=== layer_mac_scheduler ===
layer_mac_scheduler/io_fan.png
Scale: 3 px per um.
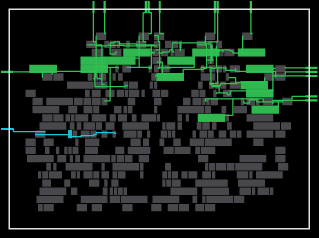
layer_mac_scheduler/congestion.png
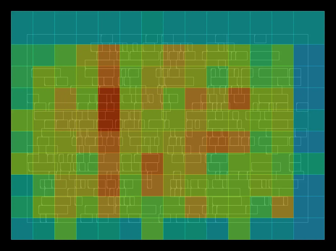
<file path="config.mk">
export PLATFORM = sky130hd
export DESIGN_NAME = layer_mac_scheduler
export DESIGN_NICKNAME = d
export VERILOG_FILES = /design/src/rtl/nn_pkg.sv /design/src/rtl/valid_delay.sv /design/src/rtl/layer_mac_scheduler.sv
export SDC_FILE = /design/constraint.sdc
export NUM_CORES = 1
export LEC_CHECK = 0
export CAP_MARGIN = 20
export CORE_ASPECT_RATIO = 0.7
export CORE_MARGIN = 5
export CORE_UTILIZATION = 40
export DETAILED_ROUTE_END_ITERATION = 8
export PLACE_DENSITY_LB_ADDON = 0.08
export SYNTH_ARGS = -nofsm -noshare
export SYNTH_HDL_FRONTEND = slang
export SYNTH_HIERARCHICAL = 1
export SYNTH_SLANG_ARGS = --single-unit
</file>
<file path="constraint.sdc">
create_clock -name Clk -period 2.9 [get_ports Clk]
set_clock_uncertainty 0.2 [all_clocks]
set_input_delay 0.29 -clock Clk [delete_from_list [all_inputs] [get_ports Clk]]
set_output_delay 0.29 -clock Clk [all_outputs]
set_load 0.05 [all_outputs]
</file>
<file path="src/rtl/nn_pkg.sv">
// Shared definitions for the 784-20-20-10 forward-pass scheduler.
//   - Layer size constants N_IN / N_H1 / N_H2 / N_OUT.
//   - One-hot layer encoding (LNone when no layer is active).
//   - Scheduler state enum.
//   - Helpers returning the input count and neuron count of a layer.
package nn_pkg;

   localparam int unsigned N_IN  = 784;
   localparam int unsigned N_H1  = 20;
   localparam int unsigned N_H2  = 20;
   localparam int unsigned N_OUT = 10;

   // Widest input vector and largest neuron count across the three layers
   localparam int unsigned MaxInputs  = (N_IN > N_H1) ? ((N_IN > N_H2) ? N_IN : N_H2)
                                                      : ((N_H1 > N_H2) ? N_H1 : N_H2);
   localparam int unsigned MaxNeurons = (N_H1 > N_H2) ? ((N_H1 > N_OUT) ? N_H1 : N_OUT)
                                                      : ((N_H2 > N_OUT) ? N_H2 : N_OUT);
   localparam int unsigned IdxW = $clog2(MaxInputs);
   localparam int unsigned NrnW = $clog2(MaxNeurons);

   typedef enum logic [2:0] {
      LNone = 3'b000,
      L1    = 3'b001,
      L2    = 3'b010,
      L3    = 3'b100
   } layer_e;

   typedef enum logic [2:0] {
      StIdle,
      StClr,
      StIssue,
      StDrain,
      StWrite,
      StDone
   } sched_state_e;

   function automatic int unsigned layer_inputs(layer_e l);
      case (l)
         L2:      return N_H1;
         L3:      return N_H2;
         default: return N_IN;
      endcase
   endfunction

   function automatic int unsigned layer_neurons(layer_e l);
      case (l)
         L2:      return N_H2;
         L3:      return N_OUT;
         default: return N_H1;
      endcase
   endfunction

endpackage

</file>
<file path="src/rtl/valid_delay.sv">
// Fixed-depth shift register that delays the issue-valid flag by Depth cycles
// so it lines up with the operand pair arriving at the MAC.
// Ports:
//   Clk     - clock, rising edge
//   Reset_n - asynchronous active-low reset, clears the line
//   Hold    - freeze every stage (no shift, no load)
//   Din     - issue-valid in
//   Dout    - issue-valid delayed by Depth cycles
module valid_delay #(
   parameter int unsigned Depth = 3
) (
   input  logic Clk,
   input  logic Reset_n,
   input  logic Hold,
   input  logic Din,
   output logic Dout
);

   logic [Depth-1:0] sr_q, sr_d;

   always_comb begin
      sr_d = sr_q;
      if (!Hold) begin
         sr_d[0] = Din;
         for (int i = 1; i < Depth; i++) begin
            sr_d[i] = sr_q[i-1];
         end
      end
   end

   always_ff @(posedge Clk or negedge Reset_n) begin
      if (!Reset_n) begin
         sr_q <= '0;
      end else begin
         sr_q <= sr_d;
      end
   end

   assign Dout = sr_q[Depth-1];

endmodule

</file>
<file path="src/rtl/layer_mac_scheduler.sv">
// Sequences the shared MAC datapath through the 784-20-20-10 forward pass,
// one neuron at a time: CLR (load bias), ISSUE (N operand reads), DRAIN
// (wait MAC_LAT for the pipeline), WRITE (store activated result).
// Optional build macro: MAC_SCHED_STALL_EN adds a Stall input that freezes
// the scheduler and masks its strobes while high.
// Ports:
//   Clk, Reset_n     - clock and asynchronous active-low reset
//   Stall            - (MAC_SCHED_STALL_EN only) hold everything this cycle
//   Start            - level request, accepted only in IDLE
//   Busy, Done       - pass in progress / one-cycle completion pulse
//   Layer            - one-hot active layer, 000 when idle or done
//   In_Addr, Wt_Addr - input activation and weight read addresses
//   Mac_Clr, Mac_En  - accumulator clear / accumulate strobes
//   Wr_En, Wr_Addr   - output buffer write strobe and neuron index
//   Relu_En          - apply ReLU on this write (layers 1-2)
module layer_mac_scheduler
   import nn_pkg::*;
#(
   parameter int unsigned MAC_LAT = 3
) (
   input  logic        Clk,
   input  logic        Reset_n,
`ifdef MAC_SCHED_STALL_EN
   input  logic        Stall,
`endif
   input  logic        Start,
   output logic        Busy,
   output logic        Done,
   output logic [2:0]  Layer,
   output logic [9:0]  In_Addr,
   output logic [13:0] Wt_Addr,
   output logic        Mac_Clr,
   output logic        Mac_En,
   output logic        Wr_En,
   output logic [4:0]  Wr_Addr,
   output logic        Relu_En
);

   localparam int unsigned DrW = $clog2(MAC_LAT + 1);

   sched_state_e      state_q, state_d;
   layer_e            layer_q, layer_d;
   logic [NrnW-1:0]   neuron_q, neuron_d;
   logic [IdxW-1:0]   idx_q, idx_d;
   logic [13:0]       wt_q, wt_d;
   logic [DrW-1:0]    drain_q, drain_d;
   logic [IdxW-1:0]   last_idx;
   logic [NrnW-1:0]   last_nrn;
   logic              hold;
   logic              mac_dly;

`ifdef MAC_SCHED_STALL_EN
   assign hold = Stall;
`else
   assign hold = 1'b0;
`endif

   assign last_idx = IdxW'(layer_inputs(layer_q) - 1);
   assign last_nrn = NrnW'(layer_neurons(layer_q) - 1);

   // wt_q walks neuron*N + idx incrementally: it rests on the last weight of
   // a neuron during DRAIN/WRITE, so +1 lands on the next neuron's base.
   always_comb begin
      state_d  = state_q;
      layer_d  = layer_q;
      neuron_d = neuron_q;
      idx_d    = idx_q;
      wt_d     = wt_q;
      drain_d  = drain_q;
      if (!hold) begin
         case (state_q)
            StIdle: begin
               if (Start) begin
                  state_d  = StClr;
                  layer_d  = L1;
                  neuron_d = '0;
                  idx_d    = '0;
                  wt_d     = '0;
               end
            end
            StClr: state_d = StIssue;
            StIssue: begin
               if (idx_q == last_idx) begin
                  state_d = StDrain;
                  drain_d = '0;
               end else begin
                  idx_d = idx_q + IdxW'(1);
                  wt_d  = wt_q + 14'd1;
               end
            end
            StDrain: begin
               if (drain_q == DrW'(MAC_LAT - 1)) begin
                  state_d = StWrite;
               end else begin
                  drain_d = drain_q + DrW'(1);
               end
            end
            StWrite: begin
               idx_d = '0;
               if (neuron_q != last_nrn) begin
                  neuron_d = neuron_q + NrnW'(1);
                  wt_d     = wt_q + 14'd1;
                  state_d  = StClr;
               end else if (layer_q == L3) begin
                  layer_d = LNone;
                  state_d = StDone;
               end else begin
                  layer_d  = layer_e'({layer_q[1:0], 1'b0});
                  neuron_d = '0;
                  wt_d     = '0;
                  state_d  = StClr;
               end
            end
            StDone:  state_d = StIdle;
            default: state_d = StIdle;
         endcase
      end
   end

   always_ff @(posedge Clk or negedge Reset_n) begin
      if (!Reset_n) begin
         state_q  <= StIdle;
         layer_q  <= LNone;
         neuron_q <= '0;
         idx_q    <= '0;
         wt_q     <= '0;
         drain_q  <= '0;
      end else begin
         state_q  <= state_d;
         layer_q  <= layer_d;
         neuron_q <= neuron_d;
         idx_q    <= idx_d;
         wt_q     <= wt_d;
         drain_q  <= drain_d;
      end
   end

   valid_delay #(
      .Depth (MAC_LAT)
   ) u_valid_delay (
      .Clk     (Clk),
      .Reset_n (Reset_n),
      .Hold    (hold),
      .Din     (state_q == StIssue),
      .Dout    (mac_dly)
   );

   assign Busy    = (state_q != StIdle);
   assign Done    = (state_q == StDone) && !hold;
   assign Mac_Clr = (state_q == StClr) && !hold;
   assign Wr_En   = (state_q == StWrite) && !hold;
   assign Mac_En  = mac_dly && !hold;
   assign Relu_En = Wr_En && (layer_q != L3);
   assign Layer   = layer_q;
   assign In_Addr = idx_q;
   assign Wt_Addr = wt_q;
   assign Wr_Addr = neuron_q;

endmodule

</file>
==> CHANGELOG.md <==
### Implementation results

- Crit path from: state_q[1]
- CTS Buffer Depth: 2
- Crit path cell chain: nor2_2 -> nand2_1 -> nor2_1 -> clkdlybuf4s50_1
- Clock transition at the registers of the reported paths: 0.08 ns
- First-pass GRT wire length: 9.328 mm
- Wl on met1: 2.976 mm
- Dominant cell area share: 0.4462
- Hold_ws: 0.2763 ns
- Met3 GRT Util: 0.04680
- Fillcell total: 500
- Final hold violations: 0
- Synth warn: 6
- Synthesized cell area: 2243 um^2
- Fa+ha+maj area frac: 0.02231
- Mux area share: 0.02510
- H-Tree Depth: 2
- Routed Wire Length: 5.565 mm
- Buffering overhead: 0.1570
- Gr ovfl total: 0
- Yosys reg bits: 40
- Root buffer cell: clkbuf_8
- Post-synth ARST share: 1.000
- Final clock-cell share: 0.04056
- DP Area: 2743 um^2
- Compound-gate portion of the synthesized area: 0.1952
- Tool warning count: 26
- Avg Vias per Cell: 5.431
- Distinct lib cells used: 58
- Leading area contributor after synthesis: dfrtp_1
- Initial antenna violation count: 0
- Clock Power Share: 0.452
- Inverters: 8
- Actual slew at the worst max-slew pin: 0.8845 ns
- Min-Delay Path Class: register to register
- Share of layout cells above drive strength 1: 0.1123
- CP required: 2.41 ns
- Worst path slowest cell: clkdlybuf4s50_1
- Crit Path Category: register to primary output
- Slew Viols, Final: 0
- Status: finished, final reports clean
Notes on layer_mac_scheduler/io_fan.png above:
legend:
  `Wt_Addr`:
    colour: green
    bits: 14
    direction: output
    edge: 8 top, 5 right, 1 left
    end_cells: 14
    wire: 606 um
  `Wr_En`:
    colour: cyan
    bits: 1
    direction: output
    edge: left
    end_cells: 1
    wire: 40.8 um

Notes on layer_mac_scheduler/congestion.png above:
M1 GR Usage: 0.2600
met2 GRT Util: 0.2091
All-Layer GR Usage: 0.1615

## cells in the final DEF (no fill, tap or decap), types with 2 or more instances in the layout
cell type        instances
o21ai_0                  9
xnor2_1                  3
o21ai_1                  6
and4_1                   2
and2_1                   2
a22o_1                   6
nor2_1                  25
nand2_1                 20
or4_1                    2
nand2b_1                 2
mux2_2                   5
and4b_1                  2
nor2b_1                  2
o22ai_1                  2
or3_1                    3
clkbuf_8                 5
clkdlybuf4s50_1         39
and3_1                   7
o31ai_1                  2
dfrtp_1                 40
o211a_1                  2
conb_1                   3
a211oi_1                 2
nand4_1                  7
inv_2                    2
buf_4                    6
a21o_1                   2
nand3_1                 14
ha_1                     4
nor3_1                   4
clkinv_4                 2
a221o_1                  5
a21oi_1                  7
xor2_1                   3
a31oi_1                  2
o2bb2ai_1                3
o211ai_1                 4
inv_1                    6
## registers in the layout, indices dropped and copies added, names as in the netlist
signal / cells
Wt_Addr: 14
In_Addr: 10
Wr_Addr: 5
Layer: 3
state_q: 3
u_valid_delay/sr_q: 3
drain_q: 2
## timing repair
action | 4_1_cts | 5_1_grt
setup buffers | 0 | 0
hold buffers | 1 | 0
endpoints found under the hold margin | 40 | 0

=== alu_issue_scheduler_flat ===
alu_issue_scheduler_flat/io_fan.png
Scale: 1.5 px per um.
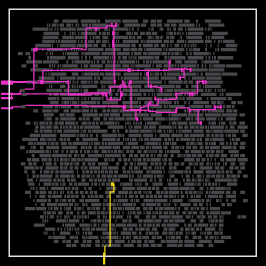
alu_issue_scheduler_flat/congestion.png
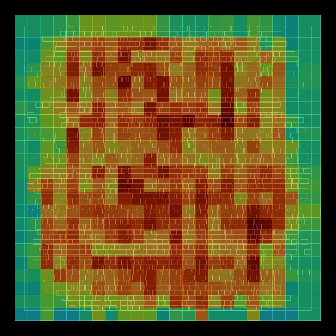
`config.mk`:
```
export PLATFORM = sky130hd
export DESIGN_NAME = alu_issue_scheduler_flat
export DESIGN_NICKNAME = d
export VERILOG_FILES = /design/src/rtl/alu_issue_scheduler_if.sv /design/src/rtl/alu_issue_scheduler.sv /design/src/flat_wrapper.sv
export SDC_FILE = /design/constraint.sdc
export NUM_CORES = 1
export LEC_CHECK = 0
export CORE_MARGIN = 5
export CORE_UTILIZATION = 55
export DETAILED_ROUTE_END_ITERATION = 12
export PLACE_DENSITY_LB_ADDON = 0.25
export SYNTH_ARGS = -nofsm -noshare
export SYNTH_HDL_FRONTEND = slang
export SYNTH_SLANG_ARGS = --single-unit
```
`constraint.sdc`:
```
create_clock -name clk -period 3.66 [get_ports clk]
set_clock_uncertainty 0.2 [all_clocks]
set_input_delay 0.915 -clock clk [delete_from_list [all_inputs] [get_ports clk]]
set_output_delay 0.915 -clock clk [all_outputs]
set_load 0.01 [all_outputs]
```
`src/rtl/alu_issue_scheduler_if.sv`:
```
// Dispatch, wakeup, flush and ALU-issue signals of the issue scheduler.
// slave is the scheduler side; master is the dispatch/ALU environment side.
interface alu_issue_scheduler_if #(
  parameter int NUM_REG  = 32,
  parameter int DEPTH    = 8,
  parameter int ALU_OP_W = 4,
  parameter int TAG_W    = 5
);
  localparam int PREG_W = $clog2(NUM_REG);
  localparam int CNT_W  = $clog2(DEPTH + 1);

  logic                flush;
  logic                disp_valid;
  logic                disp_ready;
  logic [ALU_OP_W-1:0] disp_alu_op;
  logic [TAG_W-1:0]    disp_tag;
  logic [PREG_W-1:0]   disp_p_dst;
  logic [PREG_W-1:0]   disp_p_src0;
  logic                disp_src0_rdy;
  logic [PREG_W-1:0]   disp_p_src1;
  logic                disp_src1_rdy;
  logic                wb_valid;
  logic [PREG_W-1:0]   wb_p_reg;
  logic                issue_valid;
  logic                issue_ready;
  logic [ALU_OP_W-1:0] issue_alu_op;
  logic [TAG_W-1:0]    issue_tag;
  logic [PREG_W-1:0]   issue_p_dst;
  logic [PREG_W-1:0]   issue_p_src0;
  logic [PREG_W-1:0]   issue_p_src1;
  logic [CNT_W-1:0]    occupancy;

  modport slave (
    input  flush, disp_valid, disp_alu_op, disp_tag, disp_p_dst,
           disp_p_src0, disp_src0_rdy, disp_p_src1, disp_src1_rdy,
           wb_valid, wb_p_reg, issue_ready,
    output disp_ready, issue_valid, issue_alu_op, issue_tag, issue_p_dst,
           issue_p_src0, issue_p_src1, occupancy
  );

  modport master (
    output flush, disp_valid, disp_alu_op, disp_tag, disp_p_dst,
           disp_p_src0, disp_src0_rdy, disp_p_src1, disp_src1_rdy,
           wb_valid, wb_p_reg, issue_ready,
    input  disp_ready, issue_valid, issue_alu_op, issue_tag, issue_p_dst,
           issue_p_src0, issue_p_src1, occupancy
  );
endinterface

```
`src/rtl/alu_issue_scheduler.sv`:
```
// Compacting age-ordered issue queue: offers the oldest operand-ready entry to the ALU, 1-cycle dispatch/wakeup to issue.
// issue_ready low freezes the queue; disp_ready depends only on the registered count (no pass-through when full).
module alu_issue_scheduler #(
  parameter int NUM_REG  = 32,
  parameter int DEPTH    = 8,
  parameter int ALU_OP_W = 4,
  parameter int TAG_W    = 5
) (
  input logic                 clk,
  input logic                 n_rst,
  alu_issue_scheduler_if.slave bus
);
  localparam int PREG_W = $clog2(NUM_REG);
  localparam int CNT_W  = $clog2(DEPTH + 1);
  localparam int IDX_W  = (DEPTH > 1) ? $clog2(DEPTH) : 1;

  typedef struct packed {
    logic [ALU_OP_W-1:0] op;
    logic [TAG_W-1:0]    tag;
    logic [PREG_W-1:0]   dst;
    logic [PREG_W-1:0]   src0;
    logic [PREG_W-1:0]   src1;
    logic                rdy0;
    logic                rdy1;
  } entry_t;

  entry_t           slot_q   [DEPTH];
  entry_t           slot_d   [DEPTH];
  entry_t           slot_ext [DEPTH+1];
  logic [CNT_W-1:0] count_q;
  logic [CNT_W-1:0] count_d;
  logic [CNT_W-1:0] wr_idx;
  logic [DEPTH-1:0] slot_vld;
  logic             sel_found;
  logic [IDX_W-1:0] sel_idx;
  logic             disp_fire;
  logic             issue_fire;
  entry_t           disp_ent;
  entry_t           sel_ent;

  always_comb begin
    for (int i = 0; i < DEPTH; i++) begin
      slot_vld[i] = (CNT_W'(i) < count_q);
    end
  end

  // Scan from the youngest end so the last hit is the oldest ready slot.
  always_comb begin
    sel_found = 1'b0;
    sel_idx   = '0;
    for (int i = DEPTH - 1; i >= 0; i--) begin
      if (slot_vld[i] && slot_q[i].rdy0 && slot_q[i].rdy1) begin
        sel_found = 1'b1;
        sel_idx   = IDX_W'(i);
      end
    end
  end

  assign sel_ent    = slot_q[sel_idx];
  assign issue_fire = bus.issue_valid & bus.issue_ready;
  assign disp_fire  = bus.disp_valid & bus.disp_ready & ~bus.flush;

  assign bus.disp_ready   = (count_q < CNT_W'(DEPTH));
  assign bus.occupancy    = count_q;
  assign bus.issue_valid  = sel_found & ~bus.flush;
  assign bus.issue_alu_op = sel_ent.op;
  assign bus.issue_tag    = sel_ent.tag;
  assign bus.issue_p_dst  = sel_ent.dst;
  assign bus.issue_p_src0 = sel_ent.src0;
  assign bus.issue_p_src1 = sel_ent.src1;

  // A source being written back this very cycle is captured as already ready.
  always_comb begin
    disp_ent.op   = bus.disp_alu_op;
    disp_ent.tag  = bus.disp_tag;
    disp_ent.dst  = bus.disp_p_dst;
    disp_ent.src0 = bus.disp_p_src0;
    disp_ent.src1 = bus.disp_p_src1;
    disp_ent.rdy0 = bus.disp_src0_rdy | (bus.wb_valid & (bus.wb_p_reg == bus.disp_p_src0));
    disp_ent.rdy1 = bus.disp_src1_rdy | (bus.wb_valid & (bus.wb_p_reg == bus.disp_p_src1));
  end

  always_comb begin : next_slots
    entry_t e;
    e = '0;
    for (int i = 0; i < DEPTH; i++) begin
      slot_ext[i] = slot_q[i];
    end
    slot_ext[DEPTH] = '0;
    wr_idx = issue_fire ? (count_q - CNT_W'(1)) : count_q;
    for (int i = 0; i < DEPTH; i++) begin
      e = (issue_fire && (IDX_W'(i) >= sel_idx)) ? slot_ext[i+1] : slot_ext[i];
      // Wakeup is applied after the shift so moved entries still see the broadcast.
      if (bus.wb_valid && (e.src0 == bus.wb_p_reg)) e.rdy0 = 1'b1;
      if (bus.wb_valid && (e.src1 == bus.wb_p_reg)) e.rdy1 = 1'b1;
      if (disp_fire && (CNT_W'(i) == wr_idx)) e = disp_ent;
      slot_d[i] = e;
    end
  end

  assign count_d = count_q + CNT_W'(disp_fire) - CNT_W'(issue_fire);

  always_ff @(posedge clk) begin
    if (!n_rst || bus.flush) begin
      count_q <= '0;
    end else begin
      count_q <= count_d;
    end
  end

  // Payload needs no reset: only slots below count are ever looked at.
  always_ff @(posedge clk) begin
    slot_q <= slot_d;
  end

  a_count_bound : assert property (@(posedge clk) disable iff (!n_rst)
    count_q <= CNT_W'(DEPTH));
  a_issue_slot_valid : assert property (@(posedge clk) disable iff (!n_rst)
    bus.issue_valid |-> slot_vld[sel_idx]);

endmodule

```
`src/flat_wrapper.sv`:
```
// flat-port wrapper written by rule: the top's interface ports become plain ports
module alu_issue_scheduler_flat 
#(
  parameter int NUM_REG  = 32,
  parameter int DEPTH    = 8,
  parameter int ALU_OP_W = 4,
  parameter int TAG_W    = 5
)
  (clk, n_rst, bus_flush, bus_disp_valid, bus_disp_alu_op, bus_disp_tag, bus_disp_p_dst, bus_disp_p_src0, bus_disp_src0_rdy, bus_disp_p_src1, bus_disp_src1_rdy, bus_wb_valid, bus_wb_p_reg, bus_issue_ready, bus_disp_ready, bus_issue_valid, bus_issue_alu_op, bus_issue_tag, bus_issue_p_dst, bus_issue_p_src0, bus_issue_p_src1, bus_occupancy);
  alu_issue_scheduler_if #(.NUM_REG(NUM_REG), .DEPTH(DEPTH), .ALU_OP_W(ALU_OP_W), .TAG_W(TAG_W)) bus_i ();
  input logic clk;
  input logic n_rst;
  input wire logic [$bits(bus_i.flush)-1:0] bus_flush;
  input wire logic [$bits(bus_i.disp_valid)-1:0] bus_disp_valid;
  input wire logic [$bits(bus_i.disp_alu_op)-1:0] bus_disp_alu_op;
  input wire logic [$bits(bus_i.disp_tag)-1:0] bus_disp_tag;
  input wire logic [$bits(bus_i.disp_p_dst)-1:0] bus_disp_p_dst;
  input wire logic [$bits(bus_i.disp_p_src0)-1:0] bus_disp_p_src0;
  input wire logic [$bits(bus_i.disp_src0_rdy)-1:0] bus_disp_src0_rdy;
  input wire logic [$bits(bus_i.disp_p_src1)-1:0] bus_disp_p_src1;
  input wire logic [$bits(bus_i.disp_src1_rdy)-1:0] bus_disp_src1_rdy;
  input wire logic [$bits(bus_i.wb_valid)-1:0] bus_wb_valid;
  input wire logic [$bits(bus_i.wb_p_reg)-1:0] bus_wb_p_reg;
  input wire logic [$bits(bus_i.issue_ready)-1:0] bus_issue_ready;
  output wire logic [$bits(bus_i.disp_ready)-1:0] bus_disp_ready;
  output wire logic [$bits(bus_i.issue_valid)-1:0] bus_issue_valid;
  output wire logic [$bits(bus_i.issue_alu_op)-1:0] bus_issue_alu_op;
  output wire logic [$bits(bus_i.issue_tag)-1:0] bus_issue_tag;
  output wire logic [$bits(bus_i.issue_p_dst)-1:0] bus_issue_p_dst;
  output wire logic [$bits(bus_i.issue_p_src0)-1:0] bus_issue_p_src0;
  output wire logic [$bits(bus_i.issue_p_src1)-1:0] bus_issue_p_src1;
  output wire logic [$bits(bus_i.occupancy)-1:0] bus_occupancy;
  assign bus_i.flush = bus_flush;
  assign bus_i.disp_valid = bus_disp_valid;
  assign bus_i.disp_alu_op = bus_disp_alu_op;
  assign bus_i.disp_tag = bus_disp_tag;
  assign bus_i.disp_p_dst = bus_disp_p_dst;
  assign bus_i.disp_p_src0 = bus_disp_p_src0;
  assign bus_i.disp_src0_rdy = bus_disp_src0_rdy;
  assign bus_i.disp_p_src1 = bus_disp_p_src1;
  assign bus_i.disp_src1_rdy = bus_disp_src1_rdy;
  assign bus_i.wb_valid = bus_wb_valid;
  assign bus_i.wb_p_reg = bus_wb_p_reg;
  assign bus_i.issue_ready = bus_issue_ready;
  assign bus_disp_ready = bus_i.disp_ready;
  assign bus_issue_valid = bus_i.issue_valid;
  assign bus_issue_alu_op = bus_i.issue_alu_op;
  assign bus_issue_tag = bus_i.issue_tag;
  assign bus_issue_p_dst = bus_i.issue_p_dst;
  assign bus_issue_p_src0 = bus_i.issue_p_src0;
  assign bus_issue_p_src1 = bus_i.issue_p_src1;
  assign bus_occupancy = bus_i.occupancy;
  alu_issue_scheduler #(.NUM_REG(NUM_REG), .DEPTH(DEPTH), .ALU_OP_W(ALU_OP_W), .TAG_W(TAG_W)) u_core (.clk(clk), .n_rst(n_rst), .bus(bus_i));
endmodule
```
==> CHANGELOG.md <==
### Implementation results

- Status: finished, violations left
- Failing checks: setup timing
- Slew headroom: 0.4674
- Worst reg2reg path depth: 16
- Die height: 163.8 um
- Ys flop type: edfxtp_1
- Setup TNS: -16.09 ns
- Crit Path Category: register to primary output
- Avg Vias per Cell: 6.528
- Total design power: 9674 uW
- Max-cap violations: 0
- Mux area share: 0.1231
- Top cell excl fill/tap: nand2_1
- Core area: 23400 um^2
- Leading area contributor after synthesis: edfxtp_1
- RSZ-0062 raised after global routing: true
- Hold_ws: 0.3485 ns
- Basic Gates by Area: 0.1863
- Post-synth ARST share: 0
- Flop pwr share: 0.377
- Setup WS post-layout: -0.6952 ns
- Final setup vio count: 81
- Post-Synthesis Cells: 1476
- Die area: 26810 um^2
- Hold Buf Count CTS: 0
- Crit Reg-Reg Endpoint: u_core.slot_ext[104]
- First-pass GRT wire length: 71.53 mm
- Port Buf Inserts: 66
- Tool warning count: 34
- Worst Hold End: u_core.slot_ext[163]
- Die W: 163.8 um
- Fin crit period: 4.355 ns
- Post-route cell area: 17430 um^2
- Distinct lib cells used: 73
- CP required: 2.54 ns
- Internal: 6277 uW
- Drt pass-1 iters: 6
- Core Util at FP: 0.5555
- Post-CTS Setup Bufs: 19
- Largest net degree at the start of global routing: 30
- Yosys Chip Area: 13000 um^2
## Picture notes: alu_issue_scheduler_flat/io_fan.png
legend:
  `bus_disp_src0_rdy`:
    colour: yellow
    bits: 1
    direction: input
    edge: bottom
    end_cells: 1
    wire: 51.0 um
  `bus_disp_p_dst`:
    colour: magenta
    bits: 5
    direction: input
    edge: left
    end_cells: 40
    wire: 783 um

## Picture notes: alu_issue_scheduler_flat/congestion.png
met2 GRT Util: 0.5329
All-Layer GR Usage: 0.3445
Routed wire per std cell: 24.40 um
met3 GRT Util: 0.1059
M1 GR Usage: 0.4581

==> Yosys cell counts, drive strengths merged, types with 10 or more instances <==
library cell	number
inv	26
and2	22
or3	10
o22ai	56
edfxtp	128
xor2	23
xnor2	47
nand3	62
ha	12
a31oi	19
a21oi	65
clkbuf	87
nand2	287
buf	46
or2	29
a211oi	14
o21ai	108
dfxtp	84
nor4	10
mux2i	158
nor2	81
==> area by class of cell <==
class                      instances  area (um^2)
multi-input combinational       1107         7612
fill                            1583         5977
sequential                       212         5534
timing repair buffer             287         3038
clock buffer                      39        718.2
tap                              319        399.1
inverter                          26        102.6
clock inverter                     2        21.27
==> worst max-delay path, cell delays in order, from the launching register on <==
cell and delay (ns):
dfxtp_4 0.38, inv_4 0.04, ha_4 0.17, and3b_2 0.26, a21oi_2 0.06, o21ai_2 0.16, a221oi_4 0.09, a41oi_4 0.28
buf_12 0.17, buf_6 0.12, buf_12 0.15, mux2i_1 0.27, o22ai_1 0.15, or2_4 0.27, buf_6 0.13
==> power groups by stage <==
stage                     clock (uW)  sequential [uW]  combinational (uW)
after detailed placement           0             3580                2980
after global placement             0             3570                2900
after floorplan                    0             3370                1920
final                           2330             3650                3690
after global routing            2430             3670                3900
after CTS                       2320             3560                3400

=== cmd_frame_rx ===
--- src/rtl/violet_pkg.sv ---
// violet_pkg: shared constants and state encodings for the UART command receiver
// Optional macro CMD_FRAME_CHECKSUM_EN selects 4-byte frames with a trailing XOR checksum.
package violet_pkg;
  localparam logic [7:0] CMD_LEDS    = 8'd1;
  localparam logic [7:0] CMD_BTN     = 8'd2;
  localparam logic [7:0] CMD_DISPLAY = 8'd3;
  typedef enum logic [1:0] {RX_IDLE, RX_START, RX_DATA, RX_STOP} rx_state_t;
`ifdef CMD_FRAME_CHECKSUM_EN
  typedef enum logic [1:0] {A_ADDR, A_DLO, A_DHI, A_CSUM} asm_state_t;
  localparam int FRAME_LEN = 4;
`else
  typedef enum logic [1:0] {A_ADDR, A_DLO, A_DHI} asm_state_t;
  localparam int FRAME_LEN = 3;
`endif
endpackage

--- src/rtl/uart_rx_byte.sv ---
// uart_rx_byte: 2-flop synchroniser plus 8N1 byte receiver
// Ports: i_clk clock, rst async active-low reset, uart_rx serial line (idle high),
//        byte_valid/byte_data pulse with a good byte, byte_ferr pulse on a low stop bit.
module uart_rx_byte
  import violet_pkg::*;
#(
  parameter int BAUD_DIV = 128
) (
  input  logic       i_clk,
  input  logic       rst,
  input  logic       uart_rx,
  output logic       byte_valid,
  output logic [7:0] byte_data,
  output logic       byte_ferr
);
  localparam int CW = $clog2(BAUD_DIV);
  localparam logic [CW-1:0] HALF = CW'(BAUD_DIV / 2 - 1);
  localparam logic [CW-1:0] FULL = CW'(BAUD_DIV - 1);
  logic [1:0] sync_q;
  logic rx_s;
  rx_state_t state_q, state_d;
  logic [CW-1:0] cnt_q, cnt_d;
  logic [2:0] idx_q, idx_d;
  logic [7:0] shift_q, shift_d;
  assign rx_s = sync_q[1];
  assign byte_data = shift_q;
  always_ff @(posedge i_clk or negedge rst) begin
    if (!rst) begin
      sync_q  <= 2'b11;
      state_q <= RX_IDLE;
      cnt_q   <= '0;
      idx_q   <= '0;
      shift_q <= '0;
    end else begin
      sync_q  <= {sync_q[0], uart_rx};
      state_q <= state_d;
      cnt_q   <= cnt_d;
      idx_q   <= idx_d;
      shift_q <= shift_d;
    end
  end
  // Stop-bit handling returns to idle in the sampling cycle so a back-to-back start edge is not missed.
  always_comb begin
    state_d    = state_q;
    cnt_d      = (cnt_q == '0) ? cnt_q : cnt_q - 1'b1;
    idx_d      = idx_q;
    shift_d    = shift_q;
    byte_valid = 1'b0;
    byte_ferr  = 1'b0;
    case (state_q)
      RX_IDLE: if (!rx_s) begin
        cnt_d   = HALF;
        state_d = RX_START;
      end
      RX_START: if (cnt_q == '0) begin
        state_d = rx_s ? RX_IDLE : RX_DATA;
        cnt_d   = FULL;
        idx_d   = '0;
      end
      RX_DATA: if (cnt_q == '0) begin
        shift_d = {rx_s, shift_q[7:1]};
        cnt_d   = FULL;
        idx_d   = idx_q + 3'd1;
        state_d = (idx_q == 3'd7) ? RX_STOP : RX_DATA;
      end
      RX_STOP: if (cnt_q == '0) begin
        byte_valid = rx_s;
        byte_ferr  = !rx_s;
        state_d    = RX_IDLE;
      end
    endcase
  end
endmodule

--- src/rtl/cmd_frame_rx.sv ---
// cmd_frame_rx: assembles UART bytes (addr, data_lo, data_hi) into single-cycle command pulses
// Ports: i_clk clock, rst async active-low reset, uart_rx serial line,
//        cmd_en/cmd_addr/cmd_data command output (held between frames), frame_err error pulse.
// Optional macro CMD_FRAME_CHECKSUM_EN adds a 4th byte that must equal addr ^ data_lo ^ data_hi.
module cmd_frame_rx
  import violet_pkg::*;
#(
  parameter int BAUD_DIV     = 128,
  parameter int TIMEOUT_BITS = 20
) (
  input  logic        i_clk,
  input  logic        rst,
  input  logic        uart_rx,
  output logic        cmd_en,
  output logic [7:0]  cmd_addr,
  output logic [15:0] cmd_data,
  output logic        frame_err
);
  localparam int TMO = TIMEOUT_BITS * BAUD_DIV;
  localparam int GW = $clog2(TMO + 1);
  localparam asm_state_t LAST = asm_state_t'(2'(FRAME_LEN - 1));
  logic byte_valid, byte_ferr;
  logic [7:0] byte_data;
  asm_state_t state_q, state_d;
  logic [7:0] addr_q, addr_d, lo_q, lo_d, caddr_q, caddr_d;
  logic [15:0] cdata_q, cdata_d, frame_word;
  logic [GW-1:0] gap_q, gap_d;
  logic en_q, en_d, err_q, err_d;
  logic timeout, is_last, csum_ok;
  uart_rx_byte #(.BAUD_DIV(BAUD_DIV)) u_rx (
    .i_clk     (i_clk),
    .rst       (rst),
    .uart_rx   (uart_rx),
    .byte_valid(byte_valid),
    .byte_data (byte_data),
    .byte_ferr (byte_ferr)
  );
`ifdef CMD_FRAME_CHECKSUM_EN
  logic [7:0] hi_q, hi_d;
  assign hi_d = (byte_valid && state_q == A_DHI) ? byte_data : hi_q;
  assign csum_ok = byte_data == (addr_q ^ lo_q ^ hi_q);
  assign frame_word = {hi_q, lo_q};
  always_ff @(posedge i_clk or negedge rst) begin
    if (!rst) hi_q <= '0;
    else hi_q <= hi_d;
  end
`else
  assign csum_ok = 1'b1;
  assign frame_word = {byte_data, lo_q};
`endif
  assign timeout = state_q != A_ADDR && gap_q == GW'(TMO);
  assign is_last = state_q == LAST;
  // The gap counter restarts on each accepted byte and idles at zero while waiting for an address.
  assign gap_d = (byte_valid || timeout || state_q == A_ADDR) ? '0 : gap_q + 1'b1;
  assign cmd_en = en_q;
  assign frame_err = err_q;
  assign cmd_addr = caddr_q;
  assign cmd_data = cdata_q;
  always_ff @(posedge i_clk or negedge rst) begin
    if (!rst) begin
      state_q <= A_ADDR;
      addr_q  <= '0;
      lo_q    <= '0;
      gap_q   <= '0;
      en_q    <= 1'b0;
      err_q   <= 1'b0;
      caddr_q <= '0;
      cdata_q <= '0;
    end else begin
      state_q <= state_d;
      addr_q  <= addr_d;
      lo_q    <= lo_d;
      gap_q   <= gap_d;
      en_q    <= en_d;
      err_q   <= err_d;
      caddr_q <= caddr_d;
      cdata_q <= cdata_d;
    end
  end
  // A byte arriving on the timeout cycle takes priority; a framing error and a timeout share one pulse.
  always_comb begin
    state_d = state_q;
    addr_d  = addr_q;
    lo_d    = lo_q;
    en_d    = 1'b0;
    err_d   = 1'b0;
    caddr_d = caddr_q;
    cdata_d = cdata_q;
    if (byte_ferr) begin
      state_d = A_ADDR;
      err_d   = 1'b1;
    end else if (byte_valid) begin
      state_d = is_last ? A_ADDR : asm_state_t'(state_q + 2'd1);
      addr_d  = (state_q == A_ADDR) ? byte_data : addr_q;
      lo_d    = (state_q == A_DLO) ? byte_data : lo_q;
      en_d    = is_last && csum_ok;
      err_d   = is_last && !csum_ok;
      caddr_d = en_d ? addr_q : caddr_q;
      cdata_d = en_d ? frame_word : cdata_q;
    end else if (timeout) begin
      state_d = A_ADDR;
      err_d   = 1'b1;
    end
  end
endmodule

--- config.mk ---
export PLATFORM = sky130hd
export DESIGN_NAME = cmd_frame_rx
export DESIGN_NICKNAME = d
export VERILOG_FILES = /design/src/rtl/violet_pkg.sv /design/src/rtl/uart_rx_byte.sv /design/src/rtl/cmd_frame_rx.sv
export SDC_FILE = /design/constraint.sdc
export NUM_CORES = 1
export LEC_CHECK = 0
export ABC_AREA = 0
export CAP_MARGIN = 10
export CORE_ASPECT_RATIO = 2
export CORE_UTILIZATION = 55
export DETAILED_ROUTE_END_ITERATION = 16
export PLACE_DENSITY = 0.76
export SETUP_SLACK_MARGIN = 0.2
export SYNTH_ARGS = -nofsm -noshare
export SYNTH_HDL_FRONTEND = slang
export SYNTH_HIERARCHICAL = 1
export SYNTH_SLANG_ARGS = --single-unit
--- constraint.sdc ---
create_clock -name i_clk -period 3.9 [get_ports i_clk]
set_clock_uncertainty 0.15 [all_clocks]
set_input_delay 0.39 -clock i_clk [delete_from_list [all_inputs] [get_ports i_clk]]
set_output_delay 0.39 -clock i_clk [all_outputs]
set_load 0.03 [all_outputs]
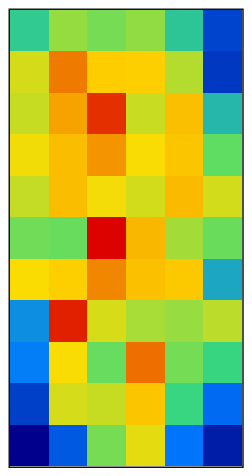
cmd_frame_rx/cell_density.png
Scale: 4 px per um. 6 x 11 tiles, from dark blue (low) to red (high), 0 to 100% covered.
fullest tile: 100%
nearly empty tiles: 1.5%
mean over tiles: 61%
tiles over 75% full: 30%

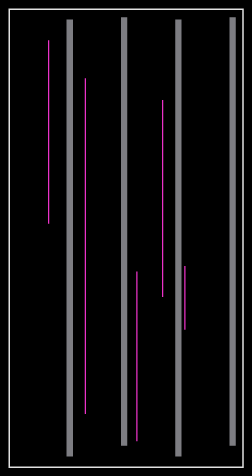
cmd_frame_rx/layer_met4.png
Scale: 4 px per um. Supply wires on this layer in grey.
share of all routed wire: 3.6%
main direction: vertical
wire length on this layer: 236 um

==> CHANGELOG.md <==
### Implementation results

- Fin crit period: 2.768 ns
- Yosys reg bits: 78
- DP Area: 3844 um^2
- Crit path depth: 6
- GPL Wtd Cong: 0.8185
- Mux area share: 0.1636
- Mapped Avg Cell Area: 13.09 um^2
- Root buffer cell: clkbuf_16
- Max-cap violations: 0
- Most frequent cells in the layout: dfrtp_1, mux2_2, clkdlybuf4s50_1
- Min-Delay Path Class: primary input to async pin
- Peak supply drop: 375.2 uV
- Port Buf Inserts: 28
- Post-route cell area: 4151 um^2
- Logic area: 1429 um^2
- IO Pins: 29
- DRC: 0
- Basic Gates by Area: 0.1024
- Worst path arrival time: 2.84 ns
- Non-filler instance count after layout: 390
- Routed Antenna Nets: 0
- Crit end category: register
- Xor/xnor share: 0.01773
- CTS Buffer Depth: 2
- Routed wire per std cell: 16.68 um
- Leading area contributor after synthesis: dfrtp_1
- Fillcell total: 434
- Comb area leader: multiplexers
- CTS tree: yes
- Area grow syn2layout: 20.09%
- LEAKAGE: 0.001954 uW
- Vias post-DR: 2215
- Crit path largest cell delay: 0.59 ns
- Slew headroom: 0.3598
- Hold_ws: 0.04178 ns
- Synth warn: 6
- Std-Cell Rows: 40
- Total design power: 1679 uW
- Number of enable flip-flop cells: 0
- Gr ovfl total: 0
- Dpl ws: 1.129 ns
- Status: finished, final reports clean
- Post-synth seq share: 0.5653
==> registers in the layout, summed over array words and instances, names as in the netlist, named ones only <==
register / flops
gap_q: 12
u_rx/idx_q: 3
lo_q: 8
frame_err: 1
u_rx/cnt_q: 7
u_rx/sync_q: 2
cmd_en: 1
state_q: 2
cmd_addr: 8
addr_q: 8
cmd_data: 16
u_rx/byte_data: 8
u_rx/state_q: 1
==> cell type report <==
class | instances | area share
clock buffers | 10 | 0.05756
clock inverters | 6 | 0.01658
inverters | 14 | 0.01326
multi-input cells | 167 | 0.3442
flip-flops and latches | 78 | 0.4708
well taps | 84 | 0.02532
repair buffers | 31 | 0.07233
==> power by group <==
| part | internal [uW] | switching, uW | total (uW) | leakage, uW |
|---|---|---|---|---|
| clock | 516 | 333 | 849 | 0.000149 |
| sequential | 811 | 1.31 | 813 | 0.00106 |
| combinational | 1.74 | 15.8 | 17.5 | 0.000747 |
| total | 1330 | 351 | 1680 | 0.00195 |
==> metal layers <==
metal	wire length, um	track usage	vias to the layer above
met1	2618	0.2492	1121
li1	-	-	1042
met5	0	0	-
met4	235	0.1540	0
met2	3503	0.3762	37
met3	149	0.04181	15

=== shift_sched ===
===== src/rtl/shift_sched.sv =====
// shift_sched: two-port round-robin scheduler around one iterative log-stage
// 32-bit shifter. Each operation walks stages 16,8,4,2,1 one per cycle and
// completes with a one-cycle done pulse carrying the result and owner id.
module shift_sched (
    input  logic        clock,
    input  logic        reset,
    input  logic [1:0]  req,
    input  logic [31:0] in0,
    input  logic [31:0] in1,
    input  logic [4:0]  shamt0,
    input  logic [4:0]  shamt1,
    input  logic [1:0]  op0,
    input  logic [1:0]  op1,
    output logic [1:0]  grant,
    output logic        busy,
    output logic        done,
    output logic        done_id,
    output logic [31:0] result
);

    typedef enum logic [1:0] {S_IDLE, S_SHIFT, S_DONE} state_t;

    state_t      state_q, state_d;
    logic [2:0]  k_q, k_d;
    logic [31:0] acc_q, acc_d;
    logic [4:0]  sh_q, sh_d;
    logic [1:0]  op_q, op_d;
    logic        owner_q, owner_d;
    logic        last_q, last_d;
    logic [1:0]  grant_q, grant_d;
    logic        busy_q, busy_d;
    logic        done_q, done_d;
    logic        done_id_q, done_id_d;
    logic [31:0] result_q, result_d;

    logic        win;
    logic [4:0]  stage_amt;
    logic [31:0] shifted;
    logic [31:0] stage_val;

    // Arbitration and one barrel stage; stage width is 2^k for the current k.
    always_comb begin
        // a lone request wins outright; on a tie the port not served last wins
        win       = (req == 2'b11) ? ~last_q : req[1];
        stage_amt = 5'd1 << k_q;
        case (op_q)
            2'b00:   shifted = acc_q << stage_amt;
            2'b01:   shifted = acc_q >> stage_amt;
            default: shifted = $unsigned($signed(acc_q) >>> stage_amt);
        endcase
        stage_val = sh_q[k_q] ? shifted : acc_q;
    end

    // Next-state logic: capture in IDLE/DONE, one stage per cycle in SHIFT.
    always_comb begin
        state_d   = state_q;
        k_d       = k_q;
        acc_d     = acc_q;
        sh_d      = sh_q;
        op_d      = op_q;
        owner_d   = owner_q;
        last_d    = last_q;
        grant_d   = 2'b00;
        busy_d    = busy_q;
        done_d    = 1'b0;
        done_id_d = done_id_q;
        result_d  = result_q;
        case (state_q)
            S_SHIFT: begin
                acc_d = stage_val;
                if (k_q == 3'd0) begin
                    result_d  = stage_val;
                    done_id_d = owner_q;
                    done_d    = 1'b1;
                    busy_d    = 1'b0;
                    state_d   = S_DONE;
                end else begin
                    k_d = k_q - 3'd1;
                end
            end
            default: begin
                // IDLE and DONE both capture, giving back-to-back operation
                if (|req) begin
                    acc_d   = win ? in1 : in0;
                    sh_d    = win ? shamt1 : shamt0;
                    op_d    = win ? op1 : op0;
                    owner_d = win;
                    last_d  = win;
                    grant_d = win ? 2'b10 : 2'b01;
                    busy_d  = 1'b1;
                    k_d     = 3'd4;
                    state_d = S_SHIFT;
                end else begin
                    state_d = S_IDLE;
                end
            end
        endcase
    end

    // State and output registers; reset drops any in-flight operation.
    always_ff @(posedge clock or posedge reset) begin
        if (reset) begin
            state_q   <= S_IDLE;
            k_q       <= 3'd4;
            acc_q     <= 32'd0;
            sh_q      <= 5'd0;
            op_q      <= 2'b00;
            owner_q   <= 1'b0;
            last_q    <= 1'b1;
            grant_q   <= 2'b00;
            busy_q    <= 1'b0;
            done_q    <= 1'b0;
            done_id_q <= 1'b0;
            result_q  <= 32'd0;
        end else begin
            state_q   <= state_d;
            k_q       <= k_d;
            acc_q     <= acc_d;
            sh_q      <= sh_d;
            op_q      <= op_d;
            owner_q   <= owner_d;
            last_q    <= last_d;
            grant_q   <= grant_d;
            busy_q    <= busy_d;
            done_q    <= done_d;
            done_id_q <= done_id_d;
            result_q  <= result_d;
        end
    end

    assign grant   = grant_q;
    assign busy    = busy_q;
    assign done    = done_q;
    assign done_id = done_id_q;
    assign result  = result_q;

endmodule


===== config.mk =====
export PLATFORM = sky130hd
export DESIGN_NAME = shift_sched
export DESIGN_NICKNAME = d
export VERILOG_FILES = /design/src/rtl/shift_sched.sv
export SDC_FILE = /design/constraint.sdc
export NUM_CORES = 1
export LEC_CHECK = 0
export ABC_AREA = 1
export CAP_MARGIN = 0
export CORE_MARGIN = 5
export CORE_UTILIZATION = 45
export CTS_BUF_LIST = sky130_fd_sc_hd__clkbuf_4
export DETAILED_ROUTE_END_ITERATION = 12
export PLACE_DENSITY = 0.74
export REMOVE_ABC_BUFFERS = 1
export SETUP_SLACK_MARGIN = 0.2
export SLEW_MARGIN = 0
export SYNTH_ARGS = -nofsm -noshare
export SYNTH_HDL_FRONTEND = slang
export SYNTH_SLANG_ARGS = --single-unit

===== constraint.sdc =====
create_clock -name clock -period 5.5 [get_ports clock]
set_clock_uncertainty 0.2 [all_clocks]
set_input_delay 0.55 -clock clock [delete_from_list [all_inputs] [get_ports clock]]
set_output_delay 0.55 -clock clock [all_outputs]
set_load 0.1 [all_outputs]

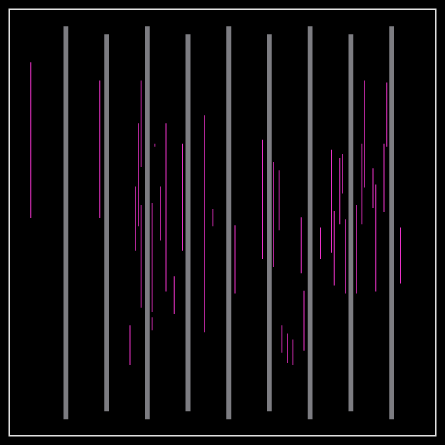
shift_sched/layer_met4.png
Scale: 3 px per um. Supply wires on this layer in grey.
main direction: vertical
share of all routed wire: 3.1%
nets with wire on the layer: 36
longest straight run: 72.1 um
wire length on this layer: 977 um

==> CHANGELOG.md <==
### Implementation results

- Clk sinks: 83
- CTS tree: yes
- Crit path max fanout: 28
- Area grow syn2layout: 18.10%
- Status: finished, final reports clean
- Post-synth seq share: 0.2667
- Distinct lib cells used: 33
- Crit path cell chain: inv_1 -> ha_1 -> inv_1 -> nor2_4 -> nand2_1 -> nand3_1 -> nand3_1 -> o21ai_0 -> nand2_1 -> nand3_1 -> o21ai_1 -> nand2_1 -> nand2_1 -> nand3_1 -> nand2_1
- H-Tree Depth: 3
- Initial antenna violation count: 1
- Core area: 17180 um^2
- Routed Antenna Nets: 0
- Crit Path Category: register to register
- Clk ins delay skew pair: 0.52 ns
- Root buffer cell: clkbuf_4
- Ys cells: 1374
- Yosys reg bits: 83
- IO Pins: 119
- Gr ovfl total: 0
- Number of enable flip-flop cells: 0
- Non-filler instance count after layout: 1675
- Worst path slowest cell: nor2_4
- Final worst path period share: 0.7039
- Die area: 20060 um^2
- Slew headroom: 0.3342
- First-pass GRT wire length: 49.47 mm
- Placed insts: 1656
- Die height: 141.6 um
- Total buffers and inverters traversed by the critical path: 2
- Post-Synthesis Cells: 1374
- Critical Path Most Common Cell: nand2_1
- Top cells by area: dfrtp_1, nand2_1, nand3_1, inv_1, o21ai_0
- Worst path arrival time: 4.08 ns
- DRC: 0
- Final core area utilization: 0.5361
==> worst paths after layout <==
path	end	depth (start not counted)	startpoint
max	result[9]	15	k_q[0]
max in group asynchronous	acc_q[9]	3	reset
min in group clock	last_q	2	last_q
max reg2reg	result[9]	15	k_q[0]
min reg2reg	last_q	2	last_q
min	done_id	2	reset
==> layer usage <==
layer  routed length [um]  global-route usage
met1                13350              0.4411
met5                    0                   0
met4                  977             0.09848
met3                 3000             0.04887
met2                14340              0.4863
==> metrics by stage <==
step	hold slack (ns)	worst slack [ns]
after floorplan	0.2440	1.925
after global placement	0.2587	1.851
after detailed placement	0.2565	1.763
after CTS	0.2785	1.758
after global routing	0.3054	1.442
final	0.2533	1.629
==> cell type report <==
| cell class | instances | area, um^2 |
|---|---|---|
| fillers | 1873 | 7968 |
| multi-input cells | 1108 | 4949 |
| flip-flops and latches | 83 | 2079 |
| repair buffers | 138 | 1331 |
| inverters | 102 | 386.6 |
| well taps | 225 | 281.5 |
| clock inverters | 7 | 106.4 |
| clock buffers | 9 | 67.56 |
| diodes | 3 | 7.507 |
==> state kept, by name, summed over array words and instances, names as in the netlist, 2 cells and up <==
register	count
sh_q	5
acc_q	32
state_q	2
grant	2
result	32
k_q	3
op_q	2

=== audio_gain_stage ===
$ cat config.mk
export PLATFORM = sky130hd
export DESIGN_NAME = audio_gain_stage
export DESIGN_NICKNAME = d
export VERILOG_FILES = /design/src/rtl/audio_gain_stage.sv
export SDC_FILE = /design/constraint.sdc
export NUM_CORES = 2
export LEC_CHECK = 0
export ABC_AREA = 0
export CAP_MARGIN = 20
export CORE_MARGIN = 1.5
export CORE_UTILIZATION = 60
export DETAILED_ROUTE_END_ITERATION = 16
export PLACE_DENSITY = 0.75
export SLEW_MARGIN = 20
export SYNTH_ARGS = -nofsm -noshare
export SYNTH_HDL_FRONTEND = slang
export SYNTH_SLANG_ARGS = --single-unit
$ cat constraint.sdc
create_clock -name clk -period 7.6 [get_ports clk]
set_clock_uncertainty 0.1 [all_clocks]
set_input_delay 0.76 -clock clk [delete_from_list [all_inputs] [get_ports clk]]
set_output_delay 0.76 -clock clk [all_outputs]
set_load 0.03 [all_outputs]
$ cat src/rtl/audio_gain_stage.sv
// rtl/audio_gain_stage.sv - stereo Q2.14 gain stage with saturation and optional gain ramp
//
// Scales a packed stereo sample by a per-channel unsigned Q2.14 gain.
// data[DWIDTH-1:DWIDTH/2] is left and data[DWIDTH/2-1:0] is right. Each half is
// a signed two's complement word.
//
// Optional feature: define GAIN_RAMP_EN to compile in the per-channel ramp FSM.
// Without it the effective gain jumps to the target on every accepted sample
// and gain_busy is tied low.
//
// Ports:
//   clk           system clock, rising edge
//   reset         synchronous, active-low reset
//   s_axis_data   stereo input sample
//   s_axis_valid  input sample valid
//   s_axis_ready  input accepted when high together with s_axis_valid
//   m_axis_data   scaled, saturated stereo output sample
//   m_axis_valid  output sample valid
//   m_axis_ready  downstream ready
//   gain_l/gain_r target gain per channel, unsigned Q2.14 (0x4000 = unity)
//   mute          forces the target gain of both channels to zero
//   gain_busy     high while either channel's effective gain is off target
//
// Timing: a sample accepted at edge N is presented on m_axis after edge N+2.
// The pipeline is s1 (input capture and gain update), s2 (product) and the
// output register (shift and saturate). The whole pipeline advances only
// when the output register is empty or being drained.

module audio_gain_stage #(
    parameter int DWIDTH     = 48,
    parameter int GAIN_WIDTH = 16,
    parameter int RAMP_STEP  = 64
) (
    input  logic                  clk,
    input  logic                  reset,
    input  logic [DWIDTH-1:0]     s_axis_data,
    input  logic                  s_axis_valid,
    output logic                  s_axis_ready,
    output logic [DWIDTH-1:0]     m_axis_data,
    output logic                  m_axis_valid,
    input  logic                  m_axis_ready,
    input  logic [GAIN_WIDTH-1:0] gain_l,
    input  logic [GAIN_WIDTH-1:0] gain_r,
    input  logic                  mute,
    output logic                  gain_busy
);

    localparam int CW   = DWIDTH / 2;            // channel word width
    localparam int PW   = CW + GAIN_WIDTH + 1;   // signed sample x zero-extended gain
    localparam int FRAC = GAIN_WIDTH - 2;        // Q2.x fractional bits

    logic                        ce;
    logic                        accept;
    logic [GAIN_WIDTH-1:0]       tgt_l;
    logic [GAIN_WIDTH-1:0]       tgt_r;
    logic [GAIN_WIDTH-1:0]       cur_l;
    logic [GAIN_WIDTH-1:0]       cur_r;
    logic [GAIN_WIDTH-1:0]       next_l;
    logic [GAIN_WIDTH-1:0]       next_r;

    logic                        s1_valid;
    logic signed [CW-1:0]        s1_l;
    logic signed [CW-1:0]        s1_r;
    logic                        s2_valid;
    logic signed [PW-1:0]        s2_l;
    logic signed [PW-1:0]        s2_r;

    assign ce           = !m_axis_valid || m_axis_ready;
    assign s_axis_ready = reset && ce;
    assign accept       = s_axis_valid && s_axis_ready;

    // Targets are only consumed on an accepted transfer, so a gain or mute
    // change between samples is picked up by the next accepted sample.
    assign tgt_l = mute ? '0 : gain_l;
    assign tgt_r = mute ? '0 : gain_r;

    // Signed sample times gain, with the gain zero-extended so 0x8000..0xFFFF
    // stay positive. The true product always fits in PW bits.
    function automatic logic signed [PW-1:0] scale(
        input logic signed [CW-1:0]   x,
        input logic [GAIN_WIDTH-1:0]  g
    );
        logic signed [PW-1:0] xe;
        logic signed [PW-1:0] ge;
        xe = PW'(x);
        ge = $signed(PW'({1'b0, g}));
        return xe * ge;
    endfunction

    // Arithmetic shift (floor) back to sample scale, then clamp to the
    // channel's signed range. In range means all bits above the channel
    // sign bit equal the sign bit.
    function automatic logic [CW-1:0] saturate(input logic signed [PW-1:0] p);
        logic signed [PW-1:0] sh;
        logic [CW-1:0]        r;
        sh = p >>> FRAC;
        if ((sh[PW-1:CW-1] == {(PW-CW+1){1'b0}}) ||
            (sh[PW-1:CW-1] == {(PW-CW+1){1'b1}})) begin
            r = sh[CW-1:0];
        end else if (sh[PW-1]) begin
            r = {1'b1, {(CW-1){1'b0}}};
        end else begin
            r = {1'b0, {(CW-1){1'b1}}};
        end
        return r;
    endfunction

`ifdef GAIN_RAMP_EN
    typedef enum logic [1:0] {
        IDLE = 2'd0,
        UP   = 2'd1,
        DOWN = 2'd2
    } ramp_state_t;

    localparam logic [GAIN_WIDTH-1:0] STEP = GAIN_WIDTH'(RAMP_STEP);

    ramp_state_t state_l;
    ramp_state_t state_r;

    // Direction comes from comparing against the target seen on this
    // transfer, not from the stored state, so a retarget mid-ramp reverses
    // direction on the very sample that carries it.
    function automatic logic [GAIN_WIDTH-1:0] ramp_next(
        input logic [GAIN_WIDTH-1:0] cur,
        input logic [GAIN_WIDTH-1:0] tgt
    );
        logic [GAIN_WIDTH-1:0] r;
        r = cur;
        if (cur < tgt) begin
            r = ((tgt - cur) <= STEP) ? tgt : (cur + STEP);
        end else if (cur > tgt) begin
            r = ((cur - tgt) <= STEP) ? tgt : (cur - STEP);
        end
        return r;
    endfunction

    function automatic ramp_state_t ramp_state(
        input logic [GAIN_WIDTH-1:0] cur,
        input logic [GAIN_WIDTH-1:0] tgt
    );
        ramp_state_t s;
        if (cur < tgt) begin
            s = UP;
        end else if (cur > tgt) begin
            s = DOWN;
        end else begin
            s = IDLE;
        end
        return s;
    endfunction

    assign next_l = ramp_next(cur_l, tgt_l);
    assign next_r = ramp_next(cur_r, tgt_r);

    // State and busy are re-evaluated against the updated gain so busy
    // drops on the same edge that lands the final step.
    always_ff @(posedge clk) begin
        if (!reset) begin
            state_l   <= IDLE;
            state_r   <= IDLE;
            gain_busy <= 1'b0;
        end else if (accept) begin
            state_l   <= ramp_state(next_l, tgt_l);
            state_r   <= ramp_state(next_r, tgt_r);
            gain_busy <= (ramp_state(next_l, tgt_l) != IDLE) ||
                         (ramp_state(next_r, tgt_r) != IDLE);
        end
    end
`else
    assign next_l    = tgt_l;
    assign next_r    = tgt_r;
    assign gain_busy = 1'b0;
`endif

    // cur_x is updated on the accept edge, and s1 multiplies by it one edge
    // later. No further accept can intervene, so each sample sees its own
    // updated gain.
    always_ff @(posedge clk) begin
        if (!reset) begin
            cur_l        <= '0;
            cur_r        <= '0;
            s1_valid     <= 1'b0;
            s1_l         <= '0;
            s1_r         <= '0;
            s2_valid     <= 1'b0;
            s2_l         <= '0;
            s2_r         <= '0;
            m_axis_valid <= 1'b0;
            m_axis_data  <= '0;
        end else begin
            if (accept) begin
                cur_l <= next_l;
                cur_r <= next_r;
            end
            if (ce) begin
                s1_valid <= accept;
                if (accept) begin
                    s1_l <= s_axis_data[DWIDTH-1:CW];
                    s1_r <= s_axis_data[CW-1:0];
                end
                s2_valid <= s1_valid;
                if (s1_valid) begin
                    s2_l <= scale(s1_l, cur_l);
                    s2_r <= scale(s1_r, cur_r);
                end
                m_axis_valid <= s2_valid;
                if (s2_valid) begin
                    m_axis_data <= {saturate(s2_l), saturate(s2_r)};
                end
            end
        end
    end

endmodule

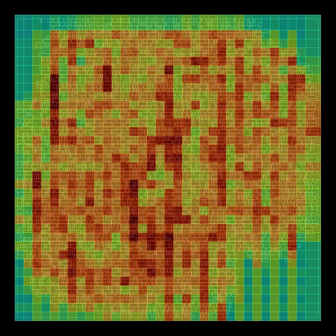
audio_gain_stage/congestion.png
All-Layer GR Usage: 0.3181
met2 GRT Util: 0.5199
met3 GRT Util: 0.05993

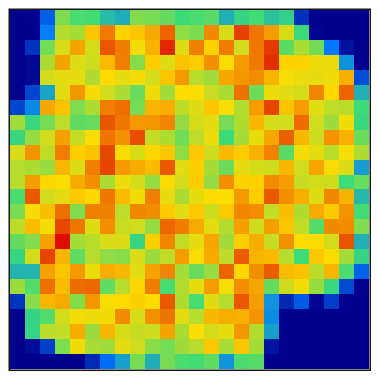
audio_gain_stage/cell_density.png
Scale: 1.5 px per um. 24 x 24 tiles, from dark blue (low) to red (high), 0 to 100% covered.
mean over tiles: 62%
tiles over 75% full: 36%
fullest tile: 99%
emptiest ninth of the die: bottom right
nearly empty tiles: 9.9%

==> CHANGELOG.md <==
### Implementation results

- Clock Power Share: 0.327
- Bufs w/o clock: 224
- Leading area contributor after synthesis: fa_1
- GPL Wtd Cong: 0.9125
- LEAKAGE: 0.01852 uW
- Die W: 239.6 um
- Status: finished, final reports clean
- Seq cells: 185
- Fa+ha+maj area frac: 0.5207
- Total design power: 2974 uW
- Core area: 55200 um^2
- Worst path arrival time: 7.48 ns
- CP required: 7.89 ns
- Top reg by flops: m_axis_data
- Delay-heaviest family, CP: adder cells
- Mapped Avg Cell Area: 8.734 um^2
- Top sig layer: met5
- Inverters: 896
- Startpoint Class: register
## worst max path at each step
| stage | startpoint | end | slack (ns) |
|---|---|---|---|
| after floorplan | cur_r[9] | s2_r[40] | 1.30 |
| after global placement | cur_l[11] | s2_l[39] | 0.60 |
| after detailed placement | cur_l[11] | s2_l[39] | 0.34 |
| after CTS | cur_l[11] | s2_l[39] | 0.28 |
| after global routing | cur_l[6] | s2_l[39] | 0.02 |
| final | cur_r[4] | s2_r[39] | 0.41 |
## what timing repair did
action,CTS,global route
resized,0,3
endpoints found under the setup margin,0,7
buffers inserted,0,2
## power by group through the flow
stage / combinational [uW] / sequential [uW] / clock (uW)
floorplan: 553 / 1110 / 0
global placement: 840 / 1150 / 0
detailed placement: 849 / 1150 / 0
CTS: 865 / 1130 / 988
global route: 971 / 1140 / 1020
finish: 867 / 1130 / 972
## placed cells by master, fill, tap and decap left out, drive strengths merged, types with 43 or more instances in the layout
cell | Yosys | layout
nor2 | 87 | 87
and2 | 302 | 302
nand2 | 675 | 675
clkdlybuf4s50 | 0 | 133
fa | 750 | 750
dfxtp | 185 | 185
xnor2 | 43 | 43
buf | 6 | 91
o21ai | 134 | 134
inv | 896 | 904
ha | 198 | 198
a21oi | 148 | 148

=== sa_seq_ctrl_flat ===
sa_seq_ctrl_flat/clk_routes.png
Scale: 6 px per um.
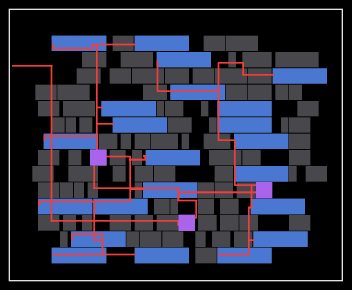
[src/rtl/sa_pkg.sv]
// Shared types and constants for the bit-serial adder sequencer.
package sa_pkg;

    localparam int unsigned DEF_WIDTH = 4;

    typedef enum logic [1:0] {
        StIdle  = 2'd0,
        StShift = 2'd1,
        StDone  = 2'd2
    } sa_state_e;

    function automatic logic maj3(input logic a, input logic b, input logic c);
        return (a & b) | (a & c) | (b & c);
    endfunction

endpackage

[src/rtl/sa_seq_ctrl_if.sv]
// Operand request and result return handshakes of the serial adder sequencer.
interface sa_seq_ctrl_if
    import sa_pkg::*;
#(
    parameter int unsigned WIDTH = DEF_WIDTH
);
    logic             in_valid;
    logic             in_ready;
    logic [WIDTH-1:0] a_in;
    logic [WIDTH-1:0] b_in;
    logic             cin_in;
    logic             abort;
    logic             res_valid;
    logic             res_ready;
    logic [WIDTH:0]   result;
    logic             busy;

    modport master (
        output in_valid, a_in, b_in, cin_in, abort, res_ready,
        input  in_ready, res_valid, result, busy
    );

    modport slave (
        input  in_valid, a_in, b_in, cin_in, abort, res_ready,
        output in_ready, res_valid, result, busy
    );

endinterface

[src/rtl/sa_bit_slice.sv]
// One-bit full adder with a registered carry; load seeds the carry for a new operation.
module sa_bit_slice
    import sa_pkg::*;
(
    input  logic clk,
    input  logic reset,
    input  logic load,
    input  logic cin_load,
    input  logic a,
    input  logic b,
    output logic s,
    output logic cout
);

    logic carry_q;

    assign s    = a ^ b ^ carry_q;
    assign cout = maj3(a, b, carry_q);

    always_ff @(posedge clk or posedge reset) begin
        if (reset) begin
            carry_q <= 1'b0;
        end else if (load) begin
            carry_q <= cin_load;
        end else begin
            carry_q <= cout;
        end
    end

endmodule

[src/rtl/sa_seq_ctrl.sv]
// Sequences a WIDTH-bit add through one serial slice, LSB first, and returns {carry, sum}.
module sa_seq_ctrl
    import sa_pkg::*;
#(
    parameter int unsigned WIDTH = DEF_WIDTH
) (
    input  logic          clk,
    input  logic          reset,
    sa_seq_ctrl_if.slave  bus
);

    localparam int unsigned CW = $clog2(WIDTH + 1);
    localparam logic [CW-1:0] LastBit = CW'(WIDTH - 1);

    sa_state_e        state_q, state_d;
    logic [WIDTH-1:0] a_sh_q, a_sh_d;
    logic [WIDTH-1:0] b_sh_q, b_sh_d;
    logic [WIDTH-1:0] sum_sh_q, sum_sh_d;
    logic [CW-1:0]    cnt_q, cnt_d;
    logic [WIDTH:0]   result_q, result_d;

    logic load;
    logic slice_a, slice_b, slice_s, slice_cout;

    // Operand bits are gated outside SHIFT so the slice carry drains to zero while idle.
    assign slice_a = (state_q == StShift) & a_sh_q[0];
    assign slice_b = (state_q == StShift) & b_sh_q[0];

    sa_bit_slice u_slice (
        .clk      (clk),
        .reset    (reset),
        .load     (load),
        .cin_load (bus.cin_in),
        .a        (slice_a),
        .b        (slice_b),
        .s        (slice_s),
        .cout     (slice_cout)
    );

    always_comb begin
        state_d  = state_q;
        a_sh_d   = a_sh_q;
        b_sh_d   = b_sh_q;
        sum_sh_d = sum_sh_q;
        cnt_d    = cnt_q;
        result_d = result_q;
        load     = 1'b0;

        unique case (state_q)
            StIdle: begin
                if (bus.in_valid && !bus.abort) begin
                    load     = 1'b1;
                    a_sh_d   = bus.a_in;
                    b_sh_d   = bus.b_in;
                    sum_sh_d = '0;
                    cnt_d    = '0;
                    state_d  = StShift;
                end
            end
            StShift: begin
                if (bus.abort) begin
                    sum_sh_d = '0;
                    result_d = '0;
                    state_d  = StIdle;
                end else begin
                    a_sh_d   = a_sh_q >> 1;
                    b_sh_d   = b_sh_q >> 1;
                    sum_sh_d = {slice_s, sum_sh_q[WIDTH-1:1]};
                    cnt_d    = cnt_q + CW'(1);
                    if (cnt_q == LastBit) begin
                        result_d = {slice_cout, sum_sh_d};
                        state_d  = StDone;
                    end
                end
            end
            StDone: begin
                if (bus.abort) begin
                    result_d = '0;
                    state_d  = StIdle;
                end else if (bus.res_ready) begin
                    state_d = StIdle;
                end
            end
            default: begin
                state_d = StIdle;
            end
        endcase
    end

    always_ff @(posedge clk or posedge reset) begin
        if (reset) begin
            state_q  <= StIdle;
            a_sh_q   <= '0;
            b_sh_q   <= '0;
            sum_sh_q <= '0;
            cnt_q    <= '0;
            result_q <= '0;
        end else begin
            state_q  <= state_d;
            a_sh_q   <= a_sh_d;
            b_sh_q   <= b_sh_d;
            sum_sh_q <= sum_sh_d;
            cnt_q    <= cnt_d;
            result_q <= result_d;
        end
    end

    assign bus.in_ready  = (state_q == StIdle);
    assign bus.busy      = (state_q == StShift);
    assign bus.res_valid = (state_q == StDone);
    assign bus.result    = result_q;

endmodule

[src/flat_wrapper.sv]
// flat-port wrapper written by rule: the top's interface ports become plain ports
module sa_seq_ctrl_flat import sa_pkg::*;
#(
    parameter int unsigned WIDTH = DEF_WIDTH
)
  (clk, reset, bus_in_valid, bus_a_in, bus_b_in, bus_cin_in, bus_abort, bus_res_ready, bus_in_ready, bus_res_valid, bus_result, bus_busy);
  sa_seq_ctrl_if #(.WIDTH(WIDTH)) bus_i ();
  input  logic clk;
  input  logic reset;
  input wire logic [$bits(bus_i.in_valid)-1:0] bus_in_valid;
  input wire logic [$bits(bus_i.a_in)-1:0] bus_a_in;
  input wire logic [$bits(bus_i.b_in)-1:0] bus_b_in;
  input wire logic [$bits(bus_i.cin_in)-1:0] bus_cin_in;
  input wire logic [$bits(bus_i.abort)-1:0] bus_abort;
  input wire logic [$bits(bus_i.res_ready)-1:0] bus_res_ready;
  output wire logic [$bits(bus_i.in_ready)-1:0] bus_in_ready;
  output wire logic [$bits(bus_i.res_valid)-1:0] bus_res_valid;
  output wire logic [$bits(bus_i.result)-1:0] bus_result;
  output wire logic [$bits(bus_i.busy)-1:0] bus_busy;
  assign bus_i.in_valid = bus_in_valid;
  assign bus_i.a_in = bus_a_in;
  assign bus_i.b_in = bus_b_in;
  assign bus_i.cin_in = bus_cin_in;
  assign bus_i.abort = bus_abort;
  assign bus_i.res_ready = bus_res_ready;
  assign bus_in_ready = bus_i.in_ready;
  assign bus_res_valid = bus_i.res_valid;
  assign bus_result = bus_i.result;
  assign bus_busy = bus_i.busy;
  sa_seq_ctrl #(.WIDTH(WIDTH)) u_core (.clk(clk), .reset(reset), .bus(bus_i));
endmodule
[config.mk]
export PLATFORM = sky130hd
export DESIGN_NAME = sa_seq_ctrl_flat
export DESIGN_NICKNAME = d
export VERILOG_FILES = /design/src/rtl/sa_pkg.sv /design/src/rtl/sa_seq_ctrl_if.sv /design/src/rtl/sa_bit_slice.sv /design/src/rtl/sa_seq_ctrl.sv /design/src/flat_wrapper.sv
export SDC_FILE = /design/constraint.sdc
export NUM_CORES = 1
export LEC_CHECK = 0
export CAP_MARGIN = 5
export CORE_ASPECT_RATIO = 0.8
export CORE_MARGIN = 2
export CORE_UTILIZATION = 54
export CTS_CLUSTER_SIZE = 40
export DETAILED_ROUTE_END_ITERATION = 8
export GPL_ROUTABILITY_DRIVEN = 0
export PLACE_DENSITY = 0.83
export SLEW_MARGIN = 20
export SYNTH_ARGS = -nofsm -noshare
export SYNTH_HDL_FRONTEND = slang
export SYNTH_HIERARCHICAL = 1
export SYNTH_SLANG_ARGS = --single-unit
export TNS_END_PERCENT = 10
[constraint.sdc]
create_clock -name clk -period 5.1 [get_ports clk]
set_input_delay 1.275 -clock clk [delete_from_list [all_inputs] [get_ports clk]]
set_output_delay 1.275 -clock clk [all_outputs]
set_load 0.005 [all_outputs]
==> CHANGELOG.md <==
### Implementation results

- Status: finished, final reports clean
- Seq cells: 22
- Worst Hold End: u_core/cnt_q[2]
- CTS resizes: 0
- Iter 0 DRT Violations: 14
- Top cells by area: dfrtp_1, mux2_4, a22o_1, mux2_2, ha_1
- Max-cap violations: 0
- Compound-gate portion of the synthesized area: 0.1731
- First-pass GRT wire length: 3.960 mm
- Hold_ws: 0.5005 ns
- All-Layer GR Usage: 0.2202
- Total design power: 408.6 uW
- H-Tree Depth: 1
- Synthesized cell area: 1135 um^2
- Port Buf Inserts: 21
- Reg2Reg Setup Slack: 2.74 ns
- Largest net degree at the start of global routing: 22
- Switching pwr: 111.7 uW
- Initial antenna violation count: 0
- Distinct lib cells used: 29
- CP required: 3.83 ns
- Die W: 55.26 um
- Drt pass-1 iters: 4
- Seq area share: 0.3993
- #MultiIn Comb: 59
- Ys cells: 92
- Crit path cell chain: nand2b_4 -> inv_1 -> clkdlybuf4s50_1
- Comb pwr share: 0.226
- Worst reg2reg path depth: 6
- Std-Cell Rows: 14
- Crit end category: primary output
- DRC: 0
- Dpl ws: 2.210 ns
- Crit path max fanout: 16
- Delay-heaviest family, CP: flip-flops
- Min-Delay Path Class: register to register
- Tool warning count: 26
- Switching portion of total power: 0.2735
- Leading area contributor after synthesis: dfrtp_1
- Startpoint Class: register
- Routed Wire Length: 2.386 mm
- Die height: 45 um
- Clk sinks: 22
- Setup TNS: 0 ns
- Area grow syn2layout: 21.50%
## Picture notes: sa_seq_ctrl_flat/clk_routes.png
legend:
  flip-flops:
    colour: blue
    count: 22
  clock wires:
    colour: red
    length: 282 um
  clock drivers:
    colour: purple
    count: 3
routed clock nets: 4

[synth_stat cells (2+ instances only)]
cell / count
a21o_1: 2
o21ai_0: 5
buf_2: 2
nor2_1: 3
a31oi_1: 2
mux2_4: 7
nor2b_1: 4
mux2_2: 7
and2_1: 2
inv_1: 6
dfrtp_1: 22
ha_1: 2
a22o_1: 12
[worst max path at each step]
stage | to | slack, ns | start | cells past startpoint
final | bus_busy | 1.82 | u_core/state_q[0] | 3
after global routing | bus_busy | 1.75 | u_core/state_q[0] | 3
after CTS | bus_busy | 1.83 | u_core/state_q[0] | 3
after detailed placement | bus_busy | 2.21 | u_core/state_q[0] | 3
after global placement | bus_busy | 2.24 | u_core/state_q[0] | 3
after floorplan | u_core/u_slice/carry_q | 2.91 | bus_abort | 3
[per-layer routing]
| metal | vias up | global-route usage | wire [um] |
|---|---|---|---|
| met5 | - | 0 | 0 |
| met4 | 0 | 0.07317 | 25 |
| met3 | 2 | 0.07163 | 134 |
| met2 | 24 | 0.3762 | 1153 |
| met1 | 393 | 0.2710 | 1072 |
| li1 | 375 | - | - |

=== mac_cluster_stream ===
mac_cluster_stream/layer_met4.png
Scale: 1 px per um. Supply wires on this layer in grey.
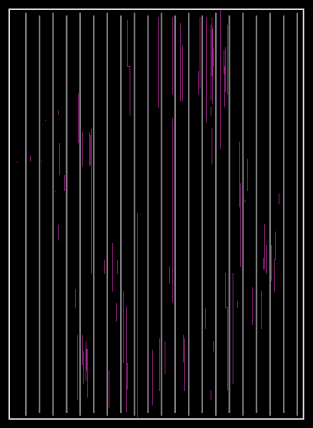
--- config.mk ---
export PLATFORM = sky130hd
export DESIGN_NAME = mac_cluster_stream
export DESIGN_NICKNAME = d
export VERILOG_FILES = /design/src/rtl/mac_cluster_stream.sv
export SDC_FILE = /design/constraint.sdc
export NUM_CORES = 2
export LEC_CHECK = 0
export CORE_ASPECT_RATIO = 1.4
export CORE_MARGIN = 2
export CORE_UTILIZATION = 31
export DETAILED_ROUTE_END_ITERATION = 8
export SYNTH_ARGS = -nofsm -noshare
export SYNTH_HDL_FRONTEND = slang
export SYNTH_SLANG_ARGS = --single-unit
--- constraint.sdc ---
create_clock -name clk -period 8.27 [get_ports clk]
set_clock_uncertainty 0.1 [all_clocks]
set_input_delay 1.654 -clock clk [delete_from_list [all_inputs] [get_ports clk]]
set_output_delay 1.654 -clock clk [all_outputs]
set_load 0.03 [all_outputs]
--- src/rtl/mac_cluster_stream.sv ---
// Streaming LANES-wide MAC cluster: valid/ready beats, programmable dot-product length.
// Define MAC_SAT_EN for saturating accumulation (default: modulo wrap).
module mac_cluster_stream #(
  parameter int LANES = 4,
  parameter int IN_W  = 8,
  parameter int ACC_W = 32,
  parameter int CNT_W = 8
) (
  input  logic                   clk,
  input  logic                   rst,
  input  logic                   en,
  input  logic                   cset,
  input  logic                   cfg_signed,
  input  logic                   cfg_mac,
  input  logic [CNT_W-1:0]       cfg_len,
  input  logic [LANES*ACC_W-1:0] cfg_init,
  input  logic                   in_valid,
  output logic                   in_ready,
  input  logic [LANES*IN_W-1:0]  a,
  input  logic [LANES*IN_W-1:0]  b,
  output logic                   out_valid,
  input  logic                   out_ready,
  output logic [LANES*ACC_W-1:0] out,
  output logic                   busy
);

  localparam int PW = 2 * IN_W;
  localparam int AW = LANES * ACC_W;

  logic             sgn_q, sgn_d;
  logic             mac_q, mac_d;
  logic [CNT_W-1:0] len_q, len_d;
  logic [AW-1:0]    init_q, init_d;
  logic             s1_valid_q, s1_valid_d;
  logic [AW-1:0]    s1_q, s1_d;
  logic [AW-1:0]    acc_q, acc_d;
  logic [CNT_W-1:0] cnt_q, cnt_d;
  logic             out_valid_q, out_valid_d;
  logic [AW-1:0]    out_q, out_d;

  logic [AW-1:0] prod;
  logic [AW-1:0] sum;
  logic          stall, adv, accept, last;

  assign stall    = out_valid_q & ~out_ready;
  assign adv      = en & ~stall;
  assign in_ready = adv & ~cset;
  assign accept   = in_valid & in_ready;
  // len 0 behaves as len 1: every beat closes the group
  assign last     = (len_q == '0) || (cnt_q == len_q - CNT_W'(1));

  assign out_valid = out_valid_q;
  assign out       = out_q;
  assign busy      = s1_valid_q | (cnt_q != '0);

  for (genvar i = 0; i < LANES; i++) begin : g_lane
    logic [PW-1:0]    ax, bx, pr;
    logic [ACC_W-1:0] acc_l, s1_l, sum_l;

    assign ax = {{IN_W{sgn_q & a[i*IN_W+IN_W-1]}}, a[i*IN_W +: IN_W]};
    assign bx = {{IN_W{sgn_q & b[i*IN_W+IN_W-1]}}, b[i*IN_W +: IN_W]};
    assign pr = ax * bx;

    if (ACC_W > PW) begin : g_ext
      assign prod[i*ACC_W +: ACC_W] =
        {{(ACC_W-PW){sgn_q & pr[PW-1]}}, pr};
    end else begin : g_noext
      assign prod[i*ACC_W +: ACC_W] = pr;
    end

    assign acc_l = acc_q[i*ACC_W +: ACC_W];
    assign s1_l  = s1_q[i*ACC_W +: ACC_W];

`ifdef MAC_SAT_EN
    logic [ACC_W:0] ws;

    // one guard bit: sign extension when signed, carry when unsigned
    assign ws = {sgn_q & acc_l[ACC_W-1], acc_l}
              + {sgn_q & s1_l[ACC_W-1], s1_l};

    always_comb begin
      sum_l = ws[ACC_W-1:0];
      if (sgn_q && (ws[ACC_W] != ws[ACC_W-1]))
        sum_l = {ws[ACC_W], {(ACC_W-1){~ws[ACC_W]}}};
      else if (!sgn_q && ws[ACC_W])
        sum_l = '1;
    end
`else
    assign sum_l = acc_l + s1_l;
`endif

    assign sum[i*ACC_W +: ACC_W] = sum_l;
  end

  always_comb begin
    sgn_d       = sgn_q;
    mac_d       = mac_q;
    len_d       = len_q;
    init_d      = init_q;
    s1_valid_d  = s1_valid_q;
    s1_d        = s1_q;
    acc_d       = acc_q;
    cnt_d       = cnt_q;
    out_valid_d = out_valid_q;
    out_d       = out_q;
    if (cset) begin
      sgn_d       = cfg_signed;
      mac_d       = cfg_mac;
      len_d       = cfg_len;
      init_d      = cfg_init;
      s1_valid_d  = 1'b0;
      out_valid_d = 1'b0;
      acc_d       = cfg_init;
      cnt_d       = '0;
    end else begin
      if (out_valid_q && out_ready)
        out_valid_d = 1'b0;
      if (adv) begin
        s1_valid_d = accept;
        if (accept)
          s1_d = prod;
        if (s1_valid_q) begin
          if (mac_q) begin
            if (last) begin
              out_d       = sum;
              out_valid_d = 1'b1;
              acc_d       = init_q;
              cnt_d       = '0;
            end else begin
              acc_d = sum;
              cnt_d = cnt_q + CNT_W'(1);
            end
          end else begin
            out_d       = s1_q;
            out_valid_d = 1'b1;
          end
        end
      end
    end
  end

  always_ff @(posedge clk) begin
    if (rst) begin
      sgn_q       <= 1'b0;
      mac_q       <= 1'b0;
      len_q       <= CNT_W'(1);
      init_q      <= '0;
      s1_valid_q  <= 1'b0;
      s1_q        <= '0;
      acc_q       <= '0;
      cnt_q       <= '0;
      out_valid_q <= 1'b0;
      out_q       <= '0;
    end else begin
      sgn_q       <= sgn_d;
      mac_q       <= mac_d;
      len_q       <= len_d;
      init_q      <= init_d;
      s1_valid_q  <= s1_valid_d;
      s1_q        <= s1_d;
      acc_q       <= acc_d;
      cnt_q       <= cnt_d;
      out_valid_q <= out_valid_d;
      out_q       <= out_d;
    end
  end

endmodule

==> CHANGELOG.md <==
### Implementation results

- LEAKAGE: 0.01829 uW
- Top Consumer: combinational logic
- Clk ins delay skew pair: 0.62 ns
- R2R Path Start: sgn_q
- Nets@finish: 5298
- Dpl ws: 0.6758 ns
- Dominant cell area share: 0.2611
- Number of enable flip-flop cells: 0
- Iter 0 DRT Violations: 1550
- Share of layout cells above drive strength 1: 0.03575
- Compound-gate portion of the synthesized area: 0.1825
- GPL Wtd Cong: 0.8698
- Mapped Avg Cell Area: 8.219 um^2
- Ys flop type: dfxtp_1
- Sequential Power: 2520 uW
- Wl on met1: 51.46 mm
- Gr ovfl total: 0
- Largest net degree at the start of global routing: 104
- Clock transition at the registers of the reported paths: 0.07 ns
- Synth warn: 0
- Metal2 WL: 56.10 mm
- DP HPWL: 86.36 mm
- Flop pwr share: 0.322
- Initial antenna violation count: 18
- Met2 GRT Util: 0.3356
- Worst Hold End: out[103]
- Root buffer cell: clkbuf_16
- Std-Cell Rows: 148
- Slew headroom: 0.2779
- Logic area: 24420 um^2
- Total design power: 7833 uW
- Crit Reg-Reg Endpoint: s1_q[111]
- CP endpoint: s1_q[47]
- Port Buf Inserts: 338
- Status: finished, final reports clean
- Count leader, synth: nand2_1
- Basic Gates by Area: 0.1742
- Setup TNS: 0 ns
- CTS resizes: 0
- Core area: 116100 um^2
- Routed Wire Length: 116.6 mm
- Top sig layer: met5
- Met3 GRT Util: 0.02760
Notes on mac_cluster_stream/layer_met4.png above:
share of all routed wire: 3.0%
longest straight run: 204 um
nets with wire on the layer: 53

==> layout make-up <==
class,count,area share
timing repair buffer,371,0.08621
sequential,472,0.2223
inverter,360,0.03181
clock inverter,24,0.006855
antenna,1,0.00005884
clock buffer,70,0.03431
multi-input combinational,3318,0.5744
tap,1500,0.04413
==> critical path, cell delays in order <==
cell	delay, ns
clkdlybuf4s50_1	0.69
nand2_1	0.29
or2_2	0.36
fa_1	0.47
fa_1	0.50
inv_1	0.05
fa_1	0.44
fa_1	0.49
inv_1	0.05
fa_1	0.49
inv_1	0.04
ha_1	0.31
a21oi_1	0.22
o21bai_1	0.09
a21oi_1	0.22
o21bai_1	0.08
a21oi_1	0.22
o21ai_0	0.15
xnor2_1	0.22
nor2_1	0.06
a21oi_1	0.15
nor2_1	0.06
==> placed cells by master, fill, tap and decap left out, drive strengths merged, types with 70 or more instances in the layout <==
master / instances
clkbuf: 70
clkdlybuf4s50: 336
a21o: 76
o21ai: 168
dfxtp: 472
mux2i: 128
and2: 159
a21oi: 449
inv: 362
nor2: 388
xnor2: 157
nand2: 602
ha: 260
fa: 256
a211oi: 76
nand2b: 90

=== bp_me_wb_arbiter ===
bp_me_wb_arbiter/clk_routes.png
Scale: 1.5 px per um.
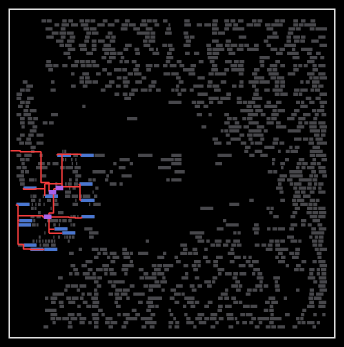
bp_me_wb_arbiter/congestion.png
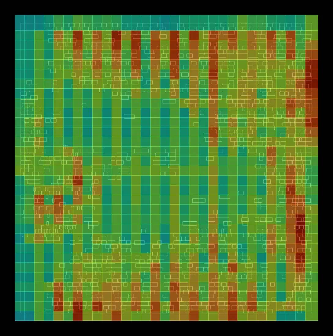
==> src/rtl/bp_me_wb_pkg.sv <==
// Shared types and constants for the two-master Wishbone arbiter.
package bp_me_wb_pkg;

  localparam int unsigned wb_addr_width_gp = 37;
  localparam int unsigned wb_data_width_gp = 64;
  localparam int unsigned wb_sel_width_gp  = wb_data_width_gp / 8;

  // Wishbone cycle-type and burst-type tags
  localparam logic [2:0] wb_cti_classic_gp = 3'b000;
  localparam logic [2:0] wb_cti_incr_gp    = 3'b010;
  localparam logic [2:0] wb_cti_end_gp     = 3'b111;
  localparam logic [1:0] wb_bte_linear_gp  = 2'b00;

  typedef enum logic [1:0] {
    e_idle  = 2'd0,
    e_grant = 2'd1,
    e_abort = 2'd2,
    e_drain = 2'd3
  } arb_state_e;

  // Request-side fields muxed from the owning master onto the slave bus
  typedef struct packed {
    logic [wb_addr_width_gp-1:0] adr;
    logic [wb_data_width_gp-1:0] dat;
    logic [wb_sel_width_gp-1:0]  sel;
    logic                        we;
    logic [2:0]                  cti;
    logic [1:0]                  bte;
  } wb_req_s;

endpackage

==> src/rtl/bp_me_wb_rr_pick.sv <==
// Two-way round-robin selector: on contention the master that did not own last wins.
module bp_me_wb_rr_pick
  import bp_me_wb_pkg::*;
(
  input  logic [1:0] req,
  input  logic       last_owner,
  output logic       owner,
  output logic       valid
);

  // Pick the lone requester, or alternate away from the last owner when both ask
  always_comb begin
    valid = |req;
    owner = req[1];
    if (&req) owner = ~last_owner;
  end

endmodule

==> src/rtl/bp_me_wb_arbiter.sv <==
// Two-master to one-slave Wishbone arbiter with round-robin grant held for the
// whole cycle and a stall watchdog that aborts hung transfers with an error.
module bp_me_wb_arbiter
  import bp_me_wb_pkg::*;
#(
  parameter int unsigned addr_width_p     = wb_addr_width_gp,
  parameter int unsigned data_width_p     = wb_data_width_gp,
  parameter int unsigned timeout_cycles_p = 1024
)
(
  input  logic                      clk_i,
  input  logic                      reset_n_i,

  input  logic [addr_width_p-1:0]   m0_adr_i,
  input  logic [data_width_p-1:0]   m0_dat_i,
  input  logic                      m0_cyc_i,
  input  logic                      m0_stb_i,
  input  logic                      m0_we_i,
  input  logic [data_width_p/8-1:0] m0_sel_i,
  input  logic [2:0]                m0_cti_i,
  input  logic [1:0]                m0_bte_i,
  output logic                      m0_ack_o,
  output logic                      m0_err_o,
  output logic [data_width_p-1:0]   m0_dat_o,

  input  logic [addr_width_p-1:0]   m1_adr_i,
  input  logic [data_width_p-1:0]   m1_dat_i,
  input  logic                      m1_cyc_i,
  input  logic                      m1_stb_i,
  input  logic                      m1_we_i,
  input  logic [data_width_p/8-1:0] m1_sel_i,
  input  logic [2:0]                m1_cti_i,
  input  logic [1:0]                m1_bte_i,
  output logic                      m1_ack_o,
  output logic                      m1_err_o,
  output logic [data_width_p-1:0]   m1_dat_o,

  output logic [addr_width_p-1:0]   s_adr_o,
  output logic [data_width_p-1:0]   s_dat_o,
  output logic                      s_cyc_o,
  output logic                      s_stb_o,
  output logic                      s_we_o,
  output logic [data_width_p/8-1:0] s_sel_o,
  output logic [2:0]                s_cti_o,
  output logic [1:0]                s_bte_o,
  input  logic                      s_ack_i,
  input  logic                      s_err_i,
  input  logic [data_width_p-1:0]   s_dat_i,

  output logic [1:0]                grant_o,
  output logic                      timeout_o
);

  localparam int unsigned sel_width_lp = data_width_p / 8;
  localparam int unsigned wd_width_lp  =
    (timeout_cycles_p > 0) ? $clog2(timeout_cycles_p + 1) : 1;
  localparam logic [wd_width_lp-1:0] wd_last_lp =
    (timeout_cycles_p > 0) ? wd_width_lp'(timeout_cycles_p - 1) : '0;
  localparam bit wd_enable_lp = (timeout_cycles_p > 0);

  arb_state_e             state_r, state_n;
  logic                   owner_r, owner_n;
  logic                   last_owner_r, last_owner_n;
  logic [wd_width_lp-1:0] wd_cnt_r, wd_cnt_n;

  logic    pick_owner, pick_valid;
  logic    own_cyc, own_stb;
  wb_req_s req0, req1, req_sel;

  bp_me_wb_rr_pick u_pick (
    .req        ({m1_cyc_i, m0_cyc_i}),
    .last_owner (last_owner_r),
    .owner      (pick_owner),
    .valid      (pick_valid)
  );

  // Bundle each master's request fields so the slave mux is a single select
  always_comb begin
    req0.adr = wb_addr_width_gp'(m0_adr_i);
    req0.dat = wb_data_width_gp'(m0_dat_i);
    req0.sel = wb_sel_width_gp'(m0_sel_i);
    req0.we  = m0_we_i;
    req0.cti = m0_cti_i;
    req0.bte = m0_bte_i;
    req1.adr = wb_addr_width_gp'(m1_adr_i);
    req1.dat = wb_data_width_gp'(m1_dat_i);
    req1.sel = wb_sel_width_gp'(m1_sel_i);
    req1.we  = m1_we_i;
    req1.cti = m1_cti_i;
    req1.bte = m1_bte_i;
  end

  assign req_sel = owner_r ? req1 : req0;
  assign own_cyc = owner_r ? m1_cyc_i : m0_cyc_i;
  assign own_stb = owner_r ? m1_stb_i : m0_stb_i;

  // State, ownership and watchdog registers
  always_ff @(posedge clk_i or negedge reset_n_i) begin
    if (!reset_n_i) begin
      state_r      <= e_idle;
      owner_r      <= 1'b0;
      last_owner_r <= 1'b1;
      wd_cnt_r     <= '0;
    end else begin
      state_r      <= state_n;
      owner_r      <= owner_n;
      last_owner_r <= last_owner_n;
      wd_cnt_r     <= wd_cnt_n;
    end
  end

  // Next state plus bus muxing; slave and responses are live only while granted
  always_comb begin
    state_n      = state_r;
    owner_n      = owner_r;
    last_owner_n = last_owner_r;
    wd_cnt_n     = wd_cnt_r;
    s_adr_o      = '0;
    s_dat_o      = '0;
    s_cyc_o      = 1'b0;
    s_stb_o      = 1'b0;
    s_we_o       = 1'b0;
    s_sel_o      = '0;
    s_cti_o      = '0;
    s_bte_o      = '0;
    m0_ack_o     = 1'b0;
    m0_err_o     = 1'b0;
    m0_dat_o     = '0;
    m1_ack_o     = 1'b0;
    m1_err_o     = 1'b0;
    m1_dat_o     = '0;
    grant_o      = '0;
    timeout_o    = 1'b0;

    case (state_r)
      e_idle: begin
        wd_cnt_n = '0;
        if (pick_valid) begin
          owner_n = pick_owner;
          state_n = e_grant;
        end
      end

      e_grant: begin
        s_adr_o = addr_width_p'(req_sel.adr);
        s_dat_o = data_width_p'(req_sel.dat);
        s_sel_o = sel_width_lp'(req_sel.sel);
        s_we_o  = req_sel.we;
        s_cti_o = req_sel.cti;
        s_bte_o = req_sel.bte;
        s_cyc_o = own_cyc;
        s_stb_o = own_stb;
        grant_o = owner_r ? 2'b10 : 2'b01;
        if (owner_r) begin
          m1_ack_o = s_ack_i;
          m1_err_o = s_err_i;
          m1_dat_o = s_dat_i;
        end else begin
          m0_ack_o = s_ack_i;
          m0_err_o = s_err_i;
          m0_dat_o = s_dat_i;
        end
        // A termination in the expiry cycle wins over the abort
        if (!own_cyc) begin
          last_owner_n = owner_r;
          state_n      = e_idle;
          wd_cnt_n     = '0;
        end else if (!wd_enable_lp || !own_stb || s_ack_i || s_err_i) begin
          wd_cnt_n = '0;
        end else if (wd_cnt_r == wd_last_lp) begin
          state_n  = e_abort;
          wd_cnt_n = '0;
        end else begin
          wd_cnt_n = wd_cnt_r + wd_width_lp'(1);
        end
      end

      e_abort: begin
        timeout_o = 1'b1;
        if (owner_r) m1_err_o = 1'b1;
        else         m0_err_o = 1'b1;
        wd_cnt_n = '0;
        state_n  = e_drain;
      end

      e_drain: begin
        // Late slave terminations are swallowed until the owner lets go
        if (!own_cyc) begin
          last_owner_n = owner_r;
          state_n      = e_idle;
        end
      end

      default: state_n = e_idle;
    endcase
  end

endmodule

==> config.mk <==
export PLATFORM = sky130hd
export DESIGN_NAME = bp_me_wb_arbiter
export DESIGN_NICKNAME = d
export VERILOG_FILES = /design/src/rtl/bp_me_wb_pkg.sv /design/src/rtl/bp_me_wb_rr_pick.sv /design/src/rtl/bp_me_wb_arbiter.sv
export SDC_FILE = /design/constraint.sdc
export NUM_CORES = 1
export LEC_CHECK = 0
export CORE_AREA = 4 4 212 214
export CTS_BUF_LIST = sky130_fd_sc_hd__clkbuf_2 sky130_fd_sc_hd__clkbuf_4 sky130_fd_sc_hd__clkbuf_8
export DETAILED_ROUTE_END_ITERATION = 6
export DIE_AREA = 0 0 216 218
export GPL_TIMING_DRIVEN = 0
export HOLD_SLACK_MARGIN = 0.06
export PLACE_DENSITY = 0.36
export SLEW_MARGIN = 25
export SYNTH_ARGS = -nofsm -noshare
export SYNTH_HDL_FRONTEND = slang
export SYNTH_SLANG_ARGS = --single-unit
==> constraint.sdc <==
create_clock -name clk_i -period 1.8 [get_ports clk_i]
set_input_delay 0.36 -clock clk_i [delete_from_list [all_inputs] [get_ports clk_i]]
set_output_delay 0.36 -clock clk_i [all_outputs]
set_load 0.05 [all_outputs]
==> CHANGELOG.md <==
### Implementation results

- TritonCTS Buffers: 3
- Worst min-delay path startpoint: m0_cyc_i
- Die W: 216 um
- Fin Clk Skew: 0.001381 ns
- Failing checks: setup timing
- Gr ovfl total: 0
- Critical Path Most Common Cell: clkbuf_16
- Hold_ws: 0.4878 ns
- DRC: 0
- Distinct lib cells used: 40
- Sequential Power: 413 uW
- Routed Antenna Nets: 0
- Root buffer cell: clkbuf_8
- Fillcell total: 4474
- Die height: 218 um
- Vias post-DR: 6064
- Final setup vio count: 262
- Largest net degree at the start of global routing: 16
- Placed insts: 1654
- Crit path cell chain: inv_2 -> ha_4 -> nor2b_4 -> buf_12 -> clkbuf_16 -> clkbuf_16 -> and2_4 -> buf_8
- Compound-gate portion of the synthesized area: 0.03746
- Top Consumer: combinational logic
- Status: finished, violations left
- PD cells: 1839 nW/um^2
- Crit Reg-Reg Endpoint: wd_cnt_r[7]
- Switching portion of total power: 0.5341
- Clock transition at the registers of the reported paths: 0.07 ns
- Non-filler instance count after layout: 1695
- Crit path max fanout: 7
- Top cells by area: mux2i_1, nor2b_1, and2_1, and3_1, dfrtp_1
- Setup WS post-layout: -0.3780 ns
- Crit Path Category: register to primary output
- Dominant cell area share: 0.3022
- Worst path arrival time: 1.82 ns
- Most frequent cells in the layout: clkdlybuf4s50_1, nor2b_4, buf_8
- Syn Nets: 824
- Yosys reg bits: 15
- Delay-heaviest family, CP: buffers and inverters
- Area grow syn2layout: 251.5%
- CP endpoint: m0_dat_o[27]
- Std-Cell Rows: 76
- Min-Delay Path Class: primary input to register
- First-pass GRT wire length: 49.87 mm
- Startpoint Class: register
- Top sig layer: met5
Notes on bp_me_wb_arbiter/clk_routes.png above:
legend:
  clock drivers:
    colour: purple
    count: 3
  clock wires:
    colour: red
    length: 295 um
  flip-flops:
    colour: blue
    count: 15
routed clock nets: 4

Notes on bp_me_wb_arbiter/congestion.png above:
GR peak layer: met2
M1 GR Usage: 0.1681

-- per-stage QoR --
stage	cell area, um^2	power, uW	setup TNS, ns	util
6_report	13620	25050	-63.94	0.3176
5_1_grt	13610	26060	-83.41	0.3173
4_1_cts	11720	21440	-96.04	0.2733
3_5_place_dp	11410	20140	-271.25	0.2660
3_3_place_gp	11410	20240	-273.01	0.2660
2_1_floorplan	5141	13760	-2.538	-
-- layout make-up --
class,count,area (um^2),area share
Multi-Input combinational cell,442,5027,0.3691
Tap cell,585,732.0,0.05373
Sequential cell,15,377.9,0.02774
Clock buffer,3,41.29,0.003031
Inverter,6,22.52,0.001653
Clock inverter,1,5.005,0.0003674
Buffer,52,833.3,0.06117
Antenna cell,6,15.01,0.001102
Timing Repair Buffer,585,6568,0.4821
-- repair_timing --
action,CTS,global route
setup endpoints to repair,266,264
setup buffers,4,12
pin swaps,4,10
gates resized,1633,483
cloned,3,13
-- flip-flops by register name, summed over array words and instances, names as in the netlist, named ones only --
| signal | count |
|---|---|
| last_owner_r | 1 |
| owner_r | 1 |
| state_r | 1 |
| wd_cnt_r | 11 |

=== hazard_scoreboard ===
hazard_scoreboard/congestion.png
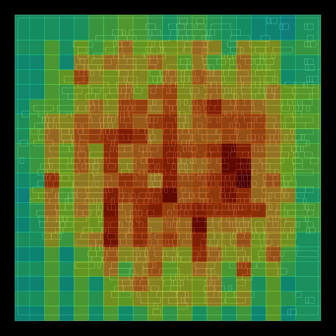
hazard_scoreboard/io_fan.png
Scale: 2 px per um.
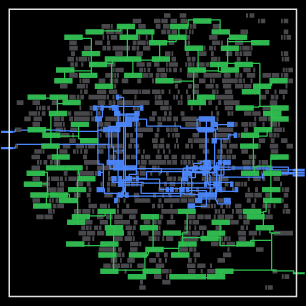
hazard_scoreboard/layer_met4.png
Scale: 2 px per um. Supply wires on this layer in grey.
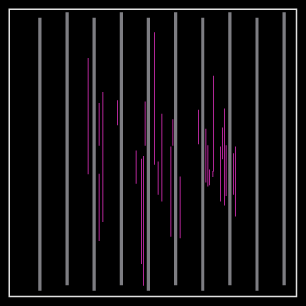
===== src/rtl/hazard_scoreboard.sv =====
// Scoreboard hazard unit: per-register countdown to forwardability; stalls IF/ID and bubbles EX on RAW/WAW/mul-busy.
// Latency: stall outputs are combinational from current state (0 cycles); state updates on the next edge.
// Backpressure: a stalled ID instruction is re-evaluated every cycle; HAZARD_STATS_EN enables the stall counter.
module hazard_scoreboard #(
  parameter int REG_ADDR_W = 5,
  parameter int CNT_W      = 3,
  parameter int ALU_LAT    = 1,
  parameter int LOAD_LAT   = 2,
  parameter int MUL_LAT    = 4,
  parameter int MUL_II     = 4,
  parameter int STAT_W     = 16
) (
  input  logic                  clk,
  input  logic                  reset,
  input  logic                  Issue_ID,
  input  logic [1:0]            OpClass_ID,
  input  logic [REG_ADDR_W-1:0] WriteReg_ID,
  input  logic [REG_ADDR_W-1:0] Rs_ID,
  input  logic [REG_ADDR_W-1:0] Rt_ID,
  input  logic                  UsesRs_ID,
  input  logic                  UsesRt_ID,
  input  logic                  Branch_ID,
  output logic                  Stall_IF,
  output logic                  Stall_ID,
  output logic                  Flush_EX,
  output logic [STAT_W-1:0]     StallCount
);

  localparam int NUM_REGS = 2**REG_ADDR_W;

  typedef enum logic [1:0] {
    OP_ALU  = 2'b00,
    OP_LOAD = 2'b01,
    OP_MUL  = 2'b10,
    OP_NONE = 2'b11
  } op_class_e;

  logic [CNT_W-1:0] cnt_q [NUM_REGS];
  logic [CNT_W-1:0] cnt_d [NUM_REGS];
  logic [CNT_W-1:0] mul_busy_q;
  logic [CNT_W-1:0] mul_busy_d;
  logic [CNT_W-1:0] lat;
  logic             writes_reg;
  logic             is_mul;
  logic             raw_s;
  logic             raw_t;
  logic             waw;
  logic             struct_haz;
  logic             stall;
  logic             issue;

  always_comb begin
    lat = '0;
    case (op_class_e'(OpClass_ID))
      OP_ALU:  lat = CNT_W'(ALU_LAT);
      OP_LOAD: lat = CNT_W'(LOAD_LAT);
      OP_MUL:  lat = CNT_W'(MUL_LAT);
      default: lat = '0;
    endcase
  end

  assign writes_reg = (OpClass_ID != OP_NONE) && (WriteReg_ID != '0);
  assign is_mul     = (OpClass_ID == OP_MUL);

  // A count of 1 means the result reaches EX forwarding in time; branches compare in ID and need 0.
  assign raw_s = UsesRs_ID && (Rs_ID != '0) &&
                 (Branch_ID ? (cnt_q[Rs_ID] != '0) : (cnt_q[Rs_ID] > CNT_W'(1)));
  assign raw_t = UsesRt_ID && (Rt_ID != '0) &&
                 (Branch_ID ? (cnt_q[Rt_ID] != '0) : (cnt_q[Rt_ID] > CNT_W'(1)));
  assign waw        = writes_reg && (cnt_q[WriteReg_ID] > lat);
  assign struct_haz = is_mul && (mul_busy_q != '0);

  assign stall    = Issue_ID && (raw_s || raw_t || waw || struct_haz);
  assign issue    = Issue_ID && !stall;
  assign Stall_IF = stall;
  assign Stall_ID = stall;
  assign Flush_EX = stall;

  always_comb begin
    for (int r = 0; r < NUM_REGS; r++) begin
      cnt_d[r] = (cnt_q[r] != '0) ? cnt_q[r] - CNT_W'(1) : '0;
    end
    if (issue && writes_reg) begin
      cnt_d[WriteReg_ID] = lat;
    end
    cnt_d[0] = '0;
    mul_busy_d = (mul_busy_q != '0) ? mul_busy_q - CNT_W'(1) : '0;
    if (issue && is_mul) begin
      mul_busy_d = CNT_W'(MUL_II - 1);
    end
  end

  always_ff @(posedge clk or negedge reset) begin
    if (!reset) begin
      for (int r = 0; r < NUM_REGS; r++) begin
        cnt_q[r] <= '0;
      end
      mul_busy_q <= '0;
    end else begin
      for (int r = 0; r < NUM_REGS; r++) begin
        cnt_q[r] <= cnt_d[r];
      end
      mul_busy_q <= mul_busy_d;
    end
  end

`ifdef HAZARD_STATS_EN
  logic [STAT_W-1:0] stat_q;
  logic [STAT_W-1:0] stat_d;

  assign stat_d = (stall && (stat_q != '1)) ? stat_q + STAT_W'(1) : stat_q;

  always_ff @(posedge clk or negedge reset) begin
    if (!reset) begin
      stat_q <= '0;
    end else begin
      stat_q <= stat_d;
    end
  end

  assign StallCount = stat_q;
`else
  assign StallCount = '0;
`endif

endmodule


===== config.mk =====
export PLATFORM = sky130hd
export DESIGN_NAME = hazard_scoreboard
export DESIGN_NICKNAME = d
export VERILOG_FILES = /design/src/rtl/hazard_scoreboard.sv
export SDC_FILE = /design/constraint.sdc
export NUM_CORES = 1
export LEC_CHECK = 0
export CAP_MARGIN = 20
export CORE_UTILIZATION = 40
export DETAILED_ROUTE_END_ITERATION = 8
export GPL_TIMING_DRIVEN = 0
export SLEW_MARGIN = 0
export SYNTH_ARGS = -nofsm -noshare
export SYNTH_HDL_FRONTEND = slang
export SYNTH_SLANG_ARGS = --single-unit

===== constraint.sdc =====
create_clock -name clk -period 5.7 [get_ports clk]
set_input_delay 0.57 -clock clk [delete_from_list [all_inputs] [get_ports clk]]
set_output_delay 0.57 -clock clk [all_outputs]
set_load 0.02 [all_outputs]

==> CHANGELOG.md <==
### Implementation results

- Crit end category: primary output
- Clk power: 573 uW
- Routed wire per std cell: 20.95 um
- Compound-gate portion of the synthesized area: 0.1072
- Gr ovfl total: 0
- Std-Cell Rows: 51
- Status: finished, final reports clean
- Post-Synthesis Cells: 816
- Count leader, synth: dfrtp_1
- Share of layout cells above drive strength 1: 0.2364
- Logic area: 4986 um^2
- Total design power: 2037 uW
- Avg Vias per Cell: 5.699
- Top cells by count, synth: dfrtp_1, inv_1, nor2_1
- Setup WS post-layout: 0.2183 ns
About hazard_scoreboard/congestion.png:
final core area utilization: 0.4527
GR peak layer: met2
All-Layer GR Usage: 0.2451

About hazard_scoreboard/io_fan.png:
legend:
  `Rs_ID`:
    colour: blue
    bits: 5
    direction: input
    edge: 3 right, 2 left
    end_cells: 63
    wire: 1300 um
  `reset`:
    colour: green
    bits: 1
    direction: input
    edge: right
    end_cells: 96
    wire: 878 um

About hazard_scoreboard/layer_met4.png:
longest straight run: 66.0 um
share of all routed wire: 3.6%
wire length on this layer: 852 um

[registers in the layout, indices dropped and copies added (netlist names)]
register and cells:
cnt_q 93, mul_busy_q 3
[worst max-delay path by stage]
stage | start | endpoint | slack [ns] | cells after the start
floorplan | WriteReg_ID[0] | cnt_q[15] | 0.66 | 16
detailed placement | WriteReg_ID[0] | cnt_q[51] | -0.60 | 16
finish | WriteReg_ID[0] | Stall_ID | 0.22 | 15
global placement | WriteReg_ID[0] | cnt_q[3] | -0.62 | 16
global route | WriteReg_ID[0] | Stall_IF | 0.003 | 15
CTS | WriteReg_ID[0] | Stall_ID | 0.20 | 18
[cell usage in the layout (no fill, tap or decap), types with 5 or more instances in the layout]
cell type,n
a211oi_1,7
a21oi_1,57
a22oi_1,8
a31oi_1,9
and2_1,32
buf_2,16
buf_4,19
clkbuf_1,22
clkbuf_16,9
clkdlybuf4s50_1,18
conb_1,16
dfrtp_1,96
ha_1,65
inv_1,71
mux2_2,58
mux2i_1,48
mux4_2,30
nand2_1,22
nand3_1,10
nor2_1,69
nor2b_1,8
nor3_1,27
nor3_2,10
nor4_2,12
o21ai_0,15
o31ai_1,5
or2_2,34

=== matmul_sequencer_flat ===
## src/rtl/matmul_sequencer_if.sv

```systemverilog
// Byte-stream bus for the matmul sequencer.
// Carries UART rx bytes in and C bytes out, plus status strobes.
interface matmul_sequencer_if;
  logic       rx_valid;
  logic [7:0] rx_data;
  logic [7:0] tx_data;
  logic       tx_valid;
  logic       tx_ready;
  logic       busy;
  logic       done;
  logic       err;

  modport slave (
    input  rx_valid, rx_data, tx_ready,
    output tx_data, tx_valid, busy, done, err
  );

  modport master (
    output rx_valid, rx_data, tx_ready,
    input  tx_data, tx_valid, busy, done, err
  );
endinterface

```

## src/rtl/matmul_sequencer.sv

```systemverilog
// Loads M/N/P and A, B from a byte stream and runs one shared MAC.
// Streams C back out MSB-first under a valid/ready handshake.
module matmul_sequencer #(
  parameter int MAX_M = 4,
  parameter int MAX_N = 4,
  parameter int MAX_P = 4
) (
  input  logic               clk,
  input  logic               rst,
  matmul_sequencer_if.slave  bus
);
  localparam int MW = $clog2(MAX_M) + 1;
  localparam int NW = $clog2(MAX_N) + 1;
  localparam int PW = $clog2(MAX_P) + 1;
  localparam int MA = (MAX_M > 1) ? $clog2(MAX_M) : 1;
  localparam int NA = (MAX_N > 1) ? $clog2(MAX_N) : 1;
  localparam int PA = (MAX_P > 1) ? $clog2(MAX_P) : 1;

  typedef enum logic [2:0] {
    HDR, LOAD_A, LOAD_B, COMPUTE, SEND
  } state_t;

  state_t        state_q;
  logic [1:0]    bcnt_q, hcnt_q;
  logic [23:0]   word_q;
  logic [31:0]   acc_q;
  logic [MW-1:0] m_q, i_q;
  logic [NW-1:0] n_q, k_q;
  logic [PW-1:0] p_q, j_q;
  logic [7:0]    tx_data_q;
  logic          tx_valid_q, busy_q;
  logic          done_q, err_q;

  logic [31:0] a_q [0:(1<<MA)-1][0:(1<<NA)-1];
  logic [31:0] b_q [0:(1<<NA)-1][0:(1<<PA)-1];
  logic [31:0] c_q [0:(1<<MA)-1][0:(1<<PA)-1];

  logic [31:0]   word_d, acc_d, prod, lim;
  logic [31:0]   c_rd, c_first;
  logic [7:0]    byte_sel;
  logic          loading, wdone, dim_ok;
  logic          i_last, j_last, k_last;
  logic [MA-1:0] ai;
  logic [NA-1:0] ak;
  logic [PA-1:0] bj;

  assign ai      = i_q[MA-1:0];
  assign ak      = k_q[NA-1:0];
  assign bj      = j_q[PA-1:0];
  assign word_d  = {word_q, bus.rx_data};
  assign loading = (state_q == HDR) ||
                   (state_q == LOAD_A) ||
                   (state_q == LOAD_B);
  assign wdone   = loading && bus.rx_valid &&
                   (bcnt_q == 2'd3);
  assign i_last  = (i_q == m_q - MW'(1));
  assign j_last  = (j_q == p_q - PW'(1));
  assign k_last  = (k_q == n_q - NW'(1));

  // The one and only multiplier; low 32 bits wrap modulo 2^32.
  assign prod  = a_q[ai][ak] * b_q[ak][bj];
  assign acc_d = ((k_q == '0) ? 32'd0 : acc_q) + prod;
  assign c_rd  = c_q[ai][bj];

  // For a 1x1 result C[0][0] is written on the same edge it is first read.
  assign c_first = (m_q == MW'(1) && p_q == PW'(1)) ?
                   acc_d : c_q[0][0];

  always_comb begin
    lim = 32'(MAX_P);
    unique case (hcnt_q)
      2'd0:    lim = 32'(MAX_M);
      2'd1:    lim = 32'(MAX_N);
      default: lim = 32'(MAX_P);
    endcase
  end

  assign dim_ok = (word_d != 32'd0) && (word_d <= lim);

  always_comb begin
    byte_sel = c_rd[7:0];
    unique case (bcnt_q)
      2'd0:    byte_sel = c_rd[31:24];
      2'd1:    byte_sel = c_rd[23:16];
      2'd2:    byte_sel = c_rd[15:8];
      default: byte_sel = c_rd[7:0];
    endcase
  end

  always_ff @(posedge clk) begin
    if (state_q == LOAD_A && wdone)
      a_q[ai][ak] <= word_d;
    if (state_q == LOAD_B && wdone)
      b_q[ak][bj] <= word_d;
    if (state_q == COMPUTE && k_last)
      c_q[ai][bj] <= acc_d;
  end

  always_ff @(posedge clk or posedge rst) begin
    if (rst) begin
      state_q    <= HDR;
      bcnt_q     <= '0;
      hcnt_q     <= '0;
      word_q     <= '0;
      acc_q      <= '0;
      m_q        <= '0;
      n_q        <= '0;
      p_q        <= '0;
      i_q        <= '0;
      j_q        <= '0;
      k_q        <= '0;
      tx_data_q  <= '0;
      tx_valid_q <= 1'b0;
      busy_q     <= 1'b0;
      done_q     <= 1'b0;
      err_q      <= 1'b0;
    end else begin
      done_q <= 1'b0;
      err_q  <= 1'b0;
      if (loading && bus.rx_valid) begin
        word_q <= word_d[23:0];
        bcnt_q <= bcnt_q + 2'd1;
      end
      unique case (state_q)
        HDR: if (wdone) begin
          if (!dim_ok) begin
            err_q  <= 1'b1;
            hcnt_q <= '0;
          end else begin
            unique case (hcnt_q)
              2'd0:    m_q <= word_d[MW-1:0];
              2'd1:    n_q <= word_d[NW-1:0];
              default: p_q <= word_d[PW-1:0];
            endcase
            hcnt_q <= hcnt_q + 2'd1;
            if (hcnt_q == 2'd2) begin
              state_q <= LOAD_A;
              hcnt_q  <= '0;
              i_q     <= '0;
              k_q     <= '0;
            end
          end
        end
        LOAD_A: if (wdone) begin
          if (k_last) begin
            k_q <= '0;
            if (i_last) begin
              state_q <= LOAD_B;
              i_q     <= '0;
              j_q     <= '0;
            end else begin
              i_q <= i_q + MW'(1);
            end
          end else begin
            k_q <= k_q + NW'(1);
          end
        end
        LOAD_B: if (wdone) begin
          if (j_last) begin
            j_q <= '0;
            if (k_last) begin
              state_q <= COMPUTE;
              busy_q  <= 1'b1;
              k_q     <= '0;
              i_q     <= '0;
            end else begin
              k_q <= k_q + NW'(1);
            end
          end else begin
            j_q <= j_q + PW'(1);
          end
        end
        COMPUTE: begin
          acc_q <= acc_d;
          if (k_last) begin
            k_q <= '0;
            if (j_last) begin
              j_q <= '0;
              if (i_last) begin
                state_q    <= SEND;
                i_q        <= '0;
                bcnt_q     <= '0;
                tx_valid_q <= 1'b1;
                tx_data_q  <= c_first[31:24];
              end else begin
                i_q <= i_q + MW'(1);
              end
            end else begin
              j_q <= j_q + PW'(1);
            end
          end else begin
            k_q <= k_q + NW'(1);
          end
        end
        SEND: begin
          if (tx_valid_q) begin
            if (bus.tx_ready) begin
              tx_valid_q <= 1'b0;
              bcnt_q     <= bcnt_q + 2'd1;
              if (bcnt_q == 2'd3) begin
                if (j_last) begin
                  j_q <= '0;
                  if (i_last) begin
                    state_q <= HDR;
                    i_q     <= '0;
                    busy_q  <= 1'b0;
                    done_q  <= 1'b1;
                  end else begin
                    i_q <= i_q + MW'(1);
                  end
                end else begin
                  j_q <= j_q + PW'(1);
                end
              end
            end
          end else begin
            tx_valid_q <= 1'b1;
            tx_data_q  <= byte_sel;
          end
        end
        default: state_q <= HDR;
      endcase
    end
  end

  assign bus.tx_data  = tx_data_q;
  assign bus.tx_valid = tx_valid_q;
  assign bus.busy     = busy_q;
  assign bus.done     = done_q;
  assign bus.err      = err_q;
endmodule

```

## src/flat_wrapper.sv

```systemverilog
// flat-port wrapper written by rule: the top's interface ports become plain ports
module matmul_sequencer_flat 
#(
  parameter int MAX_M = 4,
  parameter int MAX_N = 4,
  parameter int MAX_P = 4
)
  (clk, rst, bus_rx_valid, bus_rx_data, bus_tx_ready, bus_tx_data, bus_tx_valid, bus_busy, bus_done, bus_err);
  matmul_sequencer_if bus_i ();
  input  logic clk;
  input  logic rst;
  input wire logic [$bits(bus_i.rx_valid)-1:0] bus_rx_valid;
  input wire logic [$bits(bus_i.rx_data)-1:0] bus_rx_data;
  input wire logic [$bits(bus_i.tx_ready)-1:0] bus_tx_ready;
  output wire logic [$bits(bus_i.tx_data)-1:0] bus_tx_data;
  output wire logic [$bits(bus_i.tx_valid)-1:0] bus_tx_valid;
  output wire logic [$bits(bus_i.busy)-1:0] bus_busy;
  output wire logic [$bits(bus_i.done)-1:0] bus_done;
  output wire logic [$bits(bus_i.err)-1:0] bus_err;
  assign bus_i.rx_valid = bus_rx_valid;
  assign bus_i.rx_data = bus_rx_data;
  assign bus_i.tx_ready = bus_tx_ready;
  assign bus_tx_data = bus_i.tx_data;
  assign bus_tx_valid = bus_i.tx_valid;
  assign bus_busy = bus_i.busy;
  assign bus_done = bus_i.done;
  assign bus_err = bus_i.err;
  matmul_sequencer #(.MAX_M(MAX_M), .MAX_N(MAX_N), .MAX_P(MAX_P)) u_core (.clk(clk), .rst(rst), .bus(bus_i));
endmodule
```

## config.mk

```make
export PLATFORM = sky130hd
export DESIGN_NAME = matmul_sequencer_flat
export DESIGN_NICKNAME = d
export VERILOG_FILES = /design/src/rtl/matmul_sequencer_if.sv /design/src/rtl/matmul_sequencer.sv /design/src/flat_wrapper.sv
export SDC_FILE = /design/constraint.sdc
export NUM_CORES = 2
export LEC_CHECK = 0
export ABC_CLOCK_PERIOD_IN_PS = 12300
export CAP_MARGIN = 20
export CORE_UTILIZATION = 49
export CTS_BUF_LIST = sky130_fd_sc_hd__clkbuf_4 sky130_fd_sc_hd__clkbuf_8
export DETAILED_ROUTE_END_ITERATION = 8
export PLACE_DENSITY = 0.6
export SYNTH_ARGS = -nofsm -noshare
export SYNTH_HDL_FRONTEND = slang
export SYNTH_SLANG_ARGS = --single-unit
```

## constraint.sdc

```tcl
create_clock -name clk -period 12.3 [get_ports clk]
set_input_delay 1.23 -clock clk [delete_from_list [all_inputs] [get_ports clk]]
set_output_delay 1.23 -clock clk [all_outputs]
set_load 0.01 [all_outputs]
```

==> CHANGELOG.md <==
### Implementation results

- Post-synth seq share: 0.6111
- Crit Path Category: register to register
- Slew headroom: 0.2588
- Mux area share: 0.1352
- Routed Antenna Nets: 0
- Vias post-DR: 42787
- H-Tree Depth: 5
- DRC: 0
- Top Consumer: registers
- Switching pwr: 2392 uW
- Final hold violations: 0
- Status: finished, final reports clean
- CTS tree: yes
- Top cells by area: edfxtp_1, mux4_2, fa_1, dfrtp_1, inv_1
- Std-Cell Rows: 147
synthesized netlist by cell type, drive strengths merged, types with 3 or more instances:
master and count:
mux4 432, o21ai 43, and3 40, edfxtp 1536, o21a 4, xnor2 82, xor2 17, a21oi 61
a221oi 20, o21bai 6, mux2 74, ha 146, a221o 5, a22o 19, or2 30, dfrtp 93
nand2b 25, nand3 30, o211ai 5, nand4 4, mux2i 16, nor3 18, nor2 314, a21o 23
nor2b 16, clkbuf 114, clkinv 3, and2 41, buf 98, nor4 8, a222oi 3, a31oi 10
o22ai 6, inv 546, nand2 291, a22oi 31, a211oi 4, fa 438
cell type report:
| class | count | area, um^2 | share of cell area |
|---|---|---|---|
| sequential | 1629 | 48470 | 0.5486 |
| multi-input combinational | 2284 | 27940 | 0.3163 |
| clock buffer | 411 | 4981 | 0.05638 |
| tap | 2160 | 2703 | 0.03059 |
| inverter | 549 | 2066 | 0.02338 |
| timing repair buffer | 230 | 1886 | 0.02134 |
| clock inverter | 65 | 297.8 | 0.003371 |
| antenna | 1 | 2.502 | 0.00002832 |
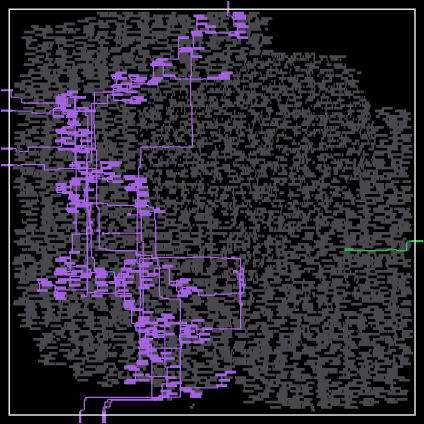
matmul_sequencer_flat/io_fan.png
Scale: 1 px per um.
legend:
  `bus_done`:
    colour: green
    bits: 1
    direction: output
    edge: right
    end_cells: 1
    wire: 69.7 um
  `bus_rx_data`:
    colour: purple
    bits: 8
    direction: input
    edge: 4 left, 3 bottom, 1 top
    end_cells: 279
    wire: 5240 um

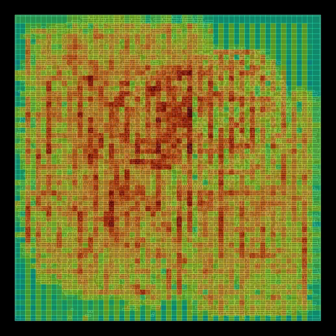
matmul_sequencer_flat/congestion.png
All-Layer GR Usage: 0.2715
final core area utilization: 0.5502
M1 GR Usage: 0.3740


=== iter_multiplier_flat ===
iter_multiplier_flat/congestion.png
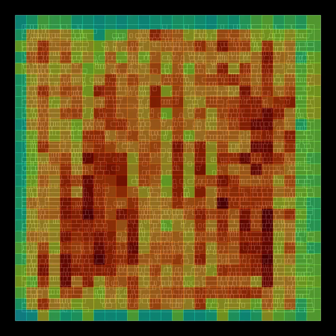
## src/rtl/iter_multiplier_if.sv

```systemverilog
// Multiply request interface between the EX stage (master) and the
// iterative multiplier (slave).
interface iter_multiplier_if;
    logic        start;
    logic        cancel;
    logic        op_signed;
    logic        op_acc;
    logic        op_sub;
    logic [31:0] operand_1;
    logic [31:0] operand_2;
    logic [31:0] hi_in;
    logic [31:0] lo_in;
    logic        mult_stall_request;
    logic        result_valid;
    logic [63:0] result_mult;

    modport master (
        output start, cancel, op_signed, op_acc, op_sub,
        output operand_1, operand_2, hi_in, lo_in,
        input  mult_stall_request, result_valid, result_mult
    );

    modport slave (
        input  start, cancel, op_signed, op_acc, op_sub,
        input  operand_1, operand_2, hi_in, lo_in,
        output mult_stall_request, result_valid, result_mult
    );
endinterface

```

## src/rtl/iter_multiplier.sv

```systemverilog
// Radix-2 shift-add multiplier, one multiplier bit per cycle, answering
// the EX stage multiply request. Returns a 64-bit {HI,LO} result.
// Optional feature macro: MULT_ACC_EN adds the ACC state and MADD/MSUB
// accumulation into {hi_in,lo_in}; without it the sign fix-up happens in
// the last CALC cycle and accumulate controls are ignored.
module iter_multiplier (
    input  logic              clk,
    input  logic              rst,
    iter_multiplier_if.slave  bus
);

`ifdef MULT_ACC_EN
    typedef enum logic [1:0] {IDLE, CALC, ACC, DONE} state_t;
`else
    typedef enum logic [1:0] {IDLE, CALC, DONE} state_t;
`endif

    state_t      state_q, state_d;
    logic [4:0]  cnt_q, cnt_d;
    logic [31:0] mcand_q, mcand_d;
    logic [31:0] mplier_q, mplier_d;
    logic [63:0] acc_q, acc_d;
    logic        neg_q, neg_d;
    logic [63:0] result_q, result_d;
    logic        stall;

    logic [31:0] abs_1;
    logic [31:0] abs_2;
    logic [63:0] partial;

`ifdef MULT_ACC_EN
    logic        op_acc_q, op_acc_d;
    logic        op_sub_q, op_sub_d;
    logic [63:0] hilo_q, hilo_d;
    logic [63:0] prod;
`else
    logic        unused_acc_inputs;
    assign unused_acc_inputs = ^{bus.op_acc, bus.op_sub, bus.hi_in, bus.lo_in};
`endif

    // Operand magnitudes; negation only for signed ops with the sign bit set.
    always_comb begin
        abs_1 = (bus.op_signed && bus.operand_1[31]) ? (~bus.operand_1 + 32'd1) : bus.operand_1;
        abs_2 = (bus.op_signed && bus.operand_2[31]) ? (~bus.operand_2 + 32'd1) : bus.operand_2;
    end

    // Accumulator value after the current iteration's conditional add.
    always_comb begin
        partial = acc_q;
        if (mplier_q[cnt_q]) begin
            partial = acc_q + ({32'h0, mcand_q} << cnt_q);
        end
    end

    // Next-state, datapath updates and stall request.
    always_comb begin
        state_d  = state_q;
        cnt_d    = cnt_q;
        mcand_d  = mcand_q;
        mplier_d = mplier_q;
        acc_d    = acc_q;
        neg_d    = neg_q;
        result_d = result_q;
        stall    = 1'b0;
`ifdef MULT_ACC_EN
        op_acc_d = op_acc_q;
        op_sub_d = op_sub_q;
        hilo_d   = hilo_q;
        prod     = neg_q ? (~acc_q + 64'd1) : acc_q;
`endif

        case (state_q)
            IDLE: begin
                if (bus.start && !bus.cancel) begin
                    stall    = 1'b1;
                    mcand_d  = abs_1;
                    mplier_d = abs_2;
                    neg_d    = bus.op_signed & (bus.operand_1[31] ^ bus.operand_2[31]);
                    acc_d    = '0;
                    cnt_d    = '0;
`ifdef MULT_ACC_EN
                    op_acc_d = bus.op_acc;
                    op_sub_d = bus.op_sub;
                    hilo_d   = {bus.hi_in, bus.lo_in};
`endif
                    state_d  = CALC;
                end
            end
            CALC: begin
                stall = 1'b1;
                acc_d = partial;
                cnt_d = cnt_q + 5'd1;
                if (cnt_q == 5'd31) begin
`ifdef MULT_ACC_EN
                    state_d  = ACC;
`else
                    // Sign fix-up uses the final partial sum so DONE follows directly.
                    result_d = neg_q ? (~partial + 64'd1) : partial;
                    state_d  = DONE;
`endif
                end
            end
`ifdef MULT_ACC_EN
            ACC: begin
                stall = 1'b1;
                if (op_acc_q) begin
                    result_d = op_sub_q ? (hilo_q - prod) : (hilo_q + prod);
                end else begin
                    result_d = prod;
                end
                state_d = DONE;
            end
`endif
            DONE: begin
                if (!bus.start) begin
                    state_d = IDLE;
                end
            end
            default: begin
                state_d = IDLE;
            end
        endcase

        if (bus.cancel) begin
            state_d = IDLE;
        end
    end

    // State and datapath registers.
    always_ff @(posedge clk or negedge rst) begin
        if (!rst) begin
            state_q  <= IDLE;
            cnt_q    <= '0;
            mcand_q  <= '0;
            mplier_q <= '0;
            acc_q    <= '0;
            neg_q    <= 1'b0;
            result_q <= '0;
`ifdef MULT_ACC_EN
            op_acc_q <= 1'b0;
            op_sub_q <= 1'b0;
            hilo_q   <= '0;
`endif
        end else begin
            state_q  <= state_d;
            cnt_q    <= cnt_d;
            mcand_q  <= mcand_d;
            mplier_q <= mplier_d;
            acc_q    <= acc_d;
            neg_q    <= neg_d;
            result_q <= result_d;
`ifdef MULT_ACC_EN
            op_acc_q <= op_acc_d;
            op_sub_q <= op_sub_d;
            hilo_q   <= hilo_d;
`endif
        end
    end

    // Stall is gated by reset so a pending start cannot raise it while held in reset.
    assign bus.mult_stall_request = stall & rst;
    assign bus.result_valid       = (state_q == DONE);
    assign bus.result_mult        = result_q;

endmodule

```

## src/flat_wrapper.sv

```systemverilog
// flat-port wrapper written by rule: the top's interface ports become plain ports
module iter_multiplier_flat 
  (clk, rst, bus_start, bus_cancel, bus_op_signed, bus_op_acc, bus_op_sub, bus_operand_1, bus_operand_2, bus_hi_in, bus_lo_in, bus_mult_stall_request, bus_result_valid, bus_result_mult);
  iter_multiplier_if bus_i ();
  input  logic clk;
  input  logic rst;
  input wire logic [$bits(bus_i.start)-1:0] bus_start;
  input wire logic [$bits(bus_i.cancel)-1:0] bus_cancel;
  input wire logic [$bits(bus_i.op_signed)-1:0] bus_op_signed;
  input wire logic [$bits(bus_i.op_acc)-1:0] bus_op_acc;
  input wire logic [$bits(bus_i.op_sub)-1:0] bus_op_sub;
  input wire logic [$bits(bus_i.operand_1)-1:0] bus_operand_1;
  input wire logic [$bits(bus_i.operand_2)-1:0] bus_operand_2;
  input wire logic [$bits(bus_i.hi_in)-1:0] bus_hi_in;
  input wire logic [$bits(bus_i.lo_in)-1:0] bus_lo_in;
  output wire logic [$bits(bus_i.mult_stall_request)-1:0] bus_mult_stall_request;
  output wire logic [$bits(bus_i.result_valid)-1:0] bus_result_valid;
  output wire logic [$bits(bus_i.result_mult)-1:0] bus_result_mult;
  assign bus_i.start = bus_start;
  assign bus_i.cancel = bus_cancel;
  assign bus_i.op_signed = bus_op_signed;
  assign bus_i.op_acc = bus_op_acc;
  assign bus_i.op_sub = bus_op_sub;
  assign bus_i.operand_1 = bus_operand_1;
  assign bus_i.operand_2 = bus_operand_2;
  assign bus_i.hi_in = bus_hi_in;
  assign bus_i.lo_in = bus_lo_in;
  assign bus_mult_stall_request = bus_i.mult_stall_request;
  assign bus_result_valid = bus_i.result_valid;
  assign bus_result_mult = bus_i.result_mult;
  iter_multiplier u_core (.clk(clk), .rst(rst), .bus(bus_i));
endmodule
```

## config.mk

```make
export PLATFORM = sky130hd
export DESIGN_NAME = iter_multiplier_flat
export DESIGN_NICKNAME = d
export VERILOG_FILES = /design/src/rtl/iter_multiplier_if.sv /design/src/rtl/iter_multiplier.sv /design/src/flat_wrapper.sv
export SDC_FILE = /design/constraint.sdc
export NUM_CORES = 1
export LEC_CHECK = 0
export CAP_MARGIN = 10
export CORE_MARGIN = 4
export CORE_UTILIZATION = 56
export CTS_CLUSTER_SIZE = 8
export DETAILED_ROUTE_END_ITERATION = 12
export GPL_TIMING_DRIVEN = 0
export PLACE_DENSITY = 0.79
export SYNTH_ARGS = -nofsm -noshare
export SYNTH_HDL_FRONTEND = slang
export SYNTH_SLANG_ARGS = --single-unit
export TNS_END_PERCENT = 20
```

## constraint.sdc

```tcl
create_clock -name clk -period 8 [get_ports clk]
set_clock_uncertainty 0.2 [all_clocks]
set_input_delay 1.2 -clock clk [delete_from_list [all_inputs] [get_ports clk]]
set_output_delay 1.2 -clock clk [all_outputs]
set_load 0.05 [all_outputs]
```

==> CHANGELOG.md <==
### Implementation results

- Switching portion of total power: 0.5567
- Top cells by area: dfrtp_1, o21ai_0, nand2_1, mux2i_1, ha_1
- Worst reg2reg path depth: 21
- Die area: 35340 um^2
- Routed wire per std cell: 23.57 um
- Basic Gates by Area: 0.2332
- Non-filler instance count after layout: 2913
- Clock Power Share: 0.124
- Crit path largest cell delay: 1.11 ns
- Min-Delay Path Class: register to register
- Internal: 3287 uW
- Gr ovfl total: 0
- Dominant cell area share: 0.2758
- PD cells: 358.3 nW/um^2
- Largest net degree at the start of global routing: 121
- Compound-gate portion of the synthesized area: 0.2397
- Syn Nets: 2514
- DP Area: 20060 um^2
- Fin crit period: 7.763 ns
- Comb pwr: 5080 uW
- Crit path cell chain: buf_2 -> buf_1 -> clkbuf_1 -> o21ai_0 -> mux2i_1 -> mux2i_1 -> and2_1 -> ha_1 -> clkbuf_1 -> nand4_1 -> a211oi_1 -> o21ai_1 -> o211ai_1 -> xnor2_1 -> o21ai_0 -> nor4bb_1 -> nand2_1 -> or4_1 -> o21ai_1 -> xor2_1 -> o21ai_1
- Routed Wire Length: 68.65 mm
- Clk sinks: 200
- Status: finished, final reports clean
- Iter 0 DRT Violations: 2123
- Ys cells: 2310
- Fmax: 128.8 MHz
Notes on iter_multiplier_flat/congestion.png above:
All-Layer GR Usage: 0.3782
M1 GR Usage: 0.5026
GR peak layer: met2

==> repair_timing <==
action | CTS | global route
endpoints found under the setup margin | 2 | 19
cloned | 0 | 0
endpoints found under the hold margin | 0 | 0
resized | 1 | 8
==> layer usage <==
metal  global-route usage  wire, um
met3              0.07409      7441
met1               0.5026     27130
met5                    0         0
met4               0.1807      3718
met2               0.5953     30360
==> sequential cells by signal, summed over array words and instances (netlist names) <==
name / count
u_core.mcand_q: 32
u_core.acc_q: 64
u_core.neg_q: 1
u_core.bus.result_mult: 64
u_core.state_q: 2
u_core.mplier_q: 32
u_core.cnt_q: 5
==> worst max-delay path: cells and delay by family, from the launching register on <==
family	cells	cell delay, ns
xor gates and xnor gates	2	0.39
adders and majority gates	1	0.26
muxes	2	0.57
DFF	1	0.36
and+or+nand+nor	5	2.56
AOI/OAI and AO/OA	7	1.71
buffers and inverters	4	1.58
==> area by class of cell <==
class,count,area [um^2]
diodes,1,2.502
plain buffers,144,615.6
clock buffers,17,425.4
clock inverters,15,176.4
fillers,2753,11110
inverters,36,135.1
multi-input cells,1930,12420
flip-flops and latches,200,5005
well taps,435,544.3
repair buffers,135,1374

=== drctrl_sync_stage ===
## src/rtl/drctrl_pkg.sv

```systemverilog
// Shared types and dual-rail helpers for the clocked dual-rail instruction controller.
// Helpers work on MAX_BITS-wide vectors; callers pass the live bit count.
package drctrl_pkg;

  typedef enum logic {IN_DATA, IN_NULL} in_state_t;

  typedef enum logic [1:0] {OUT_IDLE, OUT_DATA, OUT_RTZ} out_state_t;

  typedef enum logic [1:0] {WF_NULL, WF_DATA, WF_PARTIAL, WF_ILLEGAL} wf_class_t;

  localparam logic [1:0] RAIL_T    = 2'b10;
  localparam logic [1:0] RAIL_F    = 2'b01;
  localparam logic [1:0] RAIL_NULL = 2'b00;

  localparam int MAX_BITS = 32;

  // Pairs at index >= n are ignored, so oversized inputs may be zero-padded.
  function automatic wf_class_t classify(input logic [2*MAX_BITS-1:0] rails, input int n);
    logic any_hi;
    logic all_one;
    logic any_ill;
    any_hi  = 1'b0;
    all_one = 1'b1;
    any_ill = 1'b0;
    for (int k = 0; k < MAX_BITS; k++) begin
      if (k < n) begin
        case (rails[2*k +: 2])
          RAIL_NULL: all_one = 1'b0;
          2'b11:     any_ill = 1'b1;
          default:   any_hi  = 1'b1;
        endcase
      end
    end
    if (any_ill) begin
      return WF_ILLEGAL;
    end else if (!any_hi) begin
      return WF_NULL;
    end else if (all_one) begin
      return WF_DATA;
    end
    return WF_PARTIAL;
  endfunction

  // Command is the top out_bits opcode bits; opcode[k] is the true rail of pair k.
  function automatic logic [MAX_BITS-1:0] decode_cmd(input logic [2*MAX_BITS-1:0] rails,
                                                     input int in_bits, input int out_bits);
    logic [MAX_BITS-1:0] cmd;
    int idx;
    cmd = '0;
    for (int j = 0; j < MAX_BITS; j++) begin
      if (j < out_bits) begin
        idx    = 2 * (in_bits - out_bits + j) + 1;
        cmd[j] = rails[idx];
      end
    end
    return cmd;
  endfunction

  function automatic logic [2*MAX_BITS-1:0] encode(input logic [MAX_BITS-1:0] cmd, input int n);
    logic [2*MAX_BITS-1:0] rails;
    rails = '0;
    for (int k = 0; k < MAX_BITS; k++) begin
      if (k < n) begin
        rails[2*k +: 2] = cmd[k] ? RAIL_T : RAIL_F;
      end
    end
    return rails;
  endfunction

endpackage

```

## src/rtl/drctrl_fifo.sv

```systemverilog
// Small synchronous command FIFO with first-word-fall-through head and registered level.
module drctrl_fifo
  import drctrl_pkg::*;
#(
  parameter int WIDTH = 3,
  parameter int DEPTH = 2
) (
  input  logic                         clk,
  input  logic                         rst,
  input  logic                         push,
  input  logic                         pop,
  input  logic [WIDTH-1:0]             wr_data,
  output logic [WIDTH-1:0]             rd_data,
  output logic [$clog2(DEPTH+1)-1:0]   level
);

  localparam int PTR_W = (DEPTH > 1) ? $clog2(DEPTH) : 1;
  localparam int LVL_W = $clog2(DEPTH + 1);

  logic [WIDTH-1:0] mem [DEPTH];
  logic [PTR_W-1:0] wr_ptr_q, wr_ptr_d;
  logic [PTR_W-1:0] rd_ptr_q, rd_ptr_d;
  logic [LVL_W-1:0] level_q, level_d;
  logic             do_push;
  logic             do_pop;

  function automatic logic [PTR_W-1:0] ptr_inc(input logic [PTR_W-1:0] p);
    return (p == PTR_W'(DEPTH - 1)) ? '0 : p + PTR_W'(1);
  endfunction

  // Over/underflow requests are dropped here so the pointers never corrupt.
  always_comb begin
    do_push  = push && (level_q != LVL_W'(DEPTH));
    do_pop   = pop && (level_q != '0);
    wr_ptr_d = do_push ? ptr_inc(wr_ptr_q) : wr_ptr_q;
    rd_ptr_d = do_pop ? ptr_inc(rd_ptr_q) : rd_ptr_q;
    level_d  = level_q;
    case ({do_push, do_pop})
      2'b10:   level_d = level_q + LVL_W'(1);
      2'b01:   level_d = level_q - LVL_W'(1);
      default: level_d = level_q;
    endcase
  end

  always_ff @(posedge clk) begin
    if (rst) begin
      wr_ptr_q <= '0;
      rd_ptr_q <= '0;
      level_q  <= '0;
    end else begin
      wr_ptr_q <= wr_ptr_d;
      rd_ptr_q <= rd_ptr_d;
      level_q  <= level_d;
    end
  end

  always_ff @(posedge clk) begin
    if (do_push) begin
      mem[wr_ptr_q] <= wr_data;
    end
  end

  assign rd_data = mem[rd_ptr_q];
  assign level   = level_q;

endmodule

```

## src/rtl/drctrl_sync_stage.sv

```systemverilog
// Clocked dual-rail instruction controller: captures settled wavefronts, queues commands,
// replays them four-phase to the cache. Define DRCTRL_ILLEGAL_CNT_EN for the illegal_cnt port.
module drctrl_sync_stage
  import drctrl_pkg::*;
#(
  parameter int IN_BITS  = 4,
  parameter int OUT_BITS = 3,
  parameter int DEPTH    = 2,
  parameter int SETTLE   = 1
) (
  input  logic                        clk,
  input  logic                        rst,
  input  logic [2*IN_BITS-1:0]        instr_in,
  output logic                        ack,
  output logic [2*OUT_BITS-1:0]       cache_instr,
  input  logic                        cache_ack,
  output logic                        err,
  output logic [$clog2(DEPTH+1)-1:0]  level
`ifdef DRCTRL_ILLEGAL_CNT_EN
  ,
  output logic [7:0]                  illegal_cnt
`endif
);

  localparam int LVL_W = $clog2(DEPTH + 1);
  localparam int CNT_W = $clog2(SETTLE + 1);

  in_state_t             in_state_q, in_state_d;
  out_state_t            out_state_q, out_state_d;
  logic                  ack_q, ack_d;
  logic                  err_q, err_d;
  logic [2*OUT_BITS-1:0] cache_instr_q, cache_instr_d;
  logic [CNT_W-1:0]      cnt_q, cnt_d;
  logic [CNT_W-1:0]      cnt_inc;
  logic [2*IN_BITS-1:0]  prev_q;
  wf_class_t             wf;
  logic                  stable;
  logic                  full;
  logic                  push;
  logic                  pop;
  logic [OUT_BITS-1:0]   wr_cmd;
  logic [OUT_BITS-1:0]   head;

  assign wf     = classify((2*MAX_BITS)'(instr_in), IN_BITS);
  assign wr_cmd = OUT_BITS'(decode_cmd((2*MAX_BITS)'(instr_in), IN_BITS, OUT_BITS));
  assign stable = (wf == WF_DATA) && (instr_in == prev_q);
  assign full   = (level == LVL_W'(DEPTH));

  // Counter saturates at SETTLE so a wavefront held against a full FIFO fires as soon as room appears.
  assign cnt_inc = (cnt_q == CNT_W'(SETTLE)) ? cnt_q : cnt_q + CNT_W'(1);

  always_comb begin
    in_state_d = in_state_q;
    ack_d      = ack_q;
    err_d      = err_q;
    cnt_d      = '0;
    push       = 1'b0;
    if (wf == WF_ILLEGAL) begin
      err_d = 1'b1;
    end
    case (in_state_q)
      IN_DATA: begin
        if (stable) begin
          cnt_d = cnt_inc;
          if ((cnt_inc == CNT_W'(SETTLE)) && !full) begin
            push       = 1'b1;
            ack_d      = 1'b1;
            cnt_d      = '0;
            in_state_d = IN_NULL;
          end
        end
      end
      IN_NULL: begin
        if (wf == WF_NULL) begin
          ack_d      = 1'b0;
          in_state_d = IN_DATA;
        end
      end
      default: in_state_d = IN_DATA;
    endcase
  end

  // Cache side only starts a new DATA phase once the previous ack has been released.
  always_comb begin
    out_state_d   = out_state_q;
    cache_instr_d = cache_instr_q;
    pop           = 1'b0;
    case (out_state_q)
      OUT_IDLE: begin
        cache_instr_d = '0;
        if ((level != '0) && !cache_ack) begin
          cache_instr_d = (2*OUT_BITS)'(encode(MAX_BITS'(head), OUT_BITS));
          out_state_d   = OUT_DATA;
        end
      end
      OUT_DATA: begin
        if (cache_ack) begin
          pop           = 1'b1;
          cache_instr_d = '0;
          out_state_d   = OUT_RTZ;
        end
      end
      OUT_RTZ: begin
        if (!cache_ack) begin
          out_state_d = OUT_IDLE;
        end
      end
      default: begin
        cache_instr_d = '0;
        out_state_d   = OUT_IDLE;
      end
    endcase
  end

  always_ff @(posedge clk) begin
    if (rst) begin
      in_state_q    <= IN_DATA;
      out_state_q   <= OUT_IDLE;
      ack_q         <= 1'b0;
      err_q         <= 1'b0;
      cache_instr_q <= '0;
      cnt_q         <= '0;
      prev_q        <= '0;
    end else begin
      in_state_q    <= in_state_d;
      out_state_q   <= out_state_d;
      ack_q         <= ack_d;
      err_q         <= err_d;
      cache_instr_q <= cache_instr_d;
      cnt_q         <= cnt_d;
      prev_q        <= instr_in;
    end
  end

  drctrl_fifo #(
    .WIDTH (OUT_BITS),
    .DEPTH (DEPTH)
  ) u_fifo (
    .clk     (clk),
    .rst     (rst),
    .push    (push),
    .pop     (pop),
    .wr_data (wr_cmd),
    .rd_data (head),
    .level   (level)
  );

  assign ack         = ack_q;
  assign err         = err_q;
  assign cache_instr = cache_instr_q;

`ifdef DRCTRL_ILLEGAL_CNT_EN
  logic [7:0] ill_cnt_q, ill_cnt_d;

  always_comb begin
    ill_cnt_d = ill_cnt_q;
    if ((wf == WF_ILLEGAL) && (ill_cnt_q != 8'hFF)) begin
      ill_cnt_d = ill_cnt_q + 8'd1;
    end
  end

  always_ff @(posedge clk) begin
    if (rst) begin
      ill_cnt_q <= '0;
    end else begin
      ill_cnt_q <= ill_cnt_d;
    end
  end

  assign illegal_cnt = ill_cnt_q;
`endif

endmodule
```

## config.mk

```make
export PLATFORM = sky130hd
export DESIGN_NAME = drctrl_sync_stage
export DESIGN_NICKNAME = d
export VERILOG_FILES = /design/src/rtl/drctrl_pkg.sv /design/src/rtl/drctrl_fifo.sv /design/src/rtl/drctrl_sync_stage.sv
export SDC_FILE = /design/constraint.sdc
export NUM_CORES = 1
export LEC_CHECK = 0
export CELL_PAD_IN_SITES_DETAIL_PLACEMENT = 0
export CELL_PAD_IN_SITES_GLOBAL_PLACEMENT = 2
export CORE_UTILIZATION = 35
export DETAILED_ROUTE_END_ITERATION = 8
export HOLD_SLACK_MARGIN = 0.15
export PLACE_DENSITY_LB_ADDON = 0.05
export SYNTH_ARGS = -nofsm -noshare
export SYNTH_HDL_FRONTEND = slang
export SYNTH_SLANG_ARGS = --single-unit
```

## constraint.sdc

```tcl
create_clock -name clk -period 5.6 [get_ports clk]
set_clock_uncertainty 0.05 [all_clocks]
set_input_delay 0.56 -clock clk [delete_from_list [all_inputs] [get_ports clk]]
set_output_delay 0.56 -clock clk [all_outputs]
set_load 0.03 [all_outputs]
```

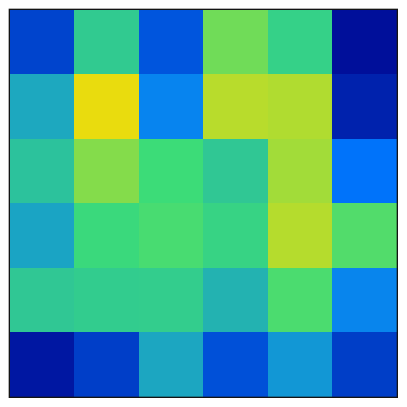
drctrl_sync_stage/cell_density.png
Scale: 6 px per um. 6 x 6 tiles, from dark blue (low) to red (high), 0 to 100% covered.
fullest tile: 72%
emptiest ninth of the die: bottom left
mean over tiles: 39%

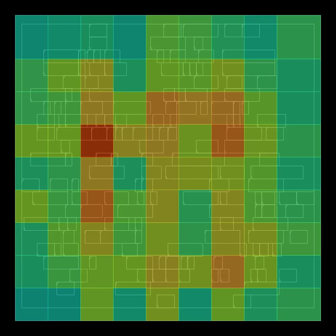
drctrl_sync_stage/congestion.png
All-Layer GR Usage: 0.1393
final core area utilization: 0.4600
GR peak layer: met2
Routed wire per std cell: 11.86 um

==> CHANGELOG.md <==
### Implementation results

- Status: finished, final reports clean
- Worst reg2reg path depth: 6
- Switching pwr: 101.2 uW
- Fin crit period: 3.059 ns
- Inverters: 11
- Startpoint Class: primary input
- Top Consumer: registers
- Actual slew at the worst max-slew pin: 0.9160 ns
- Peak supply drop: 138.4 uV
- Internal: 341.4 uW
- Drt pass-1 iters: 4
- Share of layout cells above drive strength 1: 0.1384
- PD cells: 260.9 nW/um^2
- Slew headroom: 0.3874
- Synth warn: 0
- Vias post-DR: 965
- Most frequent cells in the layout: nor2_1, dfxtp_1, clkdlybuf4s50_1
- Die area: 4150 um^2
- Yosys reg bits: 30
- CTS resizes: 0
- Post-CTS Setup Bufs: 0
- Max-cap violations: 0
- Final clock-cell share: 0.05605
- Top sig layer: met4
- Met2 GRT Util: 0.2092
- Final setup vio count: 0
- Worst Hold End: err
- Vias in the first global route: 933
- Metal2 WL: 1.036 mm
- DR WL met3: 116 um
- Std-Cell Rows: 22
- Worst path arrival time: 3.20 ns
- Reg area: 660.6 um^2
- Crit path from: instr_in[7]
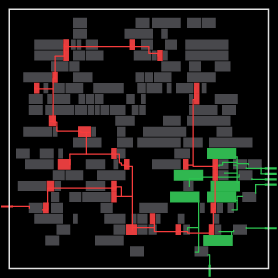
drctrl_sync_stage/io_fan.png
Scale: 4 px per um.
legend:
  `rst`:
    colour: red
    bits: 1
    direction: input
    edge: left
    end_cells: 25
    wire: 217 um
  `cache_instr`:
    colour: green
    bits: 6
    direction: output
    edge: 5 right, 1 bottom
    end_cells: 6
    wire: 89.0 um

through the flow:
step / worst slack (ns) / instance area, um^2 / util / power, uW / hold slack (ns)
after global routing: 2.387 / 1697 / 0.4600 / 465.6 / 0.4441
final: 2.541 / 1697 / 0.4600 / 442.7 / 0.4045
after floorplan: 2.865 / 1364 / - / 254.8 / 0.4122
after detailed placement: 2.245 / 1602 / 0.4342 / 271.1 / 0.3959
after CTS: 2.536 / 1697 / 0.4600 / 452.7 / 0.4127
after global placement: 2.270 / 1602 / 0.4342 / 271.5 / 0.4191
logic make-up (layout without fill, tap and decap cells):
family / count (synthesis) / count (layout) / synth area share
AOI/OAI and AO/OA: 12 / 12 / 0.05688
xor gates and xnor gates: 12 / 12 / 0.08257
adders and majority gates: 9 / 9 / 0.08257
buffers and inverters: 15 / 39 / 0.04679
DFF: 30 / 30 / 0.4844
muxes: 4 / 4 / 0.03303
and+or+nand+nor: 53 / 53 / 0.2137
worst max-delay path, stage by stage:
cell and delay, ns:
clkdlybuf4s50_1 0.49, ha_1 0.26, nor4_4 0.39, nand2_2 0.07, or4_4 0.57, ha_1 0.34
or3_1 0.37, a21oi_1 0.14

=== seven_seg_scan_decoder ===
### src/rtl/seven_seg_pkg.sv
// Shared seven-segment definitions: active-high {a..g} glyph patterns, decode/encode
// helpers and the scan-decoder state type, used by both the driver and the monitor.
package seven_seg_pkg;

    localparam logic [6:0] SEG_0 = 7'b1111110;
    localparam logic [6:0] SEG_1 = 7'b0110000;
    localparam logic [6:0] SEG_2 = 7'b1101101;
    localparam logic [6:0] SEG_3 = 7'b1111001;
    localparam logic [6:0] SEG_4 = 7'b0110011;
    localparam logic [6:0] SEG_5 = 7'b1011011;
    localparam logic [6:0] SEG_6 = 7'b1011111;
    localparam logic [6:0] SEG_7 = 7'b1110000;
    localparam logic [6:0] SEG_8 = 7'b1111111;
    localparam logic [6:0] SEG_9 = 7'b1111011;
    localparam logic [6:0] SEG_A = 7'b1110111;
    localparam logic [6:0] SEG_B = 7'b0011111;
    localparam logic [6:0] SEG_C = 7'b1001110;
    localparam logic [6:0] SEG_D = 7'b0111101;
    localparam logic [6:0] SEG_E = 7'b1001111;
    localparam logic [6:0] SEG_F = 7'b1000111;

    typedef enum logic [1:0] {
        IDLE,
        SETTLE,
        CAPTURED
    } scan_state_t;

    typedef struct packed {
        logic       valid;
        logic [3:0] value;
    } seg_decode_t;

    // Unknown glyphs decode to 0 with valid cleared so the caller can flag them.
    function automatic seg_decode_t seg_decode(input logic [6:0] pattern);
        seg_decode_t r;
        r.valid = 1'b1;
        r.value = 4'h0;
        case (pattern)
            SEG_0: r.value = 4'h0;
            SEG_1: r.value = 4'h1;
            SEG_2: r.value = 4'h2;
            SEG_3: r.value = 4'h3;
            SEG_4: r.value = 4'h4;
            SEG_5: r.value = 4'h5;
            SEG_6: r.value = 4'h6;
            SEG_7: r.value = 4'h7;
            SEG_8: r.value = 4'h8;
            SEG_9: r.value = 4'h9;
            SEG_A: r.value = 4'hA;
            SEG_B: r.value = 4'hB;
            SEG_C: r.value = 4'hC;
            SEG_D: r.value = 4'hD;
            SEG_E: r.value = 4'hE;
            SEG_F: r.value = 4'hF;
            default: r.valid = 1'b0;
        endcase
        return r;
    endfunction

    function automatic logic [6:0] seg_encode(input logic [3:0] value);
        case (value)
            4'h0: return SEG_0;
            4'h1: return SEG_1;
            4'h2: return SEG_2;
            4'h3: return SEG_3;
            4'h4: return SEG_4;
            4'h5: return SEG_5;
            4'h6: return SEG_6;
            4'h7: return SEG_7;
            4'h8: return SEG_8;
            4'h9: return SEG_9;
            4'hA: return SEG_A;
            4'hB: return SEG_B;
            4'hC: return SEG_C;
            4'hD: return SEG_D;
            4'hE: return SEG_E;
            default: return SEG_F;
        endcase
    endfunction

    // Anode strobes are active-low; a digit is being shown only when exactly one is low.
    function automatic logic onehot_low(input logic [3:0] an);
        case (an)
            4'b1110, 4'b1101, 4'b1011, 4'b0111: return 1'b1;
            default: return 1'b0;
        endcase
    endfunction

    function automatic logic [1:0] low_index(input logic [3:0] an);
        case (an)
            4'b1101: return 2'd1;
            4'b1011: return 2'd2;
            4'b0111: return 2'd3;
            default: return 2'd0;
        endcase
    endfunction

endpackage

### src/rtl/seg_pattern_decode.sv
// Combinational glyph decoder: active-high {a..g} pattern to hex value plus a valid flag.
module seg_pattern_decode
    import seven_seg_pkg::*;
(
    input  logic [6:0] pattern,
    output logic       valid,
    output logic [3:0] value
);

    seg_decode_t dec;

    always_comb begin
        dec = seg_decode(pattern);
    end

    assign valid = dec.valid;
    assign value = dec.value;

endmodule

### src/rtl/seven_seg_scan_decoder.sv
// Monitor for a four-digit multiplexed LED driver: waits for each strobe to settle,
// decodes the glyph into a per-position shadow slot and publishes whole frames.
module seven_seg_scan_decoder
    import seven_seg_pkg::*;
#(
    parameter int STABLE_CYCLES = 16,
    parameter int CNT_W         = 8
) (
    input  logic       clk,
    input  logic       reset,
    input  logic       an3,
    input  logic       an2,
    input  logic       an1,
    input  logic       an0,
    input  logic       a,
    input  logic       b,
    input  logic       c,
    input  logic       d,
    input  logic       e,
    input  logic       f,
    input  logic       g,
    input  logic       dp,
    output logic [3:0] digit3,
    output logic [3:0] digit2,
    output logic [3:0] digit1,
    output logic [3:0] digit0,
    output logic [3:0] dp_out,
    output logic [3:0] err_out,
    output logic       frame_valid
);

    localparam logic [CNT_W-1:0] CNT_LAST = CNT_W'(STABLE_CYCLES - 1);

    logic [3:0] an_reg;
    logic [3:0] an_prev_reg;
    logic [6:0] seg_reg;
    logic [6:0] seg_prev_reg;
    logic       dp_reg;
    logic       dp_prev_reg;

    // Pins are active-low; the registered copy of the segments is active-high.
    always_ff @(posedge clk or posedge reset) begin
        if (reset) begin
            an_reg       <= 4'b1111;
            an_prev_reg  <= 4'b1111;
            seg_reg      <= '0;
            seg_prev_reg <= '0;
            dp_reg       <= 1'b0;
            dp_prev_reg  <= 1'b0;
        end else begin
            an_reg       <= {an3, an2, an1, an0};
            seg_reg      <= ~{a, b, c, d, e, f, g};
            dp_reg       <= ~dp;
            an_prev_reg  <= an_reg;
            seg_prev_reg <= seg_reg;
            dp_prev_reg  <= dp_reg;
        end
    end

    logic       changed;
    logic       one_hot;
    logic [1:0] active_idx;
    logic       sample_now;

    assign changed    = (an_reg != an_prev_reg) || (seg_reg != seg_prev_reg)
                        || (dp_reg != dp_prev_reg);
    assign one_hot    = onehot_low(an_reg);
    assign active_idx = low_index(an_reg);

    scan_state_t      state_reg;
    logic [CNT_W-1:0] cnt_reg;

    assign sample_now = (state_reg == SETTLE) && !changed && (cnt_reg == CNT_LAST);

    always_ff @(posedge clk or posedge reset) begin
        if (reset) begin
            state_reg <= IDLE;
            cnt_reg   <= '0;
        end else begin
            case (state_reg)
                IDLE: begin
                    cnt_reg <= '0;
                    if (one_hot) begin
                        state_reg <= SETTLE;
                    end
                end
                SETTLE: begin
                    if (changed) begin
                        cnt_reg   <= '0;
                        state_reg <= one_hot ? SETTLE : IDLE;
                    end else if (cnt_reg == CNT_LAST) begin
                        state_reg <= CAPTURED;
                    end else begin
                        cnt_reg <= cnt_reg + 1'b1;
                    end
                end
                CAPTURED: begin
                    // Counter stays parked at its last value until the inputs move.
                    if (changed) begin
                        cnt_reg   <= '0;
                        state_reg <= one_hot ? SETTLE : IDLE;
                    end
                end
                default: begin
                    state_reg <= IDLE;
                    cnt_reg   <= '0;
                end
            endcase
        end
    end

    logic       dec_valid;
    logic [3:0] dec_value;

    seg_pattern_decode u_decode (
        .pattern (seg_reg),
        .valid   (dec_valid),
        .value   (dec_value)
    );

    logic       frame_pending_reg;
    logic [3:0] slot_val [4];
    logic [3:0] slot_dp;
    logic [3:0] slot_err;
    logic [3:0] seen;

    for (genvar gi = 0; gi < 4; gi++) begin : g_slot
        logic [3:0] val_reg;
        logic       dp_bit_reg;
        logic       err_bit_reg;
        logic       seen_reg;

        // A later sample of the same position simply overwrites the slot.
        always_ff @(posedge clk or posedge reset) begin
            if (reset) begin
                val_reg     <= '0;
                dp_bit_reg  <= 1'b0;
                err_bit_reg <= 1'b0;
                seen_reg    <= 1'b0;
            end else begin
                if (frame_pending_reg) begin
                    seen_reg <= 1'b0;
                end
                if (sample_now && (active_idx == 2'(gi))) begin
                    val_reg     <= dec_value;
                    dp_bit_reg  <= dp_reg;
                    err_bit_reg <= !dec_valid;
                    seen_reg    <= 1'b1;
                end
            end
        end

        assign slot_val[gi] = val_reg;
        assign slot_dp[gi]  = dp_bit_reg;
        assign slot_err[gi] = err_bit_reg;
        assign seen[gi]     = seen_reg;
    end

    logic [3:0] seen_eff;
    logic       completes;

    assign seen_eff  = frame_pending_reg ? 4'b0000 : seen;
    assign completes = sample_now && ((seen_eff | (4'b0001 << active_idx)) == 4'b1111);

    always_ff @(posedge clk or posedge reset) begin
        if (reset) begin
            frame_pending_reg <= 1'b0;
            frame_valid       <= 1'b0;
            digit3            <= '0;
            digit2            <= '0;
            digit1            <= '0;
            digit0            <= '0;
            dp_out            <= '0;
            err_out           <= '0;
        end else begin
            frame_pending_reg <= completes;
            frame_valid       <= frame_pending_reg;
            if (frame_pending_reg) begin
                digit3  <= slot_val[3];
                digit2  <= slot_val[2];
                digit1  <= slot_val[1];
                digit0  <= slot_val[0];
                dp_out  <= slot_dp;
                err_out <= slot_err;
            end
        end
    end

endmodule

### config.mk
export PLATFORM = sky130hd
export DESIGN_NAME = seven_seg_scan_decoder
export DESIGN_NICKNAME = d
export VERILOG_FILES = /design/src/rtl/seven_seg_pkg.sv /design/src/rtl/seg_pattern_decode.sv /design/src/rtl/seven_seg_scan_decoder.sv
export SDC_FILE = /design/constraint.sdc
export NUM_CORES = 1
export LEC_CHECK = 0
export ABC_CLOCK_PERIOD_IN_PS = 3400
export CORE_UTILIZATION = 40
export DETAILED_ROUTE_END_ITERATION = 7
export HOLD_SLACK_MARGIN = 0.15
export SYNTH_ARGS = -nofsm -noshare
export SYNTH_HDL_FRONTEND = slang
export SYNTH_SLANG_ARGS = --single-unit
### constraint.sdc
create_clock -name clk -period 3.4 [get_ports clk]
set_input_delay 0.34 -clock clk [delete_from_list [all_inputs] [get_ports clk]]
set_output_delay 0.34 -clock clk [all_outputs]
set_load 0.02 [all_outputs]
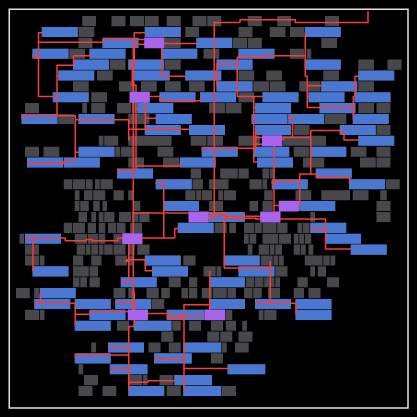
seven_seg_scan_decoder/clk_routes.png
Scale: 4 px per um.
legend:
  flip-flops:
    colour: blue
    count: 88
  clock wires:
    colour: red
    length: 1080 um
  clock drivers:
    colour: purple
    count: 9
routed clock nets: 10

==> CHANGELOG.md <==
### Implementation results

- Status: finished, final reports clean
- Crit path largest cell delay: 0.62 ns
- Met2 GRT Util: 0.2409
- Area grow syn2layout: 18.62%
- Metal2 WL: 3.283 mm
- Crit path cell chain: xor2_1 -> nor4_1 -> nand3_1 -> buf_4 -> nor3_2 -> mux2_2
- Hold-critical path depth: 1
- Met3 GRT Util: 0.02952
- Share of layout cells above drive strength 1: 0.2326
- RSZ-0062 raised after global routing: false
- Vias in the first global route: 2307
- Leading area contributor after synthesis: dfrtp_1
- H-Tree Depth: 3
- Reg area: 2212 um^2
- Worst reg2reg path depth: 6
- Distinct lib cells used: 53
- IO Pins: 39
- DRC: 0
- DP HPWL: 4.660 mm
- Flop pwr share: 0.553
- Clk sinks: 88
- Crit path max fanout: 15
- Peak supply drop: 247.2 uV
- Final setup vio count: 0
- PD cells: 438.8 nW/um^2
- Clock transition at the registers of the reported paths: 0.09 ns
- Most frequent cells in the layout: dfrtp_1, mux2_2, clkdlybuf4s50_1
- Post-CTS Setup Bufs: 0
- Crit Path Category: register to register
- Max-cap violations: 0
- Yosys reg bits: 88
- DR WL met3: 177 um
- Nets@finish: 355
- Worst Hold End: an_reg[2]
- Fin crit period: 2.622 ns
- Port Buf Inserts: 38
- Number of flip-flops in the largest register: 16
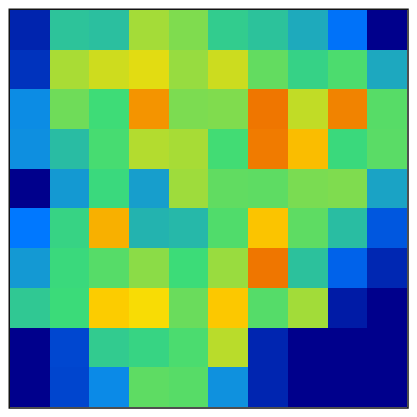
seven_seg_scan_decoder/cell_density.png
Scale: 4 px per um. 10 x 10 tiles, from dark blue (low) to red (high), 0 to 100% covered.
tiles over 75% full: 10%
fullest tile: 87%
densest ninth of the die: top middle
nearly empty tiles: 11%
emptiest ninth of the die: bottom right
mean over tiles: 44%

## cell type report
type,count,share of cell area
sequential,88,0.4921
multi-input combinational,183,0.3223
timing repair buffer,41,0.09240
tap,111,0.03089
clock buffer,9,0.02755
clock inverter,6,0.02032
inverter,17,0.01447
## critical path: cells and delay by family, from the launching register on
family	cells	cell delay [ns]
flip-flops	1	0.54
XOR/XNOR	1	0.23
multiplexers	1	0.41
buffers and inverters	1	0.21
AND/OR/NAND/NOR	3	1.12
## logic make-up after synthesis
group,share of synthesized area
AOI/OAI and AO/OA,0.06306
DFF,0.5837
adders and majority gates,0.005942
muxes,0.1515
and+or+nand+nor,0.1179
buffers and inverters,0.03400
xor gates and xnor gates,0.04391
## metrics by stage
step	power (uW)	utilization	worst slack, ns	hold slack (ns)
6_report	1973	0.4888	0.7779	0.3869
3_3_place_gp	1202	0.4654	0.7419	0.3950
5_1_grt	2065	0.4888	0.5418	0.3742
2_1_floorplan	1165	-	0.7947	0.3445
4_1_cts	2005	0.4888	0.7576	0.3686
3_5_place_dp	1203	0.4654	0.7668	0.3985

=== jpeg_idct_transpose ===
jpeg_idct_transpose/layer_met4.png
Scale: 1 px per um. Supply wires on this layer in grey.
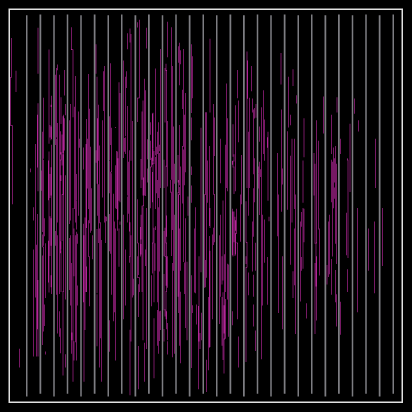
jpeg_idct_transpose/io_fan.png
Scale: 1 px per um.
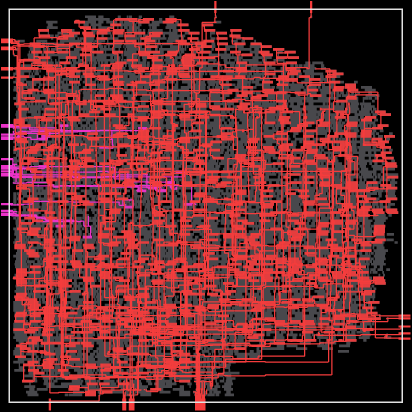
File: src/rtl/jpeg_idct_pkg.sv
// Shared constants and types for the IDCT row/column stages and the transpose buffer between them.
package jpeg_idct_pkg;

    localparam int BLOCK_WRITES = 32;
    localparam int COL_BEATS    = 16;

    typedef enum logic {
        IDLE   = 1'b0,
        STREAM = 1'b1
    } rd_state_t;

endpackage

File: src/rtl/jpeg_idct_tbuf_bank.sv
// One 8x8 sample bank: two-sample row write port, combinational four-sample column read port.
module jpeg_idct_tbuf_bank
    import jpeg_idct_pkg::*;
#(
    parameter int DATA_W = 16
) (
    input  logic                clk_i,
    input  logic                wr_en_i,
    input  logic [2:0]          wr_row_i,
    input  logic [2:0]          wr_col_i,
    input  logic [2*DATA_W-1:0] wr_data_i,
    input  logic [2:0]          rd_col_i,
    input  logic                rd_half_i,
    output logic [DATA_W-1:0]   rd_data0_o,
    output logic [DATA_W-1:0]   rd_data1_o,
    output logic [DATA_W-1:0]   rd_data2_o,
    output logic [DATA_W-1:0]   rd_data3_o
);

    logic [DATA_W-1:0] mem [8][8];

    // Sample storage is never reset; the owning full flag says when it is meaningful.
    always_ff @(posedge clk_i) begin
        if (wr_en_i) begin
            mem[wr_row_i][{wr_col_i[2:1], 1'b0}] <= wr_data_i[DATA_W-1:0];
            mem[wr_row_i][{wr_col_i[2:1], 1'b1}] <= wr_data_i[2*DATA_W-1:DATA_W];
        end
    end

    assign rd_data0_o = mem[{rd_half_i, 2'd0}][rd_col_i];
    assign rd_data1_o = mem[{rd_half_i, 2'd1}][rd_col_i];
    assign rd_data2_o = mem[{rd_half_i, 2'd2}][rd_col_i];
    assign rd_data3_o = mem[{rd_half_i, 2'd3}][rd_col_i];

endmodule

File: src/rtl/jpeg_idct_transpose.sv
// Ping-pong transpose buffer: row-order writes into one bank while the other bank drains column-wise.
module jpeg_idct_transpose
    import jpeg_idct_pkg::*;
#(
    parameter int DATA_W = 16
) (
    input  logic                clk_i,
    input  logic                rst_i,
    input  logic                img_start_i,
    input  logic                img_end_i,
    input  logic                inport_valid_i,
    input  logic [2*DATA_W-1:0] inport_data_i,
    input  logic [5:0]          inport_idx_i,
    output logic                outport_valid_o,
    output logic [DATA_W-1:0]   outport_data0_o,
    output logic [DATA_W-1:0]   outport_data1_o,
    output logic [DATA_W-1:0]   outport_data2_o,
    output logic [DATA_W-1:0]   outport_data3_o,
    output logic [3:0]          outport_idx_o,
    input  logic                outport_accept_i,
    output logic                overflow_o
);

    logic [1:0]  full_q;
    logic        wr_bank_q;
    logic        rd_bank_q;
    logic [4:0]  wr_cnt_q;
    logic [3:0]  beat_q;
    rd_state_t   state_q;
    logic        overflow_q;

    logic              vld_p1;
    logic [DATA_W-1:0] data0_p1, data1_p1, data2_p1, data3_p1;

    // Write stage p0: accept row samples into the current write bank.
    logic wr_en_p0;
    logic wr_last_p0;
    logic [1:0] full_set, full_clr;

    assign wr_en_p0   = inport_valid_i && !full_q[wr_bank_q] && !img_start_i;
    assign wr_last_p0 = wr_en_p0 && (wr_cnt_q == 5'(BLOCK_WRITES - 1));
    assign full_set   = wr_last_p0 ? (2'b01 << wr_bank_q) : 2'b00;

    // Read side: pick the beat that will be presented after this edge.
    logic       beat_acc, last_acc, load;
    logic       nxt_bank;
    logic [3:0] nxt_beat;

    assign beat_acc = vld_p1 && outport_accept_i;
    assign last_acc = beat_acc && (beat_q == 4'(COL_BEATS - 1));
    assign full_clr = last_acc ? (2'b01 << rd_bank_q) : 2'b00;

    always_comb begin
        load     = 1'b0;
        nxt_bank = rd_bank_q;
        nxt_beat = 4'd0;
        if (state_q == IDLE) begin
            load = full_q[rd_bank_q];
        end else if (last_acc) begin
            nxt_bank = ~rd_bank_q;
            load     = full_q[~rd_bank_q];
        end else if (beat_acc) begin
            nxt_beat = beat_q + 4'd1;
            load     = 1'b1;
        end
    end

    logic [DATA_W-1:0] bank_rd [2][4];

    for (genvar gi = 0; gi < 2; gi++) begin : g_bank
        jpeg_idct_tbuf_bank #(.DATA_W(DATA_W)) u_bank (
            .clk_i      (clk_i),
            .wr_en_i    (wr_en_p0 && (wr_bank_q == 1'(gi))),
            .wr_row_i   (inport_idx_i[5:3]),
            .wr_col_i   (inport_idx_i[2:0]),
            .wr_data_i  (inport_data_i),
            .rd_col_i   (nxt_beat[3:1]),
            .rd_half_i  (nxt_beat[0]),
            .rd_data0_o (bank_rd[gi][0]),
            .rd_data1_o (bank_rd[gi][1]),
            .rd_data2_o (bank_rd[gi][2]),
            .rd_data3_o (bank_rd[gi][3])
        );
    end

    // Output stage p1: registered column beat, held until accepted.
    always_ff @(posedge clk_i or posedge rst_i) begin
        if (rst_i) begin
            full_q     <= 2'b00;
            wr_bank_q  <= 1'b0;
            rd_bank_q  <= 1'b0;
            wr_cnt_q   <= 5'd0;
            beat_q     <= 4'd0;
            state_q    <= IDLE;
            overflow_q <= 1'b0;
            vld_p1     <= 1'b0;
            data0_p1   <= '0;
            data1_p1   <= '0;
            data2_p1   <= '0;
            data3_p1   <= '0;
        end else if (img_start_i) begin
            full_q     <= 2'b00;
            wr_bank_q  <= 1'b0;
            rd_bank_q  <= 1'b0;
            wr_cnt_q   <= 5'd0;
            beat_q     <= 4'd0;
            state_q    <= IDLE;
            overflow_q <= 1'b0;
            vld_p1     <= 1'b0;
        end else begin
            full_q <= (full_q & ~full_clr) | full_set;
            if (inport_valid_i && full_q[wr_bank_q])
                overflow_q <= 1'b1;
            if (wr_last_p0)
                wr_bank_q <= ~wr_bank_q;
            if (img_end_i || wr_last_p0)
                wr_cnt_q <= 5'd0;
            else if (wr_en_p0)
                wr_cnt_q <= wr_cnt_q + 5'd1;
            if (last_acc)
                rd_bank_q <= ~rd_bank_q;

            if (load) begin
                state_q  <= STREAM;
                vld_p1   <= 1'b1;
                beat_q   <= nxt_beat;
                data0_p1 <= bank_rd[nxt_bank][0];
                data1_p1 <= bank_rd[nxt_bank][1];
                data2_p1 <= bank_rd[nxt_bank][2];
                data3_p1 <= bank_rd[nxt_bank][3];
            end else if (last_acc) begin
                state_q <= IDLE;
                vld_p1  <= 1'b0;
            end
        end
    end

    assign outport_valid_o = vld_p1;
    assign outport_data0_o = data0_p1;
    assign outport_data1_o = data1_p1;
    assign outport_data2_o = data2_p1;
    assign outport_data3_o = data3_p1;
    assign outport_idx_o   = beat_q;
    assign overflow_o      = overflow_q;

endmodule

File: config.mk
export PLATFORM = sky130hd
export DESIGN_NAME = jpeg_idct_transpose
export DESIGN_NICKNAME = d
export VERILOG_FILES = /design/src/rtl/jpeg_idct_pkg.sv /design/src/rtl/jpeg_idct_tbuf_bank.sv /design/src/rtl/jpeg_idct_transpose.sv
export SDC_FILE = /design/constraint.sdc
export NUM_CORES = 2
export LEC_CHECK = 0
export CORE_MARGIN = 3
export CORE_UTILIZATION = 57
export CTS_BUF_LIST = sky130_fd_sc_hd__clkbuf_8
export CTS_CLUSTER_SIZE = 12
export DETAILED_ROUTE_END_ITERATION = 8
export PLACE_DENSITY = 0.74
export SETUP_SLACK_MARGIN = 0.02
export SLEW_MARGIN = 40
export SYNTH_ARGS = -nofsm -noshare
export SYNTH_HDL_FRONTEND = slang
export SYNTH_SLANG_ARGS = --single-unit
File: constraint.sdc
create_clock -name clk_i -period 3.13 [get_ports clk_i]
set_input_delay 0.939 -clock clk_i [delete_from_list [all_inputs] [get_ports clk_i]]
set_output_delay 0.939 -clock clk_i [all_outputs]
set_load 0.03 [all_outputs]
==> CHANGELOG.md <==
### Implementation results

- Die height: 391.6 um
- All-Layer GR Usage: 0.3562
- Post-synth seq share: 0.7489
- Min-Delay Path Class: primary input to async pin
- Avg Vias per Cell: 6.611
- Synthesized cell area: 84760 um^2
- Yosys reg bits: 2127
- Gr ovfl total: 0
- Comb pwr share: 0.027
- Crit path depth: 1
- Top sig layer: met5
- Synth warn: 0
- Slew headroom: 0.3374
- Iter 0 DRT Violations: 7795
- Internal: 42760 uW
- Post-synth ARST share: 0.03714
- CP required: 2.19 ns
- Distinct lib cells used: 62
- Area grow syn2layout: 20.72%
- Wl on met1: 90.24 mm
- Number of flip-flops in the largest register: 2048
- Crit Path Category: register to primary output
- Post-CTS Setup Bufs: 6
- CTS Buffer Depth: 4
- Initial antenna violation count: 30
- Fin crit period: 3.071 ns
- CTS tree: yes
- DP Area: 95990 um^2
- Routed Wire Length: 274.4 mm
- Delay-heaviest family, CP: buffers and inverters
- Peak supply drop: 653.5 uV
- Status: finished, final reports clean
- Fin Clk Skew: 0.07473 ns
About jpeg_idct_transpose/layer_met4.png:
main direction: vertical
share of all routed wire: 8.9%
wire length on this layer: 24.3 mm
nets with wire on the layer: 298

About jpeg_idct_transpose/io_fan.png:
legend:
  `inport_data_i`:
    colour: red
    bits: 32
    direction: input
    edge: 17 bottom, 8 left, 5 right, 2 top
    end_cells: 1184
    wire: 35.2 mm
  `outport_data1_o`:
    colour: magenta
    bits: 16
    direction: output
    edge: left
    end_cells: 16
    wire: 2130 um

## cell families after synthesis
kind of cell    after synthesis  share of synthesized area
xor+xnor                      3                  0.0003987
buf+inv                     390                    0.02065
fa+ha+maj                     5                  0.0007381
flops                      2127                     0.7489
mux                         716                    0.08730
compound gates              998                    0.07960
simple gates               1134                    0.06240
## layout make-up
cell class              instances  area (um^2)  share of cell area
clock buffers                 364         5010             0.04896
inverters                       6        25.02           0.0002446
flip-flops and latches       2127        63480              0.6204
repair buffers                926         9971             0.09745
diodes                         19        47.55           0.0004647
well taps                    1917         2399             0.02344
clock inverters               233         1061             0.01037
multi-input cells            2856        20330              0.1987
## path summary, 6_finish.rpt
check                                   start                     endpoint  slack [ns]
setup / recovery           outport_data0_o[1]           outport_data0_o[1]        0.06
hold / removal                          rst_i                   overflow_o        0.30
setup reg to reg             outport_idx_o[0]           outport_data1_o[8]        0.06
hold reg to reg                    overflow_o                   overflow_o        0.52
max in group asynchronous               rst_i           outport_data2_o[0]        2.20
min in group clk_i          inport_data_i[15]  g_bank[1].u_bank.mem[7][95]        0.30

=== uart_tx_arbiter ===
uart_tx_arbiter/congestion.png
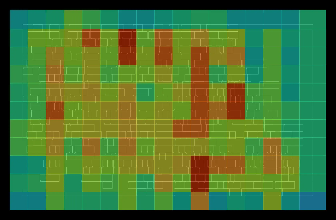
uart_tx_arbiter/clk_routes.png
Scale: 3 px per um.
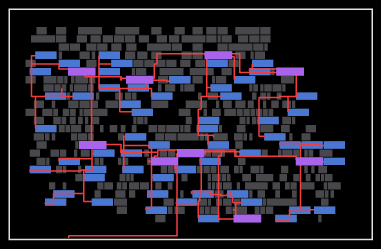
[src/rtl/uart_tx_arbiter.sv]
// Round-robin arbiter that shares one UART byte transmitter among NUM_REQ producers.
// Holds a grant for a message burst, sequences tx_start/tx_done and inserts an idle gap between bursts.
module uart_tx_arbiter #(
    parameter int NUM_REQ      = 4,
    parameter int MAX_BURST    = 16,
    parameter int GAP_CYCLES   = 8,
    parameter int DONE_TIMEOUT = 4095
) (
    input  logic                 clk,
    input  logic                 rst,
    input  logic [NUM_REQ-1:0]   req,
    input  logic [8*NUM_REQ-1:0] req_data,
    input  logic [NUM_REQ-1:0]   req_last,
    output logic [NUM_REQ-1:0]   grant,
    output logic [NUM_REQ-1:0]   req_ack,
    output logic                 tx_start,
    output logic [7:0]           tx_data,
    input  logic                 tx_busy,
    input  logic                 tx_done,
    output logic                 timeout_err,
    input  logic                 err_clr
);

    localparam int IW = $clog2(NUM_REQ);
    localparam int SW = IW + 1;
    localparam logic [7:0]  BURST_LIMIT = 8'(MAX_BURST);
    localparam logic [15:0] TO_LIMIT    = 16'(DONE_TIMEOUT - 1);
    localparam logic [8:0]  GAP_LIMIT   = 9'(GAP_CYCLES);

    typedef enum logic [2:0] {IDLE, GRANT, SEND, WAIT_DONE, GAP} state_t;

    state_t             state_q, state_d;
    logic [IW-1:0]      owner_q, owner_d;
    logic [IW-1:0]      rr_ptr_q, rr_ptr_d;
    logic [NUM_REQ-1:0] grant_q, grant_d;
    logic [NUM_REQ-1:0] req_ack_q, req_ack_d;
    logic               tx_start_q, tx_start_d;
    logic [7:0]         tx_data_q, tx_data_d;
    logic               timeout_err_q, timeout_err_d;
    logic               last_q, last_d;
    logic [7:0]         burst_q, burst_d;
    logic [15:0]        to_cnt_q, to_cnt_d;
    logic [7:0]         gap_cnt_q, gap_cnt_d;

    logic [IW-1:0] pick;
    logic          pick_vld;
    logic [SW-1:0] scan_sum;
    logic [IW-1:0] rr_next;
    logic          release_burst;
    logic          set_err;

    // Scan downward in offset so the closest set bit at or after rr_ptr is the last to overwrite pick.
    always_comb begin
        pick     = rr_ptr_q;
        pick_vld = 1'b0;
        scan_sum = '0;
        for (int i = NUM_REQ - 1; i >= 0; i--) begin
            scan_sum = {1'b0, rr_ptr_q} + SW'(i);
            if (scan_sum >= SW'(NUM_REQ)) begin
                scan_sum = scan_sum - SW'(NUM_REQ);
            end
            if (req[scan_sum[IW-1:0]]) begin
                pick     = scan_sum[IW-1:0];
                pick_vld = 1'b1;
            end
        end
    end

    assign rr_next = (owner_q == IW'(NUM_REQ - 1)) ? '0 : owner_q + 1'b1;

    // NOTE: every signal written here gets a default first, so no path leaves one unassigned and no latch is inferred.
    always_comb begin
        state_d       = state_q;
        owner_d       = owner_q;
        rr_ptr_d      = rr_ptr_q;
        grant_d       = grant_q;
        req_ack_d     = '0;
        tx_start_d    = 1'b0;
        tx_data_d     = tx_data_q;
        last_d        = last_q;
        burst_d       = burst_q;
        to_cnt_d      = to_cnt_q;
        gap_cnt_d     = gap_cnt_q;
        release_burst = 1'b0;
        set_err       = 1'b0;

        case (state_q)
            IDLE: begin
                burst_d = '0;
                if (pick_vld) begin
                    owner_d       = pick;
                    grant_d       = '0;
                    grant_d[pick] = 1'b1;
                    state_d       = GRANT;
                end
            end
            GRANT: begin
                if (!req[owner_q]) begin
                    release_burst = 1'b1;
                end else if (!tx_busy) begin
                    tx_data_d          = req_data[{owner_q, 3'b000} +: 8];
                    tx_start_d         = 1'b1;
                    req_ack_d[owner_q] = 1'b1;
                    last_d             = req_last[owner_q];
                    if (burst_q != 8'hFF) begin
                        burst_d = burst_q + 8'd1;
                    end
                    state_d = SEND;
                end
            end
            SEND: begin
                to_cnt_d = '0;
                state_d  = WAIT_DONE;
            end
            WAIT_DONE: begin
                // tx_done is tested first so a completion on the timeout cycle is not flagged.
                if (tx_done) begin
                    if (last_q || burst_q >= BURST_LIMIT) begin
                        release_burst = 1'b1;
                    end else begin
                        state_d = GRANT;
                    end
                end else if (to_cnt_q >= TO_LIMIT) begin
                    set_err       = 1'b1;
                    release_burst = 1'b1;
                end else if (to_cnt_q != 16'hFFFF) begin
                    to_cnt_d = to_cnt_q + 16'd1;
                end
            end
            GAP: begin
                if (({1'b0, gap_cnt_q} + 9'd1) >= GAP_LIMIT) begin
                    state_d = IDLE;
                end else begin
                    gap_cnt_d = gap_cnt_q + 8'd1;
                end
            end
            default: begin
                state_d = IDLE;
            end
        endcase

        if (release_burst) begin
            grant_d   = '0;
            rr_ptr_d  = rr_next;
            gap_cnt_d = '0;
            state_d   = GAP;
        end

        if (err_clr) begin
            timeout_err_d = 1'b0;
        end else if (set_err) begin
            timeout_err_d = 1'b1;
        end else begin
            timeout_err_d = timeout_err_q;
        end
    end

    // NOTE: non-blocking assignments make every flop sample the pre-edge value of its _d, independent of statement order.
    always_ff @(posedge clk) begin
        if (rst) begin
            state_q       <= IDLE;
            owner_q       <= '0;
            rr_ptr_q      <= '0;
            grant_q       <= '0;
            req_ack_q     <= '0;
            tx_start_q    <= 1'b0;
            tx_data_q     <= 8'h00;
            timeout_err_q <= 1'b0;
            last_q        <= 1'b0;
            burst_q       <= '0;
            to_cnt_q      <= '0;
            gap_cnt_q     <= '0;
        end else begin
            state_q       <= state_d;
            owner_q       <= owner_d;
            rr_ptr_q      <= rr_ptr_d;
            grant_q       <= grant_d;
            req_ack_q     <= req_ack_d;
            tx_start_q    <= tx_start_d;
            tx_data_q     <= tx_data_d;
            timeout_err_q <= timeout_err_d;
            last_q        <= last_d;
            burst_q       <= burst_d;
            to_cnt_q      <= to_cnt_d;
            gap_cnt_q     <= gap_cnt_d;
        end
    end

    assign grant       = grant_q;
    assign req_ack     = req_ack_q;
    assign tx_start    = tx_start_q;
    assign tx_data     = tx_data_q;
    assign timeout_err = timeout_err_q;

endmodule

[config.mk]
export PLATFORM = sky130hd
export DESIGN_NAME = uart_tx_arbiter
export DESIGN_NICKNAME = d
export VERILOG_FILES = /design/src/rtl/uart_tx_arbiter.sv
export SDC_FILE = /design/constraint.sdc
export NUM_CORES = 1
export LEC_CHECK = 0
export CORE_ASPECT_RATIO = 0.6
export CORE_MARGIN = 5
export CORE_UTILIZATION = 40
export DETAILED_ROUTE_END_ITERATION = 7
export HOLD_SLACK_MARGIN = 0.02
export PLACE_DENSITY = 0.65
export SLEW_MARGIN = 20
export SYNTH_ARGS = -nofsm -noshare
export SYNTH_HDL_FRONTEND = slang
export SYNTH_SLANG_ARGS = --single-unit
[constraint.sdc]
create_clock -name clk -period 2.45 [get_ports clk]
set_input_delay 0.3675 -clock clk [delete_from_list [all_inputs] [get_ports clk]]
set_output_delay 0.3675 -clock clk [all_outputs]
set_load 0.01 [all_outputs]
==> CHANGELOG.md <==
### Implementation results

- Area grow syn2layout: 35.41%
- Top cells by area: dfxtp_1, mux4_2, mux2i_1, nor2_1, ha_1
- Tap Count: 91
- IO Pins: 63
- Distinct lib cells used: 58
- R2R Path Start: to_cnt_q[0]
- Status: finished, final reports clean
- Met2 GRT Util: 0.2401
- Top cells by count, synth: dfxtp_1, nor2_1, nand2_1
- Internal: 1994 uW
- Post-Synthesis Cells: 304
- GR peak layer: met2
- Final core area utilization: 0.5503
- Final worst path period share: 0.8453
- Top cell excl fill/tap: clkdlybuf4s50_1
- Bufs w/o clock: 70
- Dominant cell area share: 0.3964
- CP required: 2.67 ns
- Post-CTS Setup Bufs: 0
- CTS resizes: 0
- Die height: 76.29 um
- Synth warn: 0
- Total buffers and inverters traversed by the critical path: 1
- Antenna cells: 0
- Post-synth seq share: 0.3964
- DP HPWL: 5.358 mm
- Initial antenna violation count: 0
- Count leader, synth: dfxtp_1
- Inverters: 14
- Crit path from: to_cnt_q[0]
- Nets@finish: 428
- Syn Nets: 358
- Switching portion of total power: 0.2505
- Crit path largest cell delay: 0.44 ns
- Final clock-cell share: 0.07161
- Mapped Avg Cell Area: 9.635 um^2
- Crit end category: register
- Final hold violations: 0
- Root buffer cell: clkbuf_16
- DRC: 0
- Vias post-DR: 2509
- Avg Vias per Cell: 5.338
- TritonCTS Buffers: 9
About uart_tx_arbiter/congestion.png:
met3 GRT Util: 0.06157
Routed wire per std cell: 15.11 um

About uart_tx_arbiter/clk_routes.png:
legend:
  clock wires:
    colour: red
    length: 799 um
  flip-flops:
    colour: blue
    count: 58
  clock drivers:
    colour: purple
    count: 9
routed clock nets: 10

==> cell families after synthesis <==
kind of cell             share of synthesized area
AND-OR/OR-AND                               0.1380
XOR/XNOR                                   0.02691
adder cells (fa/ha/maj)                    0.03845
buffers and inverters                      0.04058
flip-flops                                  0.3964
multiplexers                                0.1247
AND/OR/NAND/NOR                             0.2349
==> metrics by stage <==
stage	cells	instance area, um^2	hold WS [ns]
final	470	3966	0.4418
after global routing	470	3966	0.4622
after CTS	470	3966	0.4442
after detailed placement	454	3682	0.4297
after global placement	454	3682	0.4267
after floorplan	304	2929	0.4173
==> per-layer routing <==
layer,vias to the layer above,part of all wire
met5,-,0
met4,0,0.011
li1,1255,-
met3,8,0.033
met1,1197,0.51
met2,49,0.44
==> worst min-delay path, cell delays in order (launching register included) <==
cell	delay [ns]
dfxtp_1	0.30
inv_1	0.06
nor2_2	0.04
==> flip-flops by register name, summed over array words and instances (netlist names) <==
| register | cells |
|---|---|
| gap_cnt_q | 8 |
| timeout_err | 1 |
| last_q | 1 |
| rr_ptr_q | 2 |
| tx_data | 8 |
| state_q | 3 |
| tx_start | 1 |
| grant | 4 |
| to_cnt_q | 16 |
| req_ack | 4 |
| owner_q | 2 |
| burst_q | 8 |

=== obi_mem_arbiter_flat ===
obi_mem_arbiter_flat/layer_met4.png
Scale: 3 px per um. Supply wires on this layer in grey.
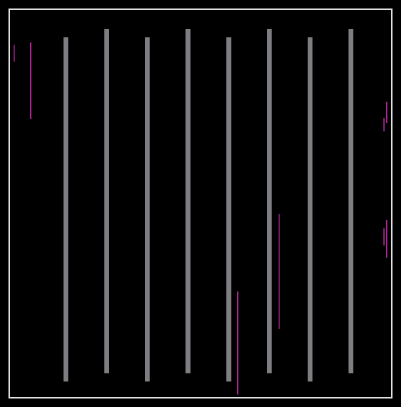
obi_mem_arbiter_flat/io_fan.png
Scale: 2 px per um.
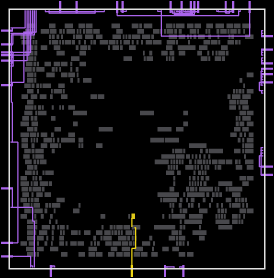
obi_mem_arbiter_flat/cell_density.png
Scale: 3 px per um. 13 x 13 tiles, from dark blue (low) to red (high), 0 to 100% covered.
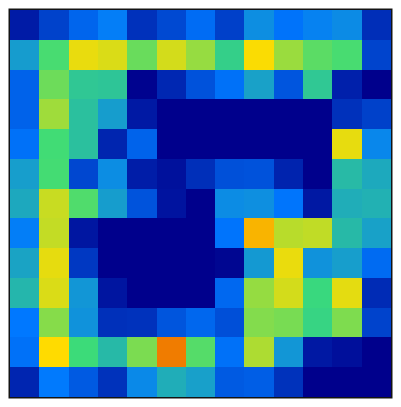
### config.mk
export PLATFORM = sky130hd
export DESIGN_NAME = obi_mem_arbiter_flat
export DESIGN_NICKNAME = d
export VERILOG_FILES = /design/src/rtl/obi_mem_arbiter_if.sv /design/src/rtl/obi_mem_arbiter.sv /design/src/flat_wrapper.sv
export SDC_FILE = /design/constraint.sdc
export NUM_CORES = 1
export LEC_CHECK = 0
export ABC_AREA = 1
export CORE_AREA = 5 5 122 124
export DETAILED_ROUTE_END_ITERATION = 16
export DIE_AREA = 0 0 127 129
export GPL_TIMING_DRIVEN = 1
export HOLD_SLACK_MARGIN = 0.12
export PLACE_DENSITY_LB_ADDON = 0.3
export SYNTH_ARGS = -nofsm -noshare
export SYNTH_HDL_FRONTEND = slang
export SYNTH_SLANG_ARGS = --single-unit
### constraint.sdc
create_clock -name clk_i -period 5.5 [get_ports clk_i]
set_clock_uncertainty 0.15 [all_clocks]
set_input_delay 1.65 -clock clk_i [delete_from_list [all_inputs] [get_ports clk_i]]
set_output_delay 1.65 -clock clk_i [all_outputs]
set_load 0.01 [all_outputs]
### src/rtl/obi_mem_arbiter_if.sv
// Bus bundle for the two-host / one-device OBI arbiter: both host ports, the device port and status.
// The slave modport is the arbiter's view; master is the view of whatever drives hosts and device.
interface obi_mem_arbiter_if #(
    parameter int unsigned ADDR_WIDTH = 32,
    parameter int unsigned DATA_WIDTH = 32
);
    logic                    h0_req, h0_gnt, h0_rvalid, h0_we, h0_err;
    logic [ADDR_WIDTH-1:0]   h0_addr;
    logic [DATA_WIDTH/8-1:0] h0_be;
    logic [DATA_WIDTH-1:0]   h0_wdata, h0_rdata;

    logic                    h1_req, h1_gnt, h1_rvalid, h1_we, h1_err;
    logic [ADDR_WIDTH-1:0]   h1_addr;
    logic [DATA_WIDTH/8-1:0] h1_be;
    logic [DATA_WIDTH-1:0]   h1_wdata, h1_rdata;

    logic                    dev_req, dev_gnt, dev_rvalid, dev_we, dev_err;
    logic [ADDR_WIDTH-1:0]   dev_addr;
    logic [DATA_WIDTH/8-1:0] dev_be;
    logic [DATA_WIDTH-1:0]   dev_wdata, dev_rdata;

    logic [3:0]              outstanding;
    logic                    protocol_err;

    modport slave (
        input  h0_req, h0_addr, h0_we, h0_be, h0_wdata,
        output h0_gnt, h0_rvalid, h0_rdata, h0_err,
        input  h1_req, h1_addr, h1_we, h1_be, h1_wdata,
        output h1_gnt, h1_rvalid, h1_rdata, h1_err,
        output dev_req, dev_addr, dev_we, dev_be, dev_wdata,
        input  dev_gnt, dev_rvalid, dev_rdata, dev_err,
        output outstanding, protocol_err
    );

    modport master (
        output h0_req, h0_addr, h0_we, h0_be, h0_wdata,
        input  h0_gnt, h0_rvalid, h0_rdata, h0_err,
        output h1_req, h1_addr, h1_we, h1_be, h1_wdata,
        input  h1_gnt, h1_rvalid, h1_rdata, h1_err,
        input  dev_req, dev_addr, dev_we, dev_be, dev_wdata,
        output dev_gnt, dev_rvalid, dev_rdata, dev_err,
        input  outstanding, protocol_err
    );
endinterface

### src/rtl/obi_mem_arbiter.sv
// Round-robin arbiter sharing one OBI device between two hosts; the address phase is locked
// until granted and responses are steered back in order through a FIFO of host IDs.
module obi_mem_arbiter #(
    parameter int unsigned MAX_OUTSTANDING = 2,
    parameter int unsigned ADDR_WIDTH      = 32,
    parameter int unsigned DATA_WIDTH      = 32
) (
    input logic              clk_i,
    input logic              rst_ni,
    obi_mem_arbiter_if.slave bus
);
    localparam int unsigned PTR_W = (MAX_OUTSTANDING > 1) ? $clog2(MAX_OUTSTANDING) : 1;

    typedef enum logic [1:0] {IDLE, LOCKED_H0, LOCKED_H1} state_t;

    state_t                  state_q, state_d;
    logic                    last_q, last_d;
    logic                    perr_q, perr_d;
    logic [3:0]              count_q;
    logic [PTR_W-1:0]        wr_ptr_q, rd_ptr_q;
    logic                    id_q [MAX_OUTSTANDING];
    logic                    sel, req, grant, pop, full, head;
    logic [ADDR_WIDTH-1:0]   addr_mux;
    logic [DATA_WIDTH/8-1:0] be_mux;
    logic [DATA_WIDTH-1:0]   wdata_mux;

    function automatic logic [PTR_W-1:0] ptr_inc(input logic [PTR_W-1:0] p);
        return (p == PTR_W'(MAX_OUTSTANDING - 1)) ? '0 : p + 1'b1;
    endfunction

    assign full = (count_q == 4'(MAX_OUTSTANDING));
    assign head = id_q[rd_ptr_q];

    always_comb begin
        state_d = state_q;
        last_d  = last_q;
        perr_d  = perr_q;
        sel     = 1'b0;
        req     = 1'b0;
        grant   = 1'b0;
        case (state_q)
            IDLE: begin
                if (!full && (bus.h0_req || bus.h1_req)) begin
                    sel = (bus.h0_req && bus.h1_req) ? ~last_q : bus.h1_req;
                    req = 1'b1;
                    if (bus.dev_gnt) begin
                        grant  = 1'b1;
                        last_d = sel;
                    end else begin
                        state_d = sel ? LOCKED_H1 : LOCKED_H0;
                    end
                end
            end
            LOCKED_H0, LOCKED_H1: begin
                // Selection frozen while locked; full cannot occur here since nothing was pushed.
                sel = (state_q == LOCKED_H1);
                if (sel ? bus.h1_req : bus.h0_req) begin
                    req = 1'b1;
                    if (bus.dev_gnt) begin
                        grant   = 1'b1;
                        last_d  = sel;
                        state_d = IDLE;
                    end
                end else begin
                    perr_d  = 1'b1;
                    state_d = IDLE;
                end
            end
            default: state_d = IDLE;
        endcase

        pop = bus.dev_rvalid && (count_q != 4'd0);
        if (bus.dev_rvalid && (count_q == 4'd0)) perr_d = 1'b1;

        if (!rst_ni) begin
            req   = 1'b0;
            grant = 1'b0;
            pop   = 1'b0;
        end
    end

    assign addr_mux  = sel ? bus.h1_addr  : bus.h0_addr;
    assign be_mux    = sel ? bus.h1_be    : bus.h0_be;
    assign wdata_mux = sel ? bus.h1_wdata : bus.h0_wdata;

    assign bus.dev_req   = req;
    assign bus.dev_addr  = addr_mux;
    assign bus.dev_we    = sel ? bus.h1_we : bus.h0_we;
    assign bus.dev_be    = be_mux;
    assign bus.dev_wdata = wdata_mux;

    assign bus.h0_gnt    = grant && !sel;
    assign bus.h1_gnt    = grant && sel;
    assign bus.h0_rvalid = pop && !head;
    assign bus.h1_rvalid = pop && head;
    assign bus.h0_err    = pop && !head && bus.dev_err;
    assign bus.h1_err    = pop && head && bus.dev_err;
    assign bus.h0_rdata  = bus.dev_rdata;
    assign bus.h1_rdata  = bus.dev_rdata;

    assign bus.outstanding  = count_q;
    assign bus.protocol_err = perr_q;

    always_ff @(posedge clk_i) begin
        if (!rst_ni) begin
            state_q  <= IDLE;
            last_q   <= 1'b1;
            perr_q   <= 1'b0;
            count_q  <= '0;
            wr_ptr_q <= '0;
            rd_ptr_q <= '0;
        end else begin
            state_q <= state_d;
            last_q  <= last_d;
            perr_q  <= perr_d;
            if (grant) wr_ptr_q <= ptr_inc(wr_ptr_q);
            if (pop)   rd_ptr_q <= ptr_inc(rd_ptr_q);
            if (grant && !pop)      count_q <= count_q + 4'd1;
            else if (pop && !grant) count_q <= count_q - 4'd1;
        end
    end

    always_ff @(posedge clk_i) begin
        if (grant) id_q[wr_ptr_q] <= sel;
    end
endmodule

### src/flat_wrapper.sv
// flat-port wrapper written by rule: the top's interface ports become plain ports
module obi_mem_arbiter_flat 
#(
    parameter int unsigned MAX_OUTSTANDING = 2,
    parameter int unsigned ADDR_WIDTH      = 32,
    parameter int unsigned DATA_WIDTH      = 32
)
  (clk_i, rst_ni, bus_h0_req, bus_h0_addr, bus_h0_we, bus_h0_be, bus_h0_wdata, bus_h0_gnt, bus_h0_rvalid, bus_h0_rdata, bus_h0_err, bus_h1_req, bus_h1_addr, bus_h1_we, bus_h1_be, bus_h1_wdata, bus_h1_gnt, bus_h1_rvalid, bus_h1_rdata, bus_h1_err, bus_dev_req, bus_dev_addr, bus_dev_we, bus_dev_be, bus_dev_wdata, bus_dev_gnt, bus_dev_rvalid, bus_dev_rdata, bus_dev_err, bus_outstanding, bus_protocol_err);
  obi_mem_arbiter_if #(.ADDR_WIDTH(ADDR_WIDTH), .DATA_WIDTH(DATA_WIDTH)) bus_i ();
  input logic clk_i;
  input logic rst_ni;
  input wire logic [$bits(bus_i.h0_req)-1:0] bus_h0_req;
  input wire logic [$bits(bus_i.h0_addr)-1:0] bus_h0_addr;
  input wire logic [$bits(bus_i.h0_we)-1:0] bus_h0_we;
  input wire logic [$bits(bus_i.h0_be)-1:0] bus_h0_be;
  input wire logic [$bits(bus_i.h0_wdata)-1:0] bus_h0_wdata;
  output wire logic [$bits(bus_i.h0_gnt)-1:0] bus_h0_gnt;
  output wire logic [$bits(bus_i.h0_rvalid)-1:0] bus_h0_rvalid;
  output wire logic [$bits(bus_i.h0_rdata)-1:0] bus_h0_rdata;
  output wire logic [$bits(bus_i.h0_err)-1:0] bus_h0_err;
  input wire logic [$bits(bus_i.h1_req)-1:0] bus_h1_req;
  input wire logic [$bits(bus_i.h1_addr)-1:0] bus_h1_addr;
  input wire logic [$bits(bus_i.h1_we)-1:0] bus_h1_we;
  input wire logic [$bits(bus_i.h1_be)-1:0] bus_h1_be;
  input wire logic [$bits(bus_i.h1_wdata)-1:0] bus_h1_wdata;
  output wire logic [$bits(bus_i.h1_gnt)-1:0] bus_h1_gnt;
  output wire logic [$bits(bus_i.h1_rvalid)-1:0] bus_h1_rvalid;
  output wire logic [$bits(bus_i.h1_rdata)-1:0] bus_h1_rdata;
  output wire logic [$bits(bus_i.h1_err)-1:0] bus_h1_err;
  output wire logic [$bits(bus_i.dev_req)-1:0] bus_dev_req;
  output wire logic [$bits(bus_i.dev_addr)-1:0] bus_dev_addr;
  output wire logic [$bits(bus_i.dev_we)-1:0] bus_dev_we;
  output wire logic [$bits(bus_i.dev_be)-1:0] bus_dev_be;
  output wire logic [$bits(bus_i.dev_wdata)-1:0] bus_dev_wdata;
  input wire logic [$bits(bus_i.dev_gnt)-1:0] bus_dev_gnt;
  input wire logic [$bits(bus_i.dev_rvalid)-1:0] bus_dev_rvalid;
  input wire logic [$bits(bus_i.dev_rdata)-1:0] bus_dev_rdata;
  input wire logic [$bits(bus_i.dev_err)-1:0] bus_dev_err;
  output wire logic [$bits(bus_i.outstanding)-1:0] bus_outstanding;
  output wire logic [$bits(bus_i.protocol_err)-1:0] bus_protocol_err;
  assign bus_i.h0_req = bus_h0_req;
  assign bus_i.h0_addr = bus_h0_addr;
  assign bus_i.h0_we = bus_h0_we;
  assign bus_i.h0_be = bus_h0_be;
  assign bus_i.h0_wdata = bus_h0_wdata;
  assign bus_h0_gnt = bus_i.h0_gnt;
  assign bus_h0_rvalid = bus_i.h0_rvalid;
  assign bus_h0_rdata = bus_i.h0_rdata;
  assign bus_h0_err = bus_i.h0_err;
  assign bus_i.h1_req = bus_h1_req;
  assign bus_i.h1_addr = bus_h1_addr;
  assign bus_i.h1_we = bus_h1_we;
  assign bus_i.h1_be = bus_h1_be;
  assign bus_i.h1_wdata = bus_h1_wdata;
  assign bus_h1_gnt = bus_i.h1_gnt;
  assign bus_h1_rvalid = bus_i.h1_rvalid;
  assign bus_h1_rdata = bus_i.h1_rdata;
  assign bus_h1_err = bus_i.h1_err;
  assign bus_dev_req = bus_i.dev_req;
  assign bus_dev_addr = bus_i.dev_addr;
  assign bus_dev_we = bus_i.dev_we;
  assign bus_dev_be = bus_i.dev_be;
  assign bus_dev_wdata = bus_i.dev_wdata;
  assign bus_i.dev_gnt = bus_dev_gnt;
  assign bus_i.dev_rvalid = bus_dev_rvalid;
  assign bus_i.dev_rdata = bus_dev_rdata;
  assign bus_i.dev_err = bus_dev_err;
  assign bus_outstanding = bus_i.outstanding;
  assign bus_protocol_err = bus_i.protocol_err;
  obi_mem_arbiter #(.MAX_OUTSTANDING(MAX_OUTSTANDING), .ADDR_WIDTH(ADDR_WIDTH), .DATA_WIDTH(DATA_WIDTH)) u_core (.clk_i(clk_i), .rst_ni(rst_ni), .bus(bus_i));
endmodule
==> CHANGELOG.md <==
### Implementation results

- Status: finished, final reports clean
- Crit path cell chain: clkdlybuf4s50_1 -> or2_1 -> nand2_2 -> nor2_2 -> nand2_4 -> nand2_8 -> buf_12 -> nor2_1 -> clkdlybuf4s50_1
- Synth warn: 0
- Fin crit period: 5.387 ns
- Top cells by area: nand2_1, buf_4, nand3_1, dfxtp_1, inv_1
- RSZ-0062 raised after global routing: false
- Startpoint Class: primary input
- Dpl ws: 0.001454 ns
- CP required: 3.70 ns
- Peak supply drop: 178.2 uV
- First-pass GRT wire length: 16.55 mm
- Post-route cell area: 4768 um^2
- Leading area contributor after synthesis: nand2_1
- Fmax: 185.6 MHz
- CTS Buffer Depth: 2
- DRC: 0
About obi_mem_arbiter_flat/layer_met4.png:
main direction: vertical
longest straight run: 38.1 um
share of all routed wire: 1.2%
wire length on this layer: 131 um
nets with wire on the layer: 8

About obi_mem_arbiter_flat/io_fan.png:
legend:
  `bus_dev_rdata`:
    colour: purple
    bits: 32
    direction: input
    edge: 12 top, 9 left, 8 right, 3 bottom
    end_cells: 0
    wire: 750 um
  `bus_h1_gnt`:
    colour: yellow
    bits: 1
    direction: output
    edge: bottom
    end_cells: 1
    wire: 26.6 um

About obi_mem_arbiter_flat/cell_density.png:
tiles over 75% full: 1.8%
emptiest ninth of the die: middle
nearly empty tiles: 19%

-- power breakdown --
part           switching [uW]  leakage, uW  total [uW]  internal (uW)
registers                31.6     0.000109         168            136
logic                     903      0.00269        1860            952
clock network            43.8    0.0000409         141           97.0
-- how the worst max path moves through the flow --
| stage | endpoint | slack (ns) | depth (start not counted) | startpoint |
|---|---|---|---|---|
| floorplan | bus_h1_gnt | 1.17 | 7 | bus_h1_req |
| global placement | bus_dev_wdata[6] | -0.002 | 11 | bus_h1_req |
| detailed placement | bus_dev_wdata[6] | 0.001 | 11 | bus_h1_req |
| CTS | bus_dev_wdata[13] | 0.007 | 11 | bus_h1_req |
| global route | bus_dev_wdata[7] | 0.006 | 13 | bus_h1_req |
| finish | bus_h0_gnt | 0.11 | 9 | bus_h0_req |
-- flip-flops by register name, indices dropped and copies added, names as in the netlist, named ones only --
| signal | cells |
|---|---|
| u_core.state_q | 2 |
| u_core.id_q | 2 |
| u_core.rd_ptr_q | 1 |
| u_core.wr_ptr_q | 1 |
| u_core.last_q | 1 |
| u_core.bus.protocol_err | 1 |
| u_core.bus.outstanding | 4 |

=== add_key_s_layer ===
add_key_s_layer/io_fan.png
Scale: 2 px per um.
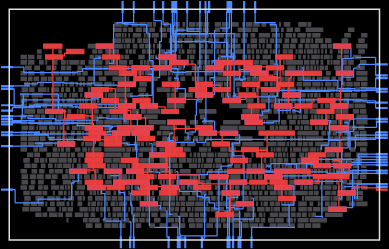
add_key_s_layer/congestion.png
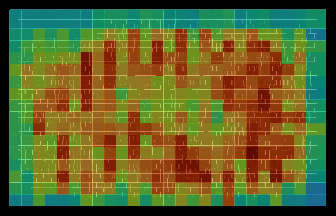
File: src/rtl/present_pkg.sv
// present_pkg: shared PRESENT constants, S-box table and stage occupancy states.
package present_pkg;
  localparam int STATE_W = 64;
  localparam int NIBBLES = 16;
  localparam logic [3:0] PRESENT_SBOX [16] = '{
    4'hC, 4'h5, 4'h6, 4'hB, 4'h9, 4'h0, 4'hA, 4'hD,
    4'h3, 4'hE, 4'hF, 4'h8, 4'h4, 4'h7, 4'h1, 4'h2
  };
  typedef enum logic [1:0] {EMPTY, ONE, TWO} occ_t;
endpackage

File: src/rtl/present_sbox4.sv
// present_sbox4: 4-bit combinational PRESENT S-box lookup.
module present_sbox4
  import present_pkg::*;
(
  input  logic [3:0] nibble,
  output logic [3:0] sub
);
  assign sub = PRESENT_SBOX[nibble];
endmodule

File: src/rtl/add_key_s_layer.sv
// add_key_s_layer: registered PRESENT addRoundKey + sBoxLayer stage with a two-entry skid buffer.
module add_key_s_layer #(
  parameter int STATE_W = 64
) (
  input  logic               clock,
  input  logic               reset_n,
  input  logic               in_valid,
  output logic               in_ready,
  input  logic [STATE_W-1:0] in_state,
  input  logic [STATE_W-1:0] in_round_key,
  input  logic               in_last,
  output logic               out_valid,
  input  logic               out_ready,
  output logic [STATE_W-1:0] out_state,
  output logic               out_last
);
  import present_pkg::*;
  if (STATE_W != 64) begin : g_width_check
    $error("add_key_s_layer supports only STATE_W = 64");
  end
  occ_t occ, occ_d;
  logic [STATE_W-1:0] x, sub, res, skid_state, main_d, skid_d;
  logic skid_last, main_last_d, skid_last_d, in_xfer, out_xfer;
  assign x = in_state ^ in_round_key;
  for (genvar i = 0; i < NIBBLES; i++) begin : g_sbox
    present_sbox4 u_sbox (.nibble(x[4*i +: 4]), .sub(sub[4*i +: 4]));
  end
  assign res = in_last ? x : sub;
  assign out_valid = occ != EMPTY;
  assign in_xfer = in_valid && in_ready;
  assign out_xfer = out_valid && out_ready;
  // Results are stored post-S-box, so a skid entry moves to main untouched.
  always_comb begin
    occ_d = occ;
    main_d = out_state;
    main_last_d = out_last;
    skid_d = skid_state;
    skid_last_d = skid_last;
    case (occ)
      EMPTY: if (in_xfer) begin
        occ_d = ONE;
        main_d = res;
        main_last_d = in_last;
      end
      ONE: if (in_xfer && !out_xfer) begin
        occ_d = TWO;
        skid_d = res;
        skid_last_d = in_last;
      end else if (in_xfer) begin
        main_d = res;
        main_last_d = in_last;
      end else if (out_xfer) begin
        occ_d = EMPTY;
      end
      TWO: if (out_xfer) begin
        occ_d = ONE;
        main_d = skid_state;
        main_last_d = skid_last;
      end
      default: occ_d = EMPTY;
    endcase
  end
  always_ff @(posedge clock or negedge reset_n) begin
    if (!reset_n) begin
      occ <= EMPTY;
      in_ready <= 1'b0;
      out_state <= '0;
      out_last <= 1'b0;
      skid_state <= '0;
      skid_last <= 1'b0;
    end else begin
      occ <= occ_d;
      in_ready <= occ_d != TWO;
      out_state <= main_d;
      out_last <= main_last_d;
      skid_state <= skid_d;
      skid_last <= skid_last_d;
    end
  end
endmodule
File: config.mk
export PLATFORM = sky130hd
export DESIGN_NAME = add_key_s_layer
export DESIGN_NICKNAME = d
export VERILOG_FILES = /design/src/rtl/present_pkg.sv /design/src/rtl/present_sbox4.sv /design/src/rtl/add_key_s_layer.sv
export SDC_FILE = /design/constraint.sdc
export NUM_CORES = 1
export LEC_CHECK = 0
export CORE_ASPECT_RATIO = 0.6
export CORE_MARGIN = 5
export CORE_UTILIZATION = 52
export CTS_CLUSTER_DIAMETER = 50
export DETAILED_ROUTE_END_ITERATION = 7
export PLACE_DENSITY = 0.91
export SYNTH_ARGS = -nofsm -noshare
export SYNTH_HDL_FRONTEND = slang
export SYNTH_SLANG_ARGS = --single-unit
File: constraint.sdc
create_clock -name clock -period 1.8 [get_ports clock]
set_input_delay 0.18 -clock clock [delete_from_list [all_inputs] [get_ports clock]]
set_output_delay 0.18 -clock clock [all_outputs]
set_load 0.05 [all_outputs]
==> CHANGELOG.md <==
### Implementation results

- Clk ins delay skew pair: 0.43 ns
- Nets@finish: 1599
- Most frequent cells in the layout: buf_4, clkdlybuf4s50_1, dfrtp_1
- Yosys reg bits: 133
- Routed Wire Length: 32.23 mm
- Leading cell kind: multi-input combinational cells
- Ys flop type: dfrtp_1
- Clk sinks: 133
- Compound-gate portion of the synthesized area: 0.2034
- Fa+ha+maj area frac: 0.1055
- Die W: 184.4 um
- Hold Buf Count CTS: 1
- CTS tree: yes
- IO Pins: 200
- Status: finished, final reports clean
- First-pass GRT wire length: 48.42 mm
- Min-Delay Path Class: primary input to async pin
- Crit path largest cell delay: 0.42 ns
- Number of enable flip-flop cells: 0
- Area grow syn2layout: 48.83%
- Comb area leader: AND-OR/OR-AND gates
- Worst path slowest cell: dfrtp_2
- Basic Gates by Area: 0.1198
- Fillcell total: 1111
- Post-CTS Setup Bufs: 3
Notes on add_key_s_layer/io_fan.png above:
legend:
  `out_state`:
    colour: blue
    bits: 64
    direction: output
    edge: 21 right, 16 top, 14 bottom, 13 left
    end_cells: 64
    wire: 3650 um
  `reset_n`:
    colour: red
    bits: 1
    direction: input
    edge: right
    end_cells: 133
    wire: 964 um

Notes on add_key_s_layer/congestion.png above:
final core area utilization: 0.7854
GR peak layer: met2
Routed wire per std cell: 19.66 um

[state kept, by name, summed over array words and instances (netlist names)]
signal      cells
out_state      64
skid_state     64
occ             2
in_ready        1
out_last        1
skid_last       1
[power groups by stage]
| stage | Sequential [uW] | Clock (uW) | Combinational, uW |
|---|---|---|---|
| 2_1_floorplan | 7600 | 0 | 3390 |
| 3_3_place_gp | 5270 | 0 | 9320 |
| 3_5_place_dp | 5370 | 0 | 9670 |
| 4_1_cts | 5360 | 3670 | 9650 |
| 5_1_grt | 5550 | 3830 | 10900 |
| 6_report | 5430 | 3670 | 10300 |
[how the worst max path moves through the flow]
stage / startpoint / to / slack [ns]
detailed placement: in_valid / out_state[22] / -0.57
global route: in_round_key[49] / out_state[49] / -0.05
floorplan: in_round_key[32] / skid_state[34] / 0.02
finish: in_ready / out_state[13] / 0.02
CTS: occ[1] / out_state[30] / 0.003
global placement: in_valid / out_state[22] / -0.44
[routing by layer]
| layer | wire length, um | GRT usage | vias to the layer above |
|---|---|---|---|
| li1 | - | - | 4373 |
| met1 | 12550 | 0.3502 | 4633 |
| met2 | 15650 | 0.4890 | 546 |
| met3 | 3246 | 0.07333 | 87 |
| met4 | 780 | 0.09453 | 0 |
| met5 | 0 | 0 | - |

=== level_generator ===
<file path="src/rtl/level_generator.sv">
// level_generator: builds a Simon-style one-hot note sequence for game_core.
// One note is appended per won round; the game is complete at MAX_NOTES notes.
// Notes are drawn from a free-running 16-bit LFSR, so the sequence depends on player timing.
// Optional feature macro: NO_REPEAT_EN (adjacent notes forced to differ).
module level_generator #(
    parameter int unsigned MAX_NOTES = 4,         // 1..15
    parameter logic [15:0] SEED      = 16'hACE1
) (
    input  logic                   clk,
    input  logic                   resetn,
    input  logic                   new_game,
    input  logic                   level_won,
    input  logic                   level_lost,
    output logic [4*MAX_NOTES-1:0] level_data,
    output logic [3:0]             level_length,
    output logic                   level_valid,
    output logic                   game_complete
);

    localparam int unsigned W        = 4 * MAX_NOTES;
    // An all-zero seed would lock the LFSR up, so it is replaced by 1.
    localparam logic [15:0] SEED_EFF = (SEED == 16'h0000) ? 16'h0001 : SEED;
    localparam logic [3:0]  LEN_MAX  = 4'(MAX_NOTES);

    typedef enum logic [1:0] {
        IDLE  = 2'd0,
        GEN   = 2'd1,
        READY = 2'd2,
        DONE  = 2'd3
    } state_t;

    state_t       state_q;
    logic [15:0]  lfsr_q;
    logic [15:0]  lfsr_d;
    logic [W-1:0] data_q;
    logic [3:0]   len_q;
    logic         valid_q;
    logic         complete_q;
    logic [3:0]   cand_note;
    logic [3:0]   note_d;
`ifdef NO_REPEAT_EN
    logic [3:0]   prev_note;
`endif

    // Fibonacci LFSR next value, x^16+x^14+x^13+x^11+1, shifting right.
    always_comb begin
        lfsr_d = {lfsr_q[0] ^ lfsr_q[2] ^ lfsr_q[3] ^ lfsr_q[5], lfsr_q[15:1]};
    end

    // LFSR advances on every clock regardless of FSM state.
    always_ff @(posedge clk or negedge resetn) begin
        if (!resetn) begin
            lfsr_q <= SEED_EFF;
        end else begin
            lfsr_q <= lfsr_d;
        end
    end

    // Note to be written in GEN: one-hot candidate, optionally rotated to avoid a repeat.
    always_comb begin
        cand_note = 4'b0001 << lfsr_q[1:0];
`ifdef NO_REPEAT_EN
        prev_note = '0;
        for (int unsigned i = 1; i < MAX_NOTES; i++) begin
            if (len_q == 4'(i)) begin
                prev_note = data_q[W-1-4*(i-1) -: 4];
            end
        end
        if ((len_q != '0) && (cand_note == prev_note)) begin
            note_d = {cand_note[2:0], cand_note[3]};
        end else begin
            note_d = cand_note;
        end
`else
        note_d = cand_note;
`endif
    end

    // Level FSM with registered outputs; new_game > level_lost > level_won.
    always_ff @(posedge clk or negedge resetn) begin
        if (!resetn) begin
            state_q    <= IDLE;
            data_q     <= '0;
            len_q      <= '0;
            valid_q    <= 1'b0;
            complete_q <= 1'b0;
        end else if (new_game) begin
            state_q    <= GEN;
            data_q     <= '0;
            len_q      <= '0;
            valid_q    <= 1'b0;
            complete_q <= 1'b0;
        end else begin
            case (state_q)
                GEN: begin
                    // Slot index is the current length; earlier slots are left untouched.
                    for (int unsigned i = 0; i < MAX_NOTES; i++) begin
                        if (len_q == 4'(i)) begin
                            data_q[W-1-4*i -: 4] <= note_d;
                        end
                    end
                    len_q   <= len_q + 4'd1;
                    valid_q <= 1'b1;
                    state_q <= READY;
                end
                READY: begin
                    if (level_lost) begin
                        state_q <= IDLE;
                        data_q  <= '0;
                        len_q   <= '0;
                        valid_q <= 1'b0;
                    end else if (level_won) begin
                        valid_q <= 1'b0;
                        if (len_q == LEN_MAX) begin
                            state_q    <= DONE;
                            complete_q <= 1'b1;
                        end else begin
                            state_q <= GEN;
                        end
                    end
                end
                IDLE, DONE: begin
                    // Only new_game leaves these states.
                end
                default: begin
                    state_q <= IDLE;
                end
            endcase
        end
    end

    assign level_data    = data_q;
    assign level_length  = len_q;
    assign level_valid   = valid_q;
    assign game_complete = complete_q;

endmodule

</file>
<file path="config.mk">
export PLATFORM = sky130hd
export DESIGN_NAME = level_generator
export DESIGN_NICKNAME = d
export VERILOG_FILES = /design/src/rtl/level_generator.sv
export SDC_FILE = /design/constraint.sdc
export NUM_CORES = 1
export LEC_CHECK = 0
export ABC_AREA = 1
export ABC_CLOCK_PERIOD_IN_PS = 1850
export CAP_MARGIN = 20
export CORE_ASPECT_RATIO = 0.7
export CORE_UTILIZATION = 40
export CTS_BUF_LIST = sky130_fd_sc_hd__clkbuf_2
export CTS_CLUSTER_DIAMETER = 60
export DETAILED_ROUTE_END_ITERATION = 8
export SYNTH_ARGS = -nofsm -noshare
export SYNTH_HDL_FRONTEND = slang
export SYNTH_SLANG_ARGS = --single-unit
</file>
<file path="constraint.sdc">
create_clock -name clk -period 1.85 [get_ports clk]
set_clock_uncertainty 0.2 [all_clocks]
set_input_delay 0.37 -clock clk [delete_from_list [all_inputs] [get_ports clk]]
set_output_delay 0.37 -clock clk [all_outputs]
set_load 0.02 [all_outputs]
</file>
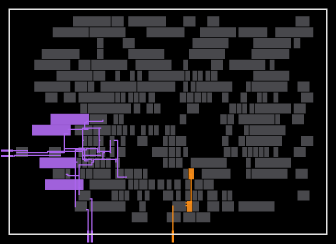
level_generator/io_fan.png
Scale: 4 px per um.
legend:
  `level_length`:
    colour: purple
    bits: 4
    direction: output
    edge: 2 left, 2 bottom
    end_cells: 4
    wire: 171 um
  `level_won`:
    colour: orange
    bits: 1
    direction: input
    edge: bottom
    end_cells: 2
    wire: 16.1 um

==> CHANGELOG.md <==
### Implementation results

- Status: finished, final reports clean
- Dominant cell area share: 0.4827
- Routed Wire Length: 3.282 mm
- Slew headroom: 0.6915
- M1 GR Usage: 0.2492
- Top cells by count, synth: nand2_1, dfrtp_1, nand3_1
- Post-Synthesis Cells: 173
- Bufs w/o clock: 35
- Count leader, synth: nand2_1
- Gr ovfl total: 0
- Routed Antenna Nets: 0
- CTS resizes: 23
- GR peak layer: met1
- Mux area share: 0
- Final setup vio count: 0
- Crit end category: primary output
- Avg Vias per Cell: 4.845
- Met3 GRT Util: 0.05738
- Hold Buf Count CTS: 1
- H-Tree Depth: 2
- Top sig layer: met4
- DRC: 0
- GPL Wtd Cong: 0.8200
- Buffering overhead: 0.1548
- Compound-gate portion of the synthesized area: 0.02564
- Fa+ha+maj area frac: 0.03017
- Clk ins delay skew pair: 0.38 ns
- Slew Viols, Final: 0
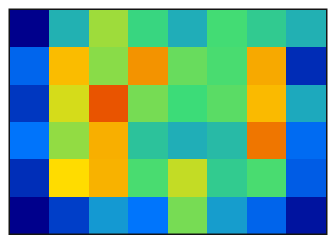
level_generator/cell_density.png
Scale: 4 px per um. 8 x 6 tiles, from dark blue (low) to red (high), 0 to 100% covered.
emptiest ninth of the die: bottom right
fullest tile: 91%
mean over tiles: 46%

[where the power goes]
group | total, uW | switching (uW) | internal, uW
clock network | 501 | 268 | 233
logic | 923 | 599 | 323
registers | 1070 | 91.7 | 976
total | 2490 | 959 | 1530
[state kept, by name (all words and copies together) (netlist names)]
name	flops
level_data	16
state_q	2
level_length	4
game_complete	1
lfsr_q	16
level_valid	1
[worst paths after layout]
kind / from / endpoint / slack (ns)
setup / recovery: level_length[2] / level_length[2] / 0.11
hold / removal: lfsr_q[6] / lfsr_q[5] / 0.17
setup reg to reg: state_q[0] / level_data[9] / 0.30
hold reg to reg: lfsr_q[6] / lfsr_q[5] / 0.17
max in group asynchronous: resetn / lfsr_q[13] / 0.67
min in group asynchronous: resetn / level_data[10] / 0.24
[layout by cell type, fill, tap and decap left out, drive strengths merged, types with 4 or more instances in the layout]
cell type    Yosys  layout
nand3           24      24
o21ai            6       6
nand2           65      65
dfrtp           32      32
nor2            11      11
dfstp            8       8
buf              3       9
dlygate4sd2      0      22
clkbuf           0       6
inv             11      11
ha               4       4

=== conv_mac_unit ===
**config.mk**
```make
export PLATFORM = sky130hd
export DESIGN_NAME = conv_mac_unit
export DESIGN_NICKNAME = d
export VERILOG_FILES = /design/src/rtl/conv_pkg.sv /design/src/rtl/conv_sat_shift.sv /design/src/rtl/conv_mac_unit.sv
export SDC_FILE = /design/constraint.sdc
export NUM_CORES = 1
export LEC_CHECK = 0
export CAP_MARGIN = 20
export CORE_AREA = 2 2 179 181
export DETAILED_ROUTE_END_ITERATION = 10
export DIE_AREA = 0 0 181 183
export HOLD_SLACK_MARGIN = 0.06
export PLACE_DENSITY = 0.92
export SLEW_MARGIN = 5
export SYNTH_ARGS = -nofsm -noshare
export SYNTH_HDL_FRONTEND = slang
export SYNTH_HIERARCHICAL = 1
export SYNTH_SLANG_ARGS = --single-unit
```
**constraint.sdc**
```tcl
create_clock -name clk -period 10.55 [get_ports clk]
set_clock_uncertainty 0.05 [all_clocks]
set_input_delay 2.11 -clock clk [delete_from_list [all_inputs] [get_ports clk]]
set_output_delay 2.11 -clock clk [all_outputs]
set_load 0.02 [all_outputs]
```
**src/rtl/conv_pkg.sv**
```systemverilog
// Shared constants and helpers for the convolution MAC datapath.
package conv_pkg;

  localparam int unsigned DATA_W_DEF = 16;
  localparam int unsigned ACC_W_DEF  = 40;
  localparam int unsigned SHIFT_W    = 5;
  localparam int unsigned CNT_W      = 10;

  localparam logic [CNT_W-1:0] CNT_MAX = '1;

  // Saturating increment for the MAC counter: sticks at all-ones
  function automatic logic [CNT_W-1:0] sat_inc(input logic [CNT_W-1:0] v);
    return (v == CNT_MAX) ? v : v + CNT_W'(1);
  endfunction

endpackage

```
**src/rtl/conv_sat_shift.sv**
```systemverilog
// Arithmetic right shift of the accumulator followed by reduction to DATA_W.
// CONV_MAC_SATURATE_EN: clamp to the signed DATA_W range; otherwise keep low bits.
module conv_sat_shift
  import conv_pkg::*;
#(
  parameter int unsigned DATA_W = DATA_W_DEF,
  parameter int unsigned ACC_W  = ACC_W_DEF
) (
  input  logic signed [ACC_W-1:0]   acc_i,
  input  logic        [SHIFT_W-1:0] shift_i,
  output logic        [DATA_W-1:0]  red_c_o
);

`ifdef CONV_MAC_SATURATE_EN
  logic signed [ACC_W-1:0] shr_c;
  logic                    fits_c;

  assign shr_c = acc_i >>> shift_i;

  // Value fits when all bits from the output sign bit upward agree
  assign fits_c = (&shr_c[ACC_W-1:DATA_W-1]) | ~(|shr_c[ACC_W-1:DATA_W-1]);

  // Clamp toward the most negative or most positive representable sample
  always_comb begin
    red_c_o = shr_c[DATA_W-1:0];
    if (!fits_c) begin
      red_c_o = shr_c[ACC_W-1] ? {1'b1, {(DATA_W-1){1'b0}}}
                               : {1'b0, {(DATA_W-1){1'b1}}};
    end
  end
`else
  // Plain truncation to the low DATA_W bits
  assign red_c_o = DATA_W'(acc_i >>> shift_i);
`endif

endmodule

```
**src/rtl/conv_mac_unit.sv**
```systemverilog
// Two-stage multiply-accumulate unit for a convolution engine.
// Stage 1 registers the shifted product, stage 2 accumulates it; an output
// strobe captures the shifted/reduced accumulator. Optional build macro
// CONV_MAC_SATURATE_EN selects clamping instead of truncation at the output.
module conv_mac_unit
  import conv_pkg::*;
#(
  parameter int unsigned DATA_W = DATA_W_DEF,
  parameter int unsigned ACC_W  = ACC_W_DEF
) (
  input  logic               clk,
  input  logic               rst,
  input  logic [DATA_W-1:0]  kr_data,
  input  logic [DATA_W-1:0]  in_data,
  input  logic               en_mult,
  input  logic               en_accuml,
  input  logic               rst_accuml,
  input  logic [SHIFT_W-1:0] mul_shift,
  input  logic [SHIFT_W-1:0] accu_shift,
  input  logic               en_out_mem,
  output logic [DATA_W-1:0]  out_data,
  output logic               out_valid,
  output logic [CNT_W-1:0]   mac_count,
  output logic               acc_ovf
);

  // ACC_W is expected to be at least 2*DATA_W so the product never truncates
  localparam int unsigned PROD_W = 2 * DATA_W;

  logic signed [PROD_W-1:0] prod_full_c;
  logic signed [PROD_W-1:0] prod_shr_c;
  logic signed [ACC_W-1:0]  prod_ext_c;

  logic signed [ACC_W-1:0]  prod_q, prod_d;
  logic                     prod_vld_q, prod_vld_d;

  logic signed [ACC_W-1:0]  acc_q, acc_d;
  logic signed [ACC_W-1:0]  acc_base_c, acc_sum_c;
  logic [CNT_W-1:0]         mac_count_q, mac_count_d, cnt_base_c;
  logic                     acc_ovf_q, acc_ovf_d, ovf_base_c;
  logic                     acc_qual_c, add_ovf_c;

  logic [DATA_W-1:0]        out_red_c;
  logic [DATA_W-1:0]        out_data_q, out_data_d;
  logic                     out_valid_q, out_valid_d;

  // Signed product, arithmetic shift, sign-extension to accumulator width
  assign prod_full_c = PROD_W'($signed(kr_data)) * PROD_W'($signed(in_data));
  assign prod_shr_c  = prod_full_c >>> mul_shift;
  assign prod_ext_c  = ACC_W'(prod_shr_c);

  // Stage 1 next state: capture product when enabled, otherwise hold it
  always_comb begin
    prod_d     = prod_q;
    prod_vld_d = en_mult;
    if (en_mult) begin
      prod_d = prod_ext_c;
    end
  end

  // Stage 2 next state: clear first, then add a qualified product on top
  always_comb begin
    acc_d       = acc_q;
    mac_count_d = mac_count_q;
    acc_ovf_d   = acc_ovf_q;
    acc_qual_c  = en_accuml & prod_vld_q;
    acc_base_c  = rst_accuml ? '0 : acc_q;
    cnt_base_c  = rst_accuml ? '0 : mac_count_q;
    ovf_base_c  = rst_accuml ? 1'b0 : acc_ovf_q;
    acc_sum_c   = acc_base_c + prod_q;
    add_ovf_c   = (acc_base_c[ACC_W-1] == prod_q[ACC_W-1]) &&
                  (acc_sum_c[ACC_W-1] != acc_base_c[ACC_W-1]);

    acc_d       = acc_base_c;
    mac_count_d = cnt_base_c;
    acc_ovf_d   = ovf_base_c;
    if (acc_qual_c) begin
      acc_d       = acc_sum_c;
      mac_count_d = sat_inc(cnt_base_c);
      acc_ovf_d   = ovf_base_c | add_ovf_c;
    end
  end

  // Output path reduces the pre-update accumulator value
  conv_sat_shift #(
    .DATA_W (DATA_W),
    .ACC_W  (ACC_W)
  ) u_out_shift (
    .acc_i   (acc_q),
    .shift_i (accu_shift),
    .red_c_o (out_red_c)
  );

  // Output capture next state: valid is the strobe delayed by one cycle
  always_comb begin
    out_data_d  = out_data_q;
    out_valid_d = en_out_mem;
    if (en_out_mem) begin
      out_data_d = out_red_c;
    end
  end

  // Product pipeline registers; reset drops any in-flight product
  always_ff @(posedge clk or posedge rst) begin
    if (rst) begin
      prod_q     <= '0;
      prod_vld_q <= 1'b0;
    end else begin
      prod_q     <= prod_d;
      prod_vld_q <= prod_vld_d;
    end
  end

  // Accumulator, counter and sticky overflow registers
  always_ff @(posedge clk or posedge rst) begin
    if (rst) begin
      acc_q       <= '0;
      mac_count_q <= '0;
      acc_ovf_q   <= 1'b0;
    end else begin
      acc_q       <= acc_d;
      mac_count_q <= mac_count_d;
      acc_ovf_q   <= acc_ovf_d;
    end
  end

  // Output data and valid-pulse registers
  always_ff @(posedge clk or posedge rst) begin
    if (rst) begin
      out_data_q  <= '0;
      out_valid_q <= 1'b0;
    end else begin
      out_data_q  <= out_data_d;
      out_valid_q <= out_valid_d;
    end
  end

  assign out_data  = out_data_q;
  assign out_valid = out_valid_q;
  assign mac_count = mac_count_q;
  assign acc_ovf   = acc_ovf_q;

endmodule

```
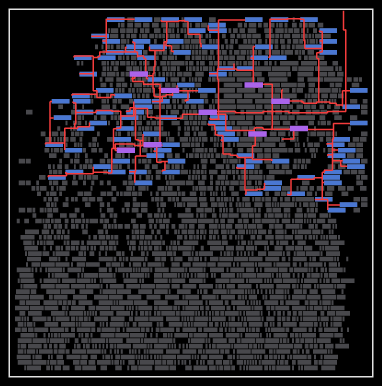
conv_mac_unit/clk_routes.png
Scale: 2 px per um.
legend:
  clock wires:
    colour: red
    length: 1470 um
  clock drivers:
    colour: purple
    count: 9
  flip-flops:
    colour: blue
    count: 101
routed clock nets: 10

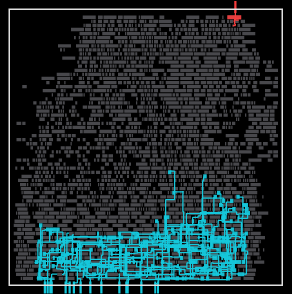
conv_mac_unit/io_fan.png
Scale: 1.5 px per um.
legend:
  `acc_ovf`:
    colour: red
    bits: 1
    direction: output
    edge: top
    end_cells: 1
    wire: 20.0 um
  `kr_data`:
    colour: cyan
    bits: 16
    direction: input
    edge: bottom
    end_cells: 256
    wire: 3800 um

==> CHANGELOG.md <==
### Implementation results

- Drt pass-1 iters: 8
- Port Buf Inserts: 75
- Top cell excl fill/tap: inv_1
- Status: finished, final reports clean
- Syn Nets: 2750
- Reg2Reg Setup Slack: 6.58 ns
- Std-Cell Rows: 65
- IO Pins: 76
- TritonCTS Buffers: 9
- Hold Buf Count CTS: 0
- Total buffers and inverters traversed by the critical path: 5
- Die height: 183 um
- Core area: 31230 um^2
- RSZ-0062 raised after global routing: false
- Yosys Chip Area: 20740 um^2
- Top sig layer: met4
- Most frequent cells in the layout: inv_1, fa_1, nand2_1
- Mapped Avg Cell Area: 8.952 um^2
- Slew Viols, Final: 0
- Crit path max fanout: 16
- M1 GR Usage: 0.4704
- Tool warning count: 26
- Distinct lib cells used: 97
- DR WL met3: 5.868 mm
- Top cells by count, synth: inv_1, fa_1, nand2_1
- Basic Gates by Area: 0.1669
- Actual slew at the worst max-slew pin: 0.9932 ns
- Max-cap violations: 0
- Routed Antenna Nets: 0
- Yosys reg bits: 101
- Count leader, synth: inv_1
==> layout make-up <==
class,count,area [um^2],area share
Tap cell,402,503.0,0.02301
Clock buffer,9,225.2,0.01030
Inverter,311,1170,0.05352
Timing Repair Buffer,96,895.9,0.04098
Sequential cell,101,2527,0.1156
Clock inverter,7,57.56,0.002633
Multi-Input combinational cell,1782,16480,0.7539
==> registers in the layout, summed over array words and instances, names as in the netlist <==
signal	flops
acc_q	40
prod_q	32
out_data	16
mac_count	10
acc_ovf	1
out_valid	1
prod_vld_q	1
==> through the flow <==
step | instance area (um^2) | utilization | instances | hold WS [ns]
CTS | 21840 | 0.6993 | 2707 | 0.4647
global placement | 21560 | 0.6903 | 2691 | 0.4410
detailed placement | 21560 | 0.6903 | 2691 | 0.4474
finish | 21860 | 0.7000 | 2708 | 0.4620
global route | 21860 | 0.7000 | 2708 | 0.4811
floorplan | 20740 | - | 2317 | 0.4102

=== axi_rd_arbiter ===
axi_rd_arbiter/clk_routes.png
Scale: 3 px per um.
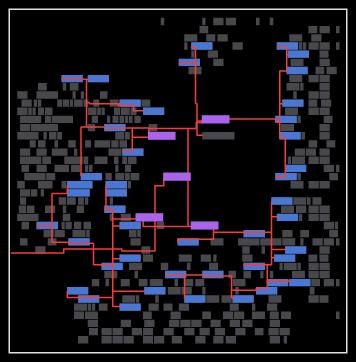
axi_rd_arbiter/cell_density.png
Scale: 3 px per um. 11 x 11 tiles, from dark blue (low) to red (high), 0 to 100% covered.
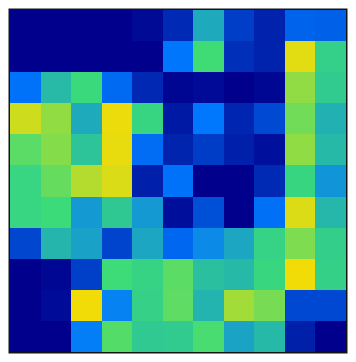
[src/rtl/axi_rd_pkg.sv]
// Shared constants for the AXI read-channel arbiter: FSM state encoding,
// AXI burst/response codes, requester IDs and grant-vector bit positions.
package axi_rd_pkg;

   // FSM state encoding (legacy-compatible plain constants)
   localparam logic [1:0] IDLE = 2'd0;
   localparam logic [1:0] AR   = 2'd1;
   localparam logic [1:0] DATA = 2'd2;

   // AXI protocol codes
   localparam logic [1:0] AXI_BURST_INCR = 2'b01;
   localparam logic [1:0] AXI_RESP_OKAY  = 2'b00;

   // ARID per requester
   localparam logic [3:0] ID_IC = 4'd0;
   localparam logic [3:0] ID_DC = 4'd1;

   // Bit positions inside the two-bit request/grant vectors
   localparam int GNT_IC = 0;
   localparam int GNT_DC = 1;

endpackage

[src/rtl/axi_rd_arbiter_rr_arb2.sv]
// Two-input arbiter, one-hot grant. Default: fixed priority, D-cache first.
// With ARB_RR_EN defined: on a tie, grant the requester not granted last.
module rr_arb2
   import axi_rd_pkg::*;
(
   input  logic [1:0] req,
`ifdef ARB_RR_EN
   input  logic       last_dc,
`endif
   output logic [1:0] gnt
);

   // Resolve a tie; a single requester always wins outright
   always_comb begin
      // NOTE: assigning a default first keeps every path driven, so no latch is inferred.
      gnt = req;
      if (req == 2'b11) begin
`ifdef ARB_RR_EN
         gnt = last_dc ? (2'b01 << GNT_IC) : (2'b01 << GNT_DC);
`else
         gnt = 2'b01 << GNT_DC;
`endif
      end
   end

endmodule

[src/rtl/axi_rd_arbiter.sv]
// Shares one AXI4 read channel between the I-cache and D-cache refill FSMs.
// One INCR burst outstanding at a time; returned beats are routed only to the
// granted requester. Optional macro ARB_RR_EN selects round-robin arbitration
// (default: fixed priority, D-cache first).
module axi_rd_arbiter
   import axi_rd_pkg::*;
#(
   parameter int unsigned ADDR_W   = 32,
   parameter int unsigned DATA_W   = 32,
   parameter int unsigned IC_BEATS = 16,
   parameter int unsigned DC_BEATS = 16
) (
   input  logic              clk,
   input  logic              rst,
   input  logic              ic_rd_req,
   input  logic [ADDR_W-1:0] ic_rd_addr,
   output logic              ic_rd_rdy,
   output logic              ic_ret_valid,
   output logic              ic_ret_last,
   input  logic              ic_ret_ready,
   input  logic              dc_rd_req,
   input  logic [ADDR_W-1:0] dc_rd_addr,
   output logic              dc_rd_rdy,
   output logic              dc_ret_valid,
   output logic              dc_ret_last,
   input  logic              dc_ret_ready,
   output logic [DATA_W-1:0] ret_data,
   output logic              ret_err,
   output logic [ADDR_W-1:0] araddr,
   output logic [7:0]        arlen,
   output logic [2:0]        arsize,
   output logic [1:0]        arburst,
   output logic [3:0]        arid,
   output logic              arvalid,
   input  logic              arready,
   input  logic [DATA_W-1:0] rdata,
   input  logic [1:0]        rresp,
   input  logic              rlast,
   input  logic              rvalid,
   output logic              rready,
   output logic              proto_err
);

   localparam logic [2:0] ARSIZE   = 3'($clog2(DATA_W / 8));
   localparam logic [7:0] IC_ARLEN = 8'(IC_BEATS - 1);
   localparam logic [7:0] DC_ARLEN = 8'(DC_BEATS - 1);

   logic [1:0]        state_q, state_d;
   logic [ADDR_W-1:0] araddr_q, araddr_d;
   logic [7:0]        arlen_q, arlen_d;
   logic [3:0]        arid_q, arid_d;
   logic [7:0]        cnt_q, cnt_d;
   logic              proto_err_q, proto_err_d;
   logic [1:0]        gnt;

`ifdef ARB_RR_EN
   logic              last_dc_q, last_dc_d;
`endif

   logic in_ar, in_data, is_dc, ar_hs, r_hs;

   rr_arb2 u_arb (
      .req     ({dc_rd_req, ic_rd_req}),
`ifdef ARB_RR_EN
      .last_dc (last_dc_q),
`endif
      .gnt     (gnt)
   );

   assign in_ar   = (state_q == AR);
   assign in_data = (state_q == DATA);
   assign is_dc   = (arid_q == ID_DC);
   assign ar_hs   = in_ar && arready;
   assign r_hs    = in_data && rvalid && rready;

   // AR channel driven straight from the latched request registers
   assign araddr  = araddr_q;
   assign arlen   = arlen_q;
   assign arsize  = ARSIZE;
   assign arburst = AXI_BURST_INCR;
   assign arid    = arid_q;
   assign arvalid = in_ar;

   // Request acknowledge and beat routing toward the granted requester only
   assign ic_rd_rdy    = ar_hs && !is_dc;
   assign dc_rd_rdy    = ar_hs && is_dc;
   assign rready       = in_data && (is_dc ? dc_ret_ready : ic_ret_ready);
   assign ic_ret_valid = in_data && !is_dc && rvalid;
   assign dc_ret_valid = in_data && is_dc && rvalid;
   assign ic_ret_last  = in_data && !is_dc && rlast;
   assign dc_ret_last  = in_data && is_dc && rlast;
   assign ret_data     = rdata;
   assign ret_err      = in_data && (rresp != AXI_RESP_OKAY);
   assign proto_err    = proto_err_q;

   // Next-state logic: arbitrate and latch in IDLE, wait for AR, count beats
   always_comb begin
      state_d     = state_q;
      araddr_d    = araddr_q;
      arlen_d     = arlen_q;
      arid_d      = arid_q;
      cnt_d       = cnt_q;
      proto_err_d = proto_err_q;
`ifdef ARB_RR_EN
      last_dc_d   = last_dc_q;
`endif
      case (state_q)
         IDLE: begin
            if (|gnt) begin
               araddr_d = gnt[GNT_DC] ? dc_rd_addr : ic_rd_addr;
               arlen_d  = gnt[GNT_DC] ? DC_ARLEN : IC_ARLEN;
               arid_d   = gnt[GNT_DC] ? ID_DC : ID_IC;
               cnt_d    = 8'd0;
               state_d  = AR;
            end
         end
         AR: begin
            if (arready) begin
               state_d = DATA;
`ifdef ARB_RR_EN
               last_dc_d = is_dc;
`endif
            end
         end
         DATA: begin
            if (r_hs) begin
               cnt_d = cnt_q + 8'd1;
               // Early rlast, or final counted beat without rlast
               if (rlast != (cnt_q == arlen_q)) proto_err_d = 1'b1;
               if (rlast) state_d = IDLE;
            end
         end
         default: state_d = IDLE;
      endcase
   end

   // State and register update with synchronous reset
   always_ff @(posedge clk) begin
      // NOTE: non-blocking assignments so every flop samples pre-edge values.
      if (rst) begin
         state_q     <= IDLE;
         araddr_q    <= '0;
         arlen_q     <= '0;
         arid_q      <= '0;
         cnt_q       <= '0;
         proto_err_q <= 1'b0;
`ifdef ARB_RR_EN
         last_dc_q   <= 1'b0;
`endif
      end else begin
         state_q     <= state_d;
         araddr_q    <= araddr_d;
         arlen_q     <= arlen_d;
         arid_q      <= arid_d;
         cnt_q       <= cnt_d;
         proto_err_q <= proto_err_d;
`ifdef ARB_RR_EN
         last_dc_q   <= last_dc_d;
`endif
      end
   end

endmodule

[config.mk]
export PLATFORM = sky130hd
export DESIGN_NAME = axi_rd_arbiter
export DESIGN_NICKNAME = d
export VERILOG_FILES = /design/src/rtl/axi_rd_pkg.sv /design/src/rtl/axi_rd_arbiter_rr_arb2.sv /design/src/rtl/axi_rd_arbiter.sv
export SDC_FILE = /design/constraint.sdc
export NUM_CORES = 1
export LEC_CHECK = 0
export CORE_AREA = 2 2 110 112
export DETAILED_ROUTE_END_ITERATION = 10
export DIE_AREA = 0 0 112 114
export PLACE_DENSITY = 0.56
export SETUP_SLACK_MARGIN = 0.2
export SYNTH_ARGS = -nofsm -noshare
export SYNTH_HDL_FRONTEND = slang
export SYNTH_SLANG_ARGS = --single-unit
[constraint.sdc]
create_clock -name clk -period 2 [get_ports clk]
set_input_delay 0.4 -clock clk [delete_from_list [all_inputs] [get_ports clk]]
set_output_delay 0.4 -clock clk [all_outputs]
set_load 0.05 [all_outputs]
==> CHANGELOG.md <==
### Implementation results

- Placed insts: 513
- R2R Path Start: state_q[0]
- Die W: 112 um
- Final hold violations: 0
- Final worst path period share: 0.8905
- Ys flop type: dfxtp_1
- Top cells by count, synth: buf_4, nor2_1, dfxtp_1
- Leading area contributor after synthesis: dfxtp_1
- Core area: 11710 um^2
- Mapped Avg Cell Area: 9.382 um^2
- Root buffer cell: clkbuf_16
- Avg Vias per Cell: 4.359
- Crit end category: primary output
- First-pass GRT wire length: 11.50 mm
- DP Area: 3849 um^2
- Max-cap violations: 0
- Status: finished, final reports clean
About axi_rd_arbiter/clk_routes.png:
legend:
  clock drivers:
    colour: purple
    count: 5
  flip-flops:
    colour: blue
    count: 45
  clock wires:
    colour: red
    length: 675 um
flops lie: all over the die
routed clock nets: 6

About axi_rd_arbiter/cell_density.png:
densest ninth of the die: left middle
emptiest ninth of the die: top middle
nearly empty tiles: 18%

## metal layers
layer  GRT usage  share of wire  routed length, um
met1      0.1247           0.42               2852
met4     0.03008          0.013                 91
met2      0.1939           0.47               3259
met5           0              0                  0
met3     0.04145          0.097                665
## cell families (layout without fill, tap and decap cells)
group	count (synthesis)	in the layout	synth area share
buffers and inverters	69	144	0.1814
flip-flops	45	45	0.3323
multiplexers	35	35	0.1329
adder cells (fa/ha/maj)	1	1	0.004614
AND/OR/NAND/NOR	84	84	0.1421
other	2	12	0.002770
AND-OR/OR-AND	53	53	0.2040
## sequential cells by signal (all words and copies together) (netlist names)
name / cells
state_q: 2
arlen: 1
araddr: 32
cnt_q: 8
arid: 1
proto_err: 1
## final timing paths
check                       to  cells after the start
setup / recovery  dc_ret_valid                      4
hold / removal      araddr[25]                      2
setup reg to reg      cnt_q[0]                      5
hold reg to reg     araddr[25]                      2
## cell type report
cell class                      count  area [um^2]  share of cell area
Inverter                            2        7.507            0.001875
Clock inverter                      2        38.79            0.009688
Timing Repair Buffer              135         1360              0.3397
Sequential cell                    45        905.9              0.2263
Multi-Input combinational cell    185         1383              0.3453
Clock buffer                        5        125.1             0.03125
Tap cell                          147        183.9             0.04594

=== booth_multiplier_synth ===
booth_multiplier_synth/io_fan.png
Scale: 2 px per um.
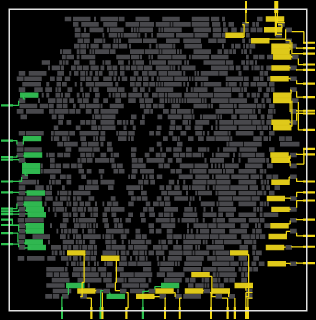
booth_multiplier_synth/cell_density.png
Scale: 2 px per um. 15 x 15 tiles, from dark blue (low) to red (high), 0 to 100% covered.
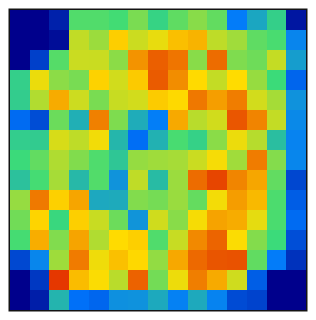
$ cat src/rtl/booth_multiplier_synth.sv
// booth_multiplier_synth
// Pipelined 16x16 signed radix-4 Booth multiplier with a full 32-bit product.
// A new operand pair is accepted on every rising edge of clk. The product
// appears two edges after its operands are captured.
//
// Ports:
//   clk          - single clock, rising-edge active
//   rst          - asynchronous active-high reset; clears every pipeline register
//   multiplicand - signed operand A (16 bits)
//   multiplier   - signed operand B (16 bits); drives the Booth recoding
//   product      - registered signed A*B (32 bits)
//
// Pipeline:
//   stage 0 : input operand registers
//   stage 1 : Booth partial products and a 3:2 carry-save tree, registered as a sum/carry pair
//   stage 2 : carry-propagate add of sum+carry, registered into product

module booth_multiplier_synth (
    input  logic        clk,
    input  logic        rst,
    input  logic [15:0] multiplicand,
    input  logic [15:0] multiplier,
    output logic [31:0] product
);

    localparam int unsigned OP_W       = 16;
    localparam int unsigned PROD_W     = 32;
    localparam int unsigned NUM_DIGITS = OP_W / 2;
    // Eight Booth rows, plus one row that collects the +1 of each negation
    localparam int unsigned NUM_ROWS   = NUM_DIGITS + 1;

    // ------------------------------------------------------------------
    // Stage 0: operand capture
    // ------------------------------------------------------------------
    logic [OP_W-1:0] a_q;
    logic [OP_W-1:0] b_q;

    always_ff @(posedge clk or posedge rst) begin
        if (rst) begin
            a_q <= '0;
            b_q <= '0;
        end else begin
            a_q <= multiplicand;
            b_q <= multiplier;
        end
    end

    // ------------------------------------------------------------------
    // Stage 1: Booth recoding and partial-product generation
    // ------------------------------------------------------------------
    logic [PROD_W-1:0] a_ext;
    logic [OP_W:0]     b_ext;
    logic [PROD_W-1:0] pp [NUM_ROWS];
    logic [PROD_W-1:0] neg_corr;

    assign a_ext = {{(PROD_W - OP_W){a_q[OP_W-1]}}, a_q};
    // b_ext[0] is the implicit B[-1] = 0
    assign b_ext = {b_q, 1'b0};

    // The negation +1 for digit i lands on bit 2i of neg_corr. These bits never
    // overlap, so neg_corr goes into the tree as one extra row and no adder
    // sits in front of the tree.
    assign neg_corr[PROD_W-1:2*NUM_DIGITS] = '0;

    for (genvar i = 0; i < NUM_DIGITS; i++) begin : g_digit
        logic [2:0]        trip;
        logic              sel_one;
        logic              sel_two;
        logic              neg;
        logic [PROD_W-1:0] mag;

        assign trip    = b_ext[2*i +: 3];
        assign sel_one = trip[1] ^ trip[0];
        assign sel_two = (trip == 3'b011) || (trip == 3'b100);
        assign neg     = trip[2];

        assign mag = sel_one ? a_ext
                   : sel_two ? {a_ext[PROD_W-2:0], 1'b0}
                   : '0;

        // -(m << 2i) == (~m << 2i) + 2^(2i). The 2^(2i) term is carried in neg_corr.
        // For trip 111, neg is set with m = 0, so the row sums to zero.
        assign pp[i] = (neg ? ~mag : mag) << (2 * i);

        assign neg_corr[2*i]     = neg;
        assign neg_corr[2*i + 1] = 1'b0;
    end

    assign pp[NUM_DIGITS] = neg_corr;

    // ------------------------------------------------------------------
    // Stage 1: 3:2 carry-save tree, 9 rows -> 6 -> 4 -> 3 -> 2
    // ------------------------------------------------------------------
    function automatic logic [PROD_W-1:0] csa_sum(
        input logic [PROD_W-1:0] x,
        input logic [PROD_W-1:0] y,
        input logic [PROD_W-1:0] z
    );
        return x ^ y ^ z;
    endfunction

    // Carries move up one weight. Bit 31 is dropped because the result is mod 2^32.
    function automatic logic [PROD_W-1:0] csa_carry(
        input logic [PROD_W-1:0] x,
        input logic [PROD_W-1:0] y,
        input logic [PROD_W-1:0] z
    );
        return ((x & y) | (x & z) | (y & z)) << 1;
    endfunction

    logic [PROD_W-1:0] l1_s [3];
    logic [PROD_W-1:0] l1_c [3];
    logic [PROD_W-1:0] l2a_s, l2a_c;
    logic [PROD_W-1:0] l2b_s, l2b_c;
    logic [PROD_W-1:0] l3_s, l3_c;
    logic [PROD_W-1:0] tree_sum, tree_carry;

    // Level 1: three independent groups of three rows
    for (genvar g = 0; g < 3; g++) begin : g_lvl1
        assign l1_s[g] = csa_sum  (pp[3*g], pp[3*g + 1], pp[3*g + 2]);
        assign l1_c[g] = csa_carry(pp[3*g], pp[3*g + 1], pp[3*g + 2]);
    end

    // Level 2: six rows -> four rows
    assign l2a_s = csa_sum  (l1_s[0], l1_c[0], l1_s[1]);
    assign l2a_c = csa_carry(l1_s[0], l1_c[0], l1_s[1]);
    assign l2b_s = csa_sum  (l1_c[1], l1_s[2], l1_c[2]);
    assign l2b_c = csa_carry(l1_c[1], l1_s[2], l1_c[2]);

    // Level 3: four rows -> three rows (l2b_c passes through)
    assign l3_s = csa_sum  (l2a_s, l2a_c, l2b_s);
    assign l3_c = csa_carry(l2a_s, l2a_c, l2b_s);

    // Level 4: three rows -> final sum/carry pair
    assign tree_sum   = csa_sum  (l3_s, l3_c, l2b_c);
    assign tree_carry = csa_carry(l3_s, l3_c, l2b_c);

    logic [PROD_W-1:0] sum_q;
    logic [PROD_W-1:0] carry_q;

    always_ff @(posedge clk or posedge rst) begin
        if (rst) begin
            sum_q   <= '0;
            carry_q <= '0;
        end else begin
            sum_q   <= tree_sum;
            carry_q <= tree_carry;
        end
    end

    // ------------------------------------------------------------------
    // Stage 2: final carry-propagate add, modulo 2^32
    // ------------------------------------------------------------------
    always_ff @(posedge clk or posedge rst) begin
        if (rst) begin
            product <= '0;
        end else begin
            product <= PROD_W'(sum_q + carry_q);
        end
    end

endmodule

$ cat config.mk
export PLATFORM = sky130hd
export DESIGN_NAME = booth_multiplier_synth
export DESIGN_NICKNAME = d
export VERILOG_FILES = /design/src/rtl/booth_multiplier_synth.sv
export SDC_FILE = /design/constraint.sdc
export NUM_CORES = 1
export LEC_CHECK = 0
export CORE_AREA = 3 3 145 147
export CTS_CLUSTER_DIAMETER = 50
export DETAILED_ROUTE_END_ITERATION = 7
export DIE_AREA = 0 0 148 150
export GPL_TIMING_DRIVEN = 0
export PLACE_DENSITY = 0.75
export SYNTH_ARGS = -nofsm -noshare
export SYNTH_HDL_FRONTEND = slang
export SYNTH_SLANG_ARGS = --single-unit
$ cat constraint.sdc
create_clock -name clk -period 4.5 [get_ports clk]
set_clock_uncertainty 0.05 [all_clocks]
set_input_delay 0.9 -clock clk [delete_from_list [all_inputs] [get_ports clk]]
set_output_delay 0.9 -clock clk [all_outputs]
set_load 0.02 [all_outputs]
==> CHANGELOG.md <==
### Implementation results

- Post-Synthesis Cells: 1060
- Reg area: 3108 um^2
- Worst reg2reg path depth: 12
- Setup WS post-layout: 0.1687 ns
- Inverters: 168
- Seq cells: 124
- Ys flop type: dfrtp_1
- Post-synth seq share: 0.2858
- Drt pass-1 iters: 5
- Yosys reg bits: 124
- Iter 0 DRT Violations: 611
- Metal2 WL: 12.32 mm
- CP endpoint: sum_q[14]
- Count leader, synth: inv_1
- Startpoint Class: register
- All-Layer GR Usage: 0.2554
- Wl on met1: 12.03 mm
- Top cells by count, synth: inv_1, xnor2_1, dfrtp_1
- #MultiIn Comb: 693
- Dpl ws: -0.9087 ns
- Crit path cell chain: clkinv_2 -> ha_2 -> nor2_4 -> clkbuf_2 -> a22oi_1 -> xnor2_1 -> fa_1 -> inv_1 -> fa_1 -> inv_1 -> fa_1 -> fa_1
- Logic share of the area: 0.5516
- Worst path slowest cell: fa_1
- Clk ins delay skew pair: 0.42 ns
- Routed wire per std cell: 19.21 um
- Root buffer cell: clkbuf_16
- Crit end category: register
- Switching pwr: 3615 uW
- Status: finished, final reports clean
- Crit Path Category: register to register
- Crit path max fanout: 10
- Synth warn: 0
- Top cell excl fill/tap: inv_1
- Min-Delay Path Class: register to register
- Share of layout cells above drive strength 1: 0.07726
## Picture notes: booth_multiplier_synth/io_fan.png
legend:
  `product`:
    colour: yellow
    bits: 32
    direction: output
    edge: 19 right, 10 bottom, 3 top
    end_cells: 32
    wire: 442 um
  `multiplicand`:
    colour: green
    bits: 16
    direction: input
    edge: 13 left, 3 bottom
    end_cells: 16
    wire: 144 um

## Picture notes: booth_multiplier_synth/cell_density.png
densest ninth of the die: top middle
fullest tile: 94%
mean over tiles: 55%

sequential cells by signal (all words and copies together), names as in the netlist:
register	flops
carry_q	28
a_q	16
sum_q	32
b_q	16
product	32
stage by stage:
step | std cells | total power [uW] | utilization
after global placement | 1395 | 6688 | 0.5912
after global routing | 1422 | 9144 | 0.6291
after floorplan | 1060 | 5442 | -
final | 1422 | 8304 | 0.6291
after CTS | 1423 | 8345 | 0.6264
after detailed placement | 1396 | 6930 | 0.5928
power groups by stage:
stage	Sequential, uW	Clock (uW)	Combinational (uW)
detailed placement	1790	0	5140
floorplan	1950	0	3490
global placement	1780	0	4910
global route	1820	1390	5940
CTS	1780	1350	5220
finish	1770	1320	5210
timing repair:
action | 4_1_cts | 5_1_grt
setup endpoints to repair | 53 | 37
resized | 43 | 18
setup buffers | 3 | 1
pin swaps | 0 | 2
kinds of logic (layout without fill, tap and decap cells):
kind of cell	count (synthesis)	in the layout	share of synthesized area
AND-OR/OR-AND	227	227	0.1469
XOR/XNOR	172	172	0.1388
adder cells (fa/ha/maj)	196	196	0.2985
buffers and inverters	243	335	0.08402
flip-flops	124	124	0.2858
multiplexers	8	8	0.007376
AND/OR/NAND/NOR	90	90	0.03861

=== tx_arbiter ===
tx_arbiter/cell_density.png
Scale: 1.5 px per um. 27 x 27 tiles, from dark blue (low) to red (high), 0 to 100% covered.
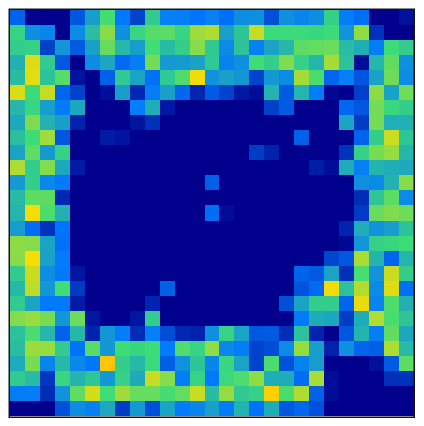
tx_arbiter/congestion.png
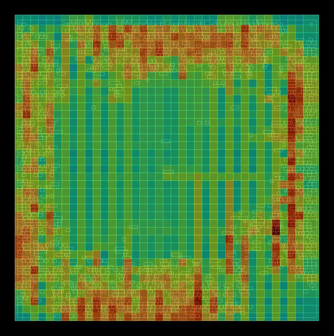
File: src/rtl/tx_arbiter.sv
// tx_arbiter -- round-robin arbiter that shares one serial transmitter
// among NUM_REQ requesters.
//
// The winning requester's frame (byte count + data) and the baud divisor are
// captured into holding registers at grant time. The arbiter then raises tf,
// waits for the transmitter's idle flag TXI to fall (started) and rise again
// (finished). It then returns a one-cycle done pulse to the owner. tf is
// held low for GAP_CYCLES cycles between frames so the transmitter can
// re-initialise.
//
// Optional feature: define TX_WDOG_EN to add a busy watchdog. If the frame
// has not finished within WDOG_CYCLES cycles, the frame is aborted, wdog_err
// pulses and done still pulses. Without the macro, wdog_err is tied low and
// the arbiter waits on TXI indefinitely.
//
// Ports:
//   clk            system clock, all logic on posedge
//   reset_n        synchronous reset, active-low
//   req            per-requester request level
//   req_framesize  packed 4-bit byte counts, requester i at [4i+3:4i]
//   req_framebits  packed FRAME_W-bit frame data, requester i at slice i
//   baudrate_cfg   clocks per bit, sampled at grant (clamped to >= 3)
//   grant          one-hot owner of the transmitter, 0 when idle
//   done           one-cycle pulse on the owner's bit at completion
//   tf             transmit flag to the transmitter
//   framesize      latched frame byte count
//   framebits      latched frame data
//   baudrate       latched baud divisor
//   TXI            transmitter idle flag (1 = idle/finished, 0 = sending)
//   wdog_err       one-cycle pulse on watchdog abort
module tx_arbiter #(
   parameter int NUM_REQ     = 4,
   parameter int FRAME_W     = 128,
   parameter int GAP_CYCLES  = 2,
   parameter int WDOG_CYCLES = 65535
) (
   input  logic                       clk,
   input  logic                       reset_n,
   input  logic [NUM_REQ-1:0]         req,
   input  logic [NUM_REQ*4-1:0]       req_framesize,
   input  logic [NUM_REQ*FRAME_W-1:0] req_framebits,
   input  logic [7:0]                 baudrate_cfg,
   output logic [NUM_REQ-1:0]         grant,
   output logic [NUM_REQ-1:0]         done,
   output logic                       tf,
   output logic [3:0]                 framesize,
   output logic [FRAME_W-1:0]         framebits,
   output logic [7:0]                 baudrate,
   input  logic                       TXI,
   output logic                       wdog_err
);

   localparam int IDX_W = (NUM_REQ > 1) ? $clog2(NUM_REQ) : 1;
   localparam int GAP_W = $clog2(GAP_CYCLES + 1);

   typedef enum logic [2:0] {IDLE, LOAD, WAIT_START, BUSY, GAP} state_t;

   // Out-of-range parameter sets elaborate this empty block.
   if (GAP_CYCLES < 2 || WDOG_CYCLES < 1 || WDOG_CYCLES > 65535) begin : g_bad_params
   end

   state_t               state_reg, state_next;
   logic [IDX_W-1:0]     owner_reg, owner_next;
   logic [IDX_W-1:0]     rr_reg, rr_next;
   logic [GAP_W-1:0]     gap_cnt_reg, gap_cnt_next;
   logic [NUM_REQ-1:0]   grant_reg, grant_next;
   logic [NUM_REQ-1:0]   done_reg, done_next;
   logic                 tf_reg, tf_next;
   logic [3:0]           framesize_reg, framesize_next;
   logic [FRAME_W-1:0]   framebits_reg, framebits_next;
   logic [7:0]           baudrate_reg, baudrate_next;

   // Per-requester views of the packed frame inputs.
   logic [3:0]           fs_arr [NUM_REQ];
   logic [FRAME_W-1:0]   fb_arr [NUM_REQ];

   for (genvar gi = 0; gi < NUM_REQ; gi++) begin : g_slice
      assign fs_arr[gi] = req_framesize[4*gi +: 4];
      assign fb_arr[gi] = req_framebits[FRAME_W*gi +: FRAME_W];
   end

   // Round-robin search starting at rr_reg.
   // The loop runs downward so the lowest offset from rr is assigned last and wins.
   logic             win_found;
   logic [IDX_W-1:0] win_idx;

   always_comb begin
      int idx;
      win_found = 1'b0;
      win_idx   = '0;
      idx       = 0;
      for (int k = NUM_REQ - 1; k >= 0; k--) begin
         idx = int'(rr_reg) + k;
         if (idx >= NUM_REQ) idx = idx - NUM_REQ;
         if (req[idx[IDX_W-1:0]]) begin
            win_found = 1'b1;
            win_idx   = idx[IDX_W-1:0];
         end
      end
   end

   logic [IDX_W-1:0] rr_after_owner;
   assign rr_after_owner = (int'(owner_reg) == NUM_REQ - 1) ? '0 : owner_reg + 1'b1;

`ifdef TX_WDOG_EN
   localparam logic [15:0] WDOG_LIMIT = 16'(WDOG_CYCLES - 1);
   logic [15:0] wdog_cnt_reg, wdog_cnt_next;
   logic        wdog_err_reg, wdog_err_next;
`endif

   logic finish;

   always_comb begin
      state_next     = state_reg;
      owner_next     = owner_reg;
      rr_next        = rr_reg;
      gap_cnt_next   = gap_cnt_reg;
      grant_next     = grant_reg;
      done_next      = '0;
      tf_next        = tf_reg;
      framesize_next = framesize_reg;
      framebits_next = framebits_reg;
      baudrate_next  = baudrate_reg;
      finish         = 1'b0;
`ifdef TX_WDOG_EN
      wdog_cnt_next  = wdog_cnt_reg;
      wdog_err_next  = 1'b0;
`endif

      case (state_reg)
         IDLE: begin
            if (win_found) begin
               owner_next          = win_idx;
               grant_next          = '0;
               grant_next[win_idx] = 1'b1;
               framesize_next      = fs_arr[win_idx];
               framebits_next      = fb_arr[win_idx];
               baudrate_next       = (baudrate_cfg < 8'd3) ? 8'd3 : baudrate_cfg;
               state_next          = LOAD;
            end
         end
         LOAD: begin
`ifdef TX_WDOG_EN
            wdog_cnt_next = '0;
`endif
            // A zero-length frame completes without touching the transmitter.
            if (framesize_reg == 4'd0) begin
               finish = 1'b1;
            end else begin
               tf_next    = 1'b1;
               state_next = WAIT_START;
            end
         end
         WAIT_START: begin
            // TXI is still high from the previous idle period; only its fall
            // means the transmitter has picked the frame up.
            if (!TXI) state_next = BUSY;
         end
         BUSY: begin
            if (TXI) finish = 1'b1;
         end
         GAP: begin
            if (gap_cnt_reg == GAP_W'(GAP_CYCLES - 1)) state_next = IDLE;
            else gap_cnt_next = gap_cnt_reg + 1'b1;
         end
         default: state_next = IDLE;
      endcase

`ifdef TX_WDOG_EN
      if (state_reg == WAIT_START || state_reg == BUSY) begin
         if (wdog_cnt_reg == WDOG_LIMIT && !(state_reg == BUSY && TXI)) begin
            finish        = 1'b1;
            wdog_err_next = 1'b1;
         end else begin
            wdog_cnt_next = wdog_cnt_reg + 16'd1;
         end
      end
`endif

      if (finish) begin
         done_next            = '0;
         done_next[owner_reg] = 1'b1;
         grant_next           = '0;
         tf_next              = 1'b0;
         rr_next              = rr_after_owner;
         gap_cnt_next         = '0;
         state_next           = GAP;
      end
   end

   always_ff @(posedge clk) begin
      if (!reset_n) begin
         state_reg     <= IDLE;
         owner_reg     <= '0;
         rr_reg        <= '0;
         gap_cnt_reg   <= '0;
         grant_reg     <= '0;
         done_reg      <= '0;
         tf_reg        <= 1'b0;
         framesize_reg <= '0;
         framebits_reg <= '0;
         baudrate_reg  <= 8'd3;
`ifdef TX_WDOG_EN
         wdog_cnt_reg  <= '0;
         wdog_err_reg  <= 1'b0;
`endif
      end else begin
         state_reg     <= state_next;
         owner_reg     <= owner_next;
         rr_reg        <= rr_next;
         gap_cnt_reg   <= gap_cnt_next;
         grant_reg     <= grant_next;
         done_reg      <= done_next;
         tf_reg        <= tf_next;
         framesize_reg <= framesize_next;
         framebits_reg <= framebits_next;
         baudrate_reg  <= baudrate_next;
`ifdef TX_WDOG_EN
         wdog_cnt_reg  <= wdog_cnt_next;
         wdog_err_reg  <= wdog_err_next;
`endif
      end
   end

   assign grant     = grant_reg;
   assign done      = done_reg;
   assign tf        = tf_reg;
   assign framesize = framesize_reg;
   assign framebits = framebits_reg;
   assign baudrate  = baudrate_reg;
`ifdef TX_WDOG_EN
   assign wdog_err  = wdog_err_reg;
`else
   assign wdog_err  = 1'b0;
`endif

endmodule

File: config.mk
export PLATFORM = sky130hd
export DESIGN_NAME = tx_arbiter
export DESIGN_NICKNAME = d
export VERILOG_FILES = /design/src/rtl/tx_arbiter.sv
export SDC_FILE = /design/constraint.sdc
export NUM_CORES = 1
export LEC_CHECK = 0
export CAP_MARGIN = 0
export CORE_AREA = 2 2 267 269
export DETAILED_ROUTE_END_ITERATION = 10
export DIE_AREA = 0 0 269 271
export PLACE_DENSITY = 0.48
export SKIP_CTS_REPAIR_TIMING = 1
export SLEW_MARGIN = 20
export SYNTH_ARGS = -nofsm -noshare
export SYNTH_HDL_FRONTEND = slang
export SYNTH_SLANG_ARGS = --single-unit
File: constraint.sdc
create_clock -name clk -period 5.5 [get_ports clk]
set_input_delay 0.825 -clock clk [delete_from_list [all_inputs] [get_ports clk]]
set_output_delay 0.825 -clock clk [all_outputs]
set_load 0.03 [all_outputs]
==> CHANGELOG.md <==
### Implementation results

- Status: finished, final reports clean
- Crit end category: register
- Post-Synthesis Cells: 1064
- Clock Power Share: 0.136
- Crit Path Category: primary input to register
- Die height: 271 um
- Share of layout cells above drive strength 1: 0.05826
- Sequential Power: 2190 uW
- Leading cell kind: non-clock buffers
- Syn Nets: 1612
- Final setup vio count: 0
- LEAKAGE: 0.006323 uW
- Die W: 269 um
- Iter 0 DRT Violations: 666
- Switching pwr: 4457 uW
- Distinct lib cells used: 42
- Fin crit period: 3.323 ns
- #MultiIn Comb: 760
- Seq area share: 0.1757
## Picture notes: tx_arbiter/cell_density.png
emptiest ninth of the die: middle
fullest tile: 77%
nearly empty tiles: 37%
mean over tiles: 23%

## Picture notes: tx_arbiter/congestion.png
M1 GR Usage: 0.1650
All-Layer GR Usage: 0.1413
GR peak layer: met2
Routed wire per std cell: 20.87 um
met3 GRT Util: 0.03541

## cell usage after synthesis (7+ instances only)
| library cell | instances | area share |
|---|---|---|
| clkbuf_1 | 91 | 0.035 |
| buf_2 | 26 | 0.013 |
| a221oi_1 | 92 | 0.083 |
| o211ai_1 | 131 | 0.10 |
| buf_4 | 15 | 0.012 |
| nand2_1 | 23 | 0.0089 |
| mux2i_1 | 132 | 0.14 |
| nor2_1 | 9 | 0.0035 |
| o22ai_1 | 135 | 0.087 |
| a221oi_2 | 40 | 0.062 |
| o21ai_0 | 136 | 0.070 |
| dfxtp_1 | 158 | 0.33 |
| a21boi_0 | 7 | 0.0054 |
## how the worst max path moves through the flow
stage           start      endpoint  slack [ns]  cells after the start
6_report       req[1]  owner_reg[0]        2.18                      6
5_1_grt        req[1]  owner_reg[0]        2.15                      6
4_1_cts        req[1]  owner_reg[0]        2.30                      6
3_5_place_dp   req[1]  owner_reg[0]        1.78                      6
3_3_place_gp   req[1]  owner_reg[0]        1.86                      6
2_1_floorplan  req[3]  framebits[0]        3.24                      8
## worst max-delay path, cell delays in order
cell and delay [ns]:
clkdlybuf4s50_1 0.59, nor4_2 0.57, or4_4 0.65, buf_12 0.39
o21ai_0 0.17, and2_1 0.18

=== fifo_rd_stream ===
fifo_rd_stream/io_fan.png
Scale: 4 px per um.
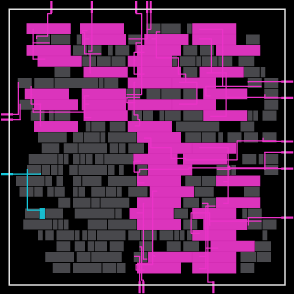
fifo_rd_stream/layer_met3.png
Scale: 6 px per um.
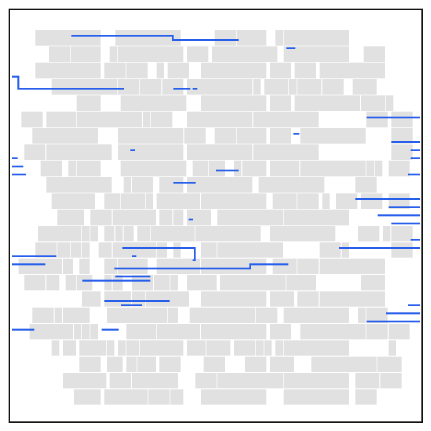
fifo_rd_stream/clk_routes.png
Scale: 6 px per um.
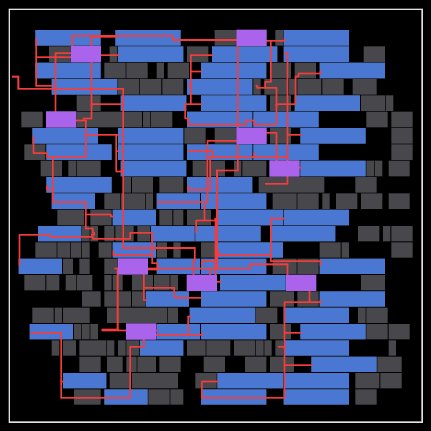
<file path="config.mk">
export PLATFORM = sky130hd
export DESIGN_NAME = fifo_rd_stream
export DESIGN_NICKNAME = d
export VERILOG_FILES = /design/src/rtl/fifo_rd_stream.sv
export SDC_FILE = /design/constraint.sdc
export NUM_CORES = 1
export LEC_CHECK = 0
export CORE_UTILIZATION = 57
export CTS_BUF_LIST = sky130_fd_sc_hd__clkbuf_8 sky130_fd_sc_hd__clkbuf_16
export CTS_CLUSTER_DIAMETER = 150
export DETAILED_ROUTE_END_ITERATION = 7
export PLACE_DENSITY = 0.83
export SETUP_SLACK_MARGIN = 0.3
export SKIP_LAST_GASP = 1
export SLEW_MARGIN = 20
export SYNTH_ARGS = -nofsm -noshare
export SYNTH_HDL_FRONTEND = slang
export SYNTH_SLANG_ARGS = --single-unit
</file>
<file path="constraint.sdc">
create_clock -name rclk -period 5.7 [get_ports rclk]
set_clock_uncertainty 0.1 [all_clocks]
set_input_delay 1.14 -clock rclk [delete_from_list [all_inputs] [get_ports rclk]]
set_output_delay 1.14 -clock rclk [all_outputs]
set_load 0.05 [all_outputs]
</file>
<file path="src/rtl/fifo_rd_stream.sv">
// fifo_rd_stream: read-side drain stage for the dual-clock FIFO (rclk domain).
// Pops the FIFO against rempty, absorbs the RD_LAT read latency, and buffers
// the popped words in a credit-controlled buffer. The words leave as a
// valid/ready stream, and m_last marks every PKT_LEN-th beat.
// Ports: rclk, rrst (sync, active high), rempty, rdata -> rinc;
//        m_valid/m_ready/m_data/m_last stream; busy.
// Option: define FIFO_RD_STATS_EN to add pop_cnt, stall_cnt and pkt_cnt.
module fifo_rd_stream #(
    parameter int DSIZE     = 16,
    parameter int RD_LAT    = 1,
    parameter int BUF_DEPTH = 3,
    parameter int PKT_LEN   = 4
) (
    input  logic             rclk,
    input  logic             rrst,
    input  logic             rempty,
    input  logic [DSIZE-1:0] rdata,
    output logic             rinc,
    output logic             m_valid,
    input  logic             m_ready,
    output logic [DSIZE-1:0] m_data,
    output logic             m_last,
`ifdef FIFO_RD_STATS_EN
    output logic [31:0]      pop_cnt,
    output logic [31:0]      stall_cnt,
    output logic [15:0]      pkt_cnt,
`endif
    output logic             busy
);

    localparam int PW = (BUF_DEPTH > 1) ? $clog2(BUF_DEPTH) : 1;
    localparam int CW = 4;
    localparam int BW = $clog2(PKT_LEN) + 1;

    logic [RD_LAT-1:0] pipe_q, pipe_d;
    logic [CW-1:0]     buf_cnt_q, buf_cnt_d;
    logic [PW-1:0]     head_q, head_d;
    logic [PW-1:0]     tail_q, tail_d;
    logic [BW-1:0]     beat_cnt_q, beat_cnt_d;
    logic [DSIZE-1:0]  buf_mem_q [BUF_DEPTH];
    logic [CW-1:0]     inflight;
    logic              cap;
    logic              pop;
    logic              at_last;

    function automatic logic [PW-1:0] ptr_inc(input logic [PW-1:0] p);
        return (p == PW'(BUF_DEPTH - 1)) ? '0 : p + 1'b1;
    endfunction

    always_comb begin
        inflight = '0;
        for (int i = 0; i < RD_LAT; i++) begin
            inflight = inflight + CW'(pipe_q[i]);
        end
    end

    // Credit check uses registered state only, so m_ready never reaches rinc.
    assign rinc = !rempty && !rrst &&
                  ((buf_cnt_q + inflight) < CW'(BUF_DEPTH));

    assign cap     = pipe_q[RD_LAT-1];
    assign m_valid = (buf_cnt_q != '0);
    assign pop     = m_valid && m_ready;
    assign m_data  = m_valid ? buf_mem_q[head_q] : '0;
    assign at_last = (beat_cnt_q == BW'(PKT_LEN - 1));
    assign m_last  = m_valid && at_last;
    assign busy    = (buf_cnt_q != '0) || (inflight != '0);

    always_comb begin
        pipe_d[0] = rinc;
        for (int i = 1; i < RD_LAT; i++) begin
            pipe_d[i] = pipe_q[i-1];
        end
        buf_cnt_d  = buf_cnt_q + CW'(cap) - CW'(pop);
        head_d     = pop ? ptr_inc(head_q) : head_q;
        tail_d     = cap ? ptr_inc(tail_q) : tail_q;
        beat_cnt_d = beat_cnt_q;
        if (pop) begin
            beat_cnt_d = at_last ? '0 : beat_cnt_q + 1'b1;
        end
    end

    always_ff @(posedge rclk) begin
        if (rrst) begin
            pipe_q     <= '0;
            buf_cnt_q  <= '0;
            head_q     <= '0;
            tail_q     <= '0;
            beat_cnt_q <= '0;
        end else begin
            pipe_q     <= pipe_d;
            buf_cnt_q  <= buf_cnt_d;
            head_q     <= head_d;
            tail_q     <= tail_d;
            beat_cnt_q <= beat_cnt_d;
        end
    end

    // Storage needs no reset; m_data is masked while the buffer is empty.
    always_ff @(posedge rclk) begin
        if (cap && !rrst) begin
            buf_mem_q[tail_q] <= rdata;
        end
    end

`ifdef FIFO_RD_STATS_EN
    logic [31:0] pop_cnt_q, pop_cnt_d;
    logic [31:0] stall_cnt_q, stall_cnt_d;
    logic [15:0] pkt_cnt_q, pkt_cnt_d;

    always_comb begin
        pop_cnt_d   = pop_cnt_q;
        stall_cnt_d = stall_cnt_q;
        pkt_cnt_d   = pkt_cnt_q;
        if (rinc && pop_cnt_q != '1) begin
            pop_cnt_d = pop_cnt_q + 1'b1;
        end
        if (m_valid && !m_ready && stall_cnt_q != '1) begin
            stall_cnt_d = stall_cnt_q + 1'b1;
        end
        if (pop && at_last && pkt_cnt_q != '1) begin
            pkt_cnt_d = pkt_cnt_q + 1'b1;
        end
    end

    always_ff @(posedge rclk) begin
        if (rrst) begin
            pop_cnt_q   <= '0;
            stall_cnt_q <= '0;
            pkt_cnt_q   <= '0;
        end else begin
            pop_cnt_q   <= pop_cnt_d;
            stall_cnt_q <= stall_cnt_d;
            pkt_cnt_q   <= pkt_cnt_d;
        end
    end

    assign pop_cnt   = pop_cnt_q;
    assign stall_cnt = stall_cnt_q;
    assign pkt_cnt   = pkt_cnt_q;
`endif

endmodule

</file>
==> CHANGELOG.md <==
### Implementation results

- Status: finished, final reports clean
- Startpoint Class: primary input
- Tool warning count: 26
- Tap Count: 50
- Top cells by count, synth: edfxtp_1, nor2_1, mux2_2, mux2i_1, dfxtp_1
- Initial antenna violation count: 0
- CTS tree: yes
- DRC: 0
- Yosys Chip Area: 2526 um^2
- RSZ-0062 raised after global routing: false
- Final setup vio count: 0
- Met3 GRT Util: 0.07566
- Compound-gate portion of the synthesized area: 0.02576
- Post-CTS Setup Bufs: 0
- IO Pins: 40
- Fmax: 220.0 MHz
- Post-synth seq share: 0.6815
- Drt pass-1 iters: 4
- Final hold violations: 0
- Placed insts: 255
- Crit path max fanout: 16
- Top cells by area: edfxtp_1, dfxtp_1, mux2_2, mux2i_1, nor2_1
- Met2 GRT Util: 0.3971
- Setup TNS: 0 ns
- Port Buf Inserts: 39
- Logic area: 762.0 um^2
- Logic share of the area: 0.2388
- Total buffers and inverters traversed by the critical path: 2
- H-Tree Depth: 3
- GR peak layer: met2
- Core Util at FP: 0.6139
- Slew Viols, Final: 0
- Syn Nets: 194
- All-Layer GR Usage: 0.2332
- Share of layout cells above drive strength 1: 0.1757
- Ys cells: 169
- Reg area: 1722 um^2
- Basic Gates by Area: 0.09361
- Leading area contributor after synthesis: edfxtp_1
- Worst path arrival time: 3.30 ns
- Xor/xnor share: 0.01040
- Crit path largest cell delay: 0.81 ns
- Total design power: 1856 uW
- Top sig layer: met4
- Final core area utilization: 0.7753
Notes on fifo_rd_stream/io_fan.png above:
legend:
  `rdata`:
    colour: magenta
    bits: 16
    direction: input
    edge: 6 right, 5 top, 3 bottom, 2 left
    end_cells: 48
    wire: 606 um
  `m_last`:
    colour: cyan
    bits: 1
    direction: output
    edge: left
    end_cells: 1
    wire: 21.2 um

Notes on fifo_rd_stream/layer_met3.png above:
nets with wire on the layer: 30
longest straight run: 22.5 um

Notes on fifo_rd_stream/clk_routes.png above:
legend:
  flip-flops:
    colour: blue
    count: 62
  clock drivers:
    colour: purple
    count: 9
  clock wires:
    colour: red
    length: 711 um
flops lie: all over the die

==> final timing paths <==
kind                      start       endpoint  slack [ns]  cells after the start
setup / recovery           rrst           rinc        1.16                      4
hold / removal    beat_cnt_q[2]  beat_cnt_q[2]        0.35                      2
setup reg to reg   buf_cnt_q[2]   buf_cnt_q[2]        3.75                      6
hold reg to reg   beat_cnt_q[2]  beat_cnt_q[2]        0.35                      2
==> worst reg2reg max path, cell delays in order, from the launching register on <==
cell and delay [ns]:
dfxtp_1 0.39, o41ai_4 0.54, inv_2 0.12, ha_1 0.23
ha_1 0.20, xnor2_1 0.17, nor2_1 0.06
==> sequential cells by signal, summed over array words and instances (netlist names), named ones only <==
name and count:
tail_q 2, head_q 2, beat_cnt_q 3, buf_mem_q 48, buf_cnt_q 4, cap 1
==> power breakdown <==
part           internal [uW]  leakage (uW)  switching, uW  total [uW]
combinational            315      0.000454            539         854
clock                    240      0.000113            160         400
sequential               534      0.000548           68.2         602
==> kinds of logic after synthesis <==
group / Yosys count
flops: 62
buf+inv: 10
xor+xnor: 3
mux: 34
compound gates: 8
simple gates: 47
fa+ha+maj: 5


## Gallery

Cell density map.
picture 1
Scale: 3 px per um. 18 x 11 tiles, from dark blue (low) to red (high), 0 to 100% covered.
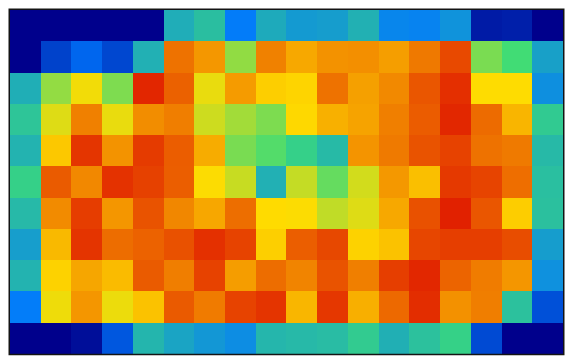
picture 2
Scale: 4 px per um. 10 x 7 tiles, from dark blue (low) to red (high), 0 to 100% covered.
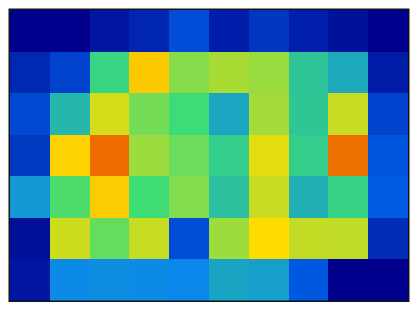
picture 3
Scale: 3 px per um. 12 x 8 tiles, from dark blue (low) to red (high), 0 to 100% covered.
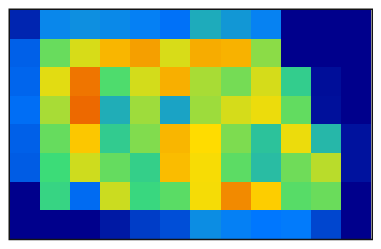
picture 4
Scale: 1 px per um. 39 x 39 tiles, from dark blue (low) to red (high), 0 to 100% covered.
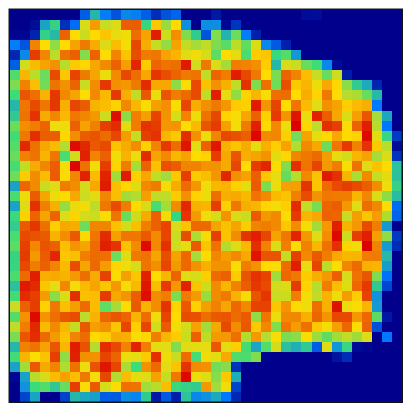
picture 5
Scale: 2 px per um. 19 x 19 tiles, from dark blue (low) to red (high), 0 to 100% covered.
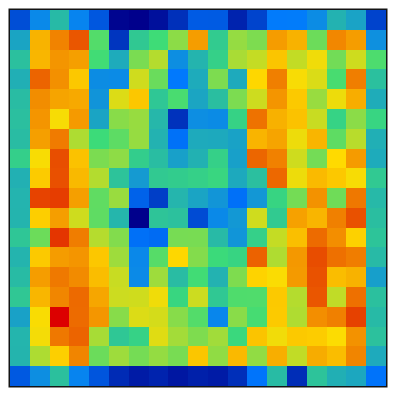
picture 6
Scale: 2 px per um. 18 x 18 tiles, from dark blue (low) to red (high), 0 to 100% covered.
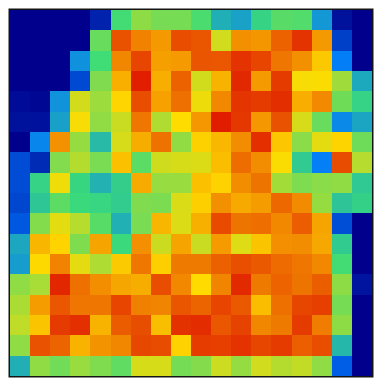
iter_multiplier_flat -> picture 5
conv_mac_unit -> picture 6
layer_mac_scheduler -> picture 2
jpeg_idct_transpose -> picture 4
add_key_s_layer -> picture 1
uart_tx_arbiter -> picture 3
- largest die: picture 4
- smallest die: picture 2


==> layout pictures side by side <==
Met4 routing.
(a)
Scale: 3 px per um. Supply wires on this layer in grey.
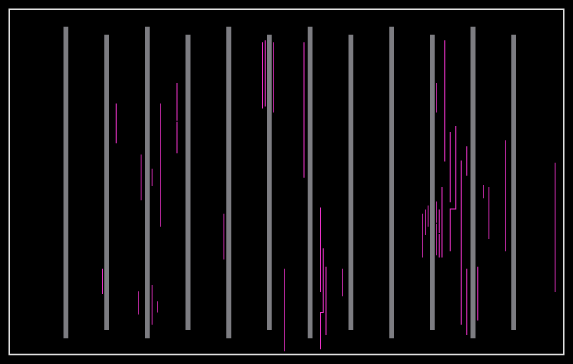
(b)
Scale: 2 px per um. Supply wires on this layer in grey.
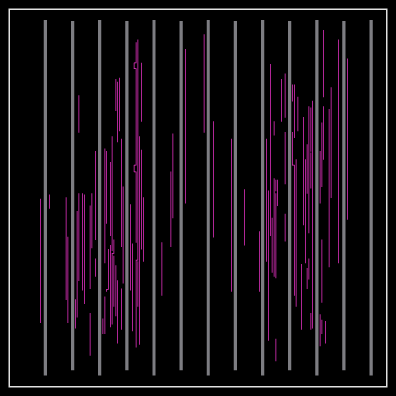
(c)
Scale: 2 px per um. Supply wires on this layer in grey.
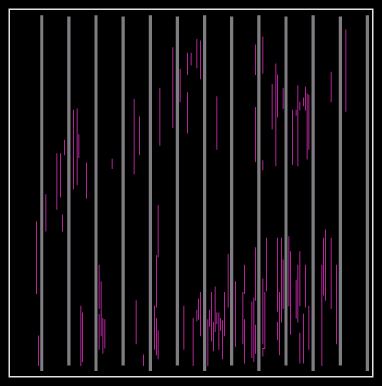
(d)
Scale: 1 px per um. Supply wires on this layer in grey.
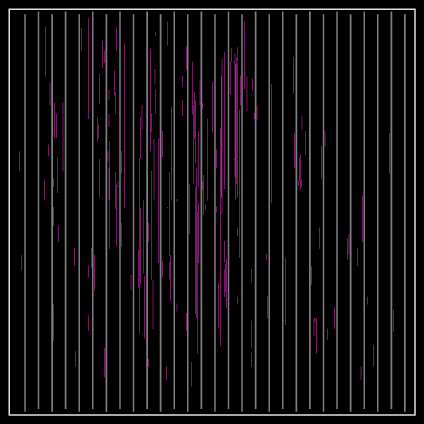
(e)
Scale: 2 px per um. Supply wires on this layer in grey.
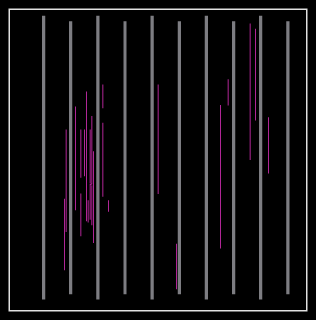
(f)
Scale: 3 px per um. Supply wires on this layer in grey.
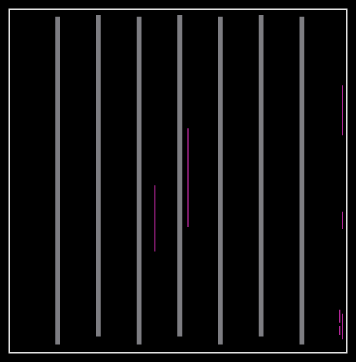
(b): iter_multiplier_flat
(d): matmul_sequencer_flat
(f): axi_rd_arbiter
(a): add_key_s_layer
(c): conv_mac_unit
(e): booth_multiplier_synth
The one with the largest die is (d).

No activity file was given, so power comes from the tool's default toggle rates.
